=== matrix_write_arbiter ===
matrix_write_arbiter/met3.png
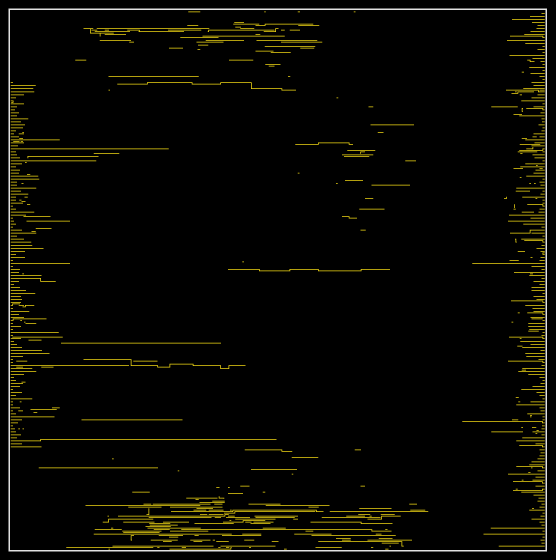
matrix_write_arbiter/final_congestion.png
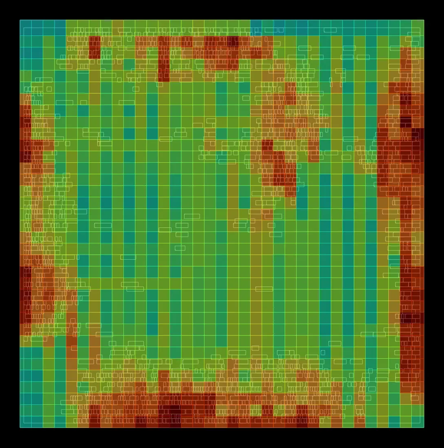
[src/rtl/matrix_write_arbiter.sv]
// Round-robin, transaction-locked arbiter that funnels N matrix write producers
// onto the single write port of the storage manager.
module matrix_write_arbiter #(
    parameter int NUM_CH         = 4,
    parameter int DATA_WIDTH     = 32,
    parameter int ID_WIDTH       = 3,
    parameter int DIM_WIDTH      = 8,
    parameter int TIMEOUT_CYCLES = 4096,
    parameter int CH_W           = $clog2(NUM_CH)
) (
    input  logic                         clk,
    input  logic                         rst,
    input  logic [NUM_CH-1:0]            ch_write_request,
    input  logic [NUM_CH*ID_WIDTH-1:0]   ch_matrix_id,
    input  logic [NUM_CH*DIM_WIDTH-1:0]  ch_rows,
    input  logic [NUM_CH*DIM_WIDTH-1:0]  ch_cols,
    input  logic [NUM_CH*64-1:0]         ch_name,
    input  logic [NUM_CH*DATA_WIDTH-1:0] ch_data,
    input  logic [NUM_CH-1:0]            ch_data_valid,
    output logic [NUM_CH-1:0]            ch_write_ready,
    output logic [NUM_CH-1:0]            ch_writer_ready,
    output logic [NUM_CH-1:0]            ch_write_done,
    output logic                         sm_write_request,
    output logic [ID_WIDTH-1:0]          sm_matrix_id,
    output logic [DIM_WIDTH-1:0]         sm_rows,
    output logic [DIM_WIDTH-1:0]         sm_cols,
    output logic [63:0]                  sm_name,
    output logic [DATA_WIDTH-1:0]        sm_data,
    output logic                         sm_data_valid,
    input  logic                         sm_write_ready,
    input  logic                         sm_writer_ready,
    input  logic                         sm_write_done,
    output logic [NUM_CH-1:0]            grant,
    output logic                         busy,
    output logic                         timeout_err,
    output logic [CH_W-1:0]              timeout_ch,
    output logic [1:0]                   dbg_state
);

    localparam logic [1:0] IDLE    = 2'd0;
    localparam logic [1:0] ACTIVE  = 2'd1;
    localparam logic [1:0] RELEASE = 2'd2;

    localparam int TW = (TIMEOUT_CYCLES > 0) ? $clog2(TIMEOUT_CYCLES + 1) : 1;
    localparam logic [TW-1:0] T_LAST = (TIMEOUT_CYCLES > 0) ? TW'(TIMEOUT_CYCLES - 1) : '0;
    localparam logic TO_EN = (TIMEOUT_CYCLES > 0);

    logic [1:0]      state;
    logic [CH_W-1:0] gidx;
    logic [CH_W-1:0] ptr;
    logic            accepted;
    logic [TW-1:0]   tcnt;

    logic            any_req;
    logic [CH_W-1:0] win;
    logic            activity;
    logic            abandon;
    logic            timeout_hit;

    // Handshake: a producer holds ch_write_request until the storage manager
    // raises sm_write_ready; an element moves on a cycle where data_valid and
    // writer_ready are both high; write_done closes the transaction.

    // Cyclic search starting one past the last winner.
    always_comb begin
        any_req = 1'b0;
        win     = '0;
        for (int i = 1; i <= NUM_CH; i++) begin
            if (!any_req && ch_write_request[(int'(ptr) + i) % NUM_CH]) begin
                any_req = 1'b1;
                win     = CH_W'((int'(ptr) + i) % NUM_CH);
            end
        end
    end

    always_comb begin
        sm_write_request = 1'b0;
        sm_data          = '0;
        sm_data_valid    = 1'b0;
        ch_write_ready   = '0;
        ch_writer_ready  = '0;
        ch_write_done    = '0;
        if (state == ACTIVE) begin
            sm_write_request      = accepted | ch_write_request[gidx];
            sm_data               = ch_data[gidx*DATA_WIDTH +: DATA_WIDTH];
            sm_data_valid         = ch_data_valid[gidx];
            ch_write_ready[gidx]  = sm_write_ready;
            ch_writer_ready[gidx] = sm_writer_ready;
            ch_write_done[gidx]   = sm_write_done;
        end
    end

    assign activity    = (sm_data_valid & sm_writer_ready) | sm_write_ready | sm_write_done;
    assign abandon     = !accepted && !ch_write_request[gidx];
    // Fires on the stall cycle that brings the counter up to the limit.
    assign timeout_hit = TO_EN && !activity && (tcnt == T_LAST);
    assign busy        = (state != IDLE);
    assign dbg_state   = state;

    always_ff @(posedge clk) begin
        if (rst) begin
            state        <= IDLE;
            gidx         <= '0;
            ptr          <= CH_W'(NUM_CH - 1);
            accepted     <= 1'b0;
            tcnt         <= '0;
            grant        <= '0;
            sm_matrix_id <= '0;
            sm_rows      <= '0;
            sm_cols      <= '0;
            sm_name      <= '0;
            timeout_err  <= 1'b0;
            timeout_ch   <= '0;
        end else begin
            timeout_err <= 1'b0;
            case (state)
                IDLE: begin
                    if (any_req) begin
                        state        <= ACTIVE;
                        gidx         <= win;
                        ptr          <= win;
                        grant        <= NUM_CH'(1) << win;
                        accepted     <= 1'b0;
                        tcnt         <= '0;
                        sm_matrix_id <= ch_matrix_id[win*ID_WIDTH +: ID_WIDTH];
                        sm_rows      <= ch_rows[win*DIM_WIDTH +: DIM_WIDTH];
                        sm_cols      <= ch_cols[win*DIM_WIDTH +: DIM_WIDTH];
                        sm_name      <= ch_name[win*64 +: 64];
                    end
                end
                ACTIVE: begin
                    if (sm_write_ready) accepted <= 1'b1;
                    if (activity) tcnt <= '0;
                    else if (tcnt != '1) tcnt <= tcnt + 1'b1;
                    // Done wins over a coincident timeout.
                    if (sm_write_done || abandon) begin
                        state <= RELEASE;
                        grant <= '0;
                    end else if (timeout_hit) begin
                        state       <= RELEASE;
                        grant       <= '0;
                        timeout_err <= 1'b1;
                        timeout_ch  <= gidx;
                    end
                end
                RELEASE: begin
                    state    <= IDLE;
                    accepted <= 1'b0;
                    tcnt     <= '0;
                end
                default: state <= IDLE;
            endcase
        end
    end

endmodule

[config.mk]
export PLATFORM = sky130hd
export DESIGN_NAME = matrix_write_arbiter
export DESIGN_NICKNAME = d
export VERILOG_FILES = /design/src/rtl/matrix_write_arbiter.sv
export SDC_FILE = /design/constraint.sdc
export NUM_CORES = 1
export LEC_CHECK = 0
export ABC_AREA = 1
export CORE_AREA = 2 2 240 242
export CTS_CLUSTER_SIZE = 40
export DETAILED_ROUTE_END_ITERATION = 8
export DIE_AREA = 0 0 242 244
export DONT_BUFFER_PORTS = 1
export GPL_ROUTABILITY_DRIVEN = 0
export SYNTH_ARGS = -nofsm -noshare
export SYNTH_HDL_FRONTEND = slang
export SYNTH_SLANG_ARGS = --single-unit
[constraint.sdc]
create_clock -name clk -period 2.3 [get_ports clk]
set_clock_uncertainty 0.2 [all_clocks]
set_input_delay 0.46 -clock clk [delete_from_list [all_inputs] [get_ports clk]]
set_output_delay 0.46 -clock clk [all_outputs]
set_load 0.1 [all_outputs]
==> results.toml <==
# physical design summary
[worst_setup_path]
cp_slowest_cell = "dfxtp_2"
r2r_end = "sm_name[26]"
ff2ff_setup_slack_ps = -140

[run_status]
violations = "setup timing"
status = "finished, violations left"

[sta]
layout_setup_ws_ps = -254
timing.hold.ws_ps = 58.5
setup_viol = 111
rsz0062_at_grt = "yes"

[final_layout]
seq_area_mm2 = 0.00222
regMostFlops = "sm_name"

[floorplan]
die-area_mm2 = 0.0590
boundaryPins = 612

[flow_run]
warnings = 29

[global_route]
grt_pass1_vias = 11000

[drt]
drt-met1-wl_um = 21300
## Picture notes: matrix_write_arbiter/met3.png
share of all routed wire: 8.6%
nets with wire on the layer: 457
main direction: horizontal
longest straight run: 107 um

## Picture notes: matrix_write_arbiter/final_congestion.png
Final Util: 30.0%
GR met3 Demand/Resource: 4.78%

[worst max-delay path, delay by kind of cell (launching register included)]
family / cells / cell delay [ps]
buffers and inverters: 4 / 600
flip-flops: 1 / 370
AND/OR/NAND/NOR: 2 / 320
AND-OR/OR-AND: 1 / 200
[area by class of cell]
class	count	area share, %
timing repair buffer	363	30.2
multi-input combinational	1242	46.8
timing repair inverter	3	0.312
clock buffer	10	1.42
antenna	3	0.0446
tap	756	5.62
inverter	80	2.10
clock inverter	6	0.312
sequential	110	13.2

=== band_energy_accumulator ===
band_energy_accumulator/gate_families.png
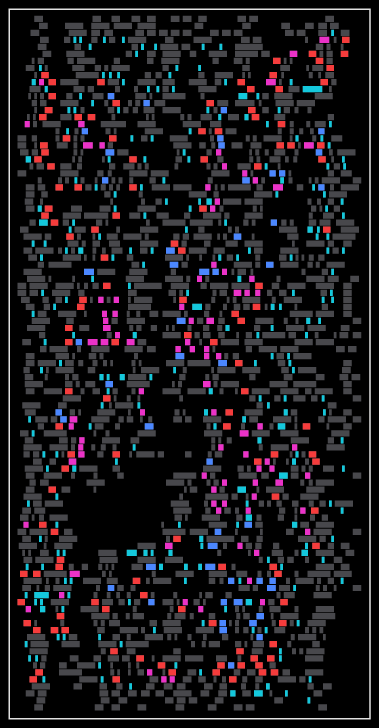
band_energy_accumulator/final_congestion.png
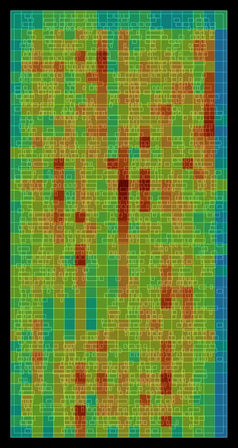
==> config.mk <==
export PLATFORM = sky130hd
export DESIGN_NAME = band_energy_accumulator
export DESIGN_NICKNAME = d
export VERILOG_FILES = /design/src/rtl/band_energy_accumulator.sv
export SDC_FILE = /design/constraint.sdc
export NUM_CORES = 1
export LEC_CHECK = 0
export ABC_CLOCK_PERIOD_IN_PS = 5500
export CAP_MARGIN = 20
export CELL_PAD_IN_SITES_DETAIL_PLACEMENT = 1
export CELL_PAD_IN_SITES_GLOBAL_PLACEMENT = 2
export CORE_ASPECT_RATIO = 2
export CORE_MARGIN = 2
export CORE_UTILIZATION = 33
export DETAILED_ROUTE_END_ITERATION = 8
export GPL_ROUTABILITY_DRIVEN = 1
export PLACE_DENSITY_LB_ADDON = 0.15
export SLEW_MARGIN = 20
export SYNTH_ARGS = -nofsm -noshare
export SYNTH_HDL_FRONTEND = slang
export SYNTH_SLANG_ARGS = --single-unit
==> constraint.sdc <==
create_clock -name clk -period 5.5 [get_ports clk]
set_clock_uncertainty 0.05 [all_clocks]
set_input_delay 1.1 -clock clk [delete_from_list [all_inputs] [get_ports clk]]
set_output_delay 1.1 -clock clk [all_outputs]
set_load 0.03 [all_outputs]
==> src/rtl/band_energy_accumulator.sv <==
// Three-band windowed energy accumulator with saturating 32-bit sums.
// Define BAND_ENERGY_SQUARE_EN for sample*sample terms; default is |sample|.
module band_energy_accumulator #(
    parameter int SAMPLE_WIDTH   = 16,
    parameter int WINDOW_SAMPLES = 1024,
    parameter int OUT_SHIFT      = 0
) (
    input  logic                           clk,
    input  logic                           rst,
    input  logic                           sample_valid,
    input  logic signed [SAMPLE_WIDTH-1:0] low_sample,
    input  logic signed [SAMPLE_WIDTH-1:0] mid_sample,
    input  logic signed [SAMPLE_WIDTH-1:0] high_sample,
    output logic        [31:0]             low_data,
    output logic        [31:0]             mid_data,
    output logic        [31:0]             high_data,
    output logic                           update_face,
    output logic        [15:0]             sample_count
);

    localparam logic [15:0] LAST_IDX = 16'(WINDOW_SAMPLES - 1);
    localparam logic [SAMPLE_WIDTH-1:0] ONE = SAMPLE_WIDTH'(1);

    // Magnitude is taken as unsigned so the most negative input maps to
    // 2^(SAMPLE_WIDTH-1) without wrapping.
    function automatic logic [31:0] band_term(
        input logic [SAMPLE_WIDTH-1:0] s
    );
        logic [SAMPLE_WIDTH-1:0] mag;
        logic [31:0]             mag32;
        mag   = s[SAMPLE_WIDTH-1] ? ((~s) + ONE) : s;
        mag32 = 32'(mag);
`ifdef BAND_ENERGY_SQUARE_EN
        return mag32 * mag32;
`else
        return mag32;
`endif
    endfunction

    function automatic logic [31:0] sat_add(
        input logic [31:0] a,
        input logic [31:0] b
    );
        logic [32:0] s;
        s = {1'b0, a} + {1'b0, b};
        return s[32] ? 32'hFFFF_FFFF : s[31:0];
    endfunction

    logic [2:0][SAMPLE_WIDTH-1:0] smp;
    logic [2:0][31:0]             sum;
    logic [2:0][31:0]             acc_q, acc_d;
    logic [2:0][31:0]             data_q, data_d;
    logic [15:0]                  cnt_q, cnt_d;
    logic                         upd_q, upd_d;
    logic                         close;

    assign smp   = {high_sample, mid_sample, low_sample};
    assign close = sample_valid && (cnt_q == LAST_IDX);

    always_comb begin
        for (int b = 0; b < 3; b++) begin
            sum[b] = sat_add(acc_q[b], band_term(smp[b]));
        end
    end

    always_comb begin
        acc_d  = acc_q;
        data_d = data_q;
        cnt_d  = cnt_q;
        upd_d  = 1'b0;
        if (close) begin
            for (int b = 0; b < 3; b++) begin
                data_d[b] = sum[b] >> OUT_SHIFT;
                acc_d[b]  = '0;
            end
            cnt_d = '0;
            upd_d = 1'b1;
        end else if (sample_valid) begin
            acc_d = sum;
            cnt_d = cnt_q + 16'd1;
        end
    end

    always_ff @(posedge clk) begin
        if (rst) begin
            acc_q  <= '0;
            data_q <= '0;
            cnt_q  <= '0;
            upd_q  <= 1'b0;
        end else begin
            acc_q  <= acc_d;
            data_q <= data_d;
            cnt_q  <= cnt_d;
            upd_q  <= upd_d;
        end
    end

    assign low_data     = data_q[0];
    assign mid_data     = data_q[1];
    assign high_data    = data_q[2];
    assign update_face  = upd_q;
    assign sample_count = cnt_q;

endmodule
==> results.toml <==
# physical design summary
[run_status]
status = "complete, no violations"

[synth]
synthArstFlopShare_pct = 0
synth-compound-area-share_pct = 23.1
synthTopCellsByArea = "dfxtp_1 (35%), xnor2_1 (6.3%), nor2_1 (6.1%)"
top_area_cell = "dfxtp_1"
synthCells = 1448

[global_route]
grt_pass1_wl_um = 62500
met2_usage_pct = 37.5
overflow = 0

[floorplan]
core_area_mm2 = 0.0362
tap_cells = 454

[cts]
post_cts_buffers = 0

[final_layout]
regMostFlops = "acc_q"
syn2layout_area_growth_pct = 24.6
finalNetCount = 1709
Notes on band_energy_accumulator/gate_families.png above:
legend:
  AND-OR and OR-AND gates:
    color: blue
    cells: 50
    most_used: a21o_1
  XOR/XNOR gates:
    color: red
    cells: 127
    most_used: xnor2_1
    where: spread over the die
  NOR gates:
    color: cyan
    cells: 239
    most_used: nor2_1
    where: spread over the die
  AND and OR gates:
    color: magenta
    cells: 88
    most_used: and3_1

Notes on band_energy_accumulator/final_congestion.png above:
drt wl/cell: 18.8 um
Overall Global Routing Usage: 19.9%

==> metrics by stage <==
stage	hold WS (ps)	utilization [%]	worst slack [ps]	area [um^2]	std cells
2_1_floorplan	399	-	945	12000	1448
3_3_place_gp	380	39.3	207	14200	2026
3_5_place_dp	391	39.3	37.9	14200	2026
4_1_cts	402	41.5	560	15000	2067
5_1_grt	431	41.5	240	15000	2067
6_report	401	41.5	576	15000	2067
==> where the power goes <==
part | switching (mW) | internal, mW
registers | 0.0360 | 1.57
clock network | 0.659 | 0.991
logic | 0.567 | 0.380
total | 1.26 | 2.94

=== tube_bcd_latch ===
### config.mk
export PLATFORM = sky130hd
export DESIGN_NAME = tube_bcd_latch
export DESIGN_NICKNAME = d
export VERILOG_FILES = /design/src/rtl/tube_pkg.sv /design/src/rtl/bin2bcd_seq.sv /design/src/rtl/tube_bcd_latch.sv
export SDC_FILE = /design/constraint.sdc
export NUM_CORES = 1
export LEC_CHECK = 0
export CORE_ASPECT_RATIO = 0.9
export CORE_MARGIN = 2
export CORE_UTILIZATION = 30
export DETAILED_ROUTE_END_ITERATION = 12
export PLACE_DENSITY = 0.69
export SLEW_MARGIN = 40
export SYNTH_ARGS = -nofsm -noshare
export SYNTH_HDL_FRONTEND = slang
export SYNTH_SLANG_ARGS = --single-unit
export TNS_END_PERCENT = 5
### constraint.sdc
create_clock -name clock -period 1.43 [get_ports clock]
set_clock_uncertainty 0.05 [all_clocks]
set_input_delay 0.2145 -clock clock [delete_from_list [all_inputs] [get_ports clock]]
set_output_delay 0.2145 -clock clock [all_outputs]
set_load 0.005 [all_outputs]
### src/rtl/tube_pkg.sv
// tube_pkg: shared register codes, converter state encoding and constants
// for the tube display latch.
package tube_pkg;

    localparam logic        SEL_VALUE = 1'b0;
    localparam logic        SEL_CTRL  = 1'b1;
    localparam logic [31:0] BCD_MAX   = 32'd99_999_999;
    localparam logic [31:0] ERR_PAT   = 32'hEEEE_EEEE;
    localparam int          ITER      = 32;

    typedef enum logic [1:0] {
        ST_IDLE,
        ST_SHIFT,
        ST_COMMIT
    } state_t;

    // Double-dabble pre-shift correction applied to all eight BCD nibbles.
    function automatic logic [31:0] dabble_adj(input logic [31:0] b);
        logic [31:0] r;
        for (int i = 0; i < 8; i++)
            r[4*i +: 4] = (b[4*i +: 4] >= 4'd5) ? b[4*i +: 4] + 4'd3 : b[4*i +: 4];
        return r;
    endfunction

endpackage

### src/rtl/bin2bcd_seq.sv
// bin2bcd_seq: iterative 32-bit binary to 8-digit BCD converter, one
// double-dabble step per cycle; start restarts, abort cancels.
module bin2bcd_seq
    import tube_pkg::*;
(
    input  logic        clock,
    input  logic        reset,
    input  logic        start,
    input  logic        abort,
    input  logic [31:0] bin,
    output logic [31:0] bcd,
    output logic        ovr,
    output logic        done,
    output logic        busy
);

    state_t      state_q, state_d;
    logic [4:0]  cnt_q, cnt_d;
    logic [63:0] sh_q, sh_d;
    logic        ovr_q, ovr_d;
    logic        busy_q, busy_d;
    logic [31:0] adj;

    always_comb begin
        state_d = state_q;
        cnt_d   = cnt_q;
        sh_d    = sh_q;
        ovr_d   = ovr_q;
        adj     = dabble_adj(sh_q[63:32]);
        if (start) begin
            state_d = ST_SHIFT;
            cnt_d   = 5'd0;
            sh_d    = {32'd0, bin};
            ovr_d   = bin > BCD_MAX;
        end else if (abort) begin
            state_d = ST_IDLE;
        end else if (state_q == ST_SHIFT) begin
            sh_d    = {adj[30:0], sh_q[31:0], 1'b0};
            cnt_d   = cnt_q + 5'd1;
            state_d = (cnt_q == 5'(ITER - 1)) ? ST_COMMIT : ST_SHIFT;
        end else if (state_q == ST_COMMIT) begin
            state_d = ST_IDLE;
        end
        busy_d = state_d != ST_IDLE;
    end

    always_ff @(posedge clock) begin
        if (!reset) begin
            state_q <= ST_IDLE;
            cnt_q   <= 5'd0;
            sh_q    <= 64'd0;
            ovr_q   <= 1'b0;
            busy_q  <= 1'b0;
        end else begin
            state_q <= state_d;
            cnt_q   <= cnt_d;
            sh_q    <= sh_d;
            ovr_q   <= ovr_d;
            busy_q  <= busy_d;
        end
    end

    assign bcd  = sh_q[63:32];
    assign ovr  = ovr_q;
    assign done = state_q == ST_COMMIT;
    assign busy = busy_q;

endmodule

### src/rtl/tube_bcd_latch.sv
// tube_bcd_latch: CPU-writable tube display register; decimal display
// mode is compiled in only when TUBE_BCD_EN is defined.
module tube_bcd_latch
    import tube_pkg::*;
(
    input  logic        clock,
    input  logic        reset,
    input  logic        io_write,
    input  logic        tube_cs,
    input  logic        addr_sel,
    input  logic [31:0] wdata,
    output logic [31:0] rdata,
    output logic        busy,
    output logic [31:0] tube_num,
    output logic        tube_en
);

    logic        value_we, ctrl_we;
    logic [31:0] raw_q, raw_d, num_q, num_d;
    logic        en_q, en_d, dec_q, dec_d;

    assign value_we = io_write & tube_cs & (addr_sel == SEL_VALUE);
    assign ctrl_we  = io_write & tube_cs & (addr_sel == SEL_CTRL);

`ifdef TUBE_BCD_EN
    logic [31:0] bcd;
    logic        ovr, done;

    // A value write in decimal mode restarts; a hex write cancels.
    bin2bcd_seq u_conv (
        .clock (clock),
        .reset (reset),
        .start (value_we & dec_q),
        .abort (value_we & ~dec_q),
        .bin   (wdata),
        .bcd   (bcd),
        .ovr   (ovr),
        .done  (done),
        .busy  (busy)
    );
`else
    assign busy = 1'b0;
`endif

    always_comb begin
        raw_d = value_we ? wdata : raw_q;
        en_d  = ctrl_we ? wdata[0] : en_q;
`ifdef TUBE_BCD_EN
        dec_d = ctrl_we ? wdata[1] : dec_q;
        num_d = value_we ? (dec_q ? num_q : wdata) : done ? (ovr ? ERR_PAT : bcd) : num_q;
`else
        dec_d = 1'b0;
        num_d = value_we ? wdata : num_q;
`endif
    end

    always_ff @(posedge clock) begin
        if (!reset) begin
            raw_q <= 32'd0;
            num_q <= 32'd0;
            en_q  <= 1'b0;
            dec_q <= 1'b0;
        end else begin
            raw_q <= raw_d;
            num_q <= num_d;
            en_q  <= en_d;
            dec_q <= dec_d;
        end
    end

    assign rdata    = (addr_sel == SEL_CTRL) ? {29'd0, busy, dec_q, en_q} : raw_q;
    assign tube_num = num_q;
    assign tube_en  = en_q;

endmodule
tube_bcd_latch/met2.png
The bar under the picture is 20 um long.
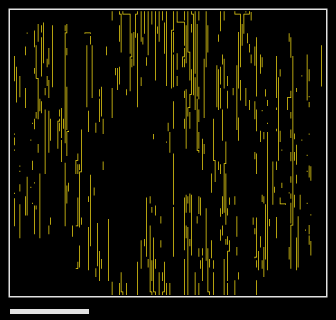
wire length on this layer: 1890 um
share of all routed wire: 46%
nets with wire on the layer: 260

==> results.toml <==
# physical design summary
[run_status]
violations = "setup timing"
status = "finished, violations left"

[global_route]
overflow = 0
grt_max_degree = 66
gr-usage-met1_pct = 17.9
grt_pass1_wl_um = 6500

[final_layout]
final_cell_mix = "clkdlybuf4s50_1 (69), nand2_1 (65), mux2i_1 (33)"
n_antenna_cell = 0
area_share_clock_buf_inv_pct = 3.61

[synth]
yosys-stat-cells = 181

[sta]
setup_viol = 8
hold_violations = 0
layout_setup_ws_ps = -100
fmax_ghz = 0.653

[worst_setup_path]
cp_data_required_time_ps = 1170
path_class = "in -> out"
r2r_end = "tube_num[0]"
cpPeakStageDelay_ps = 500

[cts]
clk_latency_ps = 280
cts_buffers = 5
cts_hold_buffers = 0
cts-root-buf = "clkbuf_8"

[drt]
drt_wl_total_um = 4130
where the power goes:
group          internal, mW  switching [mW]
Clock                 0.435           0.333
Combinational         0.230           0.128
Sequential            0.957          0.0220
registers in the layout (all words and copies together), names as in the netlist:
| name | count |
|---|---|
| tube_num | 32 |
| tube_en | 1 |
per-layer routing:
metal	part of all wire [%]	up-vias
met4	0.70	0
li1	-	771
met3	9.3	5
met2	46	61
met1	44	668
met5	0	-
logic make-up after synthesis:
group | after synthesis | synth area share (%)
flops | 33 | 41.9
other cells | 1 | 0.238
buf+inv | 15 | 7.45
mux | 34 | 21.6
simple gates | 98 | 28.8

=== seg_serial_adder ===
[config.mk]
export PLATFORM = sky130hd
export DESIGN_NAME = seg_serial_adder
export DESIGN_NICKNAME = d
export VERILOG_FILES = /design/src/rtl/seg_serial_adder.sv
export SDC_FILE = /design/constraint.sdc
export NUM_CORES = 1
export LEC_CHECK = 0
export ABC_AREA = 1
export CORE_UTILIZATION = 53
export CTS_CLUSTER_DIAMETER = 50
export CTS_CLUSTER_SIZE = 14
export DETAILED_ROUTE_END_ITERATION = 16
export GPL_TIMING_DRIVEN = 0
export HOLD_SLACK_MARGIN = 0.06
export PLACE_DENSITY = 0.8
export SLEW_MARGIN = 10
export SYNTH_ARGS = -nofsm -noshare
export SYNTH_HDL_FRONTEND = slang
export SYNTH_SLANG_ARGS = --single-unit
[constraint.sdc]
create_clock -name clk -period 3.5 [get_ports clk]
set_input_delay 0.525 -clock clk [delete_from_list [all_inputs] [get_ports clk]]
set_output_delay 0.525 -clock clk [all_outputs]
set_load 0.02 [all_outputs]
[src/rtl/seg_serial_adder.sv]
// Multi-cycle adder: SEG bits per clock through one SEG-bit carry segment, with a start/busy/done handshake.
// Define SEG_SERIAL_ADDER_OVF_EN to add the registered signed-overflow output ovf.
module seg_serial_adder #(
  parameter int WIDTH = 16,
  parameter int SEG   = 4
) (
  input  logic             clk,
  input  logic             rst,
  input  logic             start,
  input  logic [WIDTH-1:0] a,
  input  logic [WIDTH-1:0] b,
  input  logic             cin,
  output logic             busy,
  output logic             done,
  output logic [WIDTH-1:0] s,
  output logic             cout
`ifdef SEG_SERIAL_ADDER_OVF_EN
  ,
  output logic             ovf
`endif
);

  localparam int N  = WIDTH / SEG;
  localparam int IW = (N > 1) ? $clog2(N) : 1;
  localparam logic [IW-1:0] LAST = IW'(N - 1);

  typedef enum logic [1:0] {
    ST_IDLE = 2'd0,
    ST_RUN  = 2'd1,
    ST_DONE = 2'd2
  } state_t;

  state_t           r_state;
  logic [WIDTH-1:0] r_a;
  logic [WIDTH-1:0] r_b;
  logic [WIDTH-1:0] r_p;
  logic             r_c;
  logic [IW-1:0]    r_idx;

  logic [SEG-1:0]   w_seg_a;
  logic [SEG-1:0]   w_seg_b;
  logic [SEG:0]     w_seg_sum;
  logic [WIDTH-1:0] w_p_next;
`ifdef SEG_SERIAL_ADDER_OVF_EN
  logic             w_ovf;
`endif

  // Current segment add; w_p_next is the partial sum with this segment merged in.
  always_comb begin
    w_seg_a   = r_a[r_idx*SEG +: SEG];
    w_seg_b   = r_b[r_idx*SEG +: SEG];
    w_seg_sum = {1'b0, w_seg_a} + {1'b0, w_seg_b} + {{SEG{1'b0}}, r_c};
    w_p_next  = r_p;
    w_p_next[r_idx*SEG +: SEG] = w_seg_sum[SEG-1:0];
`ifdef SEG_SERIAL_ADDER_OVF_EN
    // Carry into the MSB is recovered from the MSB sum bit and its operand bits.
    w_ovf = (w_seg_sum[SEG-1] ^ w_seg_a[SEG-1] ^ w_seg_b[SEG-1]) ^ w_seg_sum[SEG];
`endif
  end

  // Handshake FSM, segment sequencing and registered result outputs.
  always_ff @(posedge clk) begin
    if (rst) begin
      r_state <= ST_IDLE;
      r_a     <= {WIDTH{1'b0}};
      r_b     <= {WIDTH{1'b0}};
      r_p     <= {WIDTH{1'b0}};
      r_c     <= 1'b0;
      r_idx   <= {IW{1'b0}};
      busy    <= 1'b0;
      done    <= 1'b0;
      s       <= {WIDTH{1'b0}};
      cout    <= 1'b0;
`ifdef SEG_SERIAL_ADDER_OVF_EN
      ovf     <= 1'b0;
`endif
    end else begin
      case (r_state)
        ST_IDLE: begin
          if (start) begin
            r_a     <= a;
            r_b     <= b;
            r_c     <= cin;
            r_idx   <= {IW{1'b0}};
            busy    <= 1'b1;
            done    <= 1'b0;
            r_state <= ST_RUN;
          end else begin
            r_state <= ST_IDLE;
          end
        end
        ST_RUN: begin
          r_p <= w_p_next;
          r_c <= w_seg_sum[SEG];
          if (r_idx == LAST) begin
            s       <= w_p_next;
            cout    <= w_seg_sum[SEG];
`ifdef SEG_SERIAL_ADDER_OVF_EN
            ovf     <= w_ovf;
`endif
            r_idx   <= {IW{1'b0}};
            busy    <= 1'b0;
            done    <= 1'b1;
            r_state <= ST_DONE;
          end else begin
            r_idx   <= r_idx + IW'(1);
          end
        end
        ST_DONE: begin
          // A start in the done cycle chains straight into the next addition.
          if (start) begin
            r_a     <= a;
            r_b     <= b;
            r_c     <= cin;
            r_idx   <= {IW{1'b0}};
            busy    <= 1'b1;
            done    <= 1'b0;
            r_state <= ST_RUN;
          end else begin
            done    <= 1'b0;
            r_state <= ST_IDLE;
          end
        end
        default: begin
          busy    <= 1'b0;
          done    <= 1'b0;
          r_state <= ST_IDLE;
        end
      endcase
    end
  end

endmodule

==> results.toml <==
# physical design summary
[run_status]
status = "complete, no violations"

[sta]
fmax_ghz = 0.340
relSlewSlack_pct = 65.5

[synth]
synthCells = 440
ys_seq_share_pct = 43.8
postSynthNetCount = 487
top_area_cell = "dfxtp_1"
synth.most_common_cell = "nor2_1"
yosysUniqueCellTypes = 31

[global_route]
antenna_found_initial = 0
grt_pass1_vias = 2925
grt-busiest-layer = "met2"

[final_layout]
drive_gt1_share_pct = 9.23
flop-count = 72
design_area_mm2 = 0.00411

[drt]
wl_met3_um = 377
vias = 3133

[floorplan]
fp_util_pct = 55.3
core_area_mm2 = 0.00596

[power_and_ir_drop]
powerSeq_mw = 0.901
pg_clk_mw = 0.661

[placement]
gp_congestion = 0.866

[worst_setup_path]
r2r_cells = 15
crit_fanout = 12
endpoint_kind = "register"
path_delay_family = "adder cells"
cpPeakStageDelay_ps = 470
-- cell families (layout without fill, tap and decap cells) --
| logic type | after synthesis | count (layout) | synth area share (%) |
|---|---|---|---|
| and+or+nand+nor | 163 | 163 | 20.9 |
| xor gates and xnor gates | 1 | 1 | 0.266 |
| DFF | 72 | 72 | 43.8 |
| adders and majority gates | 11 | 11 | 4.64 |
| AOI/OAI and AO/OA | 120 | 120 | 20.8 |
| buffers and inverters | 73 | 142 | 9.66 |
seg_serial_adder/registers.png
The bar under the picture is 20 um long. Other sequential cells in the stronger gray, the rest of the logic in the fainter gray.
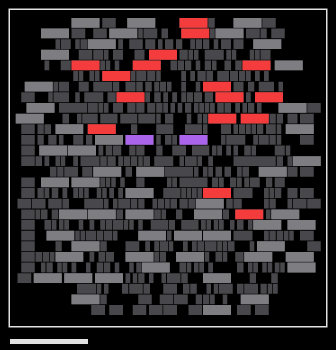
legend:
  r_p:
    color: red
    sequential_cells: 16
  r_idx:
    color: purple
    sequential_cells: 2
not colored: 54


=== debug_cmd_sequencer ===
<file path="config.mk">
export PLATFORM = sky130hd
export DESIGN_NAME = debug_cmd_sequencer
export DESIGN_NICKNAME = d
export VERILOG_FILES = /design/src/rtl/debug_pkg.sv /design/src/rtl/debug_timeout.sv /design/src/rtl/debug_cmd_sequencer.sv
export SDC_FILE = /design/constraint.sdc
export NUM_CORES = 1
export LEC_CHECK = 0
export ABC_CLOCK_PERIOD_IN_PS = 2200
export CAP_MARGIN = 25
export CORE_ASPECT_RATIO = 2
export CORE_MARGIN = 5
export CORE_UTILIZATION = 49
export CTS_CLUSTER_DIAMETER = 200
export DETAILED_ROUTE_END_ITERATION = 8
export PLACE_DENSITY = 0.9
export SKIP_LAST_GASP = 1
export SLEW_MARGIN = 20
export SYNTH_ARGS = -nofsm -noshare
export SYNTH_HDL_FRONTEND = slang
export SYNTH_SLANG_ARGS = --single-unit
</file>
<file path="constraint.sdc">
create_clock -name clk -period 2.2 [get_ports clk]
set_input_delay 0.44 -clock clk [delete_from_list [all_inputs] [get_ports clk]]
set_output_delay 0.44 -clock clk [all_outputs]
set_load 0.05 [all_outputs]
</file>
<file path="src/rtl/debug_pkg.sv">
// Shared opcodes, response codes and FSM state encoding for debug_cmd_sequencer.
package debug_pkg;

  typedef enum logic [2:0] {
    StIdle,
    StGetAddr,
    StGetData,
    StMemReq,
    StResp
  } dbg_state_e;

  // Command opcodes accepted in StIdle
  localparam logic [7:0] OpHalt   = 8'h01;
  localparam logic [7:0] OpRun    = 8'h02;
  localparam logic [7:0] OpStep   = 8'h03;
  localparam logic [7:0] OpStatus = 8'h04;
  localparam logic [7:0] OpRead   = 8'h10;
  localparam logic [7:0] OpWrite  = 8'h20;
  localparam logic [7:0] OpSetBp  = 8'h30;

  // Response codes
  localparam logic [7:0] RspOk      = 8'hA5;
  localparam logic [7:0] RspBadOp   = 8'hEE;
  localparam logic [7:0] RspStepErr = 8'hE1;
  localparam logic [7:0] RspTimeout = 8'hE2;

endpackage

</file>
<file path="src/rtl/debug_timeout.sv">
// Memory-access watchdog: load arms it, count ticks it down, expired flags the last cycle.
module debug_timeout #(
  parameter int unsigned TIMEOUT = 15
) (
  input  logic clk,
  input  logic rst_n,
  input  logic load,
  input  logic count,
  output logic expired
);

  logic [7:0] cnt_q;

  // Loaded with TIMEOUT-1 so expired is high on the TIMEOUT-th counting cycle
  always_ff @(posedge clk or negedge rst_n) begin
    if (!rst_n) begin
      cnt_q <= '0;
    end else if (load) begin
      cnt_q <= 8'(TIMEOUT - 1);
    end else if (count && (cnt_q != '0)) begin
      cnt_q <= cnt_q - 8'd1;
    end
  end

  assign expired = (cnt_q == '0);

endmodule

</file>
<file path="src/rtl/debug_cmd_sequencer.sv">
// Byte-serial debug command sequencer: halt/run/step a microcode engine and access its memory.
// Optional breakpoint support is compiled in with `define DBG_BREAKPOINT_EN.
module debug_cmd_sequencer
  import debug_pkg::*;
#(
  parameter int unsigned ADDR_W      = 8,
  parameter int unsigned MEM_TIMEOUT = 15
) (
  input  logic              clk,
  input  logic              rst_n,
  input  logic              ena,
  input  logic              cmd_valid,
  input  logic [7:0]        cmd_data,
  output logic              cmd_ready,
  output logic              rsp_valid,
  output logic [7:0]        rsp_data,
  input  logic              rsp_ready,
  output logic              core_halt,
  output logic              core_step,
  input  logic [ADDR_W-1:0] core_pc,
  output logic              mem_req,
  output logic              mem_we,
  output logic [ADDR_W-1:0] mem_addr,
  output logic [7:0]        mem_wdata,
  input  logic [7:0]        mem_rdata,
  input  logic              mem_ack
);

  dbg_state_e        state_q, state_d;
  logic              core_halt_q, core_halt_d;
  logic              core_step_q, core_step_d;
  logic              mem_req_q, mem_req_d;
  logic              mem_we_q, mem_we_d;
  logic [ADDR_W-1:0] mem_addr_q, mem_addr_d;
  logic [7:0]        mem_wdata_q, mem_wdata_d;
  logic [7:0]        rsp_data_q, rsp_data_d;
  logic [7:0]        op_q, op_d;
  logic              tmo_load, tmo_count, tmo_expired;
`ifdef DBG_BREAKPOINT_EN
  logic [ADDR_W-1:0] bp_addr_q, bp_addr_d;
  logic              bp_armed_q, bp_armed_d;
`endif

  debug_timeout #(
    .TIMEOUT (MEM_TIMEOUT)
  ) u_timeout (
    .clk     (clk),
    .rst_n   (rst_n),
    .load    (tmo_load),
    .count   (tmo_count),
    .expired (tmo_expired)
  );

  // State and output registers
  always_ff @(posedge clk or negedge rst_n) begin
    if (!rst_n) begin
      state_q     <= StIdle;
      core_halt_q <= 1'b1;
      core_step_q <= 1'b0;
      mem_req_q   <= 1'b0;
      mem_we_q    <= 1'b0;
      mem_addr_q  <= '0;
      mem_wdata_q <= '0;
      rsp_data_q  <= '0;
      op_q        <= '0;
`ifdef DBG_BREAKPOINT_EN
      bp_addr_q   <= '0;
      bp_armed_q  <= 1'b0;
`endif
    end else begin
      state_q     <= state_d;
      core_halt_q <= core_halt_d;
      core_step_q <= core_step_d;
      mem_req_q   <= mem_req_d;
      mem_we_q    <= mem_we_d;
      mem_addr_q  <= mem_addr_d;
      mem_wdata_q <= mem_wdata_d;
      rsp_data_q  <= rsp_data_d;
      op_q        <= op_d;
`ifdef DBG_BREAKPOINT_EN
      bp_addr_q   <= bp_addr_d;
      bp_armed_q  <= bp_armed_d;
`endif
    end
  end

  // Command decode, memory handshake and response next-state; everything freezes while ena=0
  always_comb begin
    state_d     = state_q;
    core_halt_d = core_halt_q;
    core_step_d = core_step_q;
    mem_req_d   = mem_req_q;
    mem_we_d    = mem_we_q;
    mem_addr_d  = mem_addr_q;
    mem_wdata_d = mem_wdata_q;
    rsp_data_d  = rsp_data_q;
    op_d        = op_q;
    tmo_load    = 1'b0;
    tmo_count   = 1'b0;
`ifdef DBG_BREAKPOINT_EN
    bp_addr_d   = bp_addr_q;
    bp_armed_d  = bp_armed_q;
`endif
    if (ena) begin
      core_step_d = 1'b0;
      unique case (state_q)
        StIdle: begin
          if (cmd_valid) begin
            op_d       = cmd_data;
            state_d    = StResp;
            rsp_data_d = RspOk;
            case (cmd_data)
              OpHalt:   core_halt_d = 1'b1;
              OpRun:    core_halt_d = 1'b0;
              OpStep: begin
                if (core_halt_q) core_step_d = 1'b1;
                else             rsp_data_d  = RspStepErr;
              end
              OpStatus: rsp_data_d = 8'(core_pc);
              OpRead, OpWrite, OpSetBp: state_d = StGetAddr;
              default:  rsp_data_d = RspBadOp;
            endcase
          end
        end
        StGetAddr: begin
          if (cmd_valid) begin
            if (op_q == OpSetBp) begin
`ifdef DBG_BREAKPOINT_EN
              bp_addr_d  = ADDR_W'(cmd_data);
              bp_armed_d = 1'b1;
              rsp_data_d = RspOk;
`else
              rsp_data_d = RspBadOp;
`endif
              state_d = StResp;
            end else begin
              mem_addr_d = ADDR_W'(cmd_data);
              if (op_q == OpWrite) begin
                state_d = StGetData;
              end else begin
                mem_we_d  = 1'b0;
                mem_req_d = 1'b1;
                tmo_load  = 1'b1;
                state_d   = StMemReq;
              end
            end
          end
        end
        StGetData: begin
          if (cmd_valid) begin
            mem_wdata_d = cmd_data;
            mem_we_d    = 1'b1;
            mem_req_d   = 1'b1;
            tmo_load    = 1'b1;
            state_d     = StMemReq;
          end
        end
        StMemReq: begin
          tmo_count = 1'b1;
          // An ack on the final allowed cycle still wins over the timeout
          if (mem_ack) begin
            mem_req_d  = 1'b0;
            rsp_data_d = mem_we_q ? RspOk : mem_rdata;
            state_d    = StResp;
          end else if (tmo_expired) begin
            mem_req_d  = 1'b0;
            rsp_data_d = RspTimeout;
            state_d    = StResp;
          end
        end
        StResp: begin
          if (rsp_ready) state_d = StIdle;
        end
        default: state_d = StIdle;
      endcase
`ifdef DBG_BREAKPOINT_EN
      // Breakpoint hit overrides a RUN accepted in the same cycle
      if (bp_armed_q && !core_halt_q && (core_pc == bp_addr_q)) begin
        core_halt_d = 1'b1;
        bp_armed_d  = 1'b0;
      end
`endif
    end
  end

  assign cmd_ready = ena && ((state_q == StIdle) || (state_q == StGetAddr) ||
                             (state_q == StGetData));
  assign rsp_valid = (state_q == StResp);
  assign rsp_data  = rsp_data_q;
  assign core_halt = core_halt_q;
  assign core_step = core_step_q;
  assign mem_req   = mem_req_q;
  assign mem_we    = mem_we_q;
  assign mem_addr  = mem_addr_q;
  assign mem_wdata = mem_wdata_q;

endmodule

</file>
debug_cmd_sequencer/met3.png
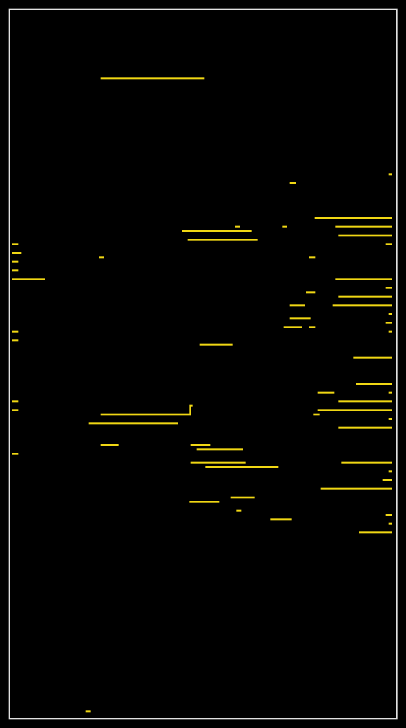
main direction: horizontal
longest straight run: 15.9 um
nets with wire on the layer: 51
wire length on this layer: 261 um
share of all routed wire: 4.1%

==> results.toml <==
# physical design summary
[final_layout]
n_fill_cell = 360
area_share_clock_buf_inv_pct = 2.90
drive_gt1_share_pct = 24.3
comb_share_pct = 35.2

[power_and_ir_drop]
p_comb_share_pct = 46.7
seq_power_share_pct = 37.6
clock_power_share_pct = 15.7
p_sw_mw = 1.45

[sta]
relSlewSlack_pct = 58.8
rsz0062_at_grt = "yes"
fmax_ghz = 0.473

[flow_run]
drv_cap = 0

[floorplan]
chipHeight_um = 110

[worst_setup_path]
worstReg2RegStart = "u_timeout.cnt_q[0]"
startpoint_type = "register"

[run_status]
status = "complete, no violations"

[synth]
ys_seq_share_pct = 47.8
synth-compound-area-share_pct = 16.3
common_cells = "dfrtp_1 (46), mux2_2 (25), nor2_1 (19)"

[cts]
cts_buffers = 5

[global_route]
met3_usage_pct = 2.56

[drt]
vias = 2163
debug_cmd_sequencer/gate_families.png
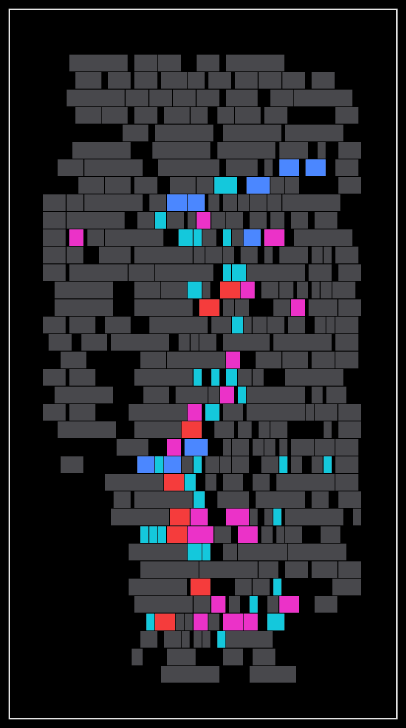
legend:
  XOR/XNOR gates:
    color: red
    cells: 8
    most_used: xnor2_1
  NOR gates:
    color: cyan
    cells: 31
    most_used: nor2_1
  AND-OR and OR-AND gates:
    color: blue
    cells: 9
  AND and OR gates:
    color: magenta
    cells: 18
    most_used: and2_1

[timing repair]
item                                   in CTS  in global routing
setup endpoints to repair                   0                  7
endpoints found under the hold margin       0                  0
hold buffers                                0                  0
resized                                     0                  2
[critical path, cell delays in order (launching register included)]
cell	delay, ps
dfrtp_1	380
inv_1	90
ha_1	170
or3b_2	540
o211ai_4	290
nand4_2	280
a21o_2	280
[registers in the layout (all words and copies together), names as in the netlist]
register         count
mem_we               1
mem_addr             8
core_halt            1
core_step            1
rsp_data             8
u_timeout.cnt_q      8
op_q                 8
mem_wdata            8
mem_req              1
state_q              3

=== perr_logger ===
perr_logger/final_congestion.png
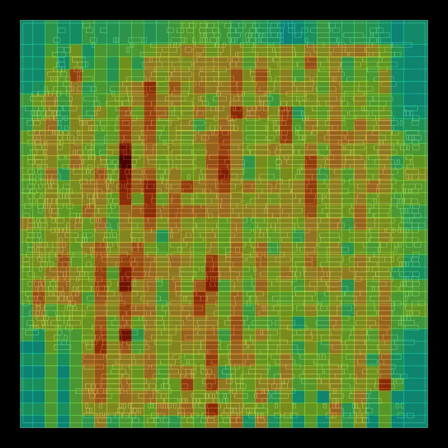
perr_logger/gate_families.png
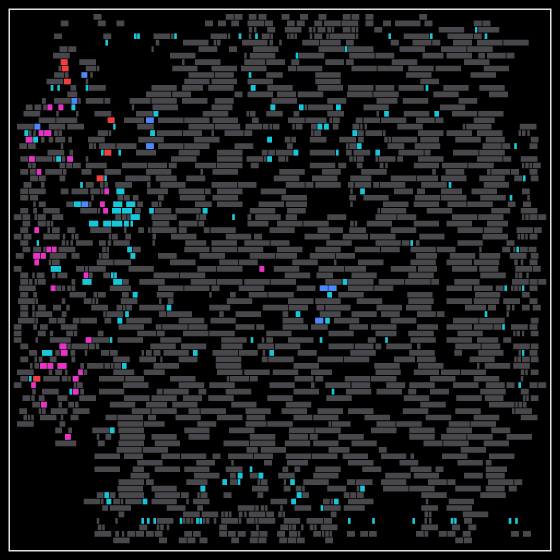
perr_logger/registers.png
The bar under the picture is 50 um long. Other sequential cells in the stronger gray, the rest of the logic in the fainter gray.
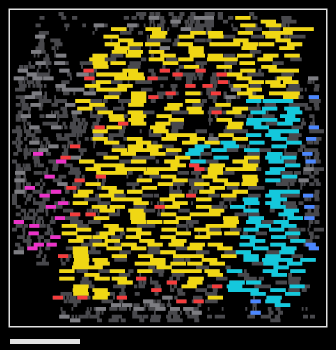
===== config.mk =====
export PLATFORM = sky130hd
export DESIGN_NAME = perr_logger
export DESIGN_NICKNAME = d
export VERILOG_FILES = /design/src/rtl/perr_logger.sv
export SDC_FILE = /design/constraint.sdc
export NUM_CORES = 1
export LEC_CHECK = 0
export CAP_MARGIN = 10
export CORE_UTILIZATION = 40
export CTS_CLUSTER_DIAMETER = 100
export DETAILED_ROUTE_END_ITERATION = 7
export GPL_TIMING_DRIVEN = 1
export PLACE_DENSITY_LB_ADDON = 0.08
export SETUP_SLACK_MARGIN = 0.5
export SYNTH_ARGS = -nofsm -noshare
export SYNTH_HDL_FRONTEND = slang
export SYNTH_SLANG_ARGS = --single-unit
export TNS_END_PERCENT = 20

===== constraint.sdc =====
create_clock -name clock -period 11.75 [get_ports clock]
set_input_delay 2.35 -clock clock [delete_from_list [all_inputs] [get_ports clock]]
set_output_delay 2.35 -clock clock [all_outputs]
set_load 0.005 [all_outputs]

===== src/rtl/perr_logger.sv =====
// perr_logger: parity error logger for the raw-hits / miniscope RAM parity
// summary. It keeps a saturating error-clock counter and a first-error
// snapshot. It also has an 8-deep first-word-fall-through log of error bursts.
// Each log entry holds the newly failing RAMs and the bunch-crossing number.
// VME pops entries with log_rd.
//
// Handshake: the log head (log_ram/log_bxn) is valid whenever log_empty=0.
// A pop is accepted on any clock where log_rd=1 and log_empty=0. A pop on an
// empty log is ignored. A write into a full log succeeds only when an accepted
// pop occurs on the same clock.
module perr_logger #(
  parameter int MXRAM    = 37,
  parameter int CNTB     = 16,
  parameter int LOG_ADRB = 3
) (
  input  logic                clock,
  input  logic                reset,
  input  logic                clear,
  input  logic                perr_en,
  input  logic                perr_pulse,
  input  logic [MXRAM-1:0]    perr_ram_ff,
  input  logic [11:0]         bxn,
  input  logic                log_rd,
  output logic [CNTB-1:0]     perr_cnt,
  output logic                perr_cnt_sat,
  output logic                first_valid,
  output logic [MXRAM-1:0]    first_ram,
  output logic [11:0]         first_bxn,
  output logic [MXRAM-1:0]    log_ram,
  output logic [11:0]         log_bxn,
  output logic                log_empty,
  output logic                log_full,
  output logic [LOG_ADRB:0]   log_wds,
  output logic [7:0]          log_lost
);

  localparam int                DEPTH   = 1 << LOG_ADRB;
  localparam logic [LOG_ADRB:0] DEPTH_W = (LOG_ADRB+1)'(DEPTH);

  // State registers
  logic [CNTB-1:0]     r_cnt;
  logic                r_first_valid;
  logic [MXRAM-1:0]    r_first_ram;
  logic [11:0]         r_first_bxn;
  logic                r_pulse_d;
  logic [MXRAM-1:0]    r_prev_map;
  logic [LOG_ADRB-1:0] r_wr_ptr;
  logic [LOG_ADRB-1:0] r_rd_ptr;
  logic [LOG_ADRB:0]   r_wds;
  logic                r_empty;
  logic                r_full;
  logic [7:0]          r_lost;
  logic [MXRAM-1:0]    r_mem_ram [DEPTH];
  logic [11:0]         r_mem_bxn [DEPTH];

  // Combinational qualifiers
  logic                w_rst;
  logic                w_acc;
  logic                w_bst;
  logic                w_rd;
  logic                w_wr;
  logic                w_drop;
  logic                w_cnt_sat;
  logic                w_lost_sat;
  logic [MXRAM-1:0]    w_entry_ram;
  logic [LOG_ADRB:0]   w_wds_nxt;

  // Clear behaves exactly like reset and overrides every other input.
  assign w_rst       = reset | clear;
  assign w_acc       = perr_pulse & perr_en;
  // A burst starts on the first error clock after a clock without an error.
  assign w_bst       = w_acc & ~r_pulse_d;
  assign w_rd        = log_rd & ~r_empty;
  // When the log is full, a same-clock pop frees the slot the write needs.
  assign w_wr        = w_bst & (~r_full | w_rd);
  assign w_drop      = w_bst & r_full & ~w_rd;
  assign w_cnt_sat   = &r_cnt;
  assign w_lost_sat  = &r_lost;
  // Report only RAMs that were not already failing at the previous error.
  assign w_entry_ram = perr_ram_ff & ~r_prev_map;
  assign w_wds_nxt   = r_wds + (LOG_ADRB+1)'(w_wr) - (LOG_ADRB+1)'(w_rd);

  // Error counter, first-error snapshot and burst-edge tracking
  always_ff @(posedge clock) begin
    if (w_rst) begin
      r_cnt         <= '0;
      r_first_valid <= 1'b0;
      r_first_ram   <= '0;
      r_first_bxn   <= '0;
      r_pulse_d     <= 1'b0;
      r_prev_map    <= '0;
    end else begin
      r_pulse_d <= w_acc;
      if (w_acc && !w_cnt_sat) begin
        r_cnt <= r_cnt + CNTB'(1);
      end
      if (w_acc && !r_first_valid) begin
        r_first_valid <= 1'b1;
        r_first_ram   <= perr_ram_ff;
        r_first_bxn   <= bxn;
      end
      // Track the map on every error. An all-zero map means the upstream
      // latch was reset, so RAMs that fail again must show as new.
      if (w_acc || (perr_ram_ff == '0)) begin
        r_prev_map <= perr_ram_ff;
      end
    end
  end

  // Log pointers, occupancy, registered flags and lost-burst counter
  always_ff @(posedge clock) begin
    if (w_rst) begin
      r_wr_ptr <= '0;
      r_rd_ptr <= '0;
      r_wds    <= '0;
      r_empty  <= 1'b1;
      r_full   <= 1'b0;
      r_lost   <= '0;
    end else begin
      if (w_wr) begin
        r_wr_ptr <= r_wr_ptr + LOG_ADRB'(1);
      end
      if (w_rd) begin
        r_rd_ptr <= r_rd_ptr + LOG_ADRB'(1);
      end
      r_wds   <= w_wds_nxt;
      r_empty <= (w_wds_nxt == '0);
      r_full  <= (w_wds_nxt == DEPTH_W);
      if (w_drop && !w_lost_sat) begin
        r_lost <= r_lost + 8'd1;
      end
    end
  end

  // Log storage; writes land at the tail and need no reset
  always_ff @(posedge clock) begin
    if (!w_rst && w_wr) begin
      r_mem_ram[r_wr_ptr] <= w_entry_ram;
      r_mem_bxn[r_wr_ptr] <= bxn;
    end
  end

  assign perr_cnt     = r_cnt;
  assign perr_cnt_sat = w_cnt_sat;
  assign first_valid  = r_first_valid;
  assign first_ram    = r_first_ram;
  assign first_bxn    = r_first_bxn;
  assign log_empty    = r_empty;
  assign log_full     = r_full;
  assign log_wds      = r_wds;
  assign log_lost     = r_lost;
  // The head entry falls through; an empty log shows zeros
  assign log_ram      = r_empty ? '0 : r_mem_ram[r_rd_ptr];
  assign log_bxn      = r_empty ? '0 : r_mem_bxn[r_rd_ptr];

endmodule


==> results.toml <==
# physical design summary
[run_status]
status = "complete, no violations"

[power_and_ir_drop]
power_mw = 3.89
powerSeq_mw = 2.00
clock_power_share_pct = 43.6
p_sw_mw = 0.831

[worst_setup_path]
crit_fanout = 40
cp-endpoint = "log_ram[16]"
cp_cell_sequence = "buf_4 -> mux4_2 -> mux2i_1 -> nor2_1 -> clkdlybuf4s50_1"
startpoint_type = "register"

[min_path]
hold_start = "first_bxn[11]"

[final_layout]
finalNetCount = 1523
logic_gate_count = 662
nClkBuffers = 76
drive_gt1_share_pct = 15.0
flop-count = 519
seq_area_mm2 = 0.0143

[flow_run]
drv_cap = 0

[global_route]
grt_pass1_vias = 12100
grt_max_degree = 66

[sta]
setup_viol = 0

[placement]
gp_congestion = 0.730
dpl.cell_count = 2074

[synth]
synthAdderAreaFrac_pct = 0.592
ys_warn_count = 0
ys_sh_mux_pct = 13.4

[cts]
clkTransAtPathRegs_ps = 60

[drt]
drt_wl_total_um = 50800
drcViolationCount = 0
## Picture notes: perr_logger/final_congestion.png
Overall Global Routing Usage: 20.1%
met1 Use GR: 28.1%
GR met3 Demand/Resource: 3.32%
drt wl/cell: 23.3 um
Final Util: 49.3%

## Picture notes: perr_logger/gate_families.png
legend:
  XOR/XNOR gates:
    color: red
    cells: 7
    most_used: xor2_1
    where: upper left
  AND and OR gates:
    color: magenta
    cells: 32
    most_used: or3_1
  AND-OR and OR-AND gates:
    color: blue
    cells: 9
    most_used: a32o_1
  NOR gates:
    color: cyan
    cells: 127
    most_used: nor2_1
    where: spread over the die

## Picture notes: perr_logger/registers.png
legend:
  perr_cnt:
    color: magenta
    sequential_cells: 16
  r_mem_bxn:
    color: cyan
    sequential_cells: 96
  r_mem_ram:
    color: yellow
    sequential_cells: 296
  first_bxn:
    color: blue
    sequential_cells: 12
  r_prev_map:
    color: red
    sequential_cells: 37

==> worst reg2reg max path: stages, from the launching register on <==
cell	delay, ps
dfxtp_2	300
buf_4	360
nand2b_4	290
a211o_1	390
or3_1	470
nor3_2	710
buf_4	740
==> layer usage <==
layer | vias to the layer above | part of all wire (%) | track usage (%)
met4 | 0 | 1.7 | 4.96
met3 | 62 | 5.1 | 3.32
met5 | - | 0 | 0
met1 | 6101 | 46 | 28.1
li1 | 5344 | - | -
met2 | 332 | 48 | 32.8

=== msrv32_wb_sched ===
File: src/rtl/msrv32_pkg.sv
// rtl/msrv32_pkg.sv - writeback select encodings and writeback scheduler FSM state
package msrv32_pkg;

  localparam int unsigned WB_SEL_W = 3;

  typedef enum logic [WB_SEL_W-1:0] {
    WB_ALU     = 3'b000,
    WB_LU      = 3'b001,
    WB_IMM     = 3'b010,
    WB_IADDER  = 3'b011,
    WB_CSR     = 3'b100,
    WB_PC_PLUS = 3'b101
  } wb_sel_e;

  typedef enum logic {
    IDLE    = 1'b0,
    WAIT_LD = 1'b1
  } wb_state_e;

endpackage

File: src/rtl/msrv32_wb_timeout_ctr.sv
// rtl/msrv32_wb_timeout_ctr.sv - load wait counter with clear, enable and expire
module msrv32_wb_timeout_ctr #(
  parameter int unsigned TIMEOUT_CYCLES = 16
) (
  input  logic clk_i,
  input  logic rst_ni,
  input  logic clear_i,
  input  logic en_i,
  output logic expire_o
);

  localparam int unsigned CW = $clog2(TIMEOUT_CYCLES + 1);

  logic [CW-1:0] cnt_q, cnt_d;

  // Clear dominates so the counter is zero on every entry into the wait state.
  always_comb begin
    cnt_d = cnt_q;
    if (clear_i) begin
      cnt_d = '0;
    end else if (en_i) begin
      cnt_d = cnt_q + CW'(1);
    end
  end

  always_ff @(posedge clk_i or negedge rst_ni) begin
    if (!rst_ni) begin
      cnt_q <= '0;
    end else begin
      cnt_q <= cnt_d;
    end
  end

  assign expire_o = (cnt_q == CW'(TIMEOUT_CYCLES - 1));

endmodule

File: src/rtl/msrv32_wb_sched.sv
// rtl/msrv32_wb_sched.sv - writeback scheduler; MSRV32_WB_TIMEOUT_EN adds the load timeout path
module msrv32_wb_sched
  import msrv32_pkg::*;
#(
  parameter int unsigned TIMEOUT_CYCLES = 16
) (
  input  logic                clk_in,
  input  logic                rst_n_in,
  input  logic                issue_valid_in,
  input  logic [WB_SEL_W-1:0] wb_sel_in,
  input  logic [4:0]          rd_in,
  input  logic                rf_we_in,
  input  logic                dmem_ack_in,
  input  logic                flush_in,
  output logic [WB_SEL_W-1:0] wb_mux_sel_reg_out,
  output logic [4:0]          rd_reg_out,
  output logic                rf_wr_en_out,
  output logic                stall_out,
  output logic                load_fault_out
);

  if (TIMEOUT_CYCLES < 2) begin : g_bad_timeout
    $error("TIMEOUT_CYCLES must be at least 2");
  end

  wb_state_e           state_q, state_d;
  logic [WB_SEL_W-1:0] sel_q, sel_d;
  logic [4:0]          rd_q, rd_d;
  logic                we_q, we_d;
  logic                wr_en_q, wr_en_d;
  logic                timeout;

  always_comb begin
    state_d   = state_q;
    sel_d     = sel_q;
    rd_d      = rd_q;
    we_d      = we_q;
    wr_en_d   = 1'b0;
    stall_out = 1'b0;
    case (state_q)
      IDLE: begin
        if (issue_valid_in && !flush_in) begin
          sel_d = wb_sel_in;
          rd_d  = rd_in;
          we_d  = rf_we_in;
          if (wb_sel_in == WB_LU && !dmem_ack_in) begin
            state_d   = WAIT_LD;
            stall_out = 1'b1;
          end else begin
            wr_en_d = rf_we_in && (rd_in != 5'd0);
          end
        end
      end
      WAIT_LD: begin
        // Flush beats ack, and ack beats timeout.
        if (flush_in) begin
          state_d = IDLE;
        end else if (dmem_ack_in) begin
          state_d = IDLE;
          wr_en_d = we_q && (rd_q != 5'd0);
        end else if (timeout) begin
          state_d = IDLE;
        end else begin
          stall_out = 1'b1;
        end
      end
    endcase
  end

  always_ff @(posedge clk_in or negedge rst_n_in) begin
    if (!rst_n_in) begin
      state_q <= IDLE;
      sel_q   <= '0;
      rd_q    <= '0;
      we_q    <= 1'b0;
      wr_en_q <= 1'b0;
    end else begin
      state_q <= state_d;
      sel_q   <= sel_d;
      rd_q    <= rd_d;
      we_q    <= we_d;
      wr_en_q <= wr_en_d;
    end
  end

`ifdef MSRV32_WB_TIMEOUT_EN
  logic fault_q;
  logic ctr_clear;
  logic ctr_en;
  logic fault_evt;

  assign ctr_clear = (state_q != WAIT_LD) || (state_d != WAIT_LD);
  assign ctr_en    = (state_q == WAIT_LD) && !dmem_ack_in;
  assign fault_evt = (state_q == WAIT_LD) && !flush_in && !dmem_ack_in && timeout;

  msrv32_wb_timeout_ctr #(
    .TIMEOUT_CYCLES(TIMEOUT_CYCLES)
  ) u_timeout_ctr (
    .clk_i   (clk_in),
    .rst_ni  (rst_n_in),
    .clear_i (ctr_clear),
    .en_i    (ctr_en),
    .expire_o(timeout)
  );

  always_ff @(posedge clk_in or negedge rst_n_in) begin
    if (!rst_n_in) begin
      fault_q <= 1'b0;
    end else begin
      fault_q <= fault_evt;
    end
  end

  assign load_fault_out = fault_q;
`else
  assign timeout        = 1'b0;
  assign load_fault_out = 1'b0;
`endif

  assign wb_mux_sel_reg_out = sel_q;
  assign rd_reg_out         = rd_q;
  assign rf_wr_en_out       = wr_en_q;

`ifndef SYNTHESIS
  a_no_issue_while_waiting: assert property (@(posedge clk_in) disable iff (!rst_n_in)
    !(state_q == WAIT_LD && issue_valid_in));
`endif

endmodule

File: config.mk
export PLATFORM = sky130hd
export DESIGN_NAME = msrv32_wb_sched
export DESIGN_NICKNAME = d
export VERILOG_FILES = /design/src/rtl/msrv32_pkg.sv /design/src/rtl/msrv32_wb_timeout_ctr.sv /design/src/rtl/msrv32_wb_sched.sv
export SDC_FILE = /design/constraint.sdc
export NUM_CORES = 1
export LEC_CHECK = 0
export CORE_MARGIN = 2
export CORE_UTILIZATION = 36
export CTS_CLUSTER_SIZE = 14
export DETAILED_ROUTE_END_ITERATION = 8
export PLACE_DENSITY = 0.75
export SKIP_LAST_GASP = 1
export SYNTH_ARGS = -nofsm -noshare
export SYNTH_HDL_FRONTEND = slang
export SYNTH_SLANG_ARGS = --single-unit
export TNS_END_PERCENT = 30
File: constraint.sdc
create_clock -name clk_in -period 1.55 [get_ports clk_in]
set_input_delay 0.31 -clock clk_in [delete_from_list [all_inputs] [get_ports clk_in]]
set_output_delay 0.31 -clock clk_in [all_outputs]
set_load 0.1 [all_outputs]
msrv32_wb_sched/gate_families.png
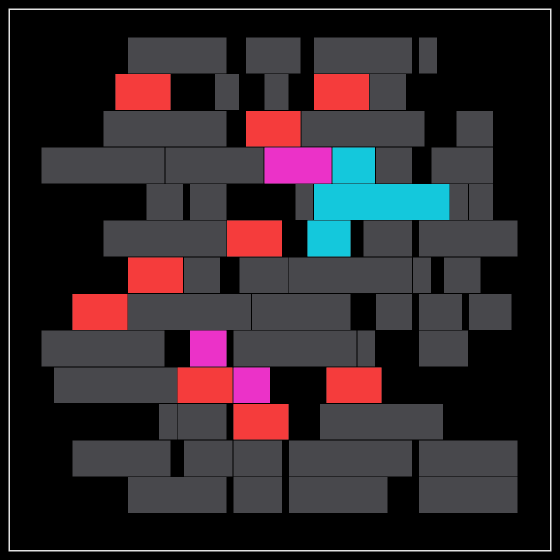
legend:
  inverting AOI/OAI gates:
    color: cyan
    cells: 3
  AND and OR gates:
    color: magenta
    cells: 3
    most_used: or4_1
  multiplexers:
    color: red
    cells: 9
    most_used: mux2_2

msrv32_wb_sched/registers.png
The bar under the picture is 10 um long. Other sequential cells in the stronger gray, the rest of the logic in the fainter gray.
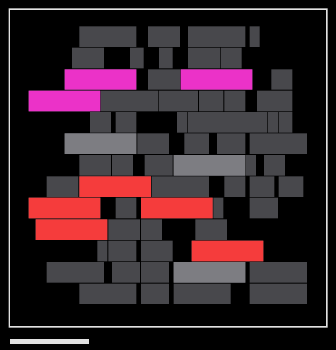
legend:
  wb_mux_sel_reg_out:
    color: magenta
    sequential_cells: 3
  rd_reg_out:
    color: red
    sequential_cells: 5
not colored: 3

==> results.toml <==
# physical design summary
[synth]
xor_share_pct = 0
ys_area_um2 = 469
synth-compound-area-share_pct = 5.60
top_area_cell = "dfrtp_1"
ys_sh_mux_pct = 21.6

[final_layout]
drive_gt1_share_pct = 53.1
finalNetCount = 79

[worst_setup_path]
startpoint_type = "input port"
cp.arrival_ps = 1350
r2r_cells = 4
crit_fanout = 2

[sta]
layout_worst_path_cycle_share_pct = 107
rsz0062_at_grt = "yes"
fmax_ghz = 0.603
setup_viol = 1
skew_ps = 1.53
layout_setup_ws_ps = -109

[cts]
ctsResizeCount = 19

[global_route]
grt-busiest-layer = "met2"

[power_and_ir_drop]
internal_power_mw = 0.621
swShare_pct = 41.6

[run_status]
status = "finished, violations left"
violations = "setup timing"

[floorplan]
boundaryPins = 25
die_w_um = 40.1

[drt]
post_drt_wl_per_cell_um = 13.3

[placement]
gp_congestion = 0.770
dpl_worst_slack_ps = -413
layout make-up:
type / instances / share of cell area [%]
Clock buffer: 4 / 2.99
Multi-Input combinational cell: 19 / 22.6
Timing Repair Buffer: 28 / 40.0
Tap cell: 15 / 2.14
Sequential cell: 11 / 31.3
Inverter: 2 / 0.855
flip-flops by register name, summed over array words and instances, names as in the netlist:
register            count
wb_mux_sel_reg_out      3
rd_reg_out              5
state_q                 1
we_q                    1
rf_wr_en_out            1
critical path: stages:
cell,delay (ps)
buf_6,90
or4b_4,550
o32ai_4,180
buf_12,220

=== param_updown_counter ===
param_updown_counter/final_congestion.png
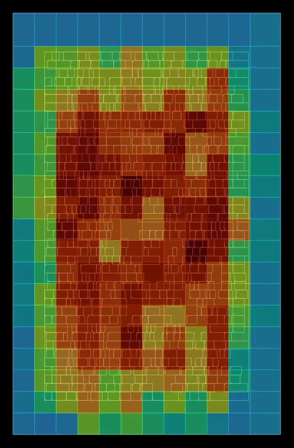
param_updown_counter/met3.png
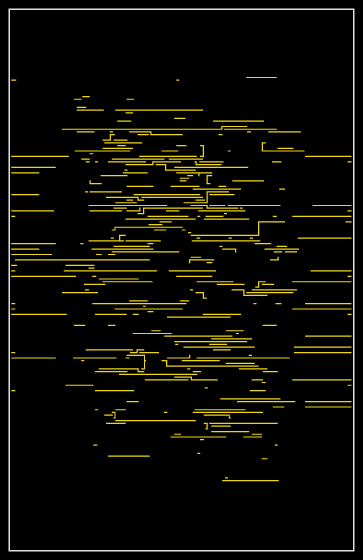
<file path="src/rtl/udc_pkg.sv">
// Shared types and defaults for the parametrised up/down counter family.
package udc_pkg;

  typedef enum logic {
    DIR_DOWN = 1'b0,
    DIR_UP   = 1'b1
  } dir_e;

  typedef enum logic {
    MODE_SAT  = 1'b0,
    MODE_WRAP = 1'b1
  } mode_e;

  localparam int UDC_DEFAULT_WIDTH = 24;

endpackage

</file>
<file path="src/rtl/udc_next_count.sv">
// Combinational next-state for one counter stage: boundary detection,
// load clamping, wrap/saturate decisions and the cascade terminal count.
module udc_next_count
  import udc_pkg::*;
#(
  parameter int WIDTH = UDC_DEFAULT_WIDTH
) (
  input  logic [WIDTH-1:0] count,
  input  logic             saturated,
  input  logic             active,
  input  logic             up_down,
  input  logic             wrap_mode,
  input  logic [WIDTH-1:0] limit,
  input  logic             load,
  input  logic [WIDTH-1:0] load_value,
  output logic [WIDTH-1:0] count_next,
  output logic             wrap_next,
  output logic             sat_next,
  output logic             at_top,
  output logic             at_bot,
  output logic             tc
);

  dir_e  dir;
  mode_e mode;

  assign dir  = dir_e'(up_down);
  assign mode = mode_e'(wrap_mode);

  // >= keeps the counter well-behaved when limit drops below count mid-run.
  assign at_top = (count >= limit);
  assign at_bot = (count == '0);
  assign tc     = active & ((dir == DIR_UP) ? at_top : at_bot);

  always_comb begin
    count_next = count;
    wrap_next  = 1'b0;
    sat_next   = saturated & (mode == MODE_SAT);
    if (load) begin
      count_next = (load_value > limit) ? limit : load_value;
      sat_next   = 1'b0;
    end else if (active) begin
      if (dir == DIR_UP) begin
        if (!at_top) begin
          // count < limit here, so the increment cannot overflow WIDTH bits
          count_next = count + 1'b1;
          sat_next   = 1'b0;
        end else if (mode == MODE_WRAP) begin
          count_next = '0;
          wrap_next  = 1'b1;
          sat_next   = 1'b0;
        end else begin
          count_next = limit;
          sat_next   = 1'b1;
        end
      end else begin
        if (!at_bot) begin
          count_next = count - 1'b1;
          sat_next   = 1'b0;
        end else if (mode == MODE_WRAP) begin
          count_next = limit;
          wrap_next  = 1'b1;
          sat_next   = 1'b0;
        end else begin
          count_next = count;
          sat_next   = 1'b1;
        end
      end
    end
  end

endmodule

</file>
<file path="src/rtl/param_updown_counter.sv">
// Cascadable up/down counter stage with terminal limit, wrap/saturate mode and load.
// Optional snapshot register (snap / snap_count) enabled by defining UDC_SNAPSHOT_EN.
module param_updown_counter
  import udc_pkg::*;
#(
  parameter int               WIDTH       = UDC_DEFAULT_WIDTH,
  parameter logic [WIDTH-1:0] RESET_VALUE = '0
) (
  input  logic             clk,
  input  logic             reset,
  input  logic             en_in,
  input  logic             en_local,
  input  logic             up_down,
  input  logic             wrap_mode,
  input  logic [WIDTH-1:0] limit,
  input  logic             load,
  input  logic [WIDTH-1:0] load_value,
`ifdef UDC_SNAPSHOT_EN
  input  logic             snap,
  output logic [WIDTH-1:0] snap_count,
`endif
  output logic [WIDTH-1:0] count,
  output logic             tc_out,
  output logic             wrap_pulse,
  output logic             saturated
);

  logic             active;
  logic [WIDTH-1:0] count_next;
  logic             wrap_next;
  logic             sat_next;
  logic             at_top;
  logic             at_bot;

  assign active = en_in & en_local;

  udc_next_count #(.WIDTH(WIDTH)) u_next (
    .count      (count),
    .saturated  (saturated),
    .active     (active),
    .up_down    (up_down),
    .wrap_mode  (wrap_mode),
    .limit      (limit),
    .load       (load),
    .load_value (load_value),
    .count_next (count_next),
    .wrap_next  (wrap_next),
    .sat_next   (sat_next),
    .at_top     (at_top),
    .at_bot     (at_bot),
    .tc         (tc_out)
  );

  always_ff @(posedge clk) begin
    if (reset) begin
      count      <= RESET_VALUE;
      wrap_pulse <= 1'b0;
      saturated  <= 1'b0;
    end else begin
      count      <= count_next;
      wrap_pulse <= wrap_next;
      saturated  <= sat_next;
    end
  end

`ifdef UDC_SNAPSHOT_EN
  // Captures the value before this edge's update.
  always_ff @(posedge clk) begin
    if (reset) begin
      snap_count <= '0;
    end else if (snap) begin
      snap_count <= count;
    end
  end
`endif

endmodule

</file>
<file path="config.mk">
export PLATFORM = sky130hd
export DESIGN_NAME = param_updown_counter
export DESIGN_NICKNAME = d
export VERILOG_FILES = /design/src/rtl/udc_pkg.sv /design/src/rtl/udc_next_count.sv /design/src/rtl/param_updown_counter.sv
export SDC_FILE = /design/constraint.sdc
export NUM_CORES = 1
export LEC_CHECK = 0
export CORE_ASPECT_RATIO = 1.75
export CORE_MARGIN = 10
export CORE_UTILIZATION = 59
export DETAILED_ROUTE_END_ITERATION = 10
export PLACE_DENSITY = 0.89
export SLEW_MARGIN = 15
export SYNTH_ARGS = -nofsm -noshare
export SYNTH_HDL_FRONTEND = slang
export SYNTH_HIERARCHICAL = 1
export SYNTH_SLANG_ARGS = --single-unit
</file>
<file path="constraint.sdc">
create_clock -name clk -period 5.7 [get_ports clk]
set_input_delay 0.57 -clock clk [delete_from_list [all_inputs] [get_ports clk]]
set_output_delay 0.57 -clock clk [all_outputs]
set_load 0.02 [all_outputs]
</file>
==> results.toml <==
# physical design summary
[power_and_ir_drop]
powerSeq_mw = 0.247
p_leak_nw = 2.18

[synth]
yosysUniqueCellTypes = 64
synthTopCellsByArea = "ha_1 (14%), dfxtp_1 (12%), mux2i_1 (10%)"
mappedNetlistArea_mm2 = 0.00445

[worst_setup_path]
cpPeakStageDelay_ps = 600
path_delay_family = "buffers and inverters"
cp-startpoint = "limit[23]"

[run_status]
status = "complete, no violations"

[sta]
slew_viol_final = 0
setup_viol = 0
relSlewSlack_pct = 18.4

[final_layout]
inverters = 37
design_area_mm2 = 0.00534
seq_area_um2 = 520

[cts]
cts_hold_buffers = 0
cts_tree = "yes"

[placement]
gp_congestion = 1.08
dpl_worst_slack_ps = 1480
dpl.cell_count = 737

[floorplan]
die_w_um = 85.6
core_area_mm2 = 0.00728
tap_cells = 86

[drt]
drtIter0Drc = 869

[flow_run]
drv_cap = 0
Notes on param_updown_counter/final_congestion.png above:
met1 Use GR: 33.0%
Overall Global Routing Usage: 30.0%
Final Util: 73.3%

Notes on param_updown_counter/met3.png above:
wire length on this layer: 1830 um
nets with wire on the layer: 138

==> worst min path at each step <==
stage	slack, ps	end	start	cells after the start
floorplan	640	count[0]	reset	1
global placement	590	saturated	saturated	3
detailed placement	600	saturated	saturated	3
CTS	610	saturated	saturated	3
global route	670	saturated	saturated	3
finish	620	saturated	saturated	3
==> kinds of logic after synthesis <==
| group | Yosys count | synth area share (%) |
|---|---|---|
| simple gates | 220 | 27.2 |
| compound gates | 155 | 23.8 |
| buf+inv | 82 | 7.63 |
| fa+ha+maj | 51 | 14.4 |
| mux | 48 | 10.9 |
| flops | 26 | 11.7 |
| xor+xnor | 22 | 4.33 |

=== mc_ctrl_fsm ===
mc_ctrl_fsm/gate_families.png
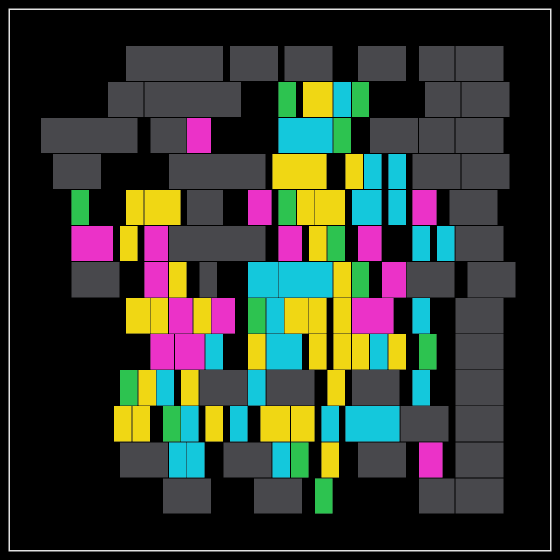
`config.mk`:
```
export PLATFORM = sky130hd
export DESIGN_NAME = mc_ctrl_fsm
export DESIGN_NICKNAME = d
export VERILOG_FILES = /design/src/rtl/mc_ctrl_fsm.sv
export SDC_FILE = /design/constraint.sdc
export NUM_CORES = 1
export LEC_CHECK = 0
export ABC_AREA = 1
export ABC_CLOCK_PERIOD_IN_PS = 2680
export CORE_MARGIN = 2
export CORE_UTILIZATION = 39
export CTS_CLUSTER_DIAMETER = 50
export DETAILED_ROUTE_END_ITERATION = 16
export GPL_TIMING_DRIVEN = 0
export PLACE_DENSITY = 0.94
export SYNTH_ARGS = -nofsm -noshare
export SYNTH_HDL_FRONTEND = slang
export SYNTH_SLANG_ARGS = --single-unit
```
`constraint.sdc`:
```
create_clock -name clk -period 2.68 [get_ports clk]
set_input_delay 0.536 -clock clk [delete_from_list [all_inputs] [get_ports clk]]
set_output_delay 0.536 -clock clk [all_outputs]
set_load 0.02 [all_outputs]
```
`src/rtl/mc_ctrl_fsm.sv`:
```
// mc_ctrl_fsm: multi-cycle MIPS-style control unit.
// The unit sequences instruction fetch, decode, memory access, ALU,
// branch, jump and addi through a Moore FSM. The FETCH, MEMRD and MEMWR
// states wait on the mem_ready handshake.
// Optional feature: define MC_BGTZ_EN to decode opcode 000111 (bgtz) as a
// branch with br_sel=11. When the macro is undefined, that opcode is
// illegal and the FSM halts.
module mc_ctrl_fsm (
    input  logic       clk,
    input  logic       rst,
    input  logic [5:0] opcode,
    input  logic       mem_ready,
    output logic       pc_write,
    output logic       ir_write,
    output logic       mem_read,
    output logic       mem_write,
    output logic       reg_write,
    output logic       reg_dst,
    output logic       mem_to_reg,
    output logic       alu_src_a,
    output logic [1:0] alu_src_b,
    output logic [1:0] aluop,
    output logic       branch,
    output logic [1:0] br_sel,
    output logic [1:0] pc_src,
    output logic       illegal,
    output logic [3:0] state
);

    typedef enum logic [3:0] {
        FETCH  = 4'd0,
        DECODE = 4'd1,
        MEMADR = 4'd2,
        MEMRD  = 4'd3,
        MEMWB  = 4'd4,
        MEMWR  = 4'd5,
        EXEC   = 4'd6,
        ALUWB  = 4'd7,
        BRANCH = 4'd8,
        JUMP   = 4'd9,
        ADDIEX = 4'd10,
        ADDIWB = 4'd11,
        HALT   = 4'd12
    } state_t;

    localparam logic [5:0] OP_RTYPE = 6'b000000;
    localparam logic [5:0] OP_LW    = 6'b100011;
    localparam logic [5:0] OP_SW    = 6'b101011;
    localparam logic [5:0] OP_BEQ   = 6'b000100;
    localparam logic [5:0] OP_BGTZ  = 6'b000111;
    localparam logic [5:0] OP_J     = 6'b000010;
    localparam logic [5:0] OP_ADDI  = 6'b001000;

    state_t state_q, state_d;
    logic   illegal_q, illegal_d;

    // State and sticky illegal flag; reset returns to FETCH from anywhere, HALT included
    always_ff @(posedge clk) begin
        if (rst) begin
            state_q   <= FETCH;
            illegal_q <= 1'b0;
        end else begin
            state_q   <= state_d;
            illegal_q <= illegal_d;
        end
    end

    // Next-state logic and per-state output decode, every output defaulted to 0 first
    always_comb begin
        state_d    = state_q;
        pc_write   = 1'b0;
        ir_write   = 1'b0;
        mem_read   = 1'b0;
        mem_write  = 1'b0;
        reg_write  = 1'b0;
        reg_dst    = 1'b0;
        mem_to_reg = 1'b0;
        alu_src_a  = 1'b0;
        alu_src_b  = 2'b00;
        aluop      = 2'b00;
        branch     = 1'b0;
        br_sel     = 2'b00;
        pc_src     = 2'b00;

        case (state_q)
            FETCH: begin
                mem_read  = 1'b1;
                alu_src_b = 2'b01;
                ir_write  = mem_ready;
                pc_write  = mem_ready;
                if (mem_ready) state_d = DECODE;
            end
            DECODE: begin
                alu_src_b = 2'b11;
                case (opcode)
                    OP_RTYPE:      state_d = EXEC;
                    OP_LW, OP_SW:  state_d = MEMADR;
                    OP_BEQ:        state_d = BRANCH;
`ifdef MC_BGTZ_EN
                    OP_BGTZ:       state_d = BRANCH;
`endif
                    OP_J:          state_d = JUMP;
                    OP_ADDI:       state_d = ADDIEX;
                    default:       state_d = HALT;
                endcase
            end
            MEMADR: begin
                alu_src_a = 1'b1;
                alu_src_b = 2'b10;
                state_d   = (opcode == OP_LW) ? MEMRD : MEMWR;
            end
            MEMRD: begin
                mem_read = 1'b1;
                if (mem_ready) state_d = MEMWB;
            end
            MEMWB: begin
                reg_write  = 1'b1;
                mem_to_reg = 1'b1;
                state_d    = FETCH;
            end
            MEMWR: begin
                mem_write = 1'b1;
                if (mem_ready) state_d = FETCH;
            end
            EXEC: begin
                alu_src_a = 1'b1;
                aluop     = 2'b10;
                state_d   = ALUWB;
            end
            ALUWB: begin
                reg_write = 1'b1;
                reg_dst   = 1'b1;
                state_d   = FETCH;
            end
            BRANCH: begin
                alu_src_a = 1'b1;
                aluop     = 2'b01;
                pc_src    = 2'b01;
                branch    = 1'b1;
`ifdef MC_BGTZ_EN
                br_sel    = (opcode == OP_BGTZ) ? 2'b11 : 2'b10;
`else
                br_sel    = 2'b10;
`endif
                state_d   = FETCH;
            end
            JUMP: begin
                pc_write = 1'b1;
                pc_src   = 2'b10;
                br_sel   = 2'b01;
                state_d  = FETCH;
            end
            ADDIEX: begin
                alu_src_a = 1'b1;
                alu_src_b = 2'b10;
                state_d   = ADDIWB;
            end
            ADDIWB: begin
                reg_write = 1'b1;
                state_d   = FETCH;
            end
            HALT: begin
                state_d = HALT;
            end
            default: begin
                state_d = HALT;
            end
        endcase

        illegal_d = illegal_q | (state_d == HALT);
    end

    assign illegal = illegal_q;
    assign state   = state_q;

endmodule

```
==> results.toml <==
# physical design summary
[cts]
cts-root-buf = "clkbuf_4"
post_cts_buffers = 0
cts.sinks = 5
cts_tree = "yes"
cts_hold_buffers = 0

[worst_setup_path]
path_class = "in -> out"
path_common_cell = "clkdlybuf4s50_1"
worstReg2RegStart = "state[1]"
crit_fanout = 3
r2r_end = "illegal"
ff2ff_setup_slack_ps = 1410

[synth]
synthAdderAreaFrac_pct = 0
postSynthNetCount = 102
ys_seq_share_pct = 19.0
synth.most_common_cell = "nand2_1"

[final_layout]
buf_share_pct = 37.9
n_antenna_cell = 0
sh_seq_area_pct = 11.5
seq_area_um2 = 100

[sta]
layout_setup_ws_ps = 319
hold_violations = 0
relSlewSlack_pct = 81.8

[placement]
hpwlAfterDp_um = 1200

[power_and_ir_drop]
p_comb_share_pct = 44.7
clock_power_share_pct = 27.7

[run_status]
status = "complete, no violations"

[drt]
drtIter0Drc = 5
## Picture notes: mc_ctrl_fsm/gate_families.png
legend:
  NOR gates:
    color: cyan
    cells: 25
    most_used: nor2_1
  inverting AOI/OAI gates:
    color: magenta
    cells: 15
  NAND gates:
    color: yellow
    cells: 31
    most_used: nand2_1
  inverters:
    color: green
    cells: 13
    most_used: inv_1

==> power by group through the flow <==
stage	Sequential [mW]	Combinational (mW)	Clock (mW)
after floorplan	0.0897	0.0686	0
after global placement	0.0851	0.133	0
after detailed placement	0.0854	0.137	0
after CTS	0.0841	0.137	0.0851
after global routing	0.0848	0.149	0.0930
final	0.0840	0.136	0.0845
==> metrics by stage <==
stage	area, um^2	cells	power (mW)	hold WS (ps)
after floorplan	527	93	0.158	532
after global placement	846	138	0.218	448
after detailed placement	846	138	0.222	458
after CTS	872	142	0.306	467
after global routing	872	142	0.327	486
final	872	142	0.305	463

=== inta_master ===
inta_master/final_congestion.png
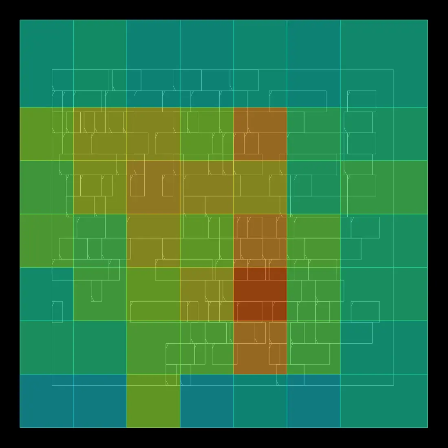
inta_master/registers.png
The bar under the picture is 20 um long. Other sequential cells in the stronger gray, the rest of the logic in the fainter gray.
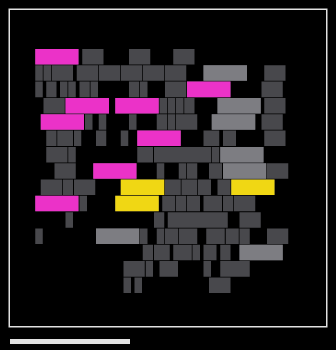
$ cat src/rtl/inta_master.sv
// inta_master: CPU-side end of the PIC INT/INTA handshake.
//
// On a qualified INT (INT=1 and enable=1, sampled only in IDLE) it drives two
// active-low INTA pulses, latches the vector byte on datain at the last edge of
// the second pulse, and offers it to the CPU core. On request it also writes
// the non-specific EOI command (A0=0, data 8'h20) with an active-low WR pulse.
//
// Handshake: vector_valid rises with the captured vector and stays high, with
// vector stable, until the edge where vector_ready=1; the transfer happens on
// that edge and vector_valid is low afterwards.
//
// Ports:
//   clk, rst_n        clock, synchronous active-low reset
//   INT, enable       interrupt request from PIC, CPU interrupt-enable flag
//   datain[7:0]       PIC data bus (vector during the second INTA pulse)
//   INTA, WR, A0      active-low acknowledge, active-low write, register select
//   dataout[7:0]      command byte during WR
//   vector[7:0]       captured vector; vector_valid / vector_ready handshake
//   eoi_req           single-cycle request for a non-specific EOI
//   busy              high whenever the controller is not in IDLE
module inta_master #(
  parameter int INTA_LOW_CYCLES = 2,
  parameter int INTA_GAP_CYCLES = 2
) (
  input  logic       clk,
  input  logic       rst_n,
  input  logic       INT,
  input  logic       enable,
  input  logic [7:0] datain,
  output logic       INTA,
  output logic       WR,
  output logic       A0,
  output logic [7:0] dataout,
  output logic [7:0] vector,
  output logic       vector_valid,
  input  logic       vector_ready,
  input  logic       eoi_req,
  output logic       busy
);

  localparam int MAX_CYC = (INTA_LOW_CYCLES > INTA_GAP_CYCLES) ? INTA_LOW_CYCLES
                                                               : INTA_GAP_CYCLES;
  // The counter holds "cycles remaining minus one", so it only needs MAX_CYC-1.
  localparam int CW = (MAX_CYC > 1) ? $clog2(MAX_CYC) : 1;
  localparam logic [CW-1:0] LOW_RELOAD = CW'(INTA_LOW_CYCLES - 1);
  localparam logic [CW-1:0] GAP_RELOAD = CW'(INTA_GAP_CYCLES - 1);

  typedef enum logic [2:0] {
    IDLE   = 3'd0,
    P1_LOW = 3'd1,
    GAP    = 3'd2,
    P2_LOW = 3'd3,
    HOLD   = 3'd4,
    EOI_WR = 3'd5
  } state_t;

  state_t          state;
  state_t          state_nxt;
  logic [CW-1:0]   cnt;
  logic [CW-1:0]   cnt_nxt;
  logic            last;
  logic            eoi_pending;

  assign last = (cnt == '0);

  // Next-state logic. Once P1_LOW is entered the sequence runs to HOLD
  // regardless of INT/enable, since the PIC expects both pulses.
  always_comb begin
    state_nxt = state;
    case (state)
      IDLE: begin
        if (eoi_pending)          state_nxt = EOI_WR;
        else if (INT && enable)   state_nxt = P1_LOW;
      end
      P1_LOW:  if (last)          state_nxt = GAP;
      GAP:     if (last)          state_nxt = P2_LOW;
      P2_LOW:  if (last)          state_nxt = HOLD;
      HOLD:    if (vector_ready)  state_nxt = IDLE;
      EOI_WR:  if (last)          state_nxt = IDLE;
      default:                    state_nxt = IDLE;
    endcase
  end

  // Duration counter: reloaded on every state entry, counts down to zero.
  always_comb begin
    cnt_nxt = cnt;
    if (state_nxt != state) begin
      case (state_nxt)
        P1_LOW, P2_LOW, EOI_WR: cnt_nxt = LOW_RELOAD;
        GAP:                    cnt_nxt = GAP_RELOAD;
        default:                cnt_nxt = '0;
      endcase
    end else if (!last) begin
      cnt_nxt = cnt - CW'(1);
    end
  end

  // Outputs are registered from the next state, so each pin changes on the
  // same edge as the state it belongs to and has no combinational input path.
  always_ff @(posedge clk) begin
    if (!rst_n) begin
      state        <= IDLE;
      cnt          <= '0;
      INTA         <= 1'b1;
      WR           <= 1'b1;
      A0           <= 1'b1;
      dataout      <= 8'h00;
      vector       <= 8'h00;
      vector_valid <= 1'b0;
      busy         <= 1'b0;
      eoi_pending  <= 1'b0;
    end else begin
      state        <= state_nxt;
      cnt          <= cnt_nxt;
      INTA         <= !((state_nxt == P1_LOW) || (state_nxt == P2_LOW));
      WR           <= (state_nxt != EOI_WR);
      A0           <= (state_nxt != EOI_WR);
      dataout      <= (state_nxt == EOI_WR) ? 8'h20 : 8'h00;
      vector_valid <= (state_nxt == HOLD);
      busy         <= (state_nxt != IDLE);
      if ((state == P2_LOW) && last)
        vector <= datain;
      // A new request on the exit edge of EOI_WR must not be lost: set wins.
      if (eoi_req)
        eoi_pending <= 1'b1;
      else if ((state == EOI_WR) && last)
        eoi_pending <= 1'b0;
    end
  end

endmodule

$ cat config.mk
export PLATFORM = sky130hd
export DESIGN_NAME = inta_master
export DESIGN_NICKNAME = d
export VERILOG_FILES = /design/src/rtl/inta_master.sv
export SDC_FILE = /design/constraint.sdc
export NUM_CORES = 1
export LEC_CHECK = 0
export ABC_CLOCK_PERIOD_IN_PS = 1950
export CORE_MARGIN = 4
export CORE_UTILIZATION = 40
export CTS_CLUSTER_SIZE = 8
export DETAILED_ROUTE_END_ITERATION = 8
export PLACE_DENSITY = 0.77
export SKIP_LAST_GASP = 1
export SLEW_MARGIN = 20
export SYNTH_ARGS = -nofsm -noshare
export SYNTH_HDL_FRONTEND = slang
export SYNTH_SLANG_ARGS = --single-unit
$ cat constraint.sdc
create_clock -name clk -period 1.95 [get_ports clk]
set_input_delay 0.195 -clock clk [delete_from_list [all_inputs] [get_ports clk]]
set_output_delay 0.195 -clock clk [all_outputs]
set_load 0.01 [all_outputs]
==> results.toml <==
# physical design summary
[run_status]
status = "complete, no violations"

[worst_setup_path]
crit_fanout = 11
path_class = "reg -> reg"
cp-endpoint = "state[0]"

[final_layout]
syn2layout_area_growth_pct = 33.1
design_area_mm2 = 0.00106

[power_and_ir_drop]
power_density_mw_per_mm2 = 881
swShare_pct = 30.2
power_top_consumer = "registers"

[min_path]
hold_start = "datain[2]"

[cts]
h-tree-depth = 1

[global_route]
antenna_found_initial = 0
grt_pass1_vias = 610

[synth]
yosysUniqueCellTypes = 29
common_cells = "dfxtp_1 (18), nand2_1 (17), a21oi_1 (10)"
synthTopCellsByArea = "dfxtp_1 (45%), buf_4 (8.5%), nand2_1 (8.0%)"

[floorplan]
fp_util_pct = 44.3

[drt]
drtIter0Drc = 7
drt_pre_antenna_iters = 4

[placement]
hpwlAfterDp_um = 1200
Notes on inta_master/final_congestion.png above:
GRT met2 Usage: 22.1%
Overall Global Routing Usage: 12.5%
met1 Use GR: 14.0%
drt wl/cell: 11.1 um
GR met3 Demand/Resource: 5.98%

Notes on inta_master/registers.png above:
legend:
  vector:
    color: magenta
    sequential_cells: 8
  state:
    color: yellow
    sequential_cells: 3

layout make-up:
| type | instances | area share [%] |
|---|---|---|
| Sequential cell | 18 | 33.9 |
| Multi-Input combinational cell | 60 | 33.5 |
| Timing Repair Buffer | 28 | 26.1 |
| Tap cell | 25 | 2.94 |
| Clock buffer | 3 | 2.12 |
| Inverter | 4 | 1.41 |
layout by cell type, fill, tap and decap left out, types with 2 or more instances in the layout:
cell type,instances
clkdlybuf4s50_1,27
dfxtp_1,18
nand2_1,17
a21oi_1,10
conb_1,7
inv_1,3
and3_1,3
clkbuf_4,3
nand3_1,2
nor4b_1,2
nor2_1,2

=== reverser_arbiter ===
reverser_arbiter/gate_families.png
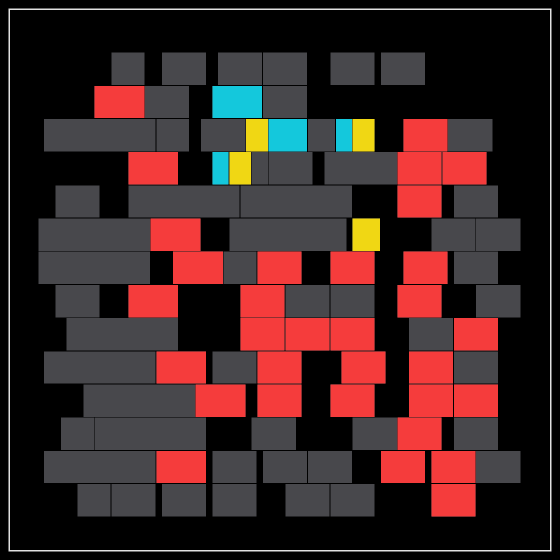
reverser_arbiter/final_congestion.png
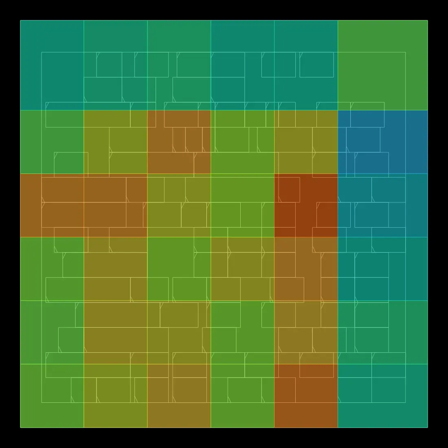
$ cat config.mk
export PLATFORM = sky130hd
export DESIGN_NAME = reverser_arbiter
export DESIGN_NICKNAME = d
export VERILOG_FILES = /design/src/rtl/reverser_arbiter.sv
export SDC_FILE = /design/constraint.sdc
export NUM_CORES = 1
export LEC_CHECK = 0
export CORE_MARGIN = 2
export CORE_UTILIZATION = 44
export CTS_BUF_LIST = sky130_fd_sc_hd__clkbuf_4
export DETAILED_ROUTE_END_ITERATION = 10
export PLACE_DENSITY = 0.86
export SLEW_MARGIN = 20
export SYNTH_ARGS = -nofsm -noshare
export SYNTH_HDL_FRONTEND = slang
export SYNTH_SLANG_ARGS = --single-unit
$ cat constraint.sdc
create_clock -name clk -period 3.88 [get_ports clk]
set_clock_uncertainty 0.15 [all_clocks]
set_input_delay 0.388 -clock clk [delete_from_list [all_inputs] [get_ports clk]]
set_output_delay 0.388 -clock clk [all_outputs]
set_load 0.005 [all_outputs]
$ cat src/rtl/reverser_arbiter.sv
// Two-requester round-robin arbiter feeding a shared bit-reverser and a
// single-entry output register tagged with the winning requester ID.
module reverser_arbiter #(
  parameter int N = 3
) (
  input  logic            clk,
  input  logic            reset_n,
  input  logic            in0_valid,
  input  logic [2**N-1:0] in0_data,
  input  logic            in0_rev,
  output logic            in0_ready,
  input  logic            in1_valid,
  input  logic [2**N-1:0] in1_data,
  input  logic            in1_rev,
  output logic            in1_ready,
  output logic            out_valid,
  output logic [2**N-1:0] out_data,
  output logic            out_src,
  input  logic            out_ready
);

  localparam int W = 2**N;

  typedef enum logic {
    EMPTY = 1'b0,
    FULL  = 1'b1
  } stage_t;

  stage_t         state;
  logic           last_grant;
  logic           slot_free;
  logic           gnt_valid;
  logic           gnt_id;
  logic           accept;
  logic           sel_rev;
  logic [W-1:0]   sel_data;
  logic [W-1:0]   rev_data;
  logic [W-1:0]   result;

  assign out_valid = (state == FULL);

  // A full slot is reusable in the same cycle the consumer drains it.
  assign slot_free = (state == EMPTY) || out_ready;

  always_comb begin
    // NOTE: every signal assigned here gets a default first, so no path can infer a latch.
    gnt_valid = 1'b0;
    gnt_id    = 1'b0;
    if (in0_valid && in1_valid) begin
      gnt_valid = 1'b1;
      gnt_id    = ~last_grant;
    end else if (in0_valid) begin
      gnt_valid = 1'b1;
      gnt_id    = 1'b0;
    end else if (in1_valid) begin
      gnt_valid = 1'b1;
      gnt_id    = 1'b1;
    end
  end

  assign accept    = slot_free && gnt_valid;
  assign in0_ready = accept && !gnt_id;
  assign in1_ready = accept &&  gnt_id;

  assign sel_data = gnt_id ? in1_data : in0_data;
  assign sel_rev  = gnt_id ? in1_rev  : in0_rev;

  always_comb begin
    rev_data = '0;
    for (int i = 0; i < W; i++) begin
      rev_data[i] = sel_data[W-1-i];
    end
  end

  assign result = sel_rev ? rev_data : sel_data;

  // last_grant resets to 1 so requester 0 wins the first contention.
  always_ff @(posedge clk or negedge reset_n) begin
    // NOTE: sequential state uses non-blocking assignments so all flops update together.
    if (!reset_n) begin
      state      <= EMPTY;
      out_data   <= '0;
      out_src    <= 1'b0;
      last_grant <= 1'b1;
    end else if (accept) begin
      state      <= FULL;
      out_data   <= result;
      out_src    <= gnt_id;
      last_grant <= gnt_id;
    end else if (out_ready) begin
      state      <= EMPTY;
    end
  end

endmodule

==> results.toml <==
# physical design summary
[final_layout]
inverters = 0
drive_gt1_share_pct = 18.3
n_fill_cell = 107

[worst_setup_path]
endpoint_kind = "output port"
crit_fanout = 9
r2r_cells = 3
cp_slowest_cell = "clkdlybuf4s50_1"

[global_route]
track_usage_pct = 19.0
met2_usage_pct = 28.2
grt_pass1_vias = 578

[sta]
hold_violations = 0

[run_status]
status = "complete, no violations"

[cts]
post_cts_buffers = 0
h-tree-depth = 1
cts_hold_buffers = 0

[drt]
vias = 576
wl_met3_um = 102
top_layer_used = "met4"

[synth]
top_area_cell = "dfrtp_1"
top_logic_kind = "multiplexers"
yosysUniqueCellTypes = 17
ys_seq_share_pct = 38.8
avgSynthCellArea_um2 = 12.3

[floorplan]
boundaryPins = 35
core_area_mm2 = 0.00151

[placement]
hpwlAfterDp_um = 1290
About reverser_arbiter/gate_families.png:
legend:
  multiplexers:
    color: red
    cells: 32
    most_used: mux2i_1
  NOR gates:
    color: cyan
    cells: 4
    most_used: nor2_1
    where: top center
  inverting AOI/OAI gates:
    color: yellow
    cells: 4
    most_used: o21ai_0
    where: top center

About reverser_arbiter/final_congestion.png:
Top Usage Layer GRT: met2
met1 Use GR: 24.4%

## cells by family after synthesis
group	after synthesis
mux	32
simple gates	7
buf+inv	3
compound gates	5
flops	11
## power groups by stage
stage	registers, mW	logic (mW)	clock network (mW)
2_1_floorplan	0.154	0.0588	0
3_3_place_gp	0.152	0.136	0
3_5_place_dp	0.153	0.139	0
4_1_cts	0.151	0.140	0.0870
5_1_grt	0.154	0.150	0.0903
6_report	0.151	0.137	0.0820
## flip-flops by register name, indices dropped and copies added, names as in the netlist
name and flops:
out_valid 1, out_src 1, out_data 8, last_grant 1

=== pipelined_addsub ===
pipelined_addsub/gate_families.png
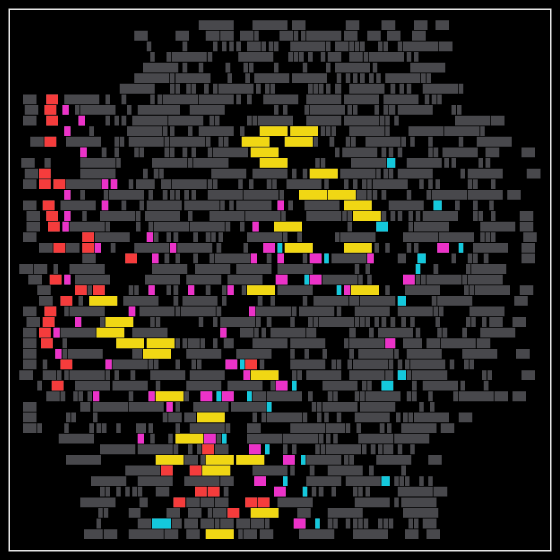
pipelined_addsub/met2.png
The bar under the picture is 50 um long.
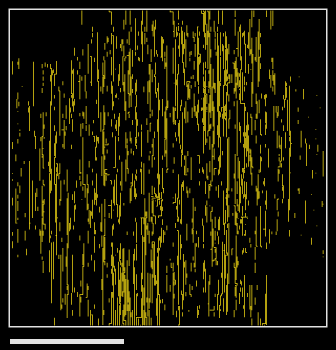
pipelined_addsub/met3.png
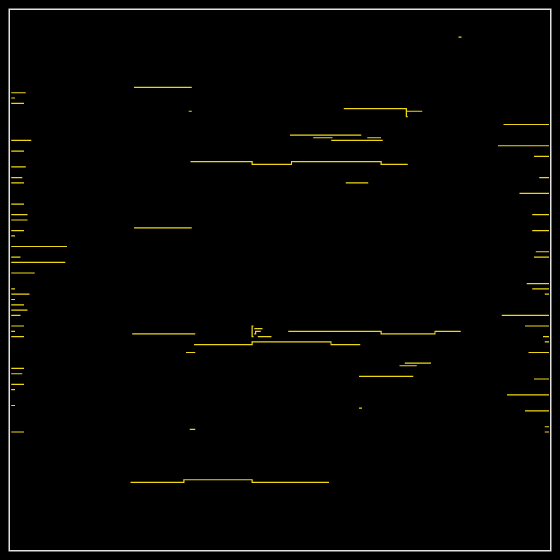
**src/rtl/addsub_pkg.sv**
```systemverilog
// Shared definitions for the pipelined adder/subtractor.
package addsub_pkg;

  // Operation select encoding for the sub input.
  localparam logic OP_ADD = 1'b0;
  localparam logic OP_SUB = 1'b1;

  // Legal geometry: SLICE nonzero, WIDTH a whole number (>= 1) of slices.
  function automatic bit width_ok(int unsigned width, int unsigned slice);
    return (slice != 0) && (width >= slice) && ((width % slice) == 0);
  endfunction

endpackage

```
**src/rtl/addsub_slice.sv**
```systemverilog
// Combinational SLICE-bit ripple adder built from full_adder cells.
// cmsb is the carry into the slice MSB, used for signed overflow.
module addsub_slice #(
  parameter int unsigned SLICE = 8
) (
  input  logic [SLICE-1:0] a,
  input  logic [SLICE-1:0] b,
  input  logic             cin,
  output logic [SLICE-1:0] s,
  output logic             cout,
  output logic             cmsb
);

  // Each bit keeps its own carry nets so the chain is not one looping vector.
  for (genvar i = 0; i < SLICE; i++) begin : g_bit
    logic ci;
    logic co;
    if (i == 0) begin : g_first
      assign ci = cin;
    end else begin : g_rest
      assign ci = g_bit[i-1].co;
    end
    full_adder u_fa (
      .a    (a[i]),
      .b    (b[i]),
      .cin  (ci),
      .s    (s[i]),
      .cout (co)
    );
  end

  assign cout = g_bit[SLICE-1].co;
  assign cmsb = g_bit[SLICE-1].ci;

endmodule

```
**src/rtl/full_adder.sv**
```systemverilog
// Structural 1-bit full adder cell.
module full_adder (
  input  logic a,
  input  logic b,
  input  logic cin,
  output logic s,
  output logic cout
);

  logic p;
  logic g;
  logic pc;

  xor u_xp (p, a, b);
  xor u_xs (s, p, cin);
  and u_ag (g, a, b);
  and u_ap (pc, p, cin);
  or  u_oc (cout, g, pc);

endmodule

```
**src/rtl/pipelined_addsub.sv**
```systemverilog
// Pipelined WIDTH-bit adder/subtractor, one SLICE-bit ripple segment per stage,
// valid/ready on both sides with a single global stall enable.
module pipelined_addsub
  import addsub_pkg::*;
#(
  parameter int unsigned WIDTH = 32,
  parameter int unsigned SLICE = 8
) (
  input  logic             clk,
  input  logic             rst_n,
  input  logic             in_valid,
  output logic             in_ready,
  input  logic [WIDTH-1:0] a,
  input  logic [WIDTH-1:0] b,
  input  logic             carryin,
  input  logic             sub,
  output logic             out_valid,
  input  logic             out_ready,
  output logic [WIDTH-1:0] sum,
  output logic             carryout,
  output logic             overflow,
  output logic             zero
);

  localparam int unsigned NSTAGE = WIDTH / SLICE;
  localparam int unsigned LAST   = NSTAGE - 1;
  // Inter-stage register count; kept at 1 so NSTAGE=1 still declares legal arrays.
  localparam int unsigned NREG   = (NSTAGE > 1) ? NSTAGE - 1 : 1;

  if (!width_ok(WIDTH, SLICE)) begin : g_bad_cfg
    $fatal(1, "pipelined_addsub: WIDTH must be a nonzero multiple of SLICE");
  end

  logic             en;
  logic [WIDTH-1:0] beff;
  logic             cin0;

  // Stage inputs: stage 0 from the ports, stage k from register k-1.
  logic             in_v [NSTAGE];
  logic [WIDTH-1:0] in_a [NSTAGE];
  logic [WIDTH-1:0] in_b [NSTAGE];
  logic [WIDTH-1:0] in_s [NSTAGE];
  logic             in_c [NSTAGE];

  // Per-stage slice adder results and next sum word.
  logic [SLICE-1:0] sl_s [NSTAGE];
  logic             sl_c [NSTAGE];
  logic             sl_m [NSTAGE];
  logic [WIDTH-1:0] nxt_s [NSTAGE];

  // Inter-stage registers.
  logic             v_q [NREG];
  logic [WIDTH-1:0] a_q [NREG];
  logic [WIDTH-1:0] b_q [NREG];
  logic [WIDTH-1:0] s_q [NREG];
  logic             c_q [NREG];

  // Output registers.
  logic             out_valid_q;
  logic [WIDTH-1:0] sum_q;
  logic             carryout_q;
  logic             overflow_q;
  logic             zero_q;

  assign en       = !out_valid_q || out_ready;
  assign in_ready = en;
  assign beff     = (sub == OP_SUB) ? ~b : b;
  assign cin0     = sub ^ carryin;

  // Route each stage's operands, partial sum and carry.
  always_comb begin
    in_v[0] = in_valid;
    in_a[0] = a;
    in_b[0] = beff;
    in_s[0] = '0;
    in_c[0] = cin0;
    for (int k = 1; k < int'(NSTAGE); k++) begin
      in_v[k] = v_q[k-1];
      in_a[k] = a_q[k-1];
      in_b[k] = b_q[k-1];
      in_s[k] = s_q[k-1];
      in_c[k] = c_q[k-1];
    end
  end

  for (genvar k = 0; k < NSTAGE; k++) begin : g_stage
    addsub_slice #(
      .SLICE (SLICE)
    ) u_slice (
      .a    (in_a[k][k*SLICE +: SLICE]),
      .b    (in_b[k][k*SLICE +: SLICE]),
      .cin  (in_c[k]),
      .s    (sl_s[k]),
      .cout (sl_c[k]),
      .cmsb (sl_m[k])
    );
  end

  // Splice each stage's slice result into the partial sum travelling with the beat.
  always_comb begin
    for (int k = 0; k < int'(NSTAGE); k++) begin
      nxt_s[k] = in_s[k];
      nxt_s[k][k*SLICE +: SLICE] = sl_s[k];
    end
  end

  // Inter-stage pipeline registers; everything holds when stalled.
  always_ff @(posedge clk or negedge rst_n) begin
    if (!rst_n) begin
      for (int k = 0; k < int'(NREG); k++) begin
        v_q[k] <= 1'b0;
        a_q[k] <= '0;
        b_q[k] <= '0;
        s_q[k] <= '0;
        c_q[k] <= 1'b0;
      end
    end else if (en) begin
      for (int k = 0; k < int'(NSTAGE) - 1; k++) begin
        v_q[k] <= in_v[k];
        a_q[k] <= in_a[k];
        b_q[k] <= in_b[k];
        s_q[k] <= nxt_s[k];
        c_q[k] <= sl_c[k];
      end
    end
  end

  // Final stage: register result and flags together.
  always_ff @(posedge clk or negedge rst_n) begin
    if (!rst_n) begin
      out_valid_q <= 1'b0;
      sum_q       <= '0;
      carryout_q  <= 1'b0;
      overflow_q  <= 1'b0;
      zero_q      <= 1'b0;
    end else if (en) begin
      out_valid_q <= in_v[LAST];
      sum_q       <= nxt_s[LAST];
      carryout_q  <= sl_c[LAST];
      overflow_q  <= sl_c[LAST] ^ sl_m[LAST];
      zero_q      <= (nxt_s[LAST] == '0);
    end
  end

  assign out_valid = out_valid_q;
  assign sum       = sum_q;
  assign carryout  = carryout_q;
  assign overflow  = overflow_q;
  assign zero      = zero_q;

endmodule
```
**config.mk**
```make
export PLATFORM = sky130hd
export DESIGN_NAME = pipelined_addsub
export DESIGN_NICKNAME = d
export VERILOG_FILES = /design/src/rtl/addsub_pkg.sv /design/src/rtl/addsub_slice.sv /design/src/rtl/full_adder.sv /design/src/rtl/pipelined_addsub.sv
export SDC_FILE = /design/constraint.sdc
export NUM_CORES = 1
export LEC_CHECK = 0
export CAP_MARGIN = 20
export CORE_MARGIN = 2
export CORE_UTILIZATION = 45
export DETAILED_ROUTE_END_ITERATION = 7
export PLACE_DENSITY = 0.66
export SYNTH_ARGS = -nofsm -noshare
export SYNTH_HDL_FRONTEND = slang
export SYNTH_SLANG_ARGS = --single-unit
```
**constraint.sdc**
```tcl
create_clock -name clk -period 5.4 [get_ports clk]
set_clock_uncertainty 0.2 [all_clocks]
set_input_delay 0.54 -clock clk [delete_from_list [all_inputs] [get_ports clk]]
set_output_delay 0.54 -clock clk [all_outputs]
set_load 0.02 [all_outputs]
```
==> results.toml <==
# physical design summary
[drt]
drt-met1-wl_um = 7850

[cts]
cts_tree = "yes"

[placement]
io_buffers = 106
dpl_cell_area_mm2 = 0.00920
dpl.cell_count = 1137

[sta]
layout_setup_ws_ps = 762
hold_violations = 5
fin_crit_ps = 4640
timing.hold.ws_ps = -14.4

[worst_setup_path]
path_depth = 13
cp_data_required_time_ps = 5510
path_common_cell = "fa_1"

[final_layout]
design_area_mm2 = 0.00977
syn2layout_area_growth_pct = 19.9
signal_buffers = 112

[synth]
ys_seq_share_pct = 57.2
edf_count = 0
top_area_cell = "dfrtp_1"
xor_share_pct = 3.66

[run_status]
violations = "hold timing"
status = "finished, violations left"

[global_route]
grt_pass1_vias = 5046
met3_usage_pct = 4.26
## Picture notes: pipelined_addsub/gate_families.png
legend:
  inverting AOI/OAI gates:
    color: magenta
    cells: 53
    most_used: o21ai_0
  adder and majority cells:
    color: yellow
    cells: 32
    most_used: fa_1
  XOR/XNOR gates:
    color: red
    cells: 34
    most_used: xnor2_1
  NOR gates:
    color: cyan
    cells: 26
    most_used: nor2_1

## Picture notes: pipelined_addsub/met2.png
nets with wire on the layer: 719
share of all routed wire: 44%
longest straight run: 55.6 um

## Picture notes: pipelined_addsub/met3.png
main direction: horizontal
wire length on this layer: 564 um
nets with wire on the layer: 64
longest straight run: 23.7 um

[worst min path at each step]
stage             start        end  slack (ps)  cells past startpoint
5_1_grt           rst_n  out_valid          70                      1
6_report          rst_n  out_valid         -10                      1
4_1_cts           rst_n  out_valid          40                      1
3_3_place_gp   in_s[32]   in_s[32]         250                      2
2_1_floorplan     rst_n    a_q[24]          40                      0
3_5_place_dp   in_s[32]   in_s[32]         260                      2
[logic make-up after synthesis]
kind of cell / Yosys count
AOI/OAI and AO/OA: 53
buffers and inverters: 75
adders and majority gates: 32
and+or+nand+nor: 461
DFF: 186
xor gates and xnor gates: 34

=== dg_pc_sequencer_flat ===
dg_pc_sequencer_flat/gate_families.png
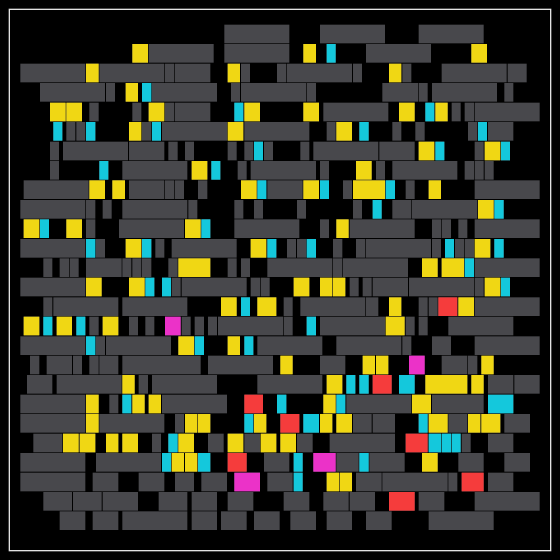
dg_pc_sequencer_flat/registers.png
The bar under the picture is 20 um long. Other sequential cells in the stronger gray, the rest of the logic in the fainter gray.
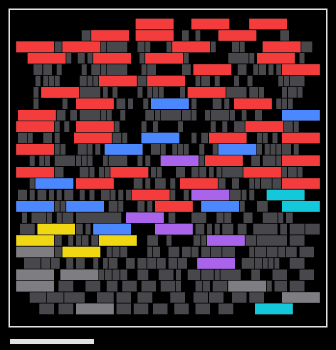
===== config.mk =====
export PLATFORM = sky130hd
export DESIGN_NAME = dg_pc_sequencer_flat
export DESIGN_NICKNAME = d
export VERILOG_FILES = /design/src/rtl/dg_pc_pkg.sv /design/src/rtl/dg_pc_sequencer_if.sv /design/src/rtl/dg_ret_stack.sv /design/src/rtl/dg_pc_sequencer.sv /design/src/flat_wrapper.sv
export SDC_FILE = /design/constraint.sdc
export NUM_CORES = 1
export LEC_CHECK = 0
export CORE_UTILIZATION = 60
export CTS_BUF_LIST = sky130_fd_sc_hd__clkbuf_4 sky130_fd_sc_hd__clkbuf_8
export DETAILED_ROUTE_END_ITERATION = 8
export PLACE_DENSITY_LB_ADDON = 0.25
export SLEW_MARGIN = 5
export SYNTH_ARGS = -nofsm -noshare
export SYNTH_HDL_FRONTEND = slang
export SYNTH_SLANG_ARGS = --single-unit

===== constraint.sdc =====
create_clock -name clk -period 6.1 [get_ports clk]
set_clock_uncertainty 0.05 [all_clocks]
set_input_delay 0.61 -clock clk [delete_from_list [all_inputs] [get_ports clk]]
set_output_delay 0.61 -clock clk [all_outputs]
set_load 0.005 [all_outputs]

===== src/rtl/dg_pc_pkg.sv =====
// Shared op encoding and the low-field LFSR successor for the PC sequencer.
package dg_pc_pkg;

  typedef enum logic [2:0] {
    OP_HOLD  = 3'd0,
    OP_NEXT  = 3'd1,
    OP_JMP   = 3'd2,
    OP_CALL  = 3'd3,
    OP_RET   = 3'd4,
    OP_SETPG = 3'd5
  } op_e;

  // Successor of the low field: shift right, feedback XNOR of the two LSBs
  // lands in bit msb. Callers zero-extend into 32 bits and truncate back, so
  // one function serves any low-field width up to 32. All-ones maps to itself.
  function automatic logic [31:0] succ(input logic [31:0] low, input logic [4:0] msb);
    logic [31:0] r;
    r      = low >> 1;
    r[msb] = ~(low[0] ^ low[1]);
    return r;
  endfunction

endpackage


===== src/rtl/dg_pc_sequencer_if.sv =====
// Op/target/page request bus and the PC/stack status returned by the sequencer.
interface dg_pc_sequencer_if #(
  parameter int PL_W        = 6,
  parameter int PU_W        = 4,
  parameter int STACK_DEPTH = 5
);
  localparam int DW = $clog2(STACK_DEPTH + 1);

  logic [2:0]         op;
  logic [PL_W-1:0]    target;
  logic [PU_W-1:0]    page_in;
  logic               flags_clr;
  logic [PU_W+PL_W-1:0] pc;
  logic [DW-1:0]      depth;
  logic               stk_full;
  logic               stk_empty;
  logic               ovf;
  logic               unf;

  modport master (
    output op, target, page_in, flags_clr,
    input  pc, depth, stk_full, stk_empty, ovf, unf
  );

  modport slave (
    input  op, target, page_in, flags_clr,
    output pc, depth, stk_full, stk_empty, ovf, unf
  );
endinterface


===== src/rtl/dg_ret_stack.sv =====
// Return-address LIFO. Entry 0 is the top; pushes shift toward the bottom so a
// push on a full stack drops the oldest entry without any extra logic.
module dg_ret_stack #(
  parameter int W     = 10,
  parameter int DEPTH = 5,
  localparam int DW   = $clog2(DEPTH + 1)
) (
  input  logic          clk,
  input  logic          rst,
  input  logic          push,
  input  logic          pop,
  input  logic [W-1:0]  din,
  output logic [W-1:0]  dout,
  output logic [DW-1:0] depth,
  output logic          full,
  output logic          empty
);
  localparam logic [DW-1:0] FULL_CNT = DW'(DEPTH);

  logic [W-1:0]  ent [DEPTH];
  logic [DW-1:0] depth_q;

  // Shift entries on push/pop; a pop on an empty stack is ignored.
  always_ff @(posedge clk or posedge rst) begin
    if (rst) begin
      for (int i = 0; i < DEPTH; i++) ent[i] <= '0;
      depth_q <= '0;
    end else if (push) begin
      ent[0] <= din;
      for (int i = 1; i < DEPTH; i++) ent[i] <= ent[i-1];
      if (depth_q != FULL_CNT) depth_q <= depth_q + DW'(1);
    end else if (pop && depth_q != '0) begin
      for (int i = 0; i < DEPTH - 1; i++) ent[i] <= ent[i+1];
      ent[DEPTH-1] <= '0;
      depth_q      <= depth_q - DW'(1);
    end
  end

  assign dout  = ent[0];
  assign depth = depth_q;
  assign full  = (depth_q == FULL_CNT);
  assign empty = (depth_q == '0);
endmodule


===== src/rtl/dg_pc_sequencer.sv =====
// Paged program counter: LFSR-stepped low field, pending-page jumps, call/return
// stack with sticky overflow/underflow flags. All outputs come from registers.
module dg_pc_sequencer
  import dg_pc_pkg::*;
#(
  parameter int              PL_W        = 6,
  parameter int              PU_W        = 4,
  parameter int              STACK_DEPTH = 5,
  parameter logic [PU_W-1:0] CALL_PAGE   = '1
) (
  input  logic            clk,
  input  logic            rst,
  dg_pc_sequencer_if.slave bus
);
  localparam int AW = PU_W + PL_W;
  localparam int DW = $clog2(STACK_DEPTH + 1);

  logic [PU_W-1:0] page_q, pend_page_q;
  logic [PL_W-1:0] low_q;
  logic            pend_valid_q, ovf_q, unf_q;

  logic [PL_W-1:0] low_succ;
  logic [PU_W-1:0] jmp_page, call_page;
  logic            push, pop, ovf_set, unf_set;
  logic [AW-1:0]   stk_top;
  logic [DW-1:0]   stk_depth;
  logic            stk_full, stk_empty;

  // Op decode and next-address candidates.
  always_comb begin
    low_succ  = PL_W'(succ(32'(low_q), 5'(PL_W - 1)));
    jmp_page  = pend_valid_q ? pend_page_q : page_q;
    call_page = pend_valid_q ? pend_page_q : CALL_PAGE;
    push      = (bus.op == OP_CALL);
    pop       = (bus.op == OP_RET);
    ovf_set   = push && stk_full;
    unf_set   = pop && stk_empty;
  end

  dg_ret_stack #(.W(AW), .DEPTH(STACK_DEPTH)) u_stk (
    .clk   (clk),
    .rst   (rst),
    .push  (push),
    .pop   (pop),
    .din   ({page_q, low_succ}),
    .dout  (stk_top),
    .depth (stk_depth),
    .full  (stk_full),
    .empty (stk_empty)
  );

  // PC, pending page and sticky flag registers. A flag set this cycle wins
  // over flags_clr; HOLD and codes 6/7 leave the pending page armed.
  always_ff @(posedge clk or posedge rst) begin
    if (rst) begin
      page_q       <= '0;
      low_q        <= '0;
      pend_page_q  <= '0;
      pend_valid_q <= 1'b0;
      ovf_q        <= 1'b0;
      unf_q        <= 1'b0;
    end else begin
      ovf_q <= ovf_set | (ovf_q & ~bus.flags_clr);
      unf_q <= unf_set | (unf_q & ~bus.flags_clr);
      case (bus.op)
        OP_NEXT: begin
          low_q        <= low_succ;
          pend_valid_q <= 1'b0;
        end
        OP_JMP: begin
          page_q       <= jmp_page;
          low_q        <= bus.target;
          pend_valid_q <= 1'b0;
        end
        OP_CALL: begin
          page_q       <= call_page;
          low_q        <= bus.target;
          pend_valid_q <= 1'b0;
        end
        OP_RET: begin
          {page_q, low_q} <= stk_empty ? '0 : stk_top;
          pend_valid_q    <= 1'b0;
        end
        OP_SETPG: begin
          pend_page_q  <= bus.page_in;
          pend_valid_q <= 1'b1;
        end
        default: ;
      endcase
    end
  end

  assign bus.pc        = {page_q, low_q};
  assign bus.depth     = stk_depth;
  assign bus.stk_full  = stk_full;
  assign bus.stk_empty = stk_empty;
  assign bus.ovf       = ovf_q;
  assign bus.unf       = unf_q;
endmodule


===== src/flat_wrapper.sv =====
// flat-port wrapper written by rule: the top's interface ports become plain ports
module dg_pc_sequencer_flat import dg_pc_pkg::*;
#(
  parameter int              PL_W        = 6,
  parameter int              PU_W        = 4,
  parameter int              STACK_DEPTH = 5,
  parameter logic [PU_W-1:0] CALL_PAGE   = '1
)
  (clk, rst, bus_op, bus_target, bus_page_in, bus_flags_clr, bus_pc, bus_depth, bus_stk_full, bus_stk_empty, bus_ovf, bus_unf);
  dg_pc_sequencer_if #(.PL_W(PL_W), .PU_W(PU_W), .STACK_DEPTH(STACK_DEPTH)) bus_i ();
  input  logic clk;
  input  logic rst;
  input wire logic [$bits(bus_i.op)-1:0] bus_op;
  input wire logic [$bits(bus_i.target)-1:0] bus_target;
  input wire logic [$bits(bus_i.page_in)-1:0] bus_page_in;
  input wire logic [$bits(bus_i.flags_clr)-1:0] bus_flags_clr;
  output wire logic [$bits(bus_i.pc)-1:0] bus_pc;
  output wire logic [$bits(bus_i.depth)-1:0] bus_depth;
  output wire logic [$bits(bus_i.stk_full)-1:0] bus_stk_full;
  output wire logic [$bits(bus_i.stk_empty)-1:0] bus_stk_empty;
  output wire logic [$bits(bus_i.ovf)-1:0] bus_ovf;
  output wire logic [$bits(bus_i.unf)-1:0] bus_unf;
  assign bus_i.op = bus_op;
  assign bus_i.target = bus_target;
  assign bus_i.page_in = bus_page_in;
  assign bus_i.flags_clr = bus_flags_clr;
  assign bus_pc = bus_i.pc;
  assign bus_depth = bus_i.depth;
  assign bus_stk_full = bus_i.stk_full;
  assign bus_stk_empty = bus_i.stk_empty;
  assign bus_ovf = bus_i.ovf;
  assign bus_unf = bus_i.unf;
  dg_pc_sequencer #(.PL_W(PL_W), .PU_W(PU_W), .STACK_DEPTH(STACK_DEPTH), .CALL_PAGE(CALL_PAGE)) u_core (.clk(clk), .rst(rst), .bus(bus_i));
endmodule

==> results.toml <==
# physical design summary
[power_and_ir_drop]
power_mw = 1.48
clock_power_share_pct = 26.5
vdd_ir_drop_max_v = 0.000235

[final_layout]
fin_cells = 464
comb_share_pct = 36.0
drive_gt1_share_pct = 8.38
seq_area_mm2 = 0.00175
finalNetCount = 406

[cts]
clkTransAtPathRegs_ps = 70
h-tree-depth = 3
cts_tree = "yes"

[run_status]
status = "complete, no violations"

[min_path]
hold_start = "u_core.bus.unf"

[worst_setup_path]
cp-startpoint = "bus_op[1]"

[synth]
edf_count = 0
xor_share_pct = 0.541
synth.most_common_cell = "nand2_1"
ys.flops = 70
top_logic_kind = "simple AND/OR/NAND/NOR gates"
common_cells = "nand2_1 (100), dfrtp_1 (70), nor2_1 (52)"
ys_area_mm2 = 0.00324
synthCells = 368

[drt]
drt_wl_total_um = 6890
vias = 2654

[sta]
layout_worst_path_cycle_share_pct = 60.7
relSlewSlack_pct = 33.1
timing.hold.ws_ps = 445

[floorplan]
die-area_mm2 = 0.00569
core_area_mm2 = 0.00514
Notes on dg_pc_sequencer_flat/gate_families.png above:
legend:
  AND and OR gates:
    color: magenta
    cells: 4
    most_used: or2_2
    where: bottom center
  inverting AOI/OAI gates:
    color: yellow
    cells: 89
    most_used: a31oi_1
    where: spread over the die
  NOR gates:
    color: cyan
    cells: 57
    most_used: nor2_1
  AND-OR and OR-AND gates:
    color: red
    cells: 8
    most_used: o21a_1

Notes on dg_pc_sequencer_flat/registers.png above:
legend:
  u_core.u_stk.depth:
    color: cyan
    sequential_cells: 3
  u_core.page_q:
    color: yellow
    sequential_cells: 4
    where: lower left
  u_core.u_stk.dout:
    color: blue
    sequential_cells: 10
  u_core.u_stk.ent:
    color: red
    sequential_cells: 40
  u_core.low_q:
    color: purple
    sequential_cells: 6

[critical path, cell delays in order]
cell and delay (ps):
clkdlybuf4s50_1 840, and3b_2 940, clkinv_1 420, fa_1 540
a31o_2 260, a211oi_1 240
[per-layer routing]
layer,global-route usage (%),routed length [um],up-vias
met5,0,0,-
met2,43.5,3410,36
met1,34.8,3210,1314
met4,14.2,130,0
li1,-,-,1292
met3,4.89,147,12

=== first_nios2_system_sysid_arbiter_flat ===
first_nios2_system_sysid_arbiter_flat/met2.png
The bar under the picture is 20 um long.
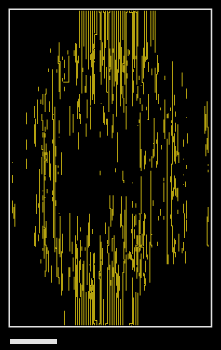
first_nios2_system_sysid_arbiter_flat/final_congestion.png
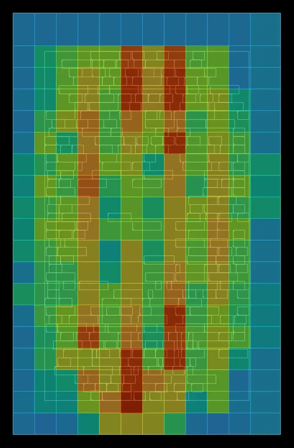
## src/rtl/first_nios2_system_sysid_arbiter_if.sv

```systemverilog
// Two-master read bus plus the shared sysid slave port.
// slave = arbiter view, master = environment view.
interface first_nios2_system_sysid_arbiter_if #(
  parameter int DATA_WIDTH = 32
);
  logic                  m0_read;
  logic                  m0_address;
  logic                  m0_waitrequest;
  logic [DATA_WIDTH-1:0] m0_readdata;
  logic                  m0_readdatavalid;
  logic                  m1_read;
  logic                  m1_address;
  logic                  m1_waitrequest;
  logic [DATA_WIDTH-1:0] m1_readdata;
  logic                  m1_readdatavalid;
  logic                  s_address;
  logic [DATA_WIDTH-1:0] s_readdata;

  modport slave (
    input  m0_read, m0_address,
    input  m1_read, m1_address,
    input  s_readdata,
    output m0_waitrequest, m0_readdata,
    output m0_readdatavalid,
    output m1_waitrequest, m1_readdata,
    output m1_readdatavalid,
    output s_address
  );

  modport master (
    output m0_read, m0_address,
    output m1_read, m1_address,
    output s_readdata,
    input  m0_waitrequest, m0_readdata,
    input  m0_readdatavalid,
    input  m1_waitrequest, m1_readdata,
    input  m1_readdatavalid,
    input  s_address
  );
endinterface

```

## src/rtl/first_nios2_system_sysid_arbiter.sv

```systemverilog
// Two-master arbiter in front of a combinational sysid slave.
// IDLE/ACCEPT/RESP, one read in flight, all outputs registered.
module first_nios2_system_sysid_arbiter #(
  parameter int DATA_WIDTH = 32,
  parameter int RR_ENABLE  = 1
) (
  input logic clock,
  input logic reset_n,
  first_nios2_system_sysid_arbiter_if.slave bus
);

  typedef enum logic [1:0] {
    IDLE   = 2'd0,
    ACCEPT = 2'd1,
    RESP   = 2'd2
  } state_t;

  state_t state;
  logic ready;
  logic grant_sel;
  logic last_grant;
  logic s_address;
  logic wait0, wait1;
  logic valid0, valid1;
  logic [DATA_WIDTH-1:0] data0, data1;

  logic any_req, both_req;
  logic win, win_addr, cur_read;

  always_comb begin
    any_req  = bus.m0_read | bus.m1_read;
    both_req = bus.m0_read & bus.m1_read;
    win      = bus.m1_read;
    if (both_req)
      win = (RR_ENABLE != 0) ? ~last_grant : 1'b0;
    win_addr = win ? bus.m1_address
                   : bus.m0_address;
    cur_read = grant_sel ? bus.m1_read
                         : bus.m0_read;
  end

  // ready delays the first grant until one edge after reset release
  always_ff @(posedge clock or negedge reset_n) begin
    if (!reset_n) begin
      state      <= IDLE;
      ready      <= 1'b0;
      grant_sel  <= 1'b0;
      last_grant <= 1'b1;
      s_address  <= 1'b0;
      wait0      <= 1'b1;
      wait1      <= 1'b1;
      valid0     <= 1'b0;
      valid1     <= 1'b0;
      data0      <= '0;
      data1      <= '0;
    end else begin
      ready  <= 1'b1;
      wait0  <= 1'b1;
      wait1  <= 1'b1;
      valid0 <= 1'b0;
      valid1 <= 1'b0;
      unique case (state)
        IDLE, RESP: begin
          if (ready && any_req) begin
            grant_sel <= win;
            s_address <= win_addr;
            wait0     <= win;
            wait1     <= ~win;
            state     <= ACCEPT;
          end else begin
            state <= IDLE;
          end
        end
        ACCEPT: begin
          if (cur_read) begin
            last_grant <= grant_sel;
            if (grant_sel) begin
              data1  <= bus.s_readdata;
              valid1 <= 1'b1;
            end else begin
              data0  <= bus.s_readdata;
              valid0 <= 1'b1;
            end
            state <= RESP;
          end else begin
            state <= IDLE;
          end
        end
        default: state <= IDLE;
      endcase
    end
  end

  assign bus.m0_waitrequest   = wait0;
  assign bus.m1_waitrequest   = wait1;
  assign bus.m0_readdatavalid = valid0;
  assign bus.m1_readdatavalid = valid1;
  assign bus.m0_readdata      = data0;
  assign bus.m1_readdata      = data1;
  assign bus.s_address        = s_address;

endmodule
```

## src/flat_wrapper.sv

```systemverilog
// flat-port wrapper written by rule: the top's interface ports become plain ports
module first_nios2_system_sysid_arbiter_flat 
#(
  parameter int DATA_WIDTH = 32,
  parameter int RR_ENABLE  = 1
)
  (clock, reset_n, bus_m0_read, bus_m0_address, bus_m1_read, bus_m1_address, bus_s_readdata, bus_m0_waitrequest, bus_m0_readdata, bus_m0_readdatavalid, bus_m1_waitrequest, bus_m1_readdata, bus_m1_readdatavalid, bus_s_address);
  first_nios2_system_sysid_arbiter_if #(.DATA_WIDTH(DATA_WIDTH)) bus_i ();
  input logic clock;
  input logic reset_n;
  input wire logic [$bits(bus_i.m0_read)-1:0] bus_m0_read;
  input wire logic [$bits(bus_i.m0_address)-1:0] bus_m0_address;
  input wire logic [$bits(bus_i.m1_read)-1:0] bus_m1_read;
  input wire logic [$bits(bus_i.m1_address)-1:0] bus_m1_address;
  input wire logic [$bits(bus_i.s_readdata)-1:0] bus_s_readdata;
  output wire logic [$bits(bus_i.m0_waitrequest)-1:0] bus_m0_waitrequest;
  output wire logic [$bits(bus_i.m0_readdata)-1:0] bus_m0_readdata;
  output wire logic [$bits(bus_i.m0_readdatavalid)-1:0] bus_m0_readdatavalid;
  output wire logic [$bits(bus_i.m1_waitrequest)-1:0] bus_m1_waitrequest;
  output wire logic [$bits(bus_i.m1_readdata)-1:0] bus_m1_readdata;
  output wire logic [$bits(bus_i.m1_readdatavalid)-1:0] bus_m1_readdatavalid;
  output wire logic [$bits(bus_i.s_address)-1:0] bus_s_address;
  assign bus_i.m0_read = bus_m0_read;
  assign bus_i.m0_address = bus_m0_address;
  assign bus_i.m1_read = bus_m1_read;
  assign bus_i.m1_address = bus_m1_address;
  assign bus_i.s_readdata = bus_s_readdata;
  assign bus_m0_waitrequest = bus_i.m0_waitrequest;
  assign bus_m0_readdata = bus_i.m0_readdata;
  assign bus_m0_readdatavalid = bus_i.m0_readdatavalid;
  assign bus_m1_waitrequest = bus_i.m1_waitrequest;
  assign bus_m1_readdata = bus_i.m1_readdata;
  assign bus_m1_readdatavalid = bus_i.m1_readdatavalid;
  assign bus_s_address = bus_i.s_address;
  first_nios2_system_sysid_arbiter #(.DATA_WIDTH(DATA_WIDTH), .RR_ENABLE(RR_ENABLE)) u_core (.clock(clock), .reset_n(reset_n), .bus(bus_i));
endmodule
```

## config.mk

```make
export PLATFORM = sky130hd
export DESIGN_NAME = first_nios2_system_sysid_arbiter_flat
export DESIGN_NICKNAME = d
export VERILOG_FILES = /design/src/rtl/first_nios2_system_sysid_arbiter_if.sv /design/src/rtl/first_nios2_system_sysid_arbiter.sv /design/src/flat_wrapper.sv
export SDC_FILE = /design/constraint.sdc
export NUM_CORES = 1
export LEC_CHECK = 0
export ABC_CLOCK_PERIOD_IN_PS = 2009
export CAP_MARGIN = 20
export CELL_PAD_IN_SITES_DETAIL_PLACEMENT = 0
export CELL_PAD_IN_SITES_GLOBAL_PLACEMENT = 1
export CORE_ASPECT_RATIO = 1.75
export CORE_MARGIN = 10
export CORE_UTILIZATION = 37
export DETAILED_ROUTE_END_ITERATION = 6
export GPL_TIMING_DRIVEN = 1
export HOLD_SLACK_MARGIN = 0.1
export PLACE_DENSITY = 0.91
export SLEW_MARGIN = 20
export SYNTH_ARGS = -nofsm -noshare
export SYNTH_HDL_FRONTEND = slang
export SYNTH_SLANG_ARGS = --single-unit
```

## constraint.sdc

```tcl
create_clock -name clock -period 2.01 [get_ports clock]
set_input_delay 0.3015 -clock clock [delete_from_list [all_inputs] [get_ports clock]]
set_output_delay 0.3015 -clock clock [all_outputs]
set_load 0.03 [all_outputs]
```

==> results.toml <==
# physical design summary
[run_status]
status = "complete, no violations"

[placement]
dpl_cell_area_mm2 = 0.00395
hpwlAfterDp_um = 5040

[final_layout]
syn2layout_area_growth_pct = 51.0
n_antenna_cell = 0
signal_buffers = 110

[sta]
rsz0062_at_grt = "no"
setup_viol = 0
timing.hold.ws_ps = 457

[floorplan]
tap_cells = 86

[drt]
top_layer_used = "met4"

[worst_setup_path]
startpoint_type = "register"
endpoint_kind = "output port"
worstReg2RegStart = "u_core.grant_sel"
r2r_end = "u_core.bus.m0_readdata[17]"
cp-endpoint = "bus_m0_waitrequest"

[global_route]
antenna_found_initial = 0
gr-usage-met1_pct = 10.4

[cts]
h-tree-depth = 3
ctsLongestPathBuffers = 2
post_cts_buffers = 0

[synth]
top_area_share_pct = 63.9
## Picture notes: first_nios2_system_sysid_arbiter_flat/met2.png
main direction: vertical
longest straight run: 61.9 um
share of all routed wire: 57%
nets with wire on the layer: 307
wire length on this layer: 3800 um

## Picture notes: first_nios2_system_sysid_arbiter_flat/final_congestion.png
Final Util: 57.6%
drt wl/cell: 18.2 um

-- where the power goes --
part           switching, mW  internal, mW  leakage [nW]
Clock                  0.522         0.811         0.118
Sequential             0.283          2.08         0.886
Combinational           1.67          1.44         0.795
Total                   2.47          4.33          1.80
-- logic make-up after synthesis --
logic type	synth area share [%]
other	0.135
AND-OR/OR-AND	1.17
flip-flops	66.8
buffers and inverters	2.43
AND/OR/NAND/NOR	3.02
multiplexers	26.5

=== polar_to_cart ===
polar_to_cart/gate_families.png
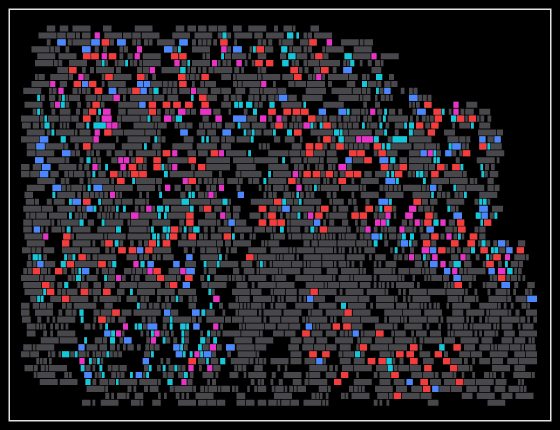
## config.mk

```make
export PLATFORM = sky130hd
export DESIGN_NAME = polar_to_cart
export DESIGN_NICKNAME = d
export VERILOG_FILES = /design/src/rtl/polar_pkg.sv /design/src/rtl/cordic_atan_lut.sv /design/src/rtl/polar_to_cart.sv
export SDC_FILE = /design/constraint.sdc
export NUM_CORES = 1
export LEC_CHECK = 0
export CAP_MARGIN = 20
export CORE_ASPECT_RATIO = 0.75
export CORE_MARGIN = 4
export CORE_UTILIZATION = 60
export DETAILED_ROUTE_END_ITERATION = 6
export PLACE_DENSITY = 0.79
export SLEW_MARGIN = 20
export SYNTH_ARGS = -nofsm -noshare
export SYNTH_HDL_FRONTEND = slang
export SYNTH_SLANG_ARGS = --single-unit
```

## constraint.sdc

```tcl
create_clock -name clk -period 8.9 [get_ports clk]
set_input_delay 1.335 -clock clk [delete_from_list [all_inputs] [get_ports clk]]
set_output_delay 1.335 -clock clk [all_outputs]
set_load 0.01 [all_outputs]
```

## src/rtl/polar_pkg.sv

```systemverilog
// Shared types and constants for the polar-to-Cartesian CORDIC converter.
package polar_pkg;

  localparam int DW_DEF = 16;

  // Constants tabulated at DW_DEF; rescale() adapts them to other widths.
  localparam int PI_Q = 25736;
  localparam int CORDIC_K = 9949;

  // Fraction bits of the tabulated arctangent entries (Q3.17, internal width 20).
  localparam int ATAN_TAB_FRAC = 17;

  typedef struct packed {
    logic signed [DW_DEF-1:0] r;
    logic signed [DW_DEF-1:0] th;
  } polar_t;

  typedef struct packed {
    logic signed [DW_DEF-1:0] x;
    logic signed [DW_DEF-1:0] y;
  } cart_t;

  typedef enum logic [1:0] {
    IDLE,
    PRE,
    ROT,
    DONE
  } p2c_state_e;

  // Move a fixed-point constant by sh fraction bits; narrowing rounds half-up.
  function automatic longint rescale(input longint v, input int sh);
    if (sh >= 0) begin
      return v <<< sh;
    end else begin
      return (v + (longint'(1) <<< (-sh - 1))) >>> (-sh);
    end
  endfunction

endpackage

```

## src/rtl/cordic_atan_lut.sv

```systemverilog
// Arctangent table: atan(2^-idx) in the internal angle format Q3.(IW-3).
module cordic_atan_lut
  import polar_pkg::*;
#(
  parameter int IW    = 20,
  parameter int IDX_W = 4
) (
  input  logic [IDX_W-1:0]     idx,
  output logic signed [IW-1:0] atan_val
);

  logic signed [63:0] base;

  // Look up the rounded Q3.17 entry and rescale it to the requested width.
  always_comb begin
    base = 64'sd0;
    case (int'(idx))
      0:  base = 64'sd102944;
      1:  base = 64'sd60771;
      2:  base = 64'sd32110;
      3:  base = 64'sd16299;
      4:  base = 64'sd8181;
      5:  base = 64'sd4095;
      6:  base = 64'sd2048;
      7:  base = 64'sd1024;
      8:  base = 64'sd512;
      9:  base = 64'sd256;
      10: base = 64'sd128;
      11: base = 64'sd64;
      12: base = 64'sd32;
      13: base = 64'sd16;
      14: base = 64'sd8;
      15: base = 64'sd4;
      16: base = 64'sd2;
      17: base = 64'sd1;
      default: base = 64'sd0;
    endcase
    atan_val = IW'(rescale(base, (IW - 3) - ATAN_TAB_FRAC));
  end

endmodule

```

## src/rtl/polar_to_cart.sv

```systemverilog
// Iterative CORDIC rotator converting {r, th} into {r*cos th, r*sin th}.
module polar_to_cart
  import polar_pkg::*;
#(
  parameter int DW   = 16,
  parameter int ITER = 16,
  parameter int GW   = 4
) (
  input  logic                 clk,
  input  logic                 rst_n,
  input  logic                 in_valid,
  output logic                 in_ready,
  input  logic signed [DW-1:0] in_r,
  input  logic signed [DW-1:0] in_th,
  output logic                 out_valid,
  input  logic                 out_ready,
  output logic signed [DW-1:0] out_x,
  output logic signed [DW-1:0] out_y
);

  localparam int IW = DW + GW;
  localparam int CW = (ITER > 1) ? $clog2(ITER) : 1;
  localparam int SH = DW - 2 - GW;

  localparam logic signed [DW-1:0] PI_DW   = DW'(rescale(longint'(PI_Q), DW - DW_DEF));
  localparam logic signed [DW-1:0] K_DW    = DW'(rescale(longint'(CORDIC_K), DW - DW_DEF));
  localparam logic signed [DW-1:0] HALF_PI = PI_DW >>> 1;
  localparam logic signed [DW-1:0] SAT_MAX = {1'b0, {(DW-1){1'b1}}};
  localparam logic signed [DW-1:0] SAT_MIN = {1'b1, {(DW-1){1'b0}}};
  localparam logic signed [IW:0]   SAT_MAX_W = (IW+1)'(SAT_MAX);
  localparam logic signed [IW:0]   SAT_MIN_W = (IW+1)'(SAT_MIN);
  localparam logic signed [IW:0]   HALF_LSB  = (IW+1)'(1) <<< (GW - 1);
  localparam logic signed [2*DW-1:0] RK_RND  = (2*DW)'(1) <<< (SH - 1);

  p2c_state_e           state_q, state_d;
  logic signed [DW-1:0] r_q, r_d, th_q, th_d;
  logic signed [IW-1:0] x_q, x_d, y_q, y_d, z_q, z_d;
  logic [CW-1:0]        i_q, i_d;
  logic                 in_ready_q, in_ready_d;
  logic                 out_valid_q, out_valid_d;
  logic signed [DW-1:0] out_x_q, out_x_d, out_y_q, out_y_d;

  logic signed [DW-1:0]   th_clamp;
  logic signed [IW-1:0]   th_ext, pi_ext, rk, x0, z0;
  logic signed [2*DW-1:0] r_ext, k_ext, rk_prod;
  logic signed [IW-1:0]   x_shr, y_shr, atan_i;
  logic                   d_pos;

  // Drop the guard bits with round-half-up, then saturate to DW signed.
  function automatic logic signed [DW-1:0] round_sat(input logic signed [IW-1:0] v);
    logic signed [IW:0] t;
    t = $signed({v[IW-1], v}) + HALF_LSB;
    t = t >>> GW;
    if (t > SAT_MAX_W) begin
      return SAT_MAX;
    end else if (t < SAT_MIN_W) begin
      return SAT_MIN;
    end else begin
      return DW'(t);
    end
  endfunction

  cordic_atan_lut #(
    .IW    (IW),
    .IDX_W (CW)
  ) u_atan_lut (
    .idx      (i_q),
    .atan_val (atan_i)
  );

  // Clamp the angle, fold it into the CORDIC range and form the scaled start vector.
  always_comb begin
    th_clamp = th_q;
    if (th_q > PI_DW) begin
      th_clamp = PI_DW;
    end else if (th_q < -PI_DW) begin
      th_clamp = -PI_DW;
    end
    th_ext  = {th_clamp, {GW{1'b0}}};
    pi_ext  = {PI_DW, {GW{1'b0}}};
    r_ext   = (2*DW)'(r_q);
    k_ext   = (2*DW)'(K_DW);
    rk_prod = r_ext * k_ext;
    rk      = IW'((rk_prod + RK_RND) >>> SH);
    if (th_clamp > HALF_PI) begin
      z0 = th_ext - pi_ext;
      x0 = -rk;
    end else if (th_clamp < -HALF_PI) begin
      z0 = th_ext + pi_ext;
      x0 = -rk;
    end else begin
      z0 = th_ext;
      x0 = rk;
    end
  end

  // Per-iteration shifted operands and rotation direction.
  always_comb begin
    x_shr = x_q >>> i_q;
    y_shr = y_q >>> i_q;
    d_pos = ~z_q[IW-1];
  end

  // Next-state and next-datapath logic for the IDLE/PRE/ROT/DONE sequence.
  always_comb begin
    state_d     = state_q;
    r_d         = r_q;
    th_d        = th_q;
    x_d         = x_q;
    y_d         = y_q;
    z_d         = z_q;
    i_d         = i_q;
    in_ready_d  = in_ready_q;
    out_valid_d = out_valid_q;
    out_x_d     = out_x_q;
    out_y_d     = out_y_q;
    unique case (state_q)
      IDLE: begin
        in_ready_d = 1'b1;
        if (in_valid && in_ready_q) begin
          r_d        = in_r;
          th_d       = in_th;
          in_ready_d = 1'b0;
          state_d    = PRE;
        end
      end
      PRE: begin
        x_d     = x0;
        y_d     = '0;
        z_d     = z0;
        i_d     = '0;
        state_d = ROT;
      end
      ROT: begin
        if (d_pos) begin
          x_d = x_q - y_shr;
          y_d = y_q + x_shr;
          z_d = z_q - atan_i;
        end else begin
          x_d = x_q + y_shr;
          y_d = y_q - x_shr;
          z_d = z_q + atan_i;
        end
        if (i_q == CW'(ITER - 1)) begin
          state_d = DONE;
        end else begin
          i_d = i_q + CW'(1);
        end
      end
      DONE: begin
        if (!out_valid_q) begin
          out_x_d     = round_sat(x_q);
          out_y_d     = round_sat(y_q);
          out_valid_d = 1'b1;
        end else if (out_ready) begin
          out_valid_d = 1'b0;
          in_ready_d  = 1'b1;
          state_d     = IDLE;
        end
      end
      default: state_d = IDLE;
    endcase
  end

  // Register all state; a low rst_n aborts any transaction in flight.
  always_ff @(posedge clk) begin
    if (!rst_n) begin
      state_q     <= IDLE;
      r_q         <= '0;
      th_q        <= '0;
      x_q         <= '0;
      y_q         <= '0;
      z_q         <= '0;
      i_q         <= '0;
      in_ready_q  <= 1'b0;
      out_valid_q <= 1'b0;
      out_x_q     <= '0;
      out_y_q     <= '0;
    end else begin
      state_q     <= state_d;
      r_q         <= r_d;
      th_q        <= th_d;
      x_q         <= x_d;
      y_q         <= y_d;
      z_q         <= z_d;
      i_q         <= i_d;
      in_ready_q  <= in_ready_d;
      out_valid_q <= out_valid_d;
      out_x_q     <= out_x_d;
      out_y_q     <= out_y_d;
    end
  end

  assign in_ready  = in_ready_q;
  assign out_valid = out_valid_q;
  assign out_x     = out_x_q;
  assign out_y     = out_y_q;

endmodule

```

==> results.toml <==
# physical design summary
[final_layout]
sh_seq_area_pct = 14.9
fin_cells = 2733
fin_util_pct = 65.7
final_cell_mix = "inv_1 (232), a21oi_1 (227), nand2_1 (218)"

[floorplan]
core_area_mm2 = 0.0305
chipHeight_um = 161

[sta]
fin_setup_tns_ps = 0

[cts]
ctsResizeCount = 0

[power_and_ir_drop]
swShare_pct = 51.7
vdd_ir_drop_max_v = 0.000181
power_top_consumer = "combinational cells"

[synth]
dominantRegCellSynth = "dfxtp_1"

[worst_setup_path]
cp_cell_sequence = "ha_1 -> xor2_1 -> ha_1 -> inv_1 -> fa_1 -> inv_1 -> fa_1 -> fa_1 -> inv_1 -> fa_1 -> inv_1 -> ha_1 -> nand2_1 -> o21ai_1 -> a21o_1 -> a41oi_1 -> a211oi_1 -> nor2b_1 -> nand4_1 -> o31ai_1 -> a221oi_1 -> a21oi_1 -> o31ai_1"

[run_status]
status = "complete, no violations"

[drt]
viasPerCell = 6.30
About polar_to_cart/gate_families.png:
legend:
  XOR/XNOR gates:
    color: red
    cells: 183
    most_used: xnor2_1
    where: spread over the die
  AND and OR gates:
    color: magenta
    cells: 92
    most_used: and2_1
    where: spread over the die
  AND-OR and OR-AND gates:
    color: blue
    cells: 91
    most_used: a21o_1
    where: spread over the die
  NOR gates:
    color: cyan
    cells: 238
    most_used: nor2_1
    where: spread over the die

-- state kept, by name, indices dropped and copies added, names as in the netlist --
| signal | cells |
|---|---|
| u_atan_lut.base | 17 |
| in_ready | 1 |
| state_q | 2 |
| z_q | 20 |
| r_q | 16 |
| out_x | 16 |
| x_q | 20 |
| out_valid | 1 |
| out_y | 16 |
| i_q | 4 |
| y_q | 20 |
| th_q | 16 |

=== wash_phase_timer ===
wash_phase_timer/final_congestion.png
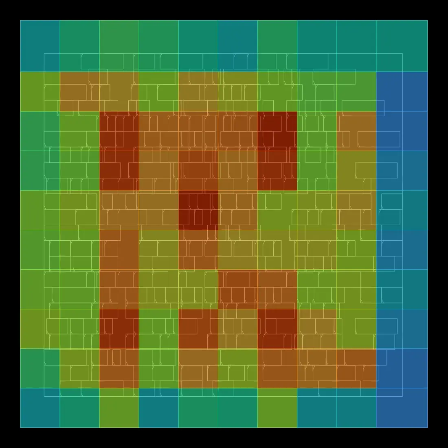
wash_phase_timer/registers.png
The bar under the picture is 20 um long. Other sequential cells in the stronger gray, the rest of the logic in the fainter gray.
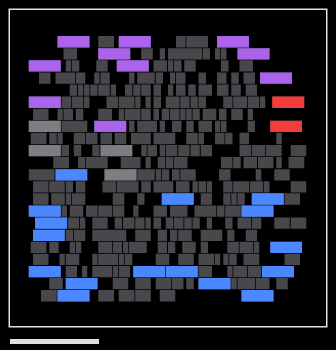
`src/rtl/wash_phase_timer.sv`:
```
// Per-phase countdown timer closing the wash FSM timing loop.
// Optional lid pause: define PHASE_TIMER_LID_PAUSE_EN.
module wash_phase_timer #(
  parameter int PRESCALE    = 1000,
  parameter int SOAK_TICKS  = 300,
  parameter int WASH_TICKS  = 600,
  parameter int RINSE_TICKS = 300,
  parameter int SPIN_TICKS  = 200,
  parameter int CNT_W       = 16
) (
  input  logic             clk,
  input  logic             rst,
  input  logic             timer_enable,
  input  logic [1:0]       phase_sel,
  input  logic             power_on,
`ifdef PHASE_TIMER_LID_PAUSE_EN
  input  logic             lid,
`endif
  output logic             timer_done,
  output logic [CNT_W-1:0] remaining,
  output logic [1:0]       cur_phase,
  output logic             busy
);

  localparam int PW = (PRESCALE > 1) ? $clog2(PRESCALE) : 1;
  localparam logic [PW-1:0] PRE_MAX = PW'(PRESCALE - 1);

  typedef enum logic [1:0] {
    S_IDLE,
    S_RUN,
    S_EXP
  } state_t;

  state_t           state_q, state_d;
  logic             done_q, done_d;
  logic [CNT_W-1:0] rem_q, rem_d;
  logic [1:0]       phase_q, phase_d;
  logic             busy_q, busy_d;
  logic [PW-1:0]    pre_q, pre_d;
  logic             tick;
  logic             cnt_en;

  // Zero-length phases still take one tick.
  function automatic logic [CNT_W-1:0] dur(input logic [1:0] p);
    int t;
    case (p)
      2'b00:   t = SOAK_TICKS;
      2'b01:   t = WASH_TICKS;
      2'b10:   t = RINSE_TICKS;
      default: t = SPIN_TICKS;
    endcase
    return (t == 0) ? CNT_W'(1) : CNT_W'(t);
  endfunction

  assign tick = (pre_q == PRE_MAX);

`ifdef PHASE_TIMER_LID_PAUSE_EN
  assign cnt_en = ~lid;
`else
  assign cnt_en = 1'b1;
`endif

  always_comb begin
    state_d = state_q;
    done_d  = 1'b0;
    rem_d   = rem_q;
    phase_d = phase_q;
    busy_d  = busy_q;
    pre_d   = tick ? '0 : pre_q;
    unique case (state_q)
      S_IDLE: begin
        rem_d  = '0;
        busy_d = 1'b0;
        if (timer_enable) begin
          rem_d   = dur(phase_sel);
          phase_d = phase_sel;
          pre_d   = '0;
          busy_d  = 1'b1;
          state_d = S_RUN;
        end
      end
      S_RUN: begin
        if (!timer_enable) begin
          rem_d   = '0;
          busy_d  = 1'b0;
          state_d = S_IDLE;
        end else if (phase_sel != phase_q) begin
          rem_d   = dur(phase_sel);
          phase_d = phase_sel;
          pre_d   = '0;
          busy_d  = 1'b1;
        end else if (!cnt_en) begin
          pre_d = pre_q;
        end else if (tick) begin
          if (rem_q <= CNT_W'(1)) begin
            rem_d   = '0;
            done_d  = 1'b1;
            busy_d  = 1'b0;
            state_d = S_EXP;
          end else begin
            rem_d = rem_q - CNT_W'(1);
          end
        end else begin
          pre_d = pre_q + PW'(1);
        end
      end
      S_EXP: begin
        rem_d  = '0;
        busy_d = 1'b0;
        if (!timer_enable) begin
          state_d = S_IDLE;
        end else if (phase_sel != phase_q) begin
          rem_d   = dur(phase_sel);
          phase_d = phase_sel;
          pre_d   = '0;
          busy_d  = 1'b1;
          state_d = S_RUN;
        end
      end
      default: begin
        rem_d   = '0;
        busy_d  = 1'b0;
        state_d = S_IDLE;
      end
    endcase
  end

  // Power loss freezes everything, including a pending done pulse.
  always_ff @(posedge clk) begin
    if (rst) begin
      state_q <= S_IDLE;
      done_q  <= 1'b0;
      rem_q   <= '0;
      phase_q <= 2'b00;
      busy_q  <= 1'b0;
      pre_q   <= '0;
    end else if (power_on) begin
      state_q <= state_d;
      done_q  <= done_d;
      rem_q   <= rem_d;
      phase_q <= phase_d;
      busy_q  <= busy_d;
      pre_q   <= pre_d;
    end
  end

  assign timer_done = done_q;
  assign remaining  = rem_q;
  assign cur_phase  = phase_q;
  assign busy       = busy_q;

endmodule

```
`config.mk`:
```
export PLATFORM = sky130hd
export DESIGN_NAME = wash_phase_timer
export DESIGN_NICKNAME = d
export VERILOG_FILES = /design/src/rtl/wash_phase_timer.sv
export SDC_FILE = /design/constraint.sdc
export NUM_CORES = 1
export LEC_CHECK = 0
export CORE_MARGIN = 4
export CORE_UTILIZATION = 55
export CTS_CLUSTER_SIZE = 16
export DETAILED_ROUTE_END_ITERATION = 10
export PLACE_DENSITY = 0.79
export SYNTH_ARGS = -nofsm -noshare
export SYNTH_HDL_FRONTEND = slang
export SYNTH_SLANG_ARGS = --single-unit
```
`constraint.sdc`:
```
create_clock -name clk -period 3.6 [get_ports clk]
set_clock_uncertainty 0.05 [all_clocks]
set_input_delay 0.72 -clock clk [delete_from_list [all_inputs] [get_ports clk]]
set_output_delay 0.72 -clock clk [all_outputs]
set_load 0.005 [all_outputs]
```
==> results.toml <==
# physical design summary
[placement]
dpl_cell_area_mm2 = 0.00249
gp_congestion = 0.958

[drt]
drt-met1-wl_um = 2840

[power_and_ir_drop]
powerSeq_mw = 0.385

[sta]
worstMarginPinSlew_ps = 558
fin_crit_ps = 2880
timing.hold.ws_ps = 420

[final_layout]
layout.cells.most_common = "nor2_1"
fin_cells = 347
drive_gt1_share_pct = 10.7

[cts]
cts_tree = "yes"

[min_path]
hold_path_end = "timer_done"
whs_path_depth = 2

[synth]
ys_warn_count = 0
common_cells = "nor2_1 (36), dfxtp_1 (32), o21ai_0 (17)"
edf_count = 0
synthCells = 272
top_area_cell = "dfxtp_1"

[worst_setup_path]
endpoint_kind = "register"
cp_num_buf_inv = 1
cp-startpoint = "phase_sel[0]"
path_delay_family = "AND-OR/OR-AND gates"

[run_status]
status = "complete, no violations"
Notes on wash_phase_timer/final_congestion.png above:
met1 Use GR: 35.3%
Overall Global Routing Usage: 24.4%
GRT met2 Usage: 37.1%
Top Usage Layer GRT: met2

Notes on wash_phase_timer/registers.png above:
legend:
  remaining:
    color: blue
    sequential_cells: 16
  pre_q:
    color: purple
    sequential_cells: 10
  cur_phase:
    color: red
    sequential_cells: 2
not colored: 4

[cell families after synthesis]
kind of cell | synth area share [%]
adders and majority gates | 4.00
and+or+nand+nor | 28.1
buffers and inverters | 4.12
DFF | 29.3
muxes | 2.40
xor gates and xnor gates | 2.80
AOI/OAI and AO/OA | 29.2
[cell type report]
class                   instances  area share (%)
inverters                      10            1.45
flip-flops and latches         32            24.8
clock inverters                 2           0.580
clock buffers                   6            3.19
well taps                      48            2.32
repair buffers                 31            11.4
multi-input cells             218            56.3

=== mem_stream_reader_flat ===
[src/rtl/mem_stream_pkg.sv]
// mem_stream_pkg
// Shared definitions for the port-b stream reader: memory geometry used by
// the data memory stage and the reader FSM state encoding.
package mem_stream_pkg;

    localparam int MEM_ADDR_W = 18;
    localparam int MEM_DATA_W = 24;

    typedef enum logic [1:0] {
        IDLE  = 2'd0,
        FETCH = 2'd1,
        DRAIN = 2'd2,
        DONE  = 2'd3
    } state_t;

endpackage

[src/rtl/mem_stream_reader_if.sv]
// mem_stream_reader_if
// Valid/ready word stream leaving the reader.
//   out_valid : source has a word on out_data
//   out_ready : sink accepts the word this cycle
//   out_data  : streamed memory word
//   out_last  : final word of the transfer
// master = producer (the reader), slave = consumer.
interface mem_stream_reader_if
    import mem_stream_pkg::*;
#(
    parameter int DATA_W = MEM_DATA_W
);

    logic              out_valid;
    logic              out_ready;
    logic [DATA_W-1:0] out_data;
    logic              out_last;

    modport master (
        output out_valid,
        output out_data,
        output out_last,
        input  out_ready
    );

    modport slave (
        input  out_valid,
        input  out_data,
        input  out_last,
        output out_ready
    );

endinterface

[src/rtl/stream_fifo.sv]
// stream_fifo
// Synchronous FIFO with registered storage; the head entry drives rdata.
//   clk, rst : clock, asynchronous active-high reset
//   push     : write wdata (performed when not full, or when full and popping)
//   pop      : drop the head entry (ignored when empty)
//   wdata    : entry to write
//   rdata    : current head entry
//   count    : occupancy, one bit wider than the pointers so full != empty
//   empty    : count is zero
//   full     : count equals DEPTH
module stream_fifo #(
    parameter int DEPTH = 4,
    parameter int WIDTH = 24
) (
    input  logic                     clk,
    input  logic                     rst,
    input  logic                     push,
    input  logic                     pop,
    input  logic [WIDTH-1:0]         wdata,
    output logic [WIDTH-1:0]         rdata,
    output logic [$clog2(DEPTH):0]   count,
    output logic                     empty,
    output logic                     full
);

    localparam int PTR_W = $clog2(DEPTH);
    localparam int CNT_W = PTR_W + 1;

    logic [WIDTH-1:0] mem_r [DEPTH];
    logic [PTR_W-1:0] wptr_r;
    logic [PTR_W-1:0] rptr_r;
    logic [CNT_W-1:0] count_r;
    logic             push_ok_s;
    logic             pop_ok_s;

    assign empty = (count_r == {CNT_W{1'b0}});
    assign full  = (count_r == CNT_W'(DEPTH));
    assign count = count_r;
    assign rdata = mem_r[rptr_r];

    // When full, a simultaneous pop frees the slot being written this cycle.
    assign pop_ok_s  = pop && !empty;
    assign push_ok_s = push && (!full || pop_ok_s);

    // Storage array, pointers (wrap naturally modulo DEPTH) and occupancy.
    always_ff @(posedge clk or posedge rst) begin
        if (rst) begin
            for (int i = 0; i < DEPTH; i++) begin
                mem_r[i] <= {WIDTH{1'b0}};
            end
            wptr_r  <= {PTR_W{1'b0}};
            rptr_r  <= {PTR_W{1'b0}};
            count_r <= {CNT_W{1'b0}};
        end else begin
            if (push_ok_s) begin
                mem_r[wptr_r] <= wdata;
                wptr_r        <= wptr_r + PTR_W'(1'b1);
            end
            if (pop_ok_s) begin
                rptr_r <= rptr_r + PTR_W'(1'b1);
            end
            case ({push_ok_s, pop_ok_s})
                2'b10:   count_r <= count_r + CNT_W'(1'b1);
                2'b01:   count_r <= count_r - CNT_W'(1'b1);
                default: count_r <= count_r;
            endcase
        end
    end

endmodule

[src/rtl/mem_stream_reader.sv]
// mem_stream_reader
// Sequential read master for port b of the data memory. A start pulse reads
// `length` consecutive words from `base_addr` and streams them on strm.
// Reads are only issued while the FIFO has a free slot for every word already
// in flight, so backpressure can never drop or duplicate a word.
//   clk, rst   : clock, asynchronous active-high reset
//   start      : transfer request, honoured only in IDLE
//   base_addr  : first word address (latched on accepted start)
//   length     : word count (latched on accepted start, 0 = immediate done)
//   busy       : high in FETCH and DRAIN
//   done       : one-cycle completion pulse
//   mem_addr   : port-b address
//   mem_rdata  : port-b read data, valid RD_LAT cycles after mem_addr
//   strm       : valid/ready output stream (master side)
module mem_stream_reader
    import mem_stream_pkg::*;
#(
    parameter int ADDR_W     = MEM_ADDR_W,
    parameter int DATA_W     = MEM_DATA_W,
    parameter int RD_LAT     = 1,
    parameter int FIFO_DEPTH = 4
) (
    input  logic                clk,
    input  logic                rst,
    input  logic                start,
    input  logic [ADDR_W-1:0]   base_addr,
    input  logic [ADDR_W-1:0]   length,
    output logic                busy,
    output logic                done,
    output logic [ADDR_W-1:0]   mem_addr,
    input  logic [DATA_W-1:0]   mem_rdata,
    mem_stream_reader_if.master strm
);

    localparam int FCW = $clog2(FIFO_DEPTH) + 1;
    localparam int CW  = $clog2(FIFO_DEPTH + RD_LAT + 1) + 1;

    state_t              state_r;
    state_t              state_next;
    logic [ADDR_W-1:0]   addr_r;
    logic [ADDR_W-1:0]   remain_r;
    logic [ADDR_W-1:0]   words_left_r;
    logic [ADDR_W-1:0]   mem_addr_r;
    logic                issue_r;
    logic [RD_LAT-1:0]   inflight_r;
    logic [RD_LAT-1:0]   inflight_next_s;
    logic                busy_r;
    logic                done_r;

    logic [FCW-1:0]      fifo_count_s;
    logic                fifo_empty_s;
    logic                fifo_full_s;
    logic [DATA_W-1:0]   fifo_head_s;
    logic                push_s;
    logic                pop_s;
    logic [CW-1:0]       inflight_cnt_s;
    logic [CW-1:0]       credit_sum_s;
    logic                credit_ok_s;
    logic                issue_next_s;
    logic                accept_s;
    logic                drain_done_s;

    stream_fifo #(
        .DEPTH (FIFO_DEPTH),
        .WIDTH (DATA_W)
    ) u_fifo (
        .clk   (clk),
        .rst   (rst),
        .push  (push_s),
        .pop   (pop_s),
        .wdata (mem_rdata),
        .rdata (fifo_head_s),
        .count (fifo_count_s),
        .empty (fifo_empty_s),
        .full  (fifo_full_s)
    );

    // Issue flag leaving the RD_LAT-deep delay line marks mem_rdata as valid.
    assign push_s = inflight_r[RD_LAT-1];
    assign pop_s  = strm.out_valid && strm.out_ready;

    assign strm.out_valid = !fifo_empty_s;
    assign strm.out_data  = fifo_head_s;
    // Only one word is left to hand over, and it is sitting at the head.
    assign strm.out_last  = !fifo_empty_s && (words_left_r == ADDR_W'(1'b1));

    assign busy     = busy_r;
    assign done     = done_r;
    assign mem_addr = mem_addr_r;

    // Delay line input: this cycle's issue enters stage 0, others shift up.
    always_comb begin
        inflight_next_s    = {RD_LAT{1'b0}};
        inflight_next_s[0] = issue_r;
        for (int i = 1; i < RD_LAT; i++) begin
            inflight_next_s[i] = inflight_r[i-1];
        end
    end

    // Credit check for an issue next cycle: occupancy after this cycle's pop
    // plus every read still travelling (including the one on mem_addr now).
    always_comb begin
        inflight_cnt_s = {CW{1'b0}};
        for (int i = 0; i < RD_LAT; i++) begin
            inflight_cnt_s = inflight_cnt_s + CW'(inflight_r[i]);
        end
        credit_sum_s = CW'(fifo_count_s) + inflight_cnt_s + CW'(issue_r) - CW'(pop_s);
        // The full term is redundant with the sum; kept as a defensive guard.
        credit_ok_s  = (credit_sum_s < CW'(FIFO_DEPTH)) && !(fifo_full_s && !pop_s);
    end

    // Final word leaves this cycle and nothing else is buffered or pending.
    assign drain_done_s = pop_s
                       && (words_left_r == ADDR_W'(1'b1))
                       && (fifo_count_s == FCW'(1'b1))
                       && !issue_r
                       && (inflight_r == {RD_LAT{1'b0}});

    // FSM next state plus issue/accept decisions for the coming cycle.
    always_comb begin
        state_next   = state_r;
        issue_next_s = 1'b0;
        accept_s     = 1'b0;
        case (state_r)
            IDLE: begin
                if (start) begin
                    if (length != {ADDR_W{1'b0}}) begin
                        // First read goes out straight away; the FIFO is empty.
                        accept_s     = 1'b1;
                        issue_next_s = 1'b1;
                        if (length == ADDR_W'(1'b1)) begin
                            state_next = DRAIN;
                        end else begin
                            state_next = FETCH;
                        end
                    end else begin
                        state_next = DONE;
                    end
                end else begin
                    state_next = IDLE;
                end
            end
            FETCH: begin
                if (credit_ok_s) begin
                    issue_next_s = 1'b1;
                    if (remain_r == ADDR_W'(1'b1)) begin
                        state_next = DRAIN;
                    end else begin
                        state_next = FETCH;
                    end
                end else begin
                    state_next = FETCH;
                end
            end
            DRAIN: begin
                if (drain_done_s) begin
                    state_next = DONE;
                end else begin
                    state_next = DRAIN;
                end
            end
            DONE: begin
                state_next = IDLE;
            end
            default: begin
                state_next = IDLE;
            end
        endcase
    end

    // FSM state register with registered busy/done decoded from the next state.
    always_ff @(posedge clk or posedge rst) begin
        if (rst) begin
            state_r <= IDLE;
            busy_r  <= 1'b0;
            done_r  <= 1'b0;
        end else begin
            state_r <= state_next;
            busy_r  <= (state_next == FETCH) || (state_next == DRAIN);
            done_r  <= (state_next == DONE);
        end
    end

    // Address generation, remaining-read and remaining-word counters.
    always_ff @(posedge clk or posedge rst) begin
        if (rst) begin
            mem_addr_r   <= {ADDR_W{1'b0}};
            addr_r       <= {ADDR_W{1'b0}};
            remain_r     <= {ADDR_W{1'b0}};
            words_left_r <= {ADDR_W{1'b0}};
            issue_r      <= 1'b0;
            inflight_r   <= {RD_LAT{1'b0}};
        end else begin
            issue_r    <= issue_next_s;
            inflight_r <= inflight_next_s;
            if (accept_s) begin
                mem_addr_r   <= base_addr;
                addr_r       <= base_addr + ADDR_W'(1'b1);
                remain_r     <= length - ADDR_W'(1'b1);
                words_left_r <= length;
            end else begin
                if (issue_next_s) begin
                    // Address wraps modulo 2^ADDR_W by plain overflow.
                    mem_addr_r <= addr_r;
                    addr_r     <= addr_r + ADDR_W'(1'b1);
                    remain_r   <= remain_r - ADDR_W'(1'b1);
                end
                if (pop_s) begin
                    words_left_r <= words_left_r - ADDR_W'(1'b1);
                end
            end
        end
    end

endmodule

[src/flat_wrapper.sv]
// flat-port wrapper written by rule: the top's interface ports become plain ports
module mem_stream_reader_flat import mem_stream_pkg::*;
#(
    parameter int ADDR_W     = MEM_ADDR_W,
    parameter int DATA_W     = MEM_DATA_W,
    parameter int RD_LAT     = 1,
    parameter int FIFO_DEPTH = 4
)
  (clk, rst, start, base_addr, length, busy, done, mem_addr, mem_rdata, strm_out_valid, strm_out_data, strm_out_last, strm_out_ready);
  mem_stream_reader_if #(.DATA_W(DATA_W)) strm_i ();
  input  logic clk;
  input  logic rst;
  input  logic start;
  input  logic [ADDR_W-1:0] base_addr;
  input  logic [ADDR_W-1:0] length;
  output logic busy;
  output logic done;
  output logic [ADDR_W-1:0] mem_addr;
  input  logic [DATA_W-1:0] mem_rdata;
  output wire logic [$bits(strm_i.out_valid)-1:0] strm_out_valid;
  output wire logic [$bits(strm_i.out_data)-1:0] strm_out_data;
  output wire logic [$bits(strm_i.out_last)-1:0] strm_out_last;
  input wire logic [$bits(strm_i.out_ready)-1:0] strm_out_ready;
  assign strm_out_valid = strm_i.out_valid;
  assign strm_out_data = strm_i.out_data;
  assign strm_out_last = strm_i.out_last;
  assign strm_i.out_ready = strm_out_ready;
  mem_stream_reader #(.ADDR_W(ADDR_W), .DATA_W(DATA_W), .RD_LAT(RD_LAT), .FIFO_DEPTH(FIFO_DEPTH)) u_core (.clk(clk), .rst(rst), .start(start), .base_addr(base_addr), .length(length), .busy(busy), .done(done), .mem_addr(mem_addr), .mem_rdata(mem_rdata), .strm(strm_i));
endmodule
[config.mk]
export PLATFORM = sky130hd
export DESIGN_NAME = mem_stream_reader_flat
export DESIGN_NICKNAME = d
export VERILOG_FILES = /design/src/rtl/mem_stream_pkg.sv /design/src/rtl/mem_stream_reader_if.sv /design/src/rtl/stream_fifo.sv /design/src/rtl/mem_stream_reader.sv /design/src/flat_wrapper.sv
export SDC_FILE = /design/constraint.sdc
export NUM_CORES = 1
export LEC_CHECK = 0
export ABC_AREA = 1
export CAP_MARGIN = 20
export CORE_MARGIN = 2
export CORE_UTILIZATION = 49
export CTS_CLUSTER_SIZE = 12
export DETAILED_ROUTE_END_ITERATION = 6
export GPL_TIMING_DRIVEN = 0
export PLACE_DENSITY = 0.82
export SYNTH_ARGS = -nofsm -noshare
export SYNTH_HDL_FRONTEND = slang
export SYNTH_HIERARCHICAL = 1
export SYNTH_SLANG_ARGS = --single-unit
export TNS_END_PERCENT = 1
[constraint.sdc]
create_clock -name clk -period 4 [get_ports clk]
set_input_delay 1 -clock clk [delete_from_list [all_inputs] [get_ports clk]]
set_output_delay 1 -clock clk [all_outputs]
set_load 0.005 [all_outputs]
mem_stream_reader_flat/met3.png
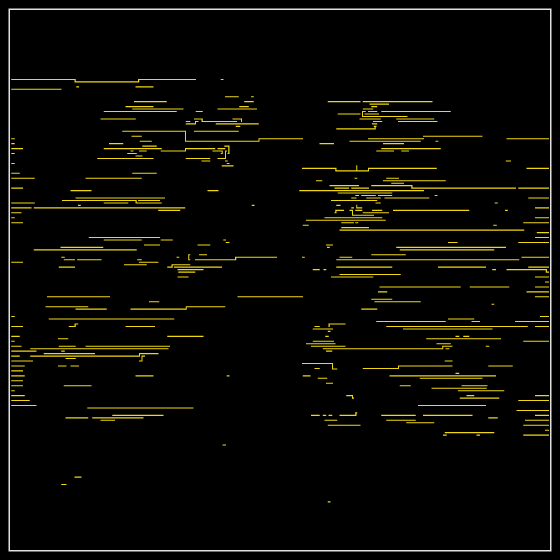
main direction: horizontal
wire length on this layer: 2490 um
share of all routed wire: 8.3%

==> results.toml <==
# physical design summary
[run_status]
status = "complete, no violations"

[synth]
ys.flops = 181
yosys-stat-cells = 1352
synth.most_common_cell = "nand2_1"

[drt]
top_layer_used = "met4"
drtIter0Drc = 1111
post_drt_wl_per_cell_um = 16.9

[final_layout]
largest_class = "multi-input combinational cells"
comb_area_mm2 = 0.00495
flop-count = 181
finalNetCount = 1563
drive_gt1_share_pct = 7.83

[worst_setup_path]
cp.arrival_ps = 4150
worstReg2RegStart = "u_core/u_fifo/count[1]"
path_common_cell = "nand2_1"

[power_and_ir_drop]
powerSeq_mw = 3.14
p_sw_mw = 4.36
p_comb_share_pct = 50.4

[global_route]
met3_usage_pct = 5.37
met2_usage_pct = 45.2

[floorplan]
tap_cells = 270

[min_path]
hold_start = "u_core/inflight_next_s"
hold_class = "reg -> reg"

[sta]
slew_viol_final = 0
setup_viol = 0
relSlewSlack_pct = 56.5

[cts]
clkTransAtPathRegs_ps = 60
cts_tree = "yes"

[placement]
hpwlAfterDp_um = 21300
mem_stream_reader_flat/gate_families.png
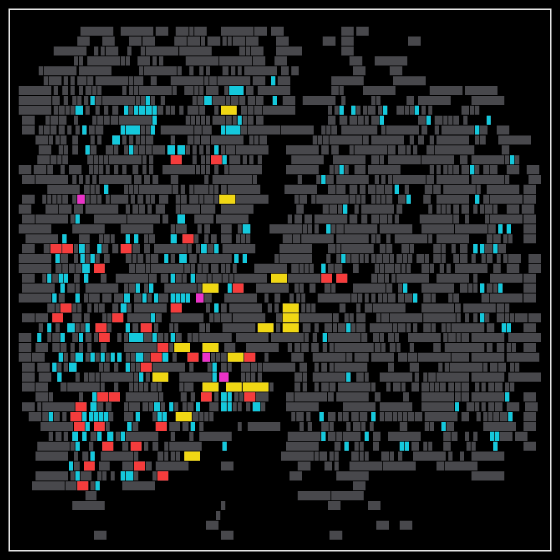
legend:
  adder and majority cells:
    color: yellow
    cells: 17
    most_used: ha_1
  AND and OR gates:
    color: magenta
    cells: 4
    most_used: or2_2
  XOR/XNOR gates:
    color: red
    cells: 37
    most_used: xor2_1
  NOR gates:
    color: cyan
    cells: 177
    most_used: nor2_1

[state kept, by name, indices dropped and copies added, names as in the netlist]
name / count
u_core/u_fifo/mem_r: 96
u_core/addr_r: 18
u_core/busy: 1
u_core/u_fifo/count: 3
u_core/state_r: 2
u_core/inflight_next_s: 1
u_core/inflight_r: 1
u_core/mem_addr: 18
u_core/remain_r: 18
u_core/u_fifo/wptr_r: 2
u_core/words_left_r: 18
u_core/u_fifo/rptr_r: 2
u_core/done: 1

=== priority_encoder_seq_flat ===
priority_encoder_seq_flat/gate_families.png
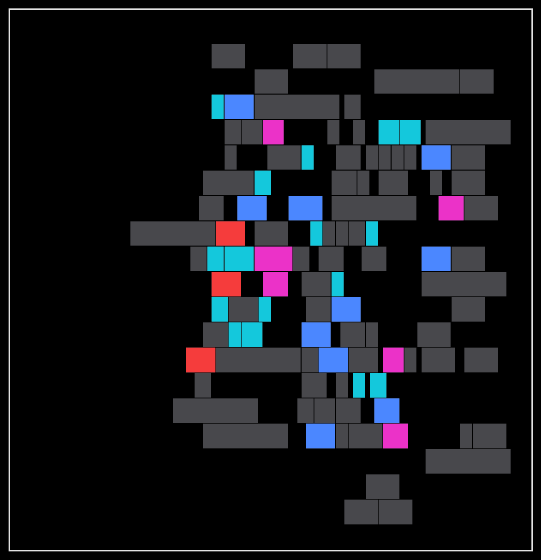
priority_encoder_seq_flat/met2.png
The bar under the picture is 20 um long.
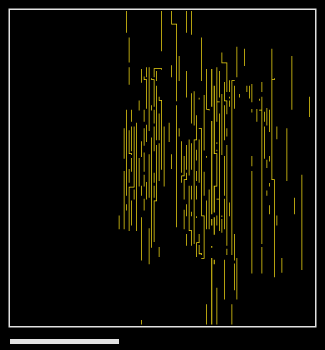
priority_encoder_seq_flat/port_nets.png
The bar under the picture is 20 um long.
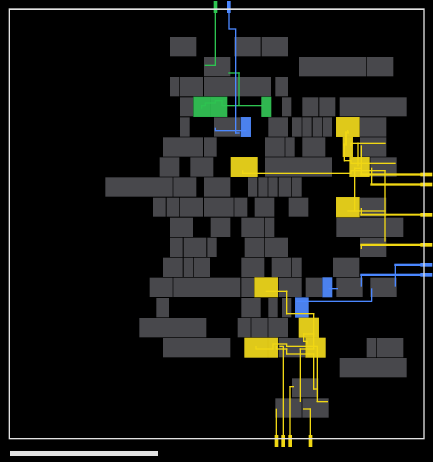
### src/rtl/priority_encoder_seq_pkg.sv
`default_nettype none
// ============================================================================
//  Module      : encoder_pkg
//  Description : Shared definitions for the sequential priority encoder
//                family: scan FSM state encoding and the clog2 helper used
//                to size index fields.
//  Contents    : state_t (ST_IDLE, ST_SCAN), clog2()
//  Revision    : 1.0 - initial release
// ============================================================================
package encoder_pkg;

  // Two-state scan controller.
  typedef enum logic [0:0] {
    ST_IDLE = 1'b0,
    ST_SCAN = 1'b1
  } state_t;

  // Ceiling log2 for widths >= 2. Evaluated at elaboration time to size
  // index buses.
  function automatic int clog2(input int value);
    int r;
    int v;
    r = 0;
    v = value - 1;
    while (v > 0) begin
      r = r + 1;
      v = v >> 1;
    end
    return r;
  endfunction

endpackage : encoder_pkg
`default_nettype wire

### src/rtl/priority_encoder_seq_if.sv
`default_nettype none
// ============================================================================
//  Module      : priority_encoder_seq_if
//  Description : Handshake bundle between a request-vector producer and the
//                sequential priority encoder, plus the index consumer side.
//  Signals     : in_valid/in_ready/in_data   - vector input handshake
//                out_valid/out_ready/out_idx - index output handshake
//                out_last                    - final index of the vector
//                zero                        - all-zero vector accepted
//                busy                        - scan in progress
//  Modports    : slave  - the encoder itself
//                master - the environment driving and consuming it
//  Revision    : 1.0 - initial release
// ============================================================================
interface priority_encoder_seq_if
  import encoder_pkg::*;
#(
  parameter int N = 8
);
  localparam int W = clog2(N);

  logic         in_valid;
  logic         in_ready;
  logic [N-1:0] in_data;
  logic         out_valid;
  logic         out_ready;
  logic [W-1:0] out_idx;
  logic         out_last;
  logic         zero;
  logic         busy;

  modport slave (
    input  in_valid, in_data, out_ready,
    output in_ready, out_valid, out_idx, out_last, zero, busy
  );

  modport master (
    output in_valid, in_data, out_ready,
    input  in_ready, out_valid, out_idx, out_last, zero, busy
  );

endinterface : priority_encoder_seq_if
`default_nettype wire

### src/rtl/priority_encoder_seq_comb.sv
`default_nettype none
// ============================================================================
//  Module      : priority_encoder_comb
//  Description : Purely combinational find-first-set over an N-bit vector.
//                MSB_FIRST=0 reports the lowest set bit, MSB_FIRST=1 the
//                highest set bit.
//  Ports       : i_vec  [N-1:0] - vector to search
//                o_idx  [W-1:0] - index of the winning bit (0 when none set)
//                o_any          - at least one bit of i_vec is set
//  Revision    : 1.0 - initial release
// ============================================================================
module priority_encoder_comb
  import encoder_pkg::*;
#(
  parameter int N         = 8,
  parameter bit MSB_FIRST = 1'b0
) (
  input  wire logic [N-1:0]        i_vec,
  output logic      [clog2(N)-1:0] o_idx,
  output logic                     o_any
);
  localparam int W = clog2(N);

  // The scan order is chosen so that the last match written wins; that
  // match is the highest-priority bit for the selected direction.
  if (MSB_FIRST) begin : g_msb_first
    always_comb begin
      o_idx = '0;
      o_any = 1'b0;
      for (int i = 0; i < N; i++) begin
        if (i_vec[i]) begin
          o_idx = W'(i);
          o_any = 1'b1;
        end
      end
    end
  end else begin : g_lsb_first
    always_comb begin
      o_idx = '0;
      o_any = 1'b0;
      for (int i = N - 1; i >= 0; i--) begin
        if (i_vec[i]) begin
          o_idx = W'(i);
          o_any = 1'b1;
        end
      end
    end
  end

endmodule : priority_encoder_comb
`default_nettype wire

### src/rtl/priority_encoder_seq.sv
`default_nettype none
// ============================================================================
//  Module      : priority_encoder_seq
//  Description : Captures an N-bit request vector and emits the index of each
//                set bit, one per output handshake, in priority order
//                (lowest-first, or highest-first when MSB_FIRST=1).
//  Ports       : clk  - rising-edge clock
//                rst  - asynchronous active-high reset
//                bus  - priority_encoder_seq_if.slave:
//                       in_valid/in_ready/in_data   vector input
//                       out_valid/out_ready/out_idx index output
//                       out_last  final index of the current vector
//                       zero      one-cycle pulse, all-zero vector accepted
//                       busy      scan in progress
//  Revision    : 1.0 - initial release
// ============================================================================
module priority_encoder_seq
  import encoder_pkg::*;
#(
  parameter int N         = 8,
  parameter bit MSB_FIRST = 1'b0
) (
  input  wire logic              clk,
  input  wire logic              rst,
  priority_encoder_seq_if.slave  bus
);
  localparam int W = clog2(N);

  state_t       r_state;
  logic [N-1:0] r_mask;     // bits still to be emitted
  logic         r_zero;

  logic [W-1:0] w_idx;
  logic         w_any;
  logic         w_single;
  logic [N-1:0] w_clr;
  logic         w_scan;

  priority_encoder_comb #(
    .N         (N),
    .MSB_FIRST (MSB_FIRST)
  ) u_ffs (
    .i_vec (r_mask),
    .o_idx (w_idx),
    .o_any (w_any)
  );

  // Exactly one pending bit: clearing the lowest set bit leaves nothing.
  assign w_single = w_any && ((r_mask & (r_mask - N'(1))) == '0);
  assign w_clr    = N'(1) << w_idx;
  assign w_scan   = (r_state == ST_SCAN);

  always_ff @(posedge clk or posedge rst) begin
    if (rst) begin
      r_state <= ST_IDLE;
      r_mask  <= '0;
      r_zero  <= 1'b0;
    end else begin
      r_zero <= 1'b0;
      case (r_state)
        ST_IDLE: begin
          if (bus.in_valid) begin
            if (bus.in_data != '0) begin
              r_mask  <= bus.in_data;
              r_state <= ST_SCAN;
            end else begin
              r_zero <= 1'b1;
            end
          end
        end
        ST_SCAN: begin
          // in_valid/in_data are deliberately not looked at here.
          if (bus.out_ready) begin
            r_mask <= r_mask & ~w_clr;
            if (w_single) begin
              r_state <= ST_IDLE;
            end
          end
        end
        default: begin
          r_state <= ST_IDLE;
          r_mask  <= '0;
        end
      endcase
    end
  end

  // Every output is a decode of registered state; no input reaches an
  // output combinationally.
  assign bus.in_ready  = ~w_scan;
  assign bus.out_valid = w_scan;
  assign bus.out_idx   = w_scan ? w_idx : '0;
  assign bus.out_last  = w_scan & w_single;
  assign bus.zero      = r_zero;
  assign bus.busy      = w_scan;

endmodule : priority_encoder_seq
`default_nettype wire
### src/flat_wrapper.sv
// flat-port wrapper written by rule: the top's interface ports become plain ports
module priority_encoder_seq_flat import encoder_pkg::*;
#(
  parameter int N         = 8,
  parameter bit MSB_FIRST = 1'b0
)
  (clk, rst, bus_in_valid, bus_in_data, bus_out_ready, bus_in_ready, bus_out_valid, bus_out_idx, bus_out_last, bus_zero, bus_busy);
  priority_encoder_seq_if #(.N(N)) bus_i ();
  input  wire logic clk;
  input  wire logic rst;
  input wire logic [$bits(bus_i.in_valid)-1:0] bus_in_valid;
  input wire logic [$bits(bus_i.in_data)-1:0] bus_in_data;
  input wire logic [$bits(bus_i.out_ready)-1:0] bus_out_ready;
  output wire logic [$bits(bus_i.in_ready)-1:0] bus_in_ready;
  output wire logic [$bits(bus_i.out_valid)-1:0] bus_out_valid;
  output wire logic [$bits(bus_i.out_idx)-1:0] bus_out_idx;
  output wire logic [$bits(bus_i.out_last)-1:0] bus_out_last;
  output wire logic [$bits(bus_i.zero)-1:0] bus_zero;
  output wire logic [$bits(bus_i.busy)-1:0] bus_busy;
  assign bus_i.in_valid = bus_in_valid;
  assign bus_i.in_data = bus_in_data;
  assign bus_i.out_ready = bus_out_ready;
  assign bus_in_ready = bus_i.in_ready;
  assign bus_out_valid = bus_i.out_valid;
  assign bus_out_idx = bus_i.out_idx;
  assign bus_out_last = bus_i.out_last;
  assign bus_zero = bus_i.zero;
  assign bus_busy = bus_i.busy;
  priority_encoder_seq #(.N(N), .MSB_FIRST(MSB_FIRST)) u_core (.clk(clk), .rst(rst), .bus(bus_i));
endmodule
### config.mk
export PLATFORM = sky130hd
export DESIGN_NAME = priority_encoder_seq_flat
export DESIGN_NICKNAME = d
export VERILOG_FILES = /design/src/rtl/priority_encoder_seq_pkg.sv /design/src/rtl/priority_encoder_seq_if.sv /design/src/rtl/priority_encoder_seq_comb.sv /design/src/rtl/priority_encoder_seq.sv /design/src/flat_wrapper.sv
export SDC_FILE = /design/constraint.sdc
export NUM_CORES = 1
export LEC_CHECK = 0
export CORE_AREA = 2 2 54 56
export DETAILED_ROUTE_END_ITERATION = 8
export DIE_AREA = 0 0 56 58
export PLACE_DENSITY = 0.6
export SYNTH_ARGS = -nofsm -noshare
export SYNTH_HDL_FRONTEND = slang
export SYNTH_SLANG_ARGS = --single-unit
### constraint.sdc
create_clock -name clk -period 5.8 [get_ports clk]
set_input_delay 1.74 -clock clk [delete_from_list [all_inputs] [get_ports clk]]
set_output_delay 1.74 -clock clk [all_outputs]
set_load 0.01 [all_outputs]
==> results.toml <==
# physical design summary
[worst_setup_path]
r2r_end = "u_core.r_mask[4]"
cp.arrival_ps = 2570

[drt]
drt-met1-wl_um = 839
vias = 751

[synth]
ys.flops = 10
edf_count = 0
top_area_share_pct = 32.6
dominantRegCellSynth = "dfrtp_1"

[final_layout]
comb_area_um2 = 437
fin_util_pct = 36.2
comb_share_pct = 45.3

[global_route]
grt_pass1_wl_um = 3380
grt_max_degree = 13

[power_and_ir_drop]
clock_power_share_pct = 9.4
p_comb_mw = 0.323
internal_power_mw = 0.292

[placement]
gp_congestion = 0.816
dpl.cell_count = 134

[sta]
setup_viol = 0
fin_crit_ps = 4310
layout_setup_ws_ps = 1490

[cts]
post_cts_buffers = 0

[min_path]
hold_start = "u_core.r_mask[2]"

[run_status]
status = "complete, no violations"
About priority_encoder_seq_flat/gate_families.png:
legend:
  NOR gates:
    color: cyan
    cells: 16
    most_used: nor2_1
  AND and OR gates:
    color: magenta
    cells: 6
    most_used: or4_1
  XOR/XNOR gates:
    color: red
    cells: 3
    most_used: xor2_1
  AND-OR and OR-AND gates:
    color: blue
    cells: 10
    most_used: a22o_1

About priority_encoder_seq_flat/met2.png:
share of all routed wire: 49%
longest straight run: 32.0 um
main direction: vertical
nets with wire on the layer: 104
wire length on this layer: 977 um

About priority_encoder_seq_flat/port_nets.png:
legend:
  bus_in_data:
    color: yellow
    direction: input
    end_cells: 10
    buffers: 8
    wire: 183 um
  bus_out_idx:
    color: blue
    direction: output
    end_cells: 3
    buffers: 3
    wire: 51.2 um
  bus_out_ready:
    color: green
    direction: input
    end_cells: 3
    buffers: 1
    wire: 24.4 um

sequential cells by signal, summed over array words and instances (netlist names):
register	flops
u_core.bus.busy	1
u_core.bus.zero	1
u_core.r_mask	8
kinds of logic (layout without fill, tap and decap cells):
kind of cell | after synthesis | after routing | synth area share, %
and+or+nand+nor | 35 | 35 | 23.3
AOI/OAI and AO/OA | 28 | 28 | 28.9
buffers and inverters | 16 | 29 | 10.4
DFF | 10 | 10 | 32.6
xor gates and xnor gates | 3 | 3 | 3.43
muxes | 1 | 1 | 1.31

=== fetch_queue_flat ===
--- src/rtl/fetch_queue_if.sv ---
// Fetch-stage bundle: redirect from EX, instruction-memory handshake and decode-side valid/ready.
// The fetch stage connects through the master modport; its environment connects through the slave modport.
interface fetch_queue_if #(
    parameter int unsigned XLEN  = 32,
    parameter int unsigned DEPTH = 4
);
    localparam int unsigned CW = $clog2(DEPTH) + 1;

    logic            PC_R;
    logic [XLEN-1:0] PC_EX;
    logic [XLEN-1:0] PC_DISP;
    logic            IMEM_REQ;
    logic [XLEN-1:0] IMEM_ADDR;
    logic            IMEM_GNT;
    logic            IMEM_RVALID;
    logic [XLEN-1:0] IMEM_RDATA;
    logic [XLEN-1:0] INSTR_D;
    logic [XLEN-1:0] PC_DE;
    logic            VALID_D;
    logic            READY_D;
    logic [CW-1:0]   Q_CNT;

    modport master (
        input  PC_R, PC_EX, PC_DISP, IMEM_GNT, IMEM_RVALID, IMEM_RDATA, READY_D,
        output IMEM_REQ, IMEM_ADDR, INSTR_D, PC_DE, VALID_D, Q_CNT
    );

    modport slave (
        output PC_R, PC_EX, PC_DISP, IMEM_GNT, IMEM_RVALID, IMEM_RDATA, READY_D,
        input  IMEM_REQ, IMEM_ADDR, INSTR_D, PC_DE, VALID_D, Q_CNT
    );
endinterface

--- src/rtl/fetch_queue.sv ---
// Fetch stage: owns the PC, issues in-order IMEM requests under a credit limit and buffers
// {PC, instruction} pairs in a circular prefetch queue; redirects flush and discard in-flight data.
module fetch_queue #(
    parameter int unsigned     XLEN  = 32,
    parameter int unsigned     DEPTH = 4,
    parameter logic [XLEN-1:0] ENTRY = '0
) (
    input logic           clk,
    input logic           rst,
    fetch_queue_if.master fq
);
    localparam int unsigned AW = $clog2(DEPTH);
    localparam int unsigned CW = AW + 1;
    localparam logic [CW:0] DEPTH_W = (CW + 1)'(DEPTH);

    typedef logic [XLEN-1:0] word_t;

    word_t          pc_q, pc_d;
    logic [CW-1:0]  cnt_q, cnt_d;
    logic [CW-1:0]  inflight_q, inflight_d;
    logic [CW-1:0]  discard_q, discard_d;
    logic [AW-1:0]  head_q, head_d, tail_q, tail_d;
    logic [AW-1:0]  tag_wr_q, tag_wr_d, tag_rd_q, tag_rd_d;
    word_t          q_instr_q [DEPTH];
    word_t          q_instr_d [DEPTH];
    word_t          q_pc_q    [DEPTH];
    word_t          q_pc_d    [DEPTH];
    word_t          tag_q     [DEPTH];
    word_t          tag_d     [DEPTH];

    logic [CW:0]    credit_used;
    logic           req, issue, resp, push, pop, valid;

    always_comb begin
        credit_used = {1'b0, cnt_q} + {1'b0, inflight_q};
        req   = rst & ~fq.PC_R & (credit_used < DEPTH_W);
        issue = req & fq.IMEM_GNT;
        // Responses with nothing outstanding are a protocol error and leave state untouched.
        resp  = fq.IMEM_RVALID & (inflight_q != '0);
        push  = resp & (discard_q == '0);
        valid = (cnt_q != '0);
        pop   = valid & fq.READY_D;

        fq.IMEM_REQ  = req;
        fq.IMEM_ADDR = pc_q;
        fq.VALID_D   = valid;
        fq.INSTR_D   = valid ? q_instr_q[head_q] : '0;
        fq.PC_DE     = valid ? q_pc_q[head_q] : '0;
        fq.Q_CNT     = cnt_q;
    end

    always_comb begin
        pc_d       = pc_q;
        inflight_d = inflight_q;
        discard_d  = discard_q;
        cnt_d      = cnt_q;
        head_d     = head_q;
        tail_d     = tail_q;
        tag_wr_d   = tag_wr_q;
        tag_rd_d   = tag_rd_q;
        q_instr_d  = q_instr_q;
        q_pc_d     = q_pc_q;
        tag_d      = tag_q;

        // The tag FIFO advances on every response, dropped or not, so it stays aligned with IMEM order.
        if (issue) begin
            pc_d            = pc_q + word_t'(4);
            tag_d[tag_wr_q] = pc_q;
            tag_wr_d        = tag_wr_q + AW'(1);
            inflight_d      = inflight_d + CW'(1);
        end
        if (resp) begin
            tag_rd_d   = tag_rd_q + AW'(1);
            inflight_d = inflight_d - CW'(1);
            if (discard_q != '0) begin
                discard_d = discard_q - CW'(1);
            end
        end

        if (fq.PC_R) begin
            // Flush wins over any push/pop this cycle; everything still outstanding gets dropped.
            pc_d      = fq.PC_EX + fq.PC_DISP;
            discard_d = inflight_d;
            cnt_d     = '0;
            head_d    = '0;
            tail_d    = '0;
        end else begin
            if (push) begin
                q_instr_d[tail_q] = fq.IMEM_RDATA;
                q_pc_d[tail_q]    = tag_q[tag_rd_q];
                tail_d            = tail_q + AW'(1);
            end
            if (pop) begin
                head_d = head_q + AW'(1);
            end
            if (push && !pop) begin
                cnt_d = cnt_q + CW'(1);
            end else if (pop && !push) begin
                cnt_d = cnt_q - CW'(1);
            end
        end
    end

    always_ff @(posedge clk) begin
        if (!rst) begin
            pc_q       <= ENTRY;
            cnt_q      <= '0;
            inflight_q <= '0;
            discard_q  <= '0;
            head_q     <= '0;
            tail_q     <= '0;
            tag_wr_q   <= '0;
            tag_rd_q   <= '0;
            q_instr_q  <= '{default: '0};
            q_pc_q     <= '{default: '0};
            tag_q      <= '{default: '0};
        end else begin
            pc_q       <= pc_d;
            cnt_q      <= cnt_d;
            inflight_q <= inflight_d;
            discard_q  <= discard_d;
            head_q     <= head_d;
            tail_q     <= tail_d;
            tag_wr_q   <= tag_wr_d;
            tag_rd_q   <= tag_rd_d;
            q_instr_q  <= q_instr_d;
            q_pc_q     <= q_pc_d;
            tag_q      <= tag_d;
        end
    end
endmodule

--- src/flat_wrapper.sv ---
// flat-port wrapper written by rule: the top's interface ports become plain ports
module fetch_queue_flat 
#(
    parameter int unsigned     XLEN  = 32,
    parameter int unsigned     DEPTH = 4,
    parameter logic [XLEN-1:0] ENTRY = '0
)
  (clk, rst, fq_PC_R, fq_PC_EX, fq_PC_DISP, fq_IMEM_GNT, fq_IMEM_RVALID, fq_IMEM_RDATA, fq_READY_D, fq_IMEM_REQ, fq_IMEM_ADDR, fq_INSTR_D, fq_PC_DE, fq_VALID_D, fq_Q_CNT);
  fetch_queue_if #(.XLEN(XLEN), .DEPTH(DEPTH)) fq_i ();
  input logic clk;
  input logic rst;
  input wire logic [$bits(fq_i.PC_R)-1:0] fq_PC_R;
  input wire logic [$bits(fq_i.PC_EX)-1:0] fq_PC_EX;
  input wire logic [$bits(fq_i.PC_DISP)-1:0] fq_PC_DISP;
  input wire logic [$bits(fq_i.IMEM_GNT)-1:0] fq_IMEM_GNT;
  input wire logic [$bits(fq_i.IMEM_RVALID)-1:0] fq_IMEM_RVALID;
  input wire logic [$bits(fq_i.IMEM_RDATA)-1:0] fq_IMEM_RDATA;
  input wire logic [$bits(fq_i.READY_D)-1:0] fq_READY_D;
  output wire logic [$bits(fq_i.IMEM_REQ)-1:0] fq_IMEM_REQ;
  output wire logic [$bits(fq_i.IMEM_ADDR)-1:0] fq_IMEM_ADDR;
  output wire logic [$bits(fq_i.INSTR_D)-1:0] fq_INSTR_D;
  output wire logic [$bits(fq_i.PC_DE)-1:0] fq_PC_DE;
  output wire logic [$bits(fq_i.VALID_D)-1:0] fq_VALID_D;
  output wire logic [$bits(fq_i.Q_CNT)-1:0] fq_Q_CNT;
  assign fq_i.PC_R = fq_PC_R;
  assign fq_i.PC_EX = fq_PC_EX;
  assign fq_i.PC_DISP = fq_PC_DISP;
  assign fq_i.IMEM_GNT = fq_IMEM_GNT;
  assign fq_i.IMEM_RVALID = fq_IMEM_RVALID;
  assign fq_i.IMEM_RDATA = fq_IMEM_RDATA;
  assign fq_i.READY_D = fq_READY_D;
  assign fq_IMEM_REQ = fq_i.IMEM_REQ;
  assign fq_IMEM_ADDR = fq_i.IMEM_ADDR;
  assign fq_INSTR_D = fq_i.INSTR_D;
  assign fq_PC_DE = fq_i.PC_DE;
  assign fq_VALID_D = fq_i.VALID_D;
  assign fq_Q_CNT = fq_i.Q_CNT;
  fetch_queue #(.XLEN(XLEN), .DEPTH(DEPTH), .ENTRY(ENTRY)) u_core (.clk(clk), .rst(rst), .fq(fq_i));
endmodule
--- config.mk ---
export PLATFORM = sky130hd
export DESIGN_NAME = fetch_queue_flat
export DESIGN_NICKNAME = d
export VERILOG_FILES = /design/src/rtl/fetch_queue_if.sv /design/src/rtl/fetch_queue.sv /design/src/flat_wrapper.sv
export SDC_FILE = /design/constraint.sdc
export NUM_CORES = 1
export LEC_CHECK = 0
export ABC_CLOCK_PERIOD_IN_PS = 3500
export CELL_PAD_IN_SITES_DETAIL_PLACEMENT = 0
export CELL_PAD_IN_SITES_GLOBAL_PLACEMENT = 1
export CORE_ASPECT_RATIO = 2
export CORE_MARGIN = 4
export CORE_UTILIZATION = 35
export CTS_BUF_LIST = sky130_fd_sc_hd__clkbuf_4 sky130_fd_sc_hd__clkbuf_8 sky130_fd_sc_hd__clkbuf_16
export CTS_CLUSTER_DIAMETER = 120
export DETAILED_ROUTE_END_ITERATION = 12
export PLACE_DENSITY_LB_ADDON = 0.1
export SETUP_SLACK_MARGIN = 0.3
export SLEW_MARGIN = 10
export SYNTH_ARGS = -nofsm -noshare
export SYNTH_HDL_FRONTEND = slang
export SYNTH_SLANG_ARGS = --single-unit
--- constraint.sdc ---
create_clock -name clk -period 3.5 [get_ports clk]
set_clock_uncertainty 0.15 [all_clocks]
set_input_delay 0.525 -clock clk [delete_from_list [all_inputs] [get_ports clk]]
set_output_delay 0.525 -clock clk [all_outputs]
set_load 0.005 [all_outputs]
fetch_queue_flat/gate_families.png
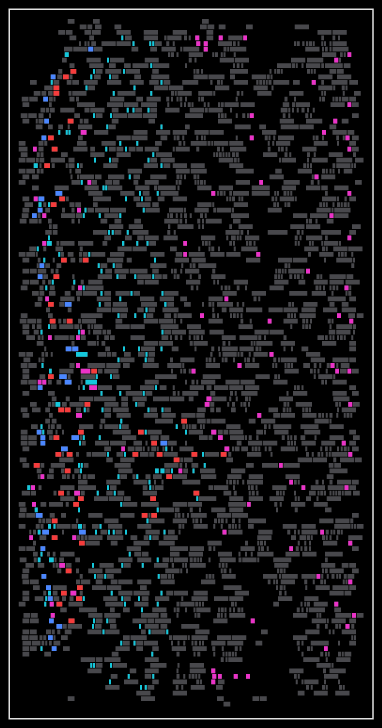
legend:
  XOR/XNOR gates:
    color: red
    cells: 52
    most_used: xnor2_1
  AND and OR gates:
    color: magenta
    cells: 99
    most_used: and2_1
    where: spread over the die
  AND-OR and OR-AND gates:
    color: blue
    cells: 34
    most_used: a21o_1
    where: a column on the left
  NOR gates:
    color: cyan
    cells: 201
    most_used: nor2_1

fetch_queue_flat/registers.png
The bar under the picture is 50 um long. Other sequential cells in the stronger gray, the rest of the logic in the fainter gray.
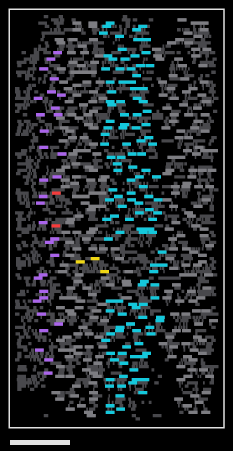
legend:
  u_core.tag_wr_q:
    color: red
    sequential_cells: 2
  u_core.q_pc_q:
    color: cyan
    sequential_cells: 128
    where: a column down the middle
  u_core.fq.IMEM_ADDR:
    color: purple
    sequential_cells: 32
  u_core.inflight_q:
    color: yellow
    sequential_cells: 3
not colored: 268

==> results.toml <==
# physical design summary
[synth]
synth.most_common_cell = "nand2_1"
top_logic_kind = "simple AND/OR/NAND/NOR gates"
ys_area_mm2 = 0.0201
dominantRegCellSynth = "dfxtp_1"
synthTopCellsByArea = "dfxtp_1 (43%), mux4_2 (11%), nand2_1 (10%)"

[final_layout]
signal_buffers = 290
drive_gt1_share_pct = 11.8
n_fill_cell = 5687
n_antenna_cell = 1

[run_status]
status = "complete, no violations"

[global_route]
antenna_found_initial = 3

[worst_setup_path]
crit_fanout = 9
path_class = "reg -> out"
cp_data_required_time_ps = 2820
cp-startpoint = "u_core.head_q[0]"

[floorplan]
core_area_mm2 = 0.0571

[sta]
setup_viol = 0

[power_and_ir_drop]
power_mw = 12.2
p_comb_share_pct = 18.1
power_top_consumer = "registers"
internal_power_mw = 8.75

[cts]
clkTransAtPathRegs_ps = 70
cts_tree = "yes"
post_cts_buffers = 3

[drt]
wl_met3_um = 2870

[placement]
dpl.cell_count = 3131

[min_path]
hold_start = "u_core.q_instr_q[110]"
fetch_queue_flat/final_congestion.png
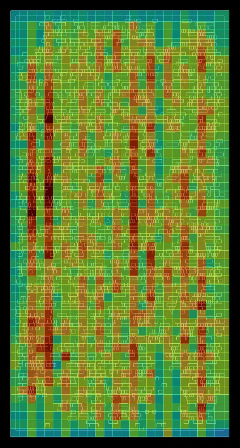
Final Util: 43.3%
Overall Global Routing Usage: 19.5%
drt wl/cell: 19.1 um
Top Usage Layer GRT: met2

==> cell families after synthesis <==
group	Yosys count
buffers and inverters	185
adder cells (fa/ha/maj)	50
AND/OR/NAND/NOR	894
AND-OR/OR-AND	408
multiplexers	230
XOR/XNOR	52
flip-flops	433
==> worst max-delay path, delay by kind of cell (launching register included) <==
| kind | cells | cell delay [ps] |
|---|---|---|
| buffers and inverters | 3 | 770 |
| muxes | 1 | 490 |
| DFF | 1 | 450 |
| and+or+nand+nor | 1 | 170 |

=== bitstream_decoder ===
bitstream_decoder/final_congestion.png
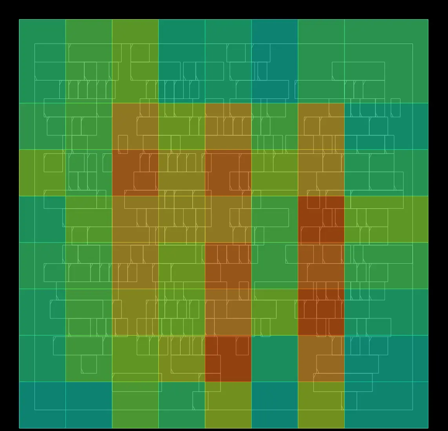
bitstream_decoder/met2.png
The bar under the picture is 20 um long.
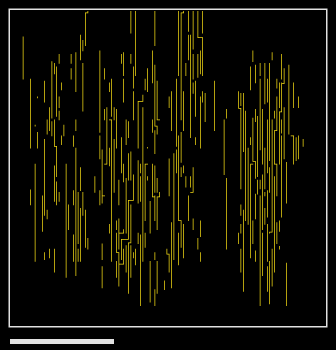
$ cat config.mk
export PLATFORM = sky130hd
export DESIGN_NAME = bitstream_decoder
export DESIGN_NICKNAME = d
export VERILOG_FILES = /design/src/rtl/bitstream_decoder.sv
export SDC_FILE = /design/constraint.sdc
export NUM_CORES = 1
export LEC_CHECK = 0
export ABC_AREA = 1
export CAP_MARGIN = 20
export CORE_MARGIN = 2
export CORE_UTILIZATION = 40
export CTS_CLUSTER_DIAMETER = 120
export DETAILED_ROUTE_END_ITERATION = 16
export GPL_TIMING_DRIVEN = 0
export PLACE_DENSITY = 0.63
export SETUP_SLACK_MARGIN = 0.15
export SYNTH_ARGS = -nofsm -noshare
export SYNTH_HDL_FRONTEND = slang
export SYNTH_SLANG_ARGS = --single-unit
$ cat constraint.sdc
create_clock -name clk -period 1.4 [get_ports clk]
set_clock_uncertainty 0.2 [all_clocks]
set_input_delay 0.14 -clock clk [delete_from_list [all_inputs] [get_ports clk]]
set_output_delay 0.14 -clock clk [all_outputs]
set_load 0.03 [all_outputs]
$ cat src/rtl/bitstream_decoder.sv
`default_nettype none
// ============================================================================
//  Module   : bitstream_decoder
//  Purpose  : Counts the ones of a stochastic bitstream over fixed windows of
//             2^WIDTH qualified cycles and presents each window's count
//             through a valid/ready output register (latest result wins).
//  Ports    : clk      - clock, all state changes on its rising edge
//             rst      - synchronous active-high reset
//             en       - qualifies x; only en=1 cycles advance the window
//             x        - bitstream bit
//             sync     - abort the current window, restart at cycle 0
//             count    - ones in the last completed window (0..2^WIDTH)
//             valid    - count holds an untaken result
//             ready    - consumer accepts count when valid & ready
//             overrun  - sticky flag, an untaken result was overwritten
//                        (only present with BITSTREAM_DECODER_OVERRUN_EN)
//  Options  : `define BITSTREAM_DECODER_OVERRUN_EN adds the overrun port.
//  Revision : 1.0 - initial release
// ============================================================================
module bitstream_decoder #(
    parameter int WIDTH = 8
) (
    input  logic             clk,
    input  logic             rst,
    input  logic             en,
    input  logic             x,
    input  logic             sync,
    output logic [WIDTH:0]   count,
    output logic             valid,
    input  logic             ready
`ifdef BITSTREAM_DECODER_OVERRUN_EN
    ,
    output logic             overrun
`endif
);

    typedef enum logic [0:0] {
        S_EMPTY = 1'b0,
        S_FULL  = 1'b1
    } state_t;

    state_t             r_state;
    state_t             w_state_nxt;

    logic [WIDTH-1:0]   r_cycle;
    logic [WIDTH:0]     r_acc;
    logic [WIDTH:0]     w_acc_plus_x;
    logic               w_last;
    logic               w_complete;

    assign w_acc_plus_x = r_acc + (WIDTH+1)'(x);
    assign w_last       = (r_cycle == {WIDTH{1'b1}});
    // A sync on the final cycle wins: the window is discarded, not completed.
    assign w_complete   = en && w_last && !sync;

    // ------------------------------------------------------------------
    // Window counters
    // ------------------------------------------------------------------
    always_ff @(posedge clk) begin
        if (rst || sync) begin
            r_cycle <= '0;
            r_acc   <= '0;
        end else if (en) begin
            if (w_last) begin
                // Next window starts immediately on the following cycle.
                r_cycle <= '0;
                r_acc   <= '0;
            end else begin
                r_cycle <= r_cycle + 1'b1;
                r_acc   <= w_acc_plus_x;
            end
        end
    end

    // ------------------------------------------------------------------
    // Result register: loaded on every completion, regardless of state.
    // ------------------------------------------------------------------
    always_ff @(posedge clk) begin
        if (rst) begin
            count <= '0;
        end else if (w_complete) begin
            count <= w_acc_plus_x;
        end
    end

    // ------------------------------------------------------------------
    // Output state machine
    // ------------------------------------------------------------------
    always_ff @(posedge clk) begin
        if (rst) begin
            r_state <= S_EMPTY;
        end else begin
            r_state <= w_state_nxt;
        end
    end

    always_comb begin
        w_state_nxt = r_state;
        case (r_state)
            S_EMPTY: begin
                if (w_complete) begin
                    w_state_nxt = S_FULL;
                end
            end
            S_FULL: begin
                // Completion keeps FULL even when the old result is accepted
                // at the same edge: the new result replaces it seamlessly.
                if (!w_complete && ready) begin
                    w_state_nxt = S_EMPTY;
                end
            end
            default: w_state_nxt = S_EMPTY;
        endcase
    end

    assign valid = (r_state == S_FULL);

`ifdef BITSTREAM_DECODER_OVERRUN_EN
    // Overwrite of an untaken result: completion while FULL and not accepted.
    always_ff @(posedge clk) begin
        if (rst) begin
            overrun <= 1'b0;
        end else if (w_complete && (r_state == S_FULL) && !ready) begin
            overrun <= 1'b1;
        end
    end
`endif

endmodule
`default_nettype wire

==> results.toml <==
# physical design summary
[global_route]
grt_pass1_wl_um = 4750
grt_max_degree = 17

[final_layout]
area_share_clock_buf_inv_pct = 1.67
buf_share_pct = 13.9
n_antenna_cell = 0
drive_gt1_share_pct = 37.7
syn2layout_area_growth_pct = 39.6

[power_and_ir_drop]
p_comb_mw = 0.0935
seq_power_share_pct = 63.4
vdd_ir_drop_max_v = 0.000567

[min_path]
whs_path_depth = 2

[synth]
synthCells = 190

[sta]
setup_viol = 16
fin_setup_tns_ps = -708
layout_setup_ws_ps = -74.3

[worst_setup_path]
endpoint_kind = "register"
cpPeakStageDelay_ps = 390
r2r_cells = 7
crit_fanout = 10
ff2ff_setup_slack_ps = -70
cp_num_buf_inv = 1
worstReg2RegStart = "r_cycle[1]"

[run_status]
status = "finished, violations left"
violations = "setup timing"

[flow_run]
drv_cap = 0

[floorplan]
tap_cells = 44
## Picture notes: bitstream_decoder/final_congestion.png
Top Usage Layer GRT: met2
Final Util: 58.9%
met1 Use GR: 19.0%

## Picture notes: bitstream_decoder/met2.png
share of all routed wire: 55%
wire length on this layer: 1570 um
main direction: vertical
nets with wire on the layer: 184

[repair_timing]
action	CTS	global route
resized	67	45
pin swaps	6	12
setup buffers	7	4
hold endpoints to repair	0	0
endpoints found under the setup margin	36	34
cloned	0	0
[cell usage in the layout (no fill, tap or decap), drive strengths merged]
master,Yosys,final
nand3,5,5
clkbuf,2,12
nor3,1,1
o21ai,5,5
inv,21,21
ha,3,3
a21oi,14,14
nor2,37,37
xnor2,2,2
o21bai,1,1
xor2,3,3
nand3b,1,1
buf,1,15
clkdlybuf4s50,0,5
nand2,66,66
clkinvlp,0,1
clkinv,1,1
dfxtp,27,27

=== instr_queue ===
instr_queue/gate_families.png
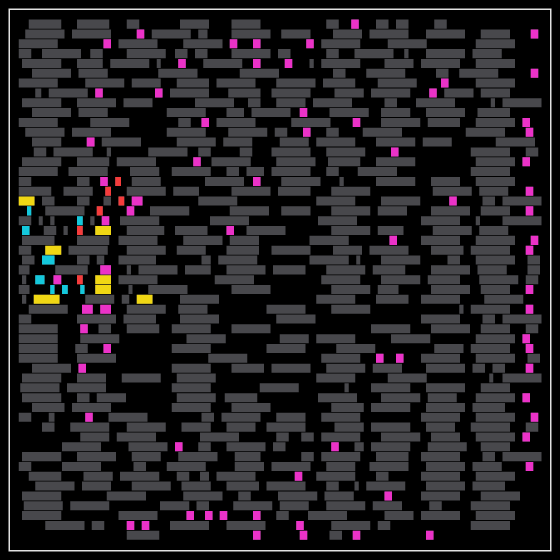
instr_queue/registers.png
The bar under the picture is 50 um long. Other sequential cells in the stronger gray, the rest of the logic in the fainter gray.
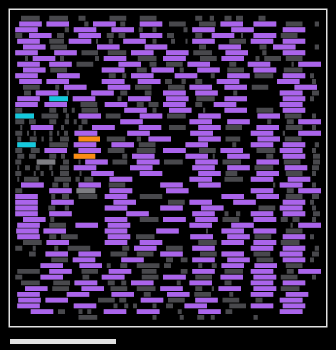
$ cat config.mk
export PLATFORM = sky130hd
export DESIGN_NAME = instr_queue
export DESIGN_NICKNAME = d
export VERILOG_FILES = /design/src/rtl/instr_queue.sv
export SDC_FILE = /design/constraint.sdc
export NUM_CORES = 1
export LEC_CHECK = 0
export CAP_MARGIN = 20
export CELL_PAD_IN_SITES_DETAIL_PLACEMENT = 2
export CELL_PAD_IN_SITES_GLOBAL_PLACEMENT = 2
export CORE_MARGIN = 2
export CORE_UTILIZATION = 48
export CTS_CLUSTER_DIAMETER = 100
export DETAILED_ROUTE_END_ITERATION = 7
export DONT_BUFFER_PORTS = 1
export HOLD_SLACK_MARGIN = 0.12
export PLACE_DENSITY = 0.87
export SLEW_MARGIN = 20
export SYNTH_ARGS = -nofsm -noshare
export SYNTH_HDL_FRONTEND = slang
export SYNTH_SLANG_ARGS = --single-unit
$ cat constraint.sdc
create_clock -name Clock -period 3.6 [get_ports Clock]
set_input_delay 0.36 -clock Clock [delete_from_list [all_inputs] [get_ports Clock]]
set_output_delay 0.36 -clock Clock [all_outputs]
set_load 0.03 [all_outputs]
$ cat src/rtl/instr_queue.sv
// IF->ID instruction FIFO: a pushed word is visible one cycle after its push edge, and a taken branch flushes the whole queue.
// InReady is computed from registered count only, so there is no push when full. When the queue is empty, ID sees a NOP bubble.
module instr_queue #(
  parameter  int DEPTH = 4,
  localparam int CW    = $clog2(DEPTH) + 1
) (
  input  logic          Clock,
  input  logic          nReset,
  input  logic [31:0]   InstrIn,
  input  logic [31:0]   PCIncIn,
  input  logic          InValid,
  output logic          InReady,
  input  logic          Flush,
  input  logic          Stall,
  output logic [31:0]   InstrOut,
  output logic [31:0]   PCIncOut,
  output logic          OutValid,
  output logic [CW-1:0] Count
);

  logic [63:0]   mem [DEPTH];
  logic [CW-2:0] wp;
  logic [CW-2:0] rp;
  logic [CW-1:0] count;
  logic          push;
  logic          pop;
  logic [63:0]   head;

  assign InReady  = (count != CW'(DEPTH));
  assign OutValid = (count != '0);
  assign Count    = count;

  assign push = InValid & InReady & ~Flush;
  assign pop  = OutValid & ~Stall & ~Flush;

  assign head     = mem[rp];
  assign InstrOut = OutValid ? head[63:32] : 32'h0000_0000;
  assign PCIncOut = OutValid ? head[31:0]  : 32'h0000_0000;

  // Pointers wrap naturally at DEPTH (a power of two); full vs empty comes from count alone.
  always_ff @(posedge Clock or negedge nReset) begin
    if (!nReset) begin
      wp    <= '0;
      rp    <= '0;
      count <= '0;
    end else if (Flush) begin
      wp    <= '0;
      rp    <= '0;
      count <= '0;
    end else begin
      if (push) wp <= wp + 1'b1;
      if (pop)  rp <= rp + 1'b1;
      count <= count + CW'(push) - CW'(pop);
    end
  end

  // Storage is deliberately left unreset; only pointers and count define what is valid.
  always_ff @(posedge Clock) begin
    if (push) mem[wp] <= {InstrIn, PCIncIn};
  end

endmodule

==> results.toml <==
# physical design summary
[floorplan]
fp_util_pct = 48.6
boundaryPins = 138
chipHeight_um = 149

[synth]
mappedNetlistArea_mm2 = 0.0102
common_cells = "edfxtp_1 (256), and2_1 (68), mux4_2 (64)"
ys.flops = 263

[cts]
ctsResizeCount = 0
h-tree-depth = 1
cts_buffers = 28
cts_tree = "yes"

[sta]
rsz0062_at_grt = "no"
slew_viol_final = 0
layout_worst_path_cycle_share_pct = 86.3
timing.hold.ws_ps = 176
fin_setup_tns_ps = 0

[final_layout]
n_fill_cell = 1677
comb_area_mm2 = 0.00211

[worst_setup_path]
startpoint_type = "register"
path_delay_family = "flip-flops"
path_depth = 3
path_class = "reg -> out"
cp_cell_sequence = "buf_12 -> mux4_2 -> and2_1"

[placement]
dpl.cell_count = 715

[drt]
drtIter0Drc = 284
wl_met3_um = 1020

[run_status]
status = "complete, no violations"

[global_route]
track_usage_pct = 21.6

[power_and_ir_drop]
vdd_ir_drop_max_v = 0.000466
## Picture notes: instr_queue/gate_families.png
legend:
  NOR gates:
    color: cyan
    cells: 8
    most_used: nor2_1
    where: middle left
  AND and OR gates:
    color: magenta
    cells: 71
    most_used: and2_1
    where: spread over the die
  adder and majority cells:
    color: yellow
    cells: 7
    most_used: ha_1
    where: middle left
  inverting AOI/OAI gates:
    color: red
    cells: 6

## Picture notes: instr_queue/registers.png
legend:
  mem:
    color: purple
    sequential_cells: 256
    where: spread over the die
  rp:
    color: orange
    sequential_cells: 2
  Count:
    color: cyan
    sequential_cells: 3

cell families after synthesis:
family / Yosys count / synth area share, %
flip-flops: 263 / 77.4
AND-OR/OR-AND: 6 / 0.296
buffers and inverters: 31 / 1.85
XOR/XNOR: 2 / 0.173
AND/OR/NAND/NOR: 82 / 5.00
multiplexers: 65 / 14.3
adder cells (fa/ha/maj): 7 / 0.937
report_power, final:
group	total, mW	switching (mW)	internal (mW)	leakage [nW]
Sequential	3.74	0.209	3.53	2.41
Combinational	2.01	1.36	0.648	0.987
Clock	2.89	1.12	1.76	0.446

=== axil_host_slice_flat ===
===== config.mk =====
export PLATFORM = sky130hd
export DESIGN_NAME = axil_host_slice_flat
export DESIGN_NICKNAME = d
export VERILOG_FILES = /design/src/rtl/axil_host_slice_if.sv /design/src/rtl/axil_host_slice.sv /design/src/flat_wrapper.sv
export SDC_FILE = /design/constraint.sdc
export NUM_CORES = 1
export LEC_CHECK = 0
export CORE_MARGIN = 3
export CORE_UTILIZATION = 44
export DETAILED_ROUTE_END_ITERATION = 12
export PLACE_DENSITY_LB_ADDON = 0.25
export SYNTH_ARGS = -nofsm -noshare
export SYNTH_HDL_FRONTEND = slang
export SYNTH_SLANG_ARGS = --single-unit

===== constraint.sdc =====
create_clock -name clk -period 2.84 [get_ports clk]
set_clock_uncertainty 0.15 [all_clocks]
set_input_delay 0.71 -clock clk [delete_from_list [all_inputs] [get_ports clk]]
set_output_delay 0.71 -clock clk [all_outputs]
set_load 0.05 [all_outputs]

===== src/rtl/axil_host_slice_if.sv =====
// AXI4-Lite bus bundle shared by the host-facing and user-IP-facing sides of axil_host_slice.
interface axil_host_slice_if #(
  parameter int ADDR_W = 16,
  parameter int DATA_W = 32
);
  logic                  awvalid;
  logic                  awready;
  logic [ADDR_W-1:0]     awaddr;
  logic                  wvalid;
  logic                  wready;
  logic [DATA_W-1:0]     wdata;
  logic [DATA_W/8-1:0]   wstrb;
  logic                  bvalid;
  logic                  bready;
  logic [1:0]            bresp;
  logic                  arvalid;
  logic                  arready;
  logic [ADDR_W-1:0]     araddr;
  logic                  rvalid;
  logic                  rready;
  logic [DATA_W-1:0]     rdata;
  logic [1:0]            rresp;

  modport master (
    output awvalid, awaddr, wvalid, wdata, wstrb, bready, arvalid, araddr, rready,
    input  awready, wready, bvalid, bresp, arready, rvalid, rdata, rresp
  );

  modport slave (
    input  awvalid, awaddr, wvalid, wdata, wstrb, bready, arvalid, araddr, rready,
    output awready, wready, bvalid, bresp, arready, rvalid, rdata, rresp
  );
endinterface


===== src/rtl/axil_host_slice.sv =====
// AXI4-Lite register slice, one outstanding transaction per direction, with completion counters.
// Define AXIL_SLICE_TIMEOUT_EN to turn a silent downstream into SLVERR after TIMEOUT_CYC cycles.
module axil_host_slice #(
  parameter int ADDR_W      = 16,
  parameter int DATA_W      = 32,
  parameter int TIMEOUT_CYC = 255
) (
  input  logic              clk,
  input  logic              rst_n,
  axil_host_slice_if.slave  s_axi,
  axil_host_slice_if.master m_axi,
  output logic [31:0]       wr_count,
  output logic [31:0]       rd_count
);
  localparam int STRB_W = DATA_W / 8;

  if (TIMEOUT_CYC < 1) begin : g_bad_timeout
    $error("TIMEOUT_CYC must be at least 1");
  end

  typedef enum logic [1:0] {W_IDLE, W_ISSUE, W_WAIT, W_RESP} wstate_t;
  typedef enum logic [1:0] {R_IDLE, R_ISSUE, R_WAIT, R_RESP} rstate_t;

  wstate_t           r_wstate, w_wstate_n;
  logic              r_aw_held, w_aw_held_n;
  logic              r_w_held, w_w_held_n;
  logic              r_awready, w_awready_n;
  logic              r_wready, w_wready_n;
  logic              r_m_awvalid, w_m_awvalid_n;
  logic              r_m_wvalid, w_m_wvalid_n;
  logic              r_m_bready, w_m_bready_n;
  logic              r_bvalid, w_bvalid_n;
  logic [1:0]        r_bresp, w_bresp_n;
  logic [ADDR_W-1:0] r_awaddr, w_awaddr_n;
  logic [DATA_W-1:0] r_wdata, w_wdata_n;
  logic [STRB_W-1:0] r_wstrb, w_wstrb_n;
  logic [31:0]       r_wr_count, w_wr_count_n;

  rstate_t           r_rstate, w_rstate_n;
  logic              r_arready, w_arready_n;
  logic              r_m_arvalid, w_m_arvalid_n;
  logic              r_m_rready, w_m_rready_n;
  logic              r_rvalid, w_rvalid_n;
  logic [1:0]        r_rresp, w_rresp_n;
  logic [ADDR_W-1:0] r_araddr, w_araddr_n;
  logic [DATA_W-1:0] r_rdata, w_rdata_n;
  logic [31:0]       r_rd_count, w_rd_count_n;

`ifdef AXIL_SLICE_TIMEOUT_EN
  localparam int            TW      = $clog2(TIMEOUT_CYC + 1);
  localparam logic [TW-1:0] TO_LAST = TW'(TIMEOUT_CYC - 1);
  logic [TW-1:0] r_wtimer, w_wtimer_n;
  logic [TW-1:0] r_rtimer, w_rtimer_n;
`endif

  // Write direction: AW and W are collected independently before one downstream issue.
  always_comb begin
    w_wstate_n    = r_wstate;
    w_aw_held_n   = r_aw_held;
    w_w_held_n    = r_w_held;
    w_awready_n   = r_awready;
    w_wready_n    = r_wready;
    w_m_awvalid_n = r_m_awvalid;
    w_m_wvalid_n  = r_m_wvalid;
    w_m_bready_n  = r_m_bready;
    w_bvalid_n    = r_bvalid;
    w_bresp_n     = r_bresp;
    w_awaddr_n    = r_awaddr;
    w_wdata_n     = r_wdata;
    w_wstrb_n     = r_wstrb;
    w_wr_count_n  = r_wr_count;
    case (r_wstate)
      W_IDLE: begin
        if (s_axi.awvalid && r_awready) begin
          w_aw_held_n = 1'b1;
          w_awaddr_n  = s_axi.awaddr;
        end
        if (s_axi.wvalid && r_wready) begin
          w_w_held_n = 1'b1;
          w_wdata_n  = s_axi.wdata;
          w_wstrb_n  = s_axi.wstrb;
        end
        w_awready_n = !w_aw_held_n;
        w_wready_n  = !w_w_held_n;
        if (w_aw_held_n && w_w_held_n) begin
          w_wstate_n    = W_ISSUE;
          w_aw_held_n   = 1'b0;
          w_w_held_n    = 1'b0;
          w_awready_n   = 1'b0;
          w_wready_n    = 1'b0;
          w_m_awvalid_n = 1'b1;
          w_m_wvalid_n  = 1'b1;
        end
      end
      W_ISSUE: begin
        if (r_m_awvalid && m_axi.awready) w_m_awvalid_n = 1'b0;
        if (r_m_wvalid && m_axi.wready)   w_m_wvalid_n  = 1'b0;
        if (!w_m_awvalid_n && !w_m_wvalid_n) begin
          w_wstate_n   = W_WAIT;
          w_m_bready_n = 1'b1;
        end
      end
      W_WAIT: begin
        if (m_axi.bvalid) begin
          w_wstate_n   = W_RESP;
          w_bresp_n    = m_axi.bresp;
          w_m_bready_n = 1'b0;
          w_bvalid_n   = 1'b1;
        end
      end
      W_RESP: begin
        if (s_axi.bready) begin
          w_wstate_n   = W_IDLE;
          w_bvalid_n   = 1'b0;
          w_wr_count_n = r_wr_count + 32'd1;
          w_awready_n  = 1'b1;
          w_wready_n   = 1'b1;
        end
      end
    endcase
`ifdef AXIL_SLICE_TIMEOUT_EN
    w_wtimer_n = '0;
    if ((r_wstate == W_ISSUE || r_wstate == W_WAIT) && w_wstate_n == r_wstate) begin
      if (r_wtimer == TO_LAST) begin
        w_wstate_n    = W_RESP;
        w_m_awvalid_n = 1'b0;
        w_m_wvalid_n  = 1'b0;
        w_m_bready_n  = 1'b0;
        w_bvalid_n    = 1'b1;
        w_bresp_n     = 2'b10;
      end else begin
        w_wtimer_n = r_wtimer + 1'b1;
      end
    end
`endif
  end

  // Read direction: rready is only raised in R_WAIT so the user IP sees it drop right after capture.
  always_comb begin
    w_rstate_n    = r_rstate;
    w_arready_n   = r_arready;
    w_m_arvalid_n = r_m_arvalid;
    w_m_rready_n  = r_m_rready;
    w_rvalid_n    = r_rvalid;
    w_rresp_n     = r_rresp;
    w_araddr_n    = r_araddr;
    w_rdata_n     = r_rdata;
    w_rd_count_n  = r_rd_count;
    case (r_rstate)
      R_IDLE: begin
        w_arready_n = 1'b1;
        if (s_axi.arvalid && r_arready) begin
          w_rstate_n    = R_ISSUE;
          w_araddr_n    = s_axi.araddr;
          w_arready_n   = 1'b0;
          w_m_arvalid_n = 1'b1;
        end
      end
      R_ISSUE: begin
        if (m_axi.arready) begin
          w_rstate_n    = R_WAIT;
          w_m_arvalid_n = 1'b0;
          w_m_rready_n  = 1'b1;
        end
      end
      R_WAIT: begin
        if (m_axi.rvalid) begin
          w_rstate_n   = R_RESP;
          w_rdata_n    = m_axi.rdata;
          w_rresp_n    = m_axi.rresp;
          w_m_rready_n = 1'b0;
          w_rvalid_n   = 1'b1;
        end
      end
      R_RESP: begin
        if (s_axi.rready) begin
          w_rstate_n   = R_IDLE;
          w_rvalid_n   = 1'b0;
          w_rd_count_n = r_rd_count + 32'd1;
          w_arready_n  = 1'b1;
        end
      end
    endcase
`ifdef AXIL_SLICE_TIMEOUT_EN
    w_rtimer_n = '0;
    if ((r_rstate == R_ISSUE || r_rstate == R_WAIT) && w_rstate_n == r_rstate) begin
      if (r_rtimer == TO_LAST) begin
        w_rstate_n    = R_RESP;
        w_m_arvalid_n = 1'b0;
        w_m_rready_n  = 1'b0;
        w_rvalid_n    = 1'b1;
        w_rresp_n     = 2'b10;
        w_rdata_n     = DATA_W'(32'h0BADC0DE);
      end else begin
        w_rtimer_n = r_rtimer + 1'b1;
      end
    end
`endif
  end

  always_ff @(posedge clk or negedge rst_n) begin
    if (!rst_n) begin
      r_wstate    <= W_IDLE;
      r_aw_held   <= 1'b0;
      r_w_held    <= 1'b0;
      r_awready   <= 1'b0;
      r_wready    <= 1'b0;
      r_m_awvalid <= 1'b0;
      r_m_wvalid  <= 1'b0;
      r_m_bready  <= 1'b0;
      r_bvalid    <= 1'b0;
      r_bresp     <= '0;
      r_awaddr    <= '0;
      r_wdata     <= '0;
      r_wstrb     <= '0;
      r_wr_count  <= '0;
      r_rstate    <= R_IDLE;
      r_arready   <= 1'b0;
      r_m_arvalid <= 1'b0;
      r_m_rready  <= 1'b0;
      r_rvalid    <= 1'b0;
      r_rresp     <= '0;
      r_araddr    <= '0;
      r_rdata     <= '0;
      r_rd_count  <= '0;
`ifdef AXIL_SLICE_TIMEOUT_EN
      r_wtimer    <= '0;
      r_rtimer    <= '0;
`endif
    end else begin
      r_wstate    <= w_wstate_n;
      r_aw_held   <= w_aw_held_n;
      r_w_held    <= w_w_held_n;
      r_awready   <= w_awready_n;
      r_wready    <= w_wready_n;
      r_m_awvalid <= w_m_awvalid_n;
      r_m_wvalid  <= w_m_wvalid_n;
      r_m_bready  <= w_m_bready_n;
      r_bvalid    <= w_bvalid_n;
      r_bresp     <= w_bresp_n;
      r_awaddr    <= w_awaddr_n;
      r_wdata     <= w_wdata_n;
      r_wstrb     <= w_wstrb_n;
      r_wr_count  <= w_wr_count_n;
      r_rstate    <= w_rstate_n;
      r_arready   <= w_arready_n;
      r_m_arvalid <= w_m_arvalid_n;
      r_m_rready  <= w_m_rready_n;
      r_rvalid    <= w_rvalid_n;
      r_rresp     <= w_rresp_n;
      r_araddr    <= w_araddr_n;
      r_rdata     <= w_rdata_n;
      r_rd_count  <= w_rd_count_n;
`ifdef AXIL_SLICE_TIMEOUT_EN
      r_wtimer    <= w_wtimer_n;
      r_rtimer    <= w_rtimer_n;
`endif
    end
  end

  assign s_axi.awready = r_awready;
  assign s_axi.wready  = r_wready;
  assign s_axi.bvalid  = r_bvalid;
  assign s_axi.bresp   = r_bresp;
  assign s_axi.arready = r_arready;
  assign s_axi.rvalid  = r_rvalid;
  assign s_axi.rdata   = r_rdata;
  assign s_axi.rresp   = r_rresp;

  assign m_axi.awvalid = r_m_awvalid;
  assign m_axi.awaddr  = r_awaddr;
  assign m_axi.wvalid  = r_m_wvalid;
  assign m_axi.wdata   = r_wdata;
  assign m_axi.wstrb   = r_wstrb;
  assign m_axi.bready  = r_m_bready;
  assign m_axi.arvalid = r_m_arvalid;
  assign m_axi.araddr  = r_araddr;
  assign m_axi.rready  = r_m_rready;

  assign wr_count = r_wr_count;
  assign rd_count = r_rd_count;
endmodule


===== src/flat_wrapper.sv =====
// flat-port wrapper written by rule: the top's interface ports become plain ports
module axil_host_slice_flat 
#(
  parameter int ADDR_W      = 16,
  parameter int DATA_W      = 32,
  parameter int TIMEOUT_CYC = 255
)
  (clk, rst_n, wr_count, rd_count, s_axi_awvalid, s_axi_awaddr, s_axi_wvalid, s_axi_wdata, s_axi_wstrb, s_axi_bready, s_axi_arvalid, s_axi_araddr, s_axi_rready, s_axi_awready, s_axi_wready, s_axi_bvalid, s_axi_bresp, s_axi_arready, s_axi_rvalid, s_axi_rdata, s_axi_rresp, m_axi_awvalid, m_axi_awaddr, m_axi_wvalid, m_axi_wdata, m_axi_wstrb, m_axi_bready, m_axi_arvalid, m_axi_araddr, m_axi_rready, m_axi_awready, m_axi_wready, m_axi_bvalid, m_axi_bresp, m_axi_arready, m_axi_rvalid, m_axi_rdata, m_axi_rresp);
  axil_host_slice_if #(.ADDR_W(ADDR_W), .DATA_W(DATA_W)) s_axi_i ();
  axil_host_slice_if #(.ADDR_W(ADDR_W), .DATA_W(DATA_W)) m_axi_i ();
  input  logic clk;
  input  logic rst_n;
  output logic [31:0] wr_count;
  output logic [31:0] rd_count;
  input wire logic [$bits(s_axi_i.awvalid)-1:0] s_axi_awvalid;
  input wire logic [$bits(s_axi_i.awaddr)-1:0] s_axi_awaddr;
  input wire logic [$bits(s_axi_i.wvalid)-1:0] s_axi_wvalid;
  input wire logic [$bits(s_axi_i.wdata)-1:0] s_axi_wdata;
  input wire logic [$bits(s_axi_i.wstrb)-1:0] s_axi_wstrb;
  input wire logic [$bits(s_axi_i.bready)-1:0] s_axi_bready;
  input wire logic [$bits(s_axi_i.arvalid)-1:0] s_axi_arvalid;
  input wire logic [$bits(s_axi_i.araddr)-1:0] s_axi_araddr;
  input wire logic [$bits(s_axi_i.rready)-1:0] s_axi_rready;
  output wire logic [$bits(s_axi_i.awready)-1:0] s_axi_awready;
  output wire logic [$bits(s_axi_i.wready)-1:0] s_axi_wready;
  output wire logic [$bits(s_axi_i.bvalid)-1:0] s_axi_bvalid;
  output wire logic [$bits(s_axi_i.bresp)-1:0] s_axi_bresp;
  output wire logic [$bits(s_axi_i.arready)-1:0] s_axi_arready;
  output wire logic [$bits(s_axi_i.rvalid)-1:0] s_axi_rvalid;
  output wire logic [$bits(s_axi_i.rdata)-1:0] s_axi_rdata;
  output wire logic [$bits(s_axi_i.rresp)-1:0] s_axi_rresp;
  output wire logic [$bits(m_axi_i.awvalid)-1:0] m_axi_awvalid;
  output wire logic [$bits(m_axi_i.awaddr)-1:0] m_axi_awaddr;
  output wire logic [$bits(m_axi_i.wvalid)-1:0] m_axi_wvalid;
  output wire logic [$bits(m_axi_i.wdata)-1:0] m_axi_wdata;
  output wire logic [$bits(m_axi_i.wstrb)-1:0] m_axi_wstrb;
  output wire logic [$bits(m_axi_i.bready)-1:0] m_axi_bready;
  output wire logic [$bits(m_axi_i.arvalid)-1:0] m_axi_arvalid;
  output wire logic [$bits(m_axi_i.araddr)-1:0] m_axi_araddr;
  output wire logic [$bits(m_axi_i.rready)-1:0] m_axi_rready;
  input wire logic [$bits(m_axi_i.awready)-1:0] m_axi_awready;
  input wire logic [$bits(m_axi_i.wready)-1:0] m_axi_wready;
  input wire logic [$bits(m_axi_i.bvalid)-1:0] m_axi_bvalid;
  input wire logic [$bits(m_axi_i.bresp)-1:0] m_axi_bresp;
  input wire logic [$bits(m_axi_i.arready)-1:0] m_axi_arready;
  input wire logic [$bits(m_axi_i.rvalid)-1:0] m_axi_rvalid;
  input wire logic [$bits(m_axi_i.rdata)-1:0] m_axi_rdata;
  input wire logic [$bits(m_axi_i.rresp)-1:0] m_axi_rresp;
  assign s_axi_i.awvalid = s_axi_awvalid;
  assign s_axi_i.awaddr = s_axi_awaddr;
  assign s_axi_i.wvalid = s_axi_wvalid;
  assign s_axi_i.wdata = s_axi_wdata;
  assign s_axi_i.wstrb = s_axi_wstrb;
  assign s_axi_i.bready = s_axi_bready;
  assign s_axi_i.arvalid = s_axi_arvalid;
  assign s_axi_i.araddr = s_axi_araddr;
  assign s_axi_i.rready = s_axi_rready;
  assign s_axi_awready = s_axi_i.awready;
  assign s_axi_wready = s_axi_i.wready;
  assign s_axi_bvalid = s_axi_i.bvalid;
  assign s_axi_bresp = s_axi_i.bresp;
  assign s_axi_arready = s_axi_i.arready;
  assign s_axi_rvalid = s_axi_i.rvalid;
  assign s_axi_rdata = s_axi_i.rdata;
  assign s_axi_rresp = s_axi_i.rresp;
  assign m_axi_awvalid = m_axi_i.awvalid;
  assign m_axi_awaddr = m_axi_i.awaddr;
  assign m_axi_wvalid = m_axi_i.wvalid;
  assign m_axi_wdata = m_axi_i.wdata;
  assign m_axi_wstrb = m_axi_i.wstrb;
  assign m_axi_bready = m_axi_i.bready;
  assign m_axi_arvalid = m_axi_i.arvalid;
  assign m_axi_araddr = m_axi_i.araddr;
  assign m_axi_rready = m_axi_i.rready;
  assign m_axi_i.awready = m_axi_awready;
  assign m_axi_i.wready = m_axi_wready;
  assign m_axi_i.bvalid = m_axi_bvalid;
  assign m_axi_i.bresp = m_axi_bresp;
  assign m_axi_i.arready = m_axi_arready;
  assign m_axi_i.rvalid = m_axi_rvalid;
  assign m_axi_i.rdata = m_axi_rdata;
  assign m_axi_i.rresp = m_axi_rresp;
  axil_host_slice #(.ADDR_W(ADDR_W), .DATA_W(DATA_W), .TIMEOUT_CYC(TIMEOUT_CYC)) u_core (.clk(clk), .rst_n(rst_n), .s_axi(s_axi_i), .m_axi(m_axi_i), .wr_count(wr_count), .rd_count(rd_count));
endmodule

axil_host_slice_flat/met2.png
The bar under the picture is 50 um long.
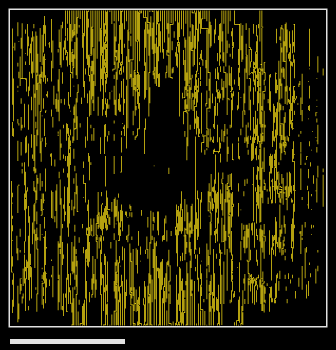
longest straight run: 49.0 um
share of all routed wire: 52%
wire length on this layer: 10500 um
nets with wire on the layer: 929

axil_host_slice_flat/final_congestion.png
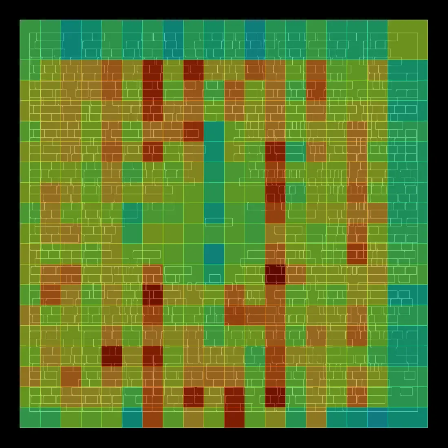
GR met3 Demand/Resource: 9.75%
Overall Global Routing Usage: 21.8%
drt wl/cell: 18.4 um
met1 Use GR: 24.2%
Final Util: 68.7%

==> results.toml <==
# physical design summary
[run_status]
status = "complete, no violations"

[flow_run]
drv_cap = 0

[final_layout]
seq_area_mm2 = 0.00460
area_share_clock_buf_inv_pct = 5.46
n_fill_cell = 1208
drive_gt1_share_pct = 18.1
largest_class = "flip-flops and latches"

[drt]
viasPerCell = 5.13
route.met2.wl_um = 10500
drtIter0Drc = 247
vias = 5683

[synth]
dominantRegCellSynth = "dfrtp_1"
top_area_cell = "dfrtp_1"
avgSynthCellArea_um2 = 13.5
ys_seq_share_pct = 60.4
synthAdderAreaFrac_pct = 1.64
mappedNetlistArea_mm2 = 0.00762
synth.most_common_cell = "dfrtp_1"

[worst_setup_path]
cp.arrival_ps = 1790
path_delay_family = "buffers and inverters"

[sta]
layout_setup_ws_ps = 188
fmax_ghz = 0.377
relSlewSlack_pct = 59.5
hold_violations = 0

[power_and_ir_drop]
swShare_pct = 43.9
vdd_ir_drop_max_v = 0.000915
power groups by stage:
stage / combinational [mW] / sequential (mW) / clock (mW)
after global routing: 7.41 / 4.30 / 2.66
after detailed placement: 7.10 / 4.21 / 0
after CTS: 7.14 / 4.18 / 2.56
after floorplan: 1.48 / 7.22 / 0
after global placement: 7.00 / 4.14 / 0
final: 7.07 / 4.17 / 2.50
stage by stage:
stage | instances | instance area (um^2)
floorplan | 565 | 7620
global placement | 1077 | 10900
detailed placement | 1077 | 10900
CTS | 1108 | 11500
global route | 1108 | 11500
finish | 1108 | 11500

=== mult_arbiter_flat ===
mult_arbiter_flat/final_congestion.png
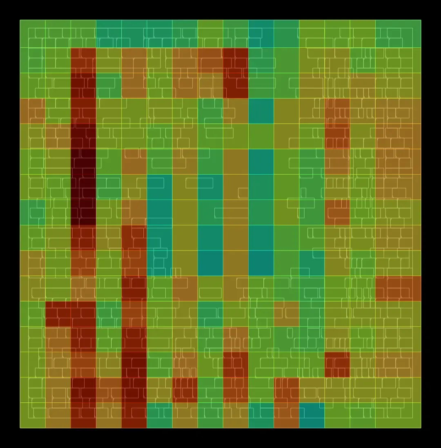
mult_arbiter_flat/registers.png
The bar under the picture is 20 um long. Other sequential cells in the stronger gray, the rest of the logic in the fainter gray.
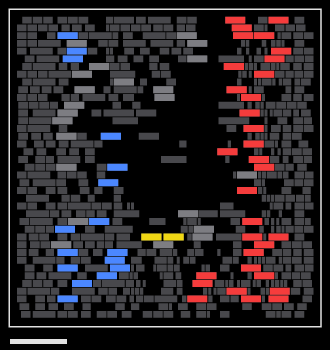
mult_arbiter_flat/met2.png
The bar under the picture is 20 um long.
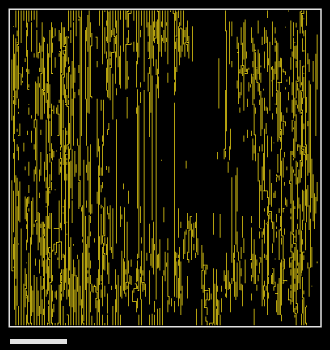
$ cat config.mk
export PLATFORM = sky130hd
export DESIGN_NAME = mult_arbiter_flat
export DESIGN_NICKNAME = d
export VERILOG_FILES = /design/src/rtl/mult_arbiter_pkg.sv /design/src/rtl/mult_arbiter_if.sv /design/src/rtl/mult_arbiter_rr_pick.sv /design/src/rtl/mult_arbiter.sv /design/src/flat_wrapper.sv
export SDC_FILE = /design/constraint.sdc
export NUM_CORES = 1
export LEC_CHECK = 0
export ABC_CLOCK_PERIOD_IN_PS = 3640
export CORE_AREA = 2 2 107 109
export DETAILED_ROUTE_END_ITERATION = 8
export DIE_AREA = 0 0 109 111
export PLACE_DENSITY = 0.81
export SLEW_MARGIN = 40
export SYNTH_ARGS = -nofsm -noshare
export SYNTH_HDL_FRONTEND = slang
export SYNTH_HIERARCHICAL = 1
export SYNTH_SLANG_ARGS = --single-unit
$ cat constraint.sdc
create_clock -name clk -period 3.64 [get_ports clk]
set_input_delay 0.546 -clock clk [delete_from_list [all_inputs] [get_ports clk]]
set_output_delay 0.546 -clock clk [all_outputs]
set_load 0.05 [all_outputs]
$ cat src/rtl/mult_arbiter_pkg.sv
`default_nettype none
// ============================================================================
//  Module      : mult_pkg
//  Description : Shared types and constants for the multiplier arbiter slice.
//  Revision    : 1.0 - initial release
// ============================================================================
package mult_pkg;

    localparam int SIZE_DEF = 16;
    localparam int NREQ_DEF = 4;
    localparam int ID_W     = $clog2(NREQ_DEF);
    localparam int PROD_W   = 2 * SIZE_DEF;

    // Arbiter sequencing: pick a requester, wait for the array, hand back the product
    typedef enum logic [1:0] {
        IDLE = 2'd0,
        WAIT = 2'd1,
        RESP = 2'd2
    } state_t;

    // Next requester index after id, wrapping at n
    function automatic int next_idx(input int id, input int n);
        return (id + 1 == n) ? 0 : id + 1;
    endfunction

endpackage
`default_nettype wire

$ cat src/rtl/mult_arbiter_if.sv
`default_nettype none
// ============================================================================
//  Module      : mult_arbiter_if
//  Description : Requester, response and multiplier-side signals of the
//                shared-multiplier arbiter.
//  Revision    : 1.0 - initial release
// ============================================================================
interface mult_arbiter_if #(
    parameter int SIZE = 16,
    parameter int NREQ = 4
);
    logic [NREQ-1:0]      req_valid;
    logic [NREQ*SIZE-1:0] req_a;
    logic [NREQ*SIZE-1:0] req_b;
    logic [NREQ-1:0]      req_ready;
    logic [NREQ-1:0]      rsp_valid;
    logic [NREQ-1:0]      rsp_ready;
    logic [2*SIZE-1:0]    rsp_p;
    logic [SIZE-1:0]      mult_a;
    logic [SIZE-1:0]      mult_b;
    logic [2*SIZE-1:0]    mult_p;
    logic [2*SIZE-1:0]    mult_v;
    logic                 err;
    logic                 busy;

    // Requesters plus the external multiplier
    modport master (
        output req_valid, req_a, req_b, rsp_ready, mult_p, mult_v,
        input  req_ready, rsp_valid, rsp_p, mult_a, mult_b, err, busy
    );

    // The arbiter itself
    modport slave (
        input  req_valid, req_a, req_b, rsp_ready, mult_p, mult_v,
        output req_ready, rsp_valid, rsp_p, mult_a, mult_b, err, busy
    );
endinterface
`default_nettype wire

$ cat src/rtl/mult_arbiter_rr_pick.sv
`default_nettype none
// ============================================================================
//  Module      : rr_pick
//  Description : Combinational round-robin search; first set request at or
//                above ptr, wrapping past NREQ-1 back to 0.
//  Revision    : 1.0 - initial release
// ============================================================================
module rr_pick #(
    parameter int NREQ = 4,
    parameter int ID_W = 2
) (
    input  wire logic [NREQ-1:0] req,
    input  wire logic [ID_W-1:0] ptr,
    output logic      [ID_W-1:0] win,
    output logic                 any
);

    logic [ID_W-1:0] w_idx;

    // Scan offsets from farthest to nearest so the nearest hit is the last write
    always_comb begin
        win   = ptr;
        any   = 1'b0;
        w_idx = '0;
        for (int off = NREQ - 1; off >= 0; off--) begin
            w_idx = ID_W'((int'(ptr) + off) % NREQ);
            if (req[w_idx]) begin
                win = w_idx;
                any = 1'b1;
            end
        end
    end

endmodule
`default_nettype wire

$ cat src/rtl/mult_arbiter.sv
`default_nettype none
// ============================================================================
//  Module      : mult_arbiter
//  Description : Round-robin sharing of one external array multiplier among
//                NREQ requesters, with product capture after a fixed settle
//                latency and a sticky product/verification mismatch flag.
//  Revision    : 1.0 - initial release
// ============================================================================
module mult_arbiter
    import mult_pkg::*;
#(
    parameter int SIZE = 16,
    parameter int NREQ = 4,
    parameter int LAT  = 2
) (
    input  wire logic    clk,
    input  wire logic    rst,
    mult_arbiter_if.slave bus
);

    localparam int c_ID_W   = $clog2(NREQ);
    localparam int c_CNT_W  = $clog2(LAT);
    localparam int c_PROD_W = 2 * SIZE;

    state_t              r_state;
    state_t              w_state_nxt;
    logic [c_ID_W-1:0]   r_ptr;
    logic [c_ID_W-1:0]   r_id;
    logic [c_ID_W-1:0]   w_win;
    logic                w_any;
    logic [c_CNT_W-1:0]  r_cnt;
    logic [SIZE-1:0]     r_mult_a;
    logic [SIZE-1:0]     r_mult_b;
    logic [c_PROD_W-1:0] r_rsp_p;
    logic                r_err;
    logic                w_accept;
    logic                w_capture;
    logic                w_rsp_done;

    rr_pick #(
        .NREQ (NREQ),
        .ID_W (c_ID_W)
    ) u_pick (
        .req  (bus.req_valid),
        .ptr  (r_ptr),
        .win  (w_win),
        .any  (w_any)
    );

    // Next-state and handshake strobes; ready is suppressed while rst is high
    always_comb begin
        w_state_nxt = r_state;
        w_accept    = 1'b0;
        w_capture   = 1'b0;
        w_rsp_done  = 1'b0;
        case (r_state)
            IDLE: begin
                if (w_any && !rst) begin
                    w_accept    = 1'b1;
                    w_state_nxt = WAIT;
                end
            end
            WAIT: begin
                if (r_cnt == '0) begin
                    w_capture   = 1'b1;
                    w_state_nxt = RESP;
                end
            end
            RESP: begin
                if (bus.rsp_ready[r_id]) begin
                    w_rsp_done  = 1'b1;
                    w_state_nxt = IDLE;
                end
            end
            default: w_state_nxt = IDLE;
        endcase
    end

    // State register
    always_ff @(posedge clk) begin
        if (rst) r_state <= IDLE;
        else     r_state <= w_state_nxt;
    end

    // Operand launch, settle countdown, product capture, error and pointer update
    always_ff @(posedge clk) begin
        if (rst) begin
            r_ptr    <= '0;
            r_id     <= '0;
            r_cnt    <= '0;
            r_mult_a <= '0;
            r_mult_b <= '0;
            r_rsp_p  <= '0;
            r_err    <= 1'b0;
        end else begin
            if (w_accept) begin
                r_mult_a <= bus.req_a[int'(w_win)*SIZE +: SIZE];
                r_mult_b <= bus.req_b[int'(w_win)*SIZE +: SIZE];
                r_id     <= w_win;
                r_cnt    <= c_CNT_W'(LAT - 1);
            end else if (r_state == WAIT && r_cnt != '0) begin
                r_cnt <= r_cnt - 1'b1;
            end
            if (w_capture) begin
                r_rsp_p <= bus.mult_p;
                if (bus.mult_p != bus.mult_v) r_err <= 1'b1;
            end
            if (w_rsp_done) r_ptr <= c_ID_W'(next_idx(int'(r_id), NREQ));
        end
    end

    assign bus.req_ready = w_accept ? (NREQ'(1) << w_win) : '0;
    assign bus.rsp_valid = (r_state == RESP) ? (NREQ'(1) << r_id) : '0;
    assign bus.rsp_p     = r_rsp_p;
    assign bus.mult_a    = r_mult_a;
    assign bus.mult_b    = r_mult_b;
    assign bus.err       = r_err;
    assign bus.busy      = (r_state != IDLE);

endmodule
`default_nettype wire

$ cat src/flat_wrapper.sv
// flat-port wrapper written by rule: the top's interface ports become plain ports
module mult_arbiter_flat import mult_pkg::*;
#(
    parameter int SIZE = 16,
    parameter int NREQ = 4,
    parameter int LAT  = 2
)
  (clk, rst, bus_req_valid, bus_req_a, bus_req_b, bus_rsp_ready, bus_mult_p, bus_mult_v, bus_req_ready, bus_rsp_valid, bus_rsp_p, bus_mult_a, bus_mult_b, bus_err, bus_busy);
  mult_arbiter_if #(.SIZE(SIZE), .NREQ(NREQ)) bus_i ();
  input  wire logic clk;
  input  wire logic rst;
  input wire logic [$bits(bus_i.req_valid)-1:0] bus_req_valid;
  input wire logic [$bits(bus_i.req_a)-1:0] bus_req_a;
  input wire logic [$bits(bus_i.req_b)-1:0] bus_req_b;
  input wire logic [$bits(bus_i.rsp_ready)-1:0] bus_rsp_ready;
  input wire logic [$bits(bus_i.mult_p)-1:0] bus_mult_p;
  input wire logic [$bits(bus_i.mult_v)-1:0] bus_mult_v;
  output wire logic [$bits(bus_i.req_ready)-1:0] bus_req_ready;
  output wire logic [$bits(bus_i.rsp_valid)-1:0] bus_rsp_valid;
  output wire logic [$bits(bus_i.rsp_p)-1:0] bus_rsp_p;
  output wire logic [$bits(bus_i.mult_a)-1:0] bus_mult_a;
  output wire logic [$bits(bus_i.mult_b)-1:0] bus_mult_b;
  output wire logic [$bits(bus_i.err)-1:0] bus_err;
  output wire logic [$bits(bus_i.busy)-1:0] bus_busy;
  assign bus_i.req_valid = bus_req_valid;
  assign bus_i.req_a = bus_req_a;
  assign bus_i.req_b = bus_req_b;
  assign bus_i.rsp_ready = bus_rsp_ready;
  assign bus_i.mult_p = bus_mult_p;
  assign bus_i.mult_v = bus_mult_v;
  assign bus_req_ready = bus_i.req_ready;
  assign bus_rsp_valid = bus_i.rsp_valid;
  assign bus_rsp_p = bus_i.rsp_p;
  assign bus_mult_a = bus_i.mult_a;
  assign bus_mult_b = bus_i.mult_b;
  assign bus_err = bus_i.err;
  assign bus_busy = bus_i.busy;
  mult_arbiter #(.SIZE(SIZE), .NREQ(NREQ), .LAT(LAT)) u_core (.clk(clk), .rst(rst), .bus(bus_i));
endmodule
==> results.toml <==
# physical design summary
[placement]
dpl_worst_slack_ps = 386
dpl_cell_area_mm2 = 0.00664

[drt]
post_drt_wl_per_cell_um = 18.5

[cts]
cts_tree = "yes"

[final_layout]
seq_area_mm2 = 0.00144
largest_class = "buffers"
logic_gate_count = 256
fin_cells = 779
signal_buffers = 283

[power_and_ir_drop]
power_density_mw_per_mm2 = 428

[global_route]
met2_usage_pct = 44.6

[run_status]
status = "complete, no violations"

[worst_setup_path]
cp_cell_sequence = "clkdlybuf4s50_1 -> and2b_2 -> or4_1 -> nand2_1 -> nand2_1 -> nor2_1 -> buf_4"

[synth]
synth.most_common_cell = "dfxtp_1"

[sta]
setup_viol = 0

[floorplan]
die_w_um = 109
About mult_arbiter_flat/final_congestion.png:
Final Util: 63.0%
GR met3 Demand/Resource: 8.70%
Top Usage Layer GRT: met2
met1 Use GR: 21.7%

About mult_arbiter_flat/registers.png:
legend:
  u_core/bus.rsp_p:
    color: red
    sequential_cells: 32
    where: a column on the right
  u_core/r_ptr:
    color: yellow
    sequential_cells: 2
  u_core/bus.mult_b:
    color: blue
    sequential_cells: 16
not colored: 22

About mult_arbiter_flat/met2.png:
nets with wire on the layer: 745
main direction: vertical

==> worst max-delay path by stage <==
stage | startpoint | end | slack (ps) | cells after the start
2_1_floorplan | bus_req_valid[3] | bus_req_ready[1] | 100 | 6
4_1_cts | bus_req_valid[3] | bus_req_ready[2] | 440 | 7
3_5_place_dp | bus_req_valid[3] | u_core/bus.mult_a[8] | 390 | 7
6_report | bus_req_valid[0] | bus_req_ready[2] | 470 | 7
3_3_place_gp | bus_req_valid[3] | u_core/bus.mult_a[6] | 480 | 7
5_1_grt | bus_req_valid[3] | bus_req_ready[2] | 280 | 7

=== prf_stream_collector ===
prf_stream_collector/gate_families.png
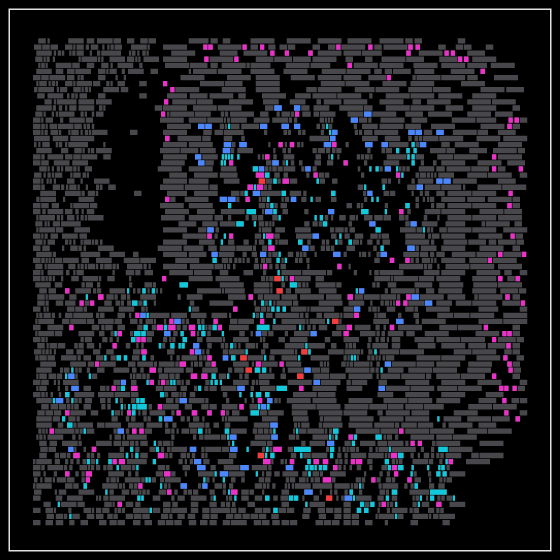
prf_stream_collector/met3.png
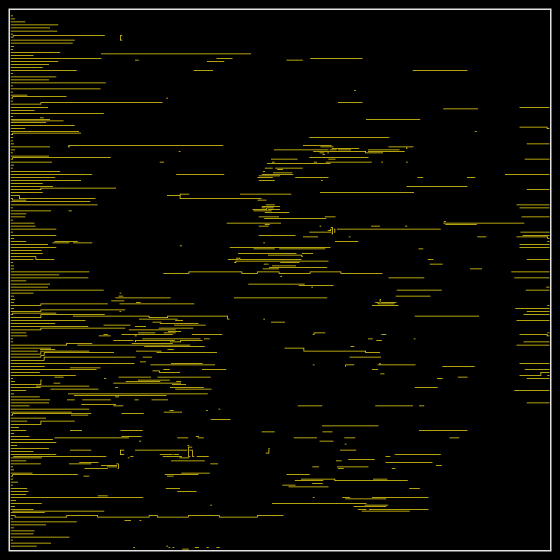
[src/rtl/prf_stream_collector.sv]
// Issues one prf_evaluate per index of a command and packs the returned symbols into FIFO-buffered words.
// Optional watchdog in WAIT: define PRF_STREAM_TIMEOUT_EN.
module prf_stream_collector #(
    parameter int P           = 32,
    parameter int WORD_WIDTH  = 64,
    parameter int CNT_WIDTH   = 32,
    parameter int FIFO_DEPTH  = 4,
    parameter int TIMEOUT_CYC = 4096
) (
    input  logic                      clk,
    input  logic                      rst,
    input  logic                      cmd_valid,
    output logic                      cmd_ready,
    input  logic [63:0]               cmd_nonce,
    input  logic [63:0]               cmd_index,
    input  logic [CNT_WIDTH-1:0]      cmd_count,
    output logic                      prf_start,
    output logic [63:0]               prf_nonce,
    output logic [63:0]               prf_index,
    input  logic [$clog2(P)-1:0]      prf_out,
    input  logic                      prf_done,
    output logic                      word_valid,
    input  logic                      word_ready,
    output logic [WORD_WIDTH-1:0]     word_data,
    output logic                      word_last,
    output logic                      busy,
    output logic                      err
);
    localparam int SW  = $clog2(P);
    localparam int SPW = WORD_WIDTH / SW;
    localparam int OW  = $clog2(WORD_WIDTH);
    localparam int AW  = $clog2(FIFO_DEPTH);
    localparam logic [OW-1:0] LAST_OFF = OW'((SPW - 1) * SW);
    localparam logic [OW-1:0] SW_STEP  = OW'(SW);

    typedef enum logic [1:0] {IDLE, ISSUE, WAIT} state_t;

    state_t                state;
    logic [CNT_WIDTH-1:0]  remaining;
    logic [WORD_WIDTH-1:0] pack;
    logic [WORD_WIDTH-1:0] pack_nxt;
    logic [OW-1:0]         sym_off;
    logic [WORD_WIDTH-1:0] mem [FIFO_DEPTH];
    logic [FIFO_DEPTH-1:0] mem_last;
    logic [AW-1:0]         wr_ptr;
    logic [AW-1:0]         rd_ptr;
    logic [AW:0]           fill;
    logic                  take;
    logic                  last_sym;
    logic                  push;
    logic                  pop;
    logic                  full;
    logic                  timeout;

    assign full       = fill == (AW + 1)'(FIFO_DEPTH);
    assign take       = (state == WAIT) && prf_done;
    assign last_sym   = remaining == CNT_WIDTH'(1);
    assign push       = take && (last_sym || sym_off == LAST_OFF);
    assign word_valid = fill != '0;
    assign pop        = word_valid && word_ready;
    assign cmd_ready  = state == IDLE;
    assign prf_start  = (state == ISSUE) && !full;
    assign busy       = (state != IDLE) || word_valid;
    assign word_data  = word_valid ? mem[rd_ptr] : '0;
    assign word_last  = word_valid && mem_last[rd_ptr];

    always_comb begin
        pack_nxt = pack;
        pack_nxt[sym_off +: SW] = prf_out;
    end

`ifdef PRF_STREAM_TIMEOUT_EN
    localparam int TW = $clog2(TIMEOUT_CYC + 1);
    logic [TW-1:0] tmo_cnt;
    logic          err_q;

    assign timeout = (state == WAIT) && !prf_done
                     && tmo_cnt == TW'(TIMEOUT_CYC - 1);
    assign err     = err_q;

    always_ff @(posedge clk) begin
        if (rst) begin
            tmo_cnt <= '0;
            err_q   <= 1'b0;
        end else begin
            if (prf_start)
                tmo_cnt <= '0;
            else if (state == WAIT)
                tmo_cnt <= tmo_cnt + TW'(1);
            if (timeout)
                err_q <= 1'b1;
        end
    end
`else
    logic unused_tmo;
    assign unused_tmo = ^TIMEOUT_CYC;
    assign timeout    = 1'b0;
    assign err        = 1'b0;
`endif

    always_ff @(posedge clk) begin
        if (rst) begin
            state     <= IDLE;
            remaining <= '0;
            prf_nonce <= '0;
            prf_index <= '0;
            pack      <= '0;
            sym_off   <= '0;
        end else begin
            unique case (state)
                IDLE: if (cmd_valid) begin
                    remaining <= cmd_count;
                    prf_nonce <= cmd_nonce;
                    prf_index <= cmd_index;
                    if (cmd_count != '0)
                        state <= ISSUE;
                end
                ISSUE: if (!full)
                    state <= WAIT;
                WAIT: if (prf_done) begin
                    remaining <= remaining - CNT_WIDTH'(1);
                    prf_index <= prf_index + 64'd1;
                    state     <= last_sym ? IDLE : ISSUE;
                    if (push) begin
                        pack    <= '0;
                        sym_off <= '0;
                    end else begin
                        pack    <= pack_nxt;
                        sym_off <= sym_off + SW_STEP;
                    end
                end else if (timeout) begin
                    // partial word is dropped, no last word follows
                    state   <= IDLE;
                    pack    <= '0;
                    sym_off <= '0;
                end
                default: state <= IDLE;
            endcase
        end
    end

    always_ff @(posedge clk) begin
        if (push) begin
            mem[wr_ptr]      <= pack_nxt;
            mem_last[wr_ptr] <= last_sym;
        end
    end

    always_ff @(posedge clk) begin
        if (rst) begin
            wr_ptr <= '0;
            rd_ptr <= '0;
            fill   <= '0;
        end else begin
            if (push)
                wr_ptr <= wr_ptr + AW'(1);
            if (pop)
                rd_ptr <= rd_ptr + AW'(1);
            fill <= fill + (AW + 1)'(push) - (AW + 1)'(pop);
        end
    end

endmodule

[config.mk]
export PLATFORM = sky130hd
export DESIGN_NAME = prf_stream_collector
export DESIGN_NICKNAME = d
export VERILOG_FILES = /design/src/rtl/prf_stream_collector.sv
export SDC_FILE = /design/constraint.sdc
export NUM_CORES = 1
export LEC_CHECK = 0
export CORE_MARGIN = 10
export CORE_UTILIZATION = 49
export DETAILED_ROUTE_END_ITERATION = 8
export PLACE_DENSITY_LB_ADDON = 0.2
export REMOVE_ABC_BUFFERS = 1
export SLEW_MARGIN = 0
export SYNTH_ARGS = -nofsm -noshare
export SYNTH_HDL_FRONTEND = slang
export SYNTH_SLANG_ARGS = --single-unit
[constraint.sdc]
create_clock -name clk -period 3.55 [get_ports clk]
set_input_delay 0.5325 -clock clk [delete_from_list [all_inputs] [get_ports clk]]
set_output_delay 0.5325 -clock clk [all_outputs]
set_load 0.005 [all_outputs]
==> results.toml <==
# physical design summary
[final_layout]
drive_gt1_share_pct = 12.1
comb_area_mm2 = 0.0105
fin_cells = 3283

[synth]
dominantRegCellSynth = "edfxtp_1"
synthTopCellsByArea = "edfxtp_1 (33%), dfxtp_1 (20%), mux4_2 (6.1%)"
synthArstFlopShare_pct = 0

[global_route]
met3_usage_pct = 7.09
track_usage_pct = 26.0
gr-usage-met1_pct = 33.6

[worst_setup_path]
cp_data_required_time_ps = 3020
cp_slowest_cell = "or3_2"
cp-endpoint = "word_last"
startpoint_type = "register"

[sta]
setup_viol = 0

[min_path]
hold_path_end = "wr_ptr[0]"

[placement]
hpwlAfterDp_um = 54000

[cts]
cts.sinks = 501
cts_hold_buffers = 0

[drt]
drtIter0Drc = 1997
ant_nets = 0

[run_status]
status = "complete, no violations"

[power_and_ir_drop]
vdd_ir_drop_max_v = 0.000404

[floorplan]
die-area_mm2 = 0.0580
Notes on prf_stream_collector/gate_families.png above:
legend:
  AND and OR gates:
    color: magenta
    cells: 173
    most_used: and2_1
    where: spread over the die
  AND-OR and OR-AND gates:
    color: blue
    cells: 90
    most_used: a22o_1
  NOR gates:
    color: cyan
    cells: 253
    most_used: nor2_1
  XOR/XNOR gates:
    color: red
    cells: 10
    most_used: xnor2_1

Notes on prf_stream_collector/met3.png above:
share of all routed wire: 9.2%
main direction: horizontal
wire length on this layer: 7010 um

==> where the power goes <==
group	switching (mW)	total, mW	internal (mW)
clock network	2.36	5.63	3.26
logic	2.26	4.77	2.50
registers	0.331	6.65	6.32
total	4.96	17.0	12.1
==> area by class of cell <==
cell class / count / area share (%)
Multi-Input combinational cell: 1596 / 34.8
Timing Repair Buffer: 430 / 14.3
Inverter: 40 / 0.514
Clock buffer: 65 / 4.78
Antenna cell: 2 / 0.0166
Sequential cell: 501 / 41.9
Tap cell: 615 / 2.55
Clock inverter: 34 / 1.08

=== bht_predictor ===
===== config.mk =====
export PLATFORM = sky130hd
export DESIGN_NAME = bht_predictor
export DESIGN_NICKNAME = d
export VERILOG_FILES = /design/src/rtl/bht_predictor.sv
export SDC_FILE = /design/constraint.sdc
export NUM_CORES = 1
export LEC_CHECK = 0
export ABC_CLOCK_PERIOD_IN_PS = 22000
export CORE_UTILIZATION = 50
export DETAILED_ROUTE_END_ITERATION = 8
export PLACE_DENSITY = 0.73
export SLEW_MARGIN = 20
export SYNTH_ARGS = -nofsm -noshare
export SYNTH_HDL_FRONTEND = slang
export SYNTH_SLANG_ARGS = --single-unit

===== constraint.sdc =====
create_clock -name clk_i -period 22 [get_ports clk_i]
set_clock_uncertainty 0.15 [all_clocks]
set_input_delay 4.4 -clock clk_i [delete_from_list [all_inputs] [get_ports clk_i]]
set_output_delay 4.4 -clock clk_i [all_outputs]
set_load 0.02 [all_outputs]

===== src/rtl/bht_predictor.sv =====
// Branch history table: 2-bit saturating counters indexed by PC, with registered taken/not-taken prediction.
// Latency: lookup result 1 cycle after the request; an update is visible to lookups from the following cycle.
// Backpressure: none; a lookup and an update are accepted every cycle (updates are dropped in debug mode or on flush).
//
// Ports:
//   clk_i, rst_i                 clock, asynchronous active-high reset
//   flush_i                      synchronous invalidate of every entry and of the pending update
//   debug_mode_i                 suppresses updates (and mispredict counting)
//   lookup_valid_i, lookup_pc_i  frontend prediction request
//   pred_valid_o, pred_taken_o   registered prediction for the previous cycle's request
//   update_valid_i, update_pc_i, update_taken_i, update_mispredict_i
//                                resolved conditional branch from the branch unit
//   mispredict_cnt_o             saturating count of accepted mispredicted updates

module bht_predictor #(
    parameter int unsigned NR_ENTRIES  = 64,
    parameter int unsigned VLEN        = 64,
    parameter int unsigned INSTR_ALIGN = 1
) (
    input  logic            clk_i,
    input  logic            rst_i,
    input  logic            flush_i,
    input  logic            debug_mode_i,
    input  logic            lookup_valid_i,
    input  logic [VLEN-1:0] lookup_pc_i,
    output logic            pred_valid_o,
    output logic            pred_taken_o,
    input  logic            update_valid_i,
    input  logic [VLEN-1:0] update_pc_i,
    input  logic            update_taken_i,
    input  logic            update_mispredict_i,
    output logic [15:0]     mispredict_cnt_o
);

    localparam int unsigned IDX_W = $clog2(NR_ENTRIES);

    // Counter value an entry takes whenever it is (re)initialised: weakly not-taken.
    localparam logic [1:0] CNT_INIT = 2'b01;

    // ------------------------------------------------------------------
    // Storage
    // ------------------------------------------------------------------
    logic [NR_ENTRIES-1:0] tbl_valid;
    logic [1:0]            tbl_cnt [NR_ENTRIES];

    // Pending update: written into the table one cycle after acceptance.
    logic                  upd_valid_q;
    logic [IDX_W-1:0]      upd_idx_q;
    logic [1:0]            upd_cnt_q;

    logic                  pred_valid_q;
    logic                  pred_taken_q;
    logic [15:0]           mis_cnt_q;

    // ------------------------------------------------------------------
    // Indexing (no tag; aliasing between PCs is accepted)
    // ------------------------------------------------------------------
    logic [IDX_W-1:0] lookup_idx;
    logic [IDX_W-1:0] update_idx;

    assign lookup_idx = lookup_pc_i[IDX_W+INSTR_ALIGN-1:INSTR_ALIGN];
    assign update_idx = update_pc_i[IDX_W+INSTR_ALIGN-1:INSTR_ALIGN];

    // Only the index bits of the PCs matter; the rest are folded away here.
    logic unused_pc_bits;
    assign unused_pc_bits = ^{lookup_pc_i, update_pc_i};

    // ------------------------------------------------------------------
    // Effective entry: the pending update overrides the stored entry so
    // that neither a lookup nor a back-to-back update misses it.
    // ------------------------------------------------------------------
    logic       lk_fwd;
    logic       lk_valid;
    logic [1:0] lk_cnt;

    logic       up_fwd;
    logic       up_valid;
    logic [1:0] up_cnt;

    always_comb begin
        lk_fwd   = upd_valid_q && (upd_idx_q == lookup_idx);
        lk_valid = lk_fwd | tbl_valid[lookup_idx];
        lk_cnt   = lk_fwd ? upd_cnt_q : tbl_cnt[lookup_idx];

        up_fwd   = upd_valid_q && (upd_idx_q == update_idx);
        up_valid = up_fwd | tbl_valid[update_idx];
        up_cnt   = up_fwd ? upd_cnt_q : tbl_cnt[update_idx];
    end

    // ------------------------------------------------------------------
    // Update acceptance and next counter value
    // ------------------------------------------------------------------
    logic       upd_accept;
    logic [1:0] upd_new_cnt;

    assign upd_accept = update_valid_i & ~debug_mode_i & ~flush_i;

    always_comb begin
        upd_new_cnt = CNT_INIT;
        if (!up_valid) begin
            // First sighting of this index: start just on the outcome's side.
            upd_new_cnt = update_taken_i ? 2'b10 : 2'b01;
        end else if (update_taken_i) begin
            upd_new_cnt = (up_cnt == 2'b11) ? 2'b11 : up_cnt + 2'b01;
        end else begin
            upd_new_cnt = (up_cnt == 2'b00) ? 2'b00 : up_cnt - 2'b01;
        end
    end

    // ------------------------------------------------------------------
    // Pending-update register
    // ------------------------------------------------------------------
    always_ff @(posedge clk_i or posedge rst_i) begin
        if (rst_i) begin
            upd_valid_q <= 1'b0;
            upd_idx_q   <= '0;
            upd_cnt_q   <= CNT_INIT;
        end else begin
            // flush_i already blocks acceptance, which discards the pending slot.
            upd_valid_q <= upd_accept;
            if (upd_accept) begin
                upd_idx_q <= update_idx;
                upd_cnt_q <= upd_new_cnt;
            end
        end
    end

    // ------------------------------------------------------------------
    // Table write: flush wins over the pending write.
    // ------------------------------------------------------------------
    always_ff @(posedge clk_i or posedge rst_i) begin
        if (rst_i) begin
            tbl_valid <= '0;
            for (int i = 0; i < int'(NR_ENTRIES); i++) begin
                tbl_cnt[i] <= CNT_INIT;
            end
        end else if (flush_i) begin
            tbl_valid <= '0;
            for (int i = 0; i < int'(NR_ENTRIES); i++) begin
                tbl_cnt[i] <= CNT_INIT;
            end
        end else if (upd_valid_q) begin
            tbl_valid[upd_idx_q] <= 1'b1;
            tbl_cnt[upd_idx_q]   <= upd_cnt_q;
        end
    end

    // ------------------------------------------------------------------
    // Registered prediction. A same-cycle update is deliberately not
    // visible: it only reaches upd_q at this same edge.
    // ------------------------------------------------------------------
    logic pred_hit;
    assign pred_hit = lookup_valid_i & lk_valid & ~flush_i;

    always_ff @(posedge clk_i or posedge rst_i) begin
        if (rst_i) begin
            pred_valid_q <= 1'b0;
            pred_taken_q <= 1'b0;
        end else begin
            pred_valid_q <= pred_hit;
            pred_taken_q <= pred_hit & lk_cnt[1];
        end
    end

    // ------------------------------------------------------------------
    // Mispredict counter: saturating, survives flush.
    // ------------------------------------------------------------------
    always_ff @(posedge clk_i or posedge rst_i) begin
        if (rst_i) begin
            mis_cnt_q <= '0;
        end else if (upd_accept && update_mispredict_i && (mis_cnt_q != 16'hFFFF)) begin
            mis_cnt_q <= mis_cnt_q + 16'd1;
        end
    end

    assign pred_valid_o     = pred_valid_q;
    assign pred_taken_o     = pred_taken_q;
    assign mispredict_cnt_o = mis_cnt_q;

endmodule


bht_predictor/met2.png
The bar under the picture is 50 um long.
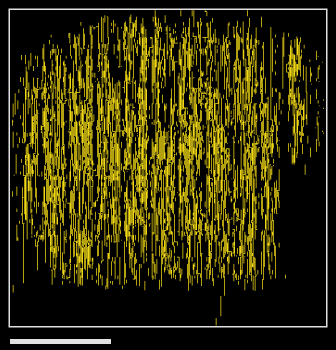
wire length on this layer: 15100 um
nets with wire on the layer: 942

bht_predictor/gate_families.png
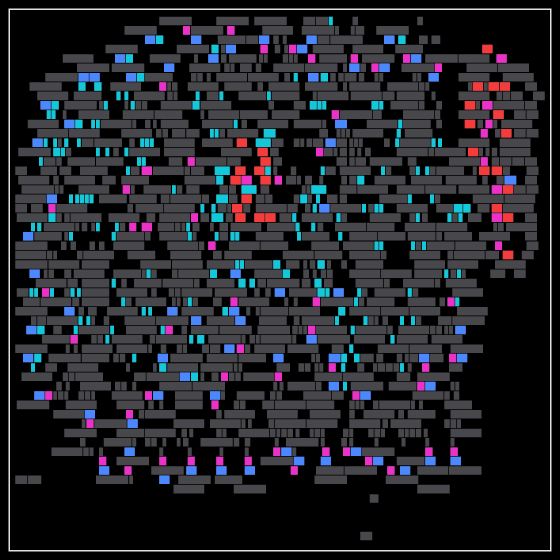
legend:
  AND-OR and OR-AND gates:
    color: blue
    cells: 69
    most_used: a211o_1
    where: spread over the die
  XOR/XNOR gates:
    color: red
    cells: 27
    most_used: xnor2_1
  NOR gates:
    color: cyan
    cells: 166
    most_used: nor2_1
  AND and OR gates:
    color: magenta
    cells: 64
    most_used: and3_1
    where: spread over the die

==> final timing paths <==
path	start	endpoint	slack, ps	depth (start not counted)
worst max-delay path	lookup_pc_i[2]	pred_taken_o	15040	7
worst min-delay path	mispredict_cnt_o[7]	mispredict_cnt_o[7]	350	1
worst max register to register	tbl_cnt[25]	pred_taken_o	19380	5
worst min register to register	mispredict_cnt_o[7]	mispredict_cnt_o[7]	350	1
max in group asynchronous	rst_i	upd_cnt_q[1]	16120	3
min in group asynchronous	rst_i	tbl_cnt[41]	4190	2
==> results.toml <==
# physical design summary
[floorplan]
boundaryPins = 154
core_area_mm2 = 0.0235
die_w_um = 157
chipHeight_um = 157

[power_and_ir_drop]
internal_power_mw = 0.676
powerSeq_mw = 0.426

[cts]
cts_tree = "yes"

[final_layout]
inverters = 7
fin_cells = 1440
sh_seq_area_pct = 42.0
buf_share_pct = 3.96

[worst_setup_path]
path_class = "in -> reg"
cp_slowest_cell = "buf_2"

[synth]
avgSynthCellArea_um2 = 10.6
top_logic_kind = "multiplexers"
synthAdderAreaFrac_pct = 0.104

[placement]
dpl_cell_area_mm2 = 0.0125

[drt]
top_layer_used = "met4"
drt_wl_total_um = 32200

[run_status]
status = "complete, no violations"


==> notes/layouts.md <==
Pictures saved along the way, in no particular order.

M2 wires.
panel A
The bar under the picture is 50 um long.
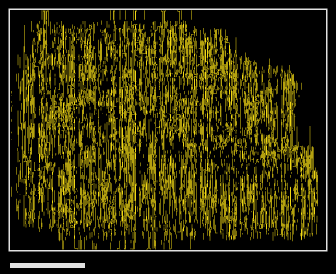
panel B
The bar under the picture is 50 um long.
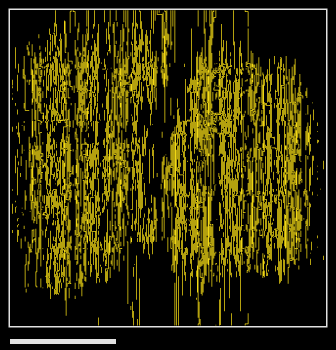
panel C
The bar under the picture is 10 um long.
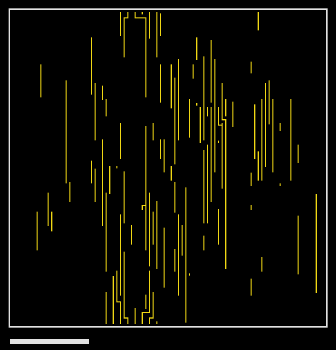
panel D
The bar under the picture is 10 um long.
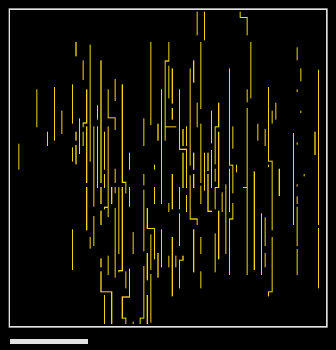
panel E
The bar under the picture is 20 um long.
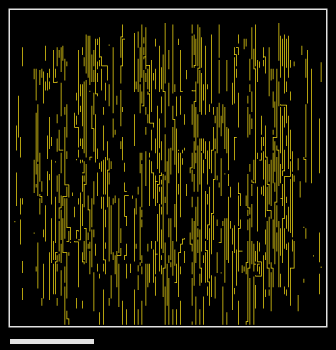
panel F
The bar under the picture is 20 um long.
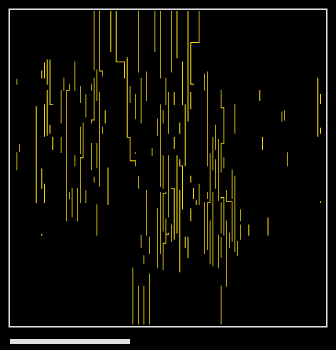
Panel A is polar_to_cart.
Panel E is dg_pc_sequencer_flat.
Panel D is mc_ctrl_fsm.
Panel F is inta_master.
Panel B is mem_stream_reader_flat.
Panel C is msrv32_wb_sched.
The one with the largest die is panel A.


## Gallery

Signal wires on met3.
Plate I
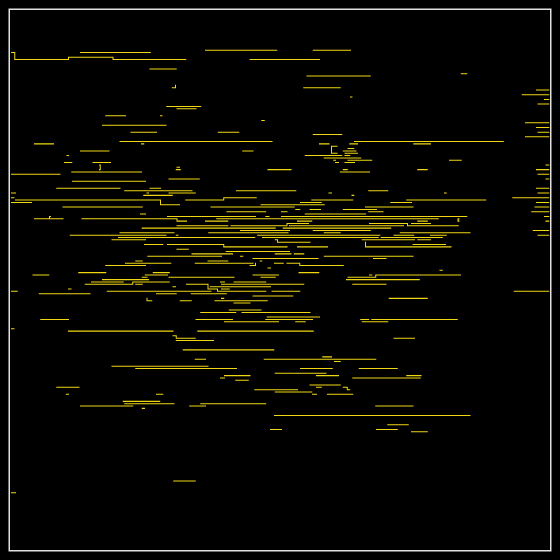
Plate II
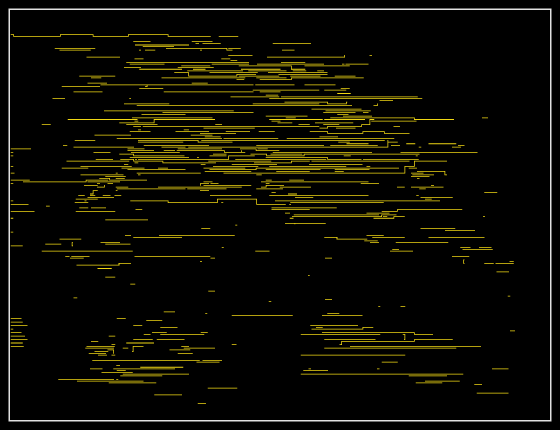
Plate III
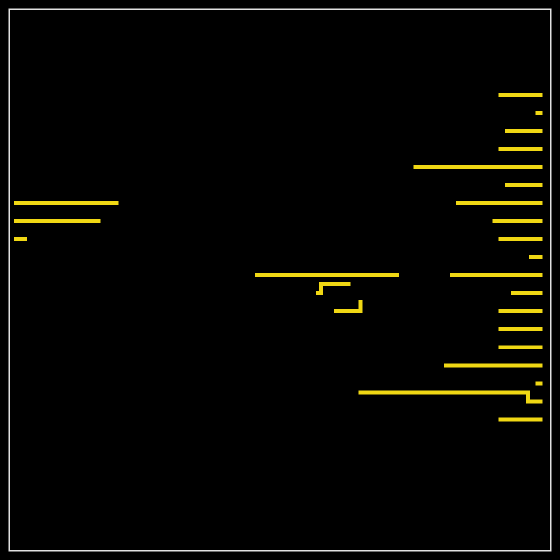
Plate IV
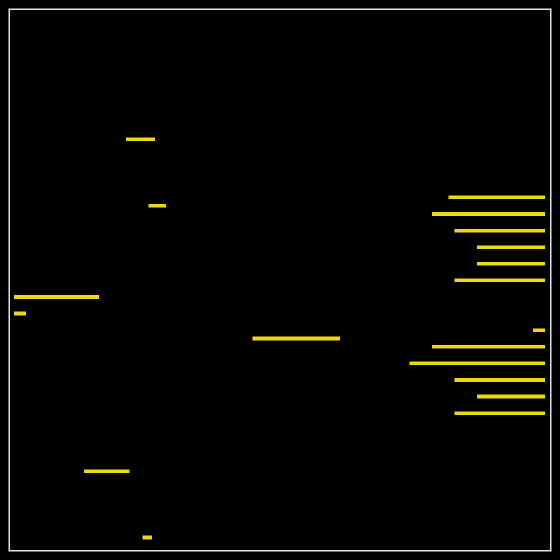
Plate V
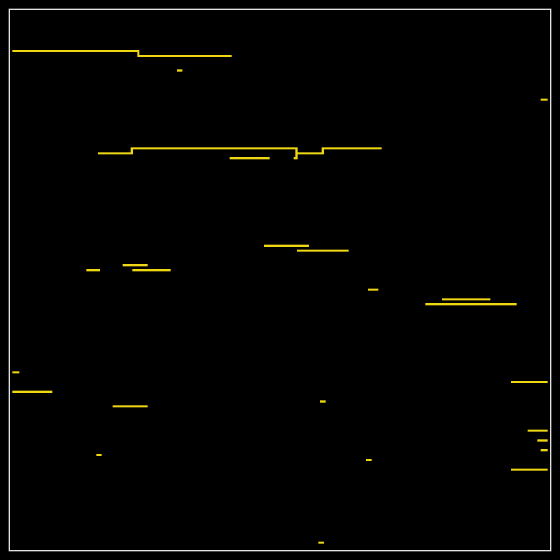
Plate VI
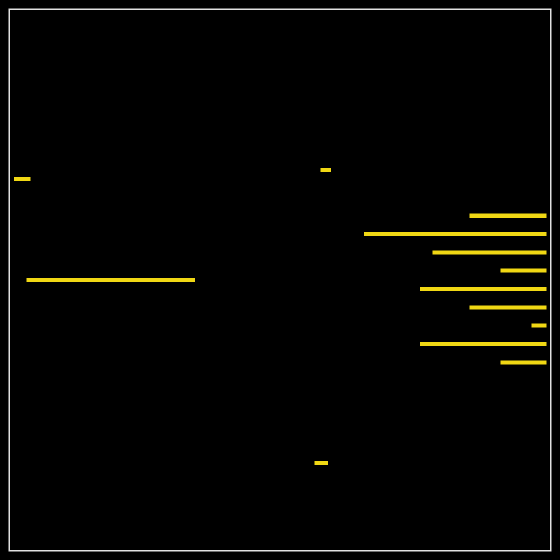
mc_ctrl_fsm is Plate III.
dg_pc_sequencer_flat is Plate V.
polar_to_cart is Plate II.
msrv32_wb_sched is Plate VI.
reverser_arbiter is Plate IV.
bht_predictor is Plate I.

Key to Plate V:
share of all routed wire: 2.2%
wire length on this layer: 148 um
nets with wire on the layer: 16

No activity file was given, so power comes from the tool's default toggle rates.
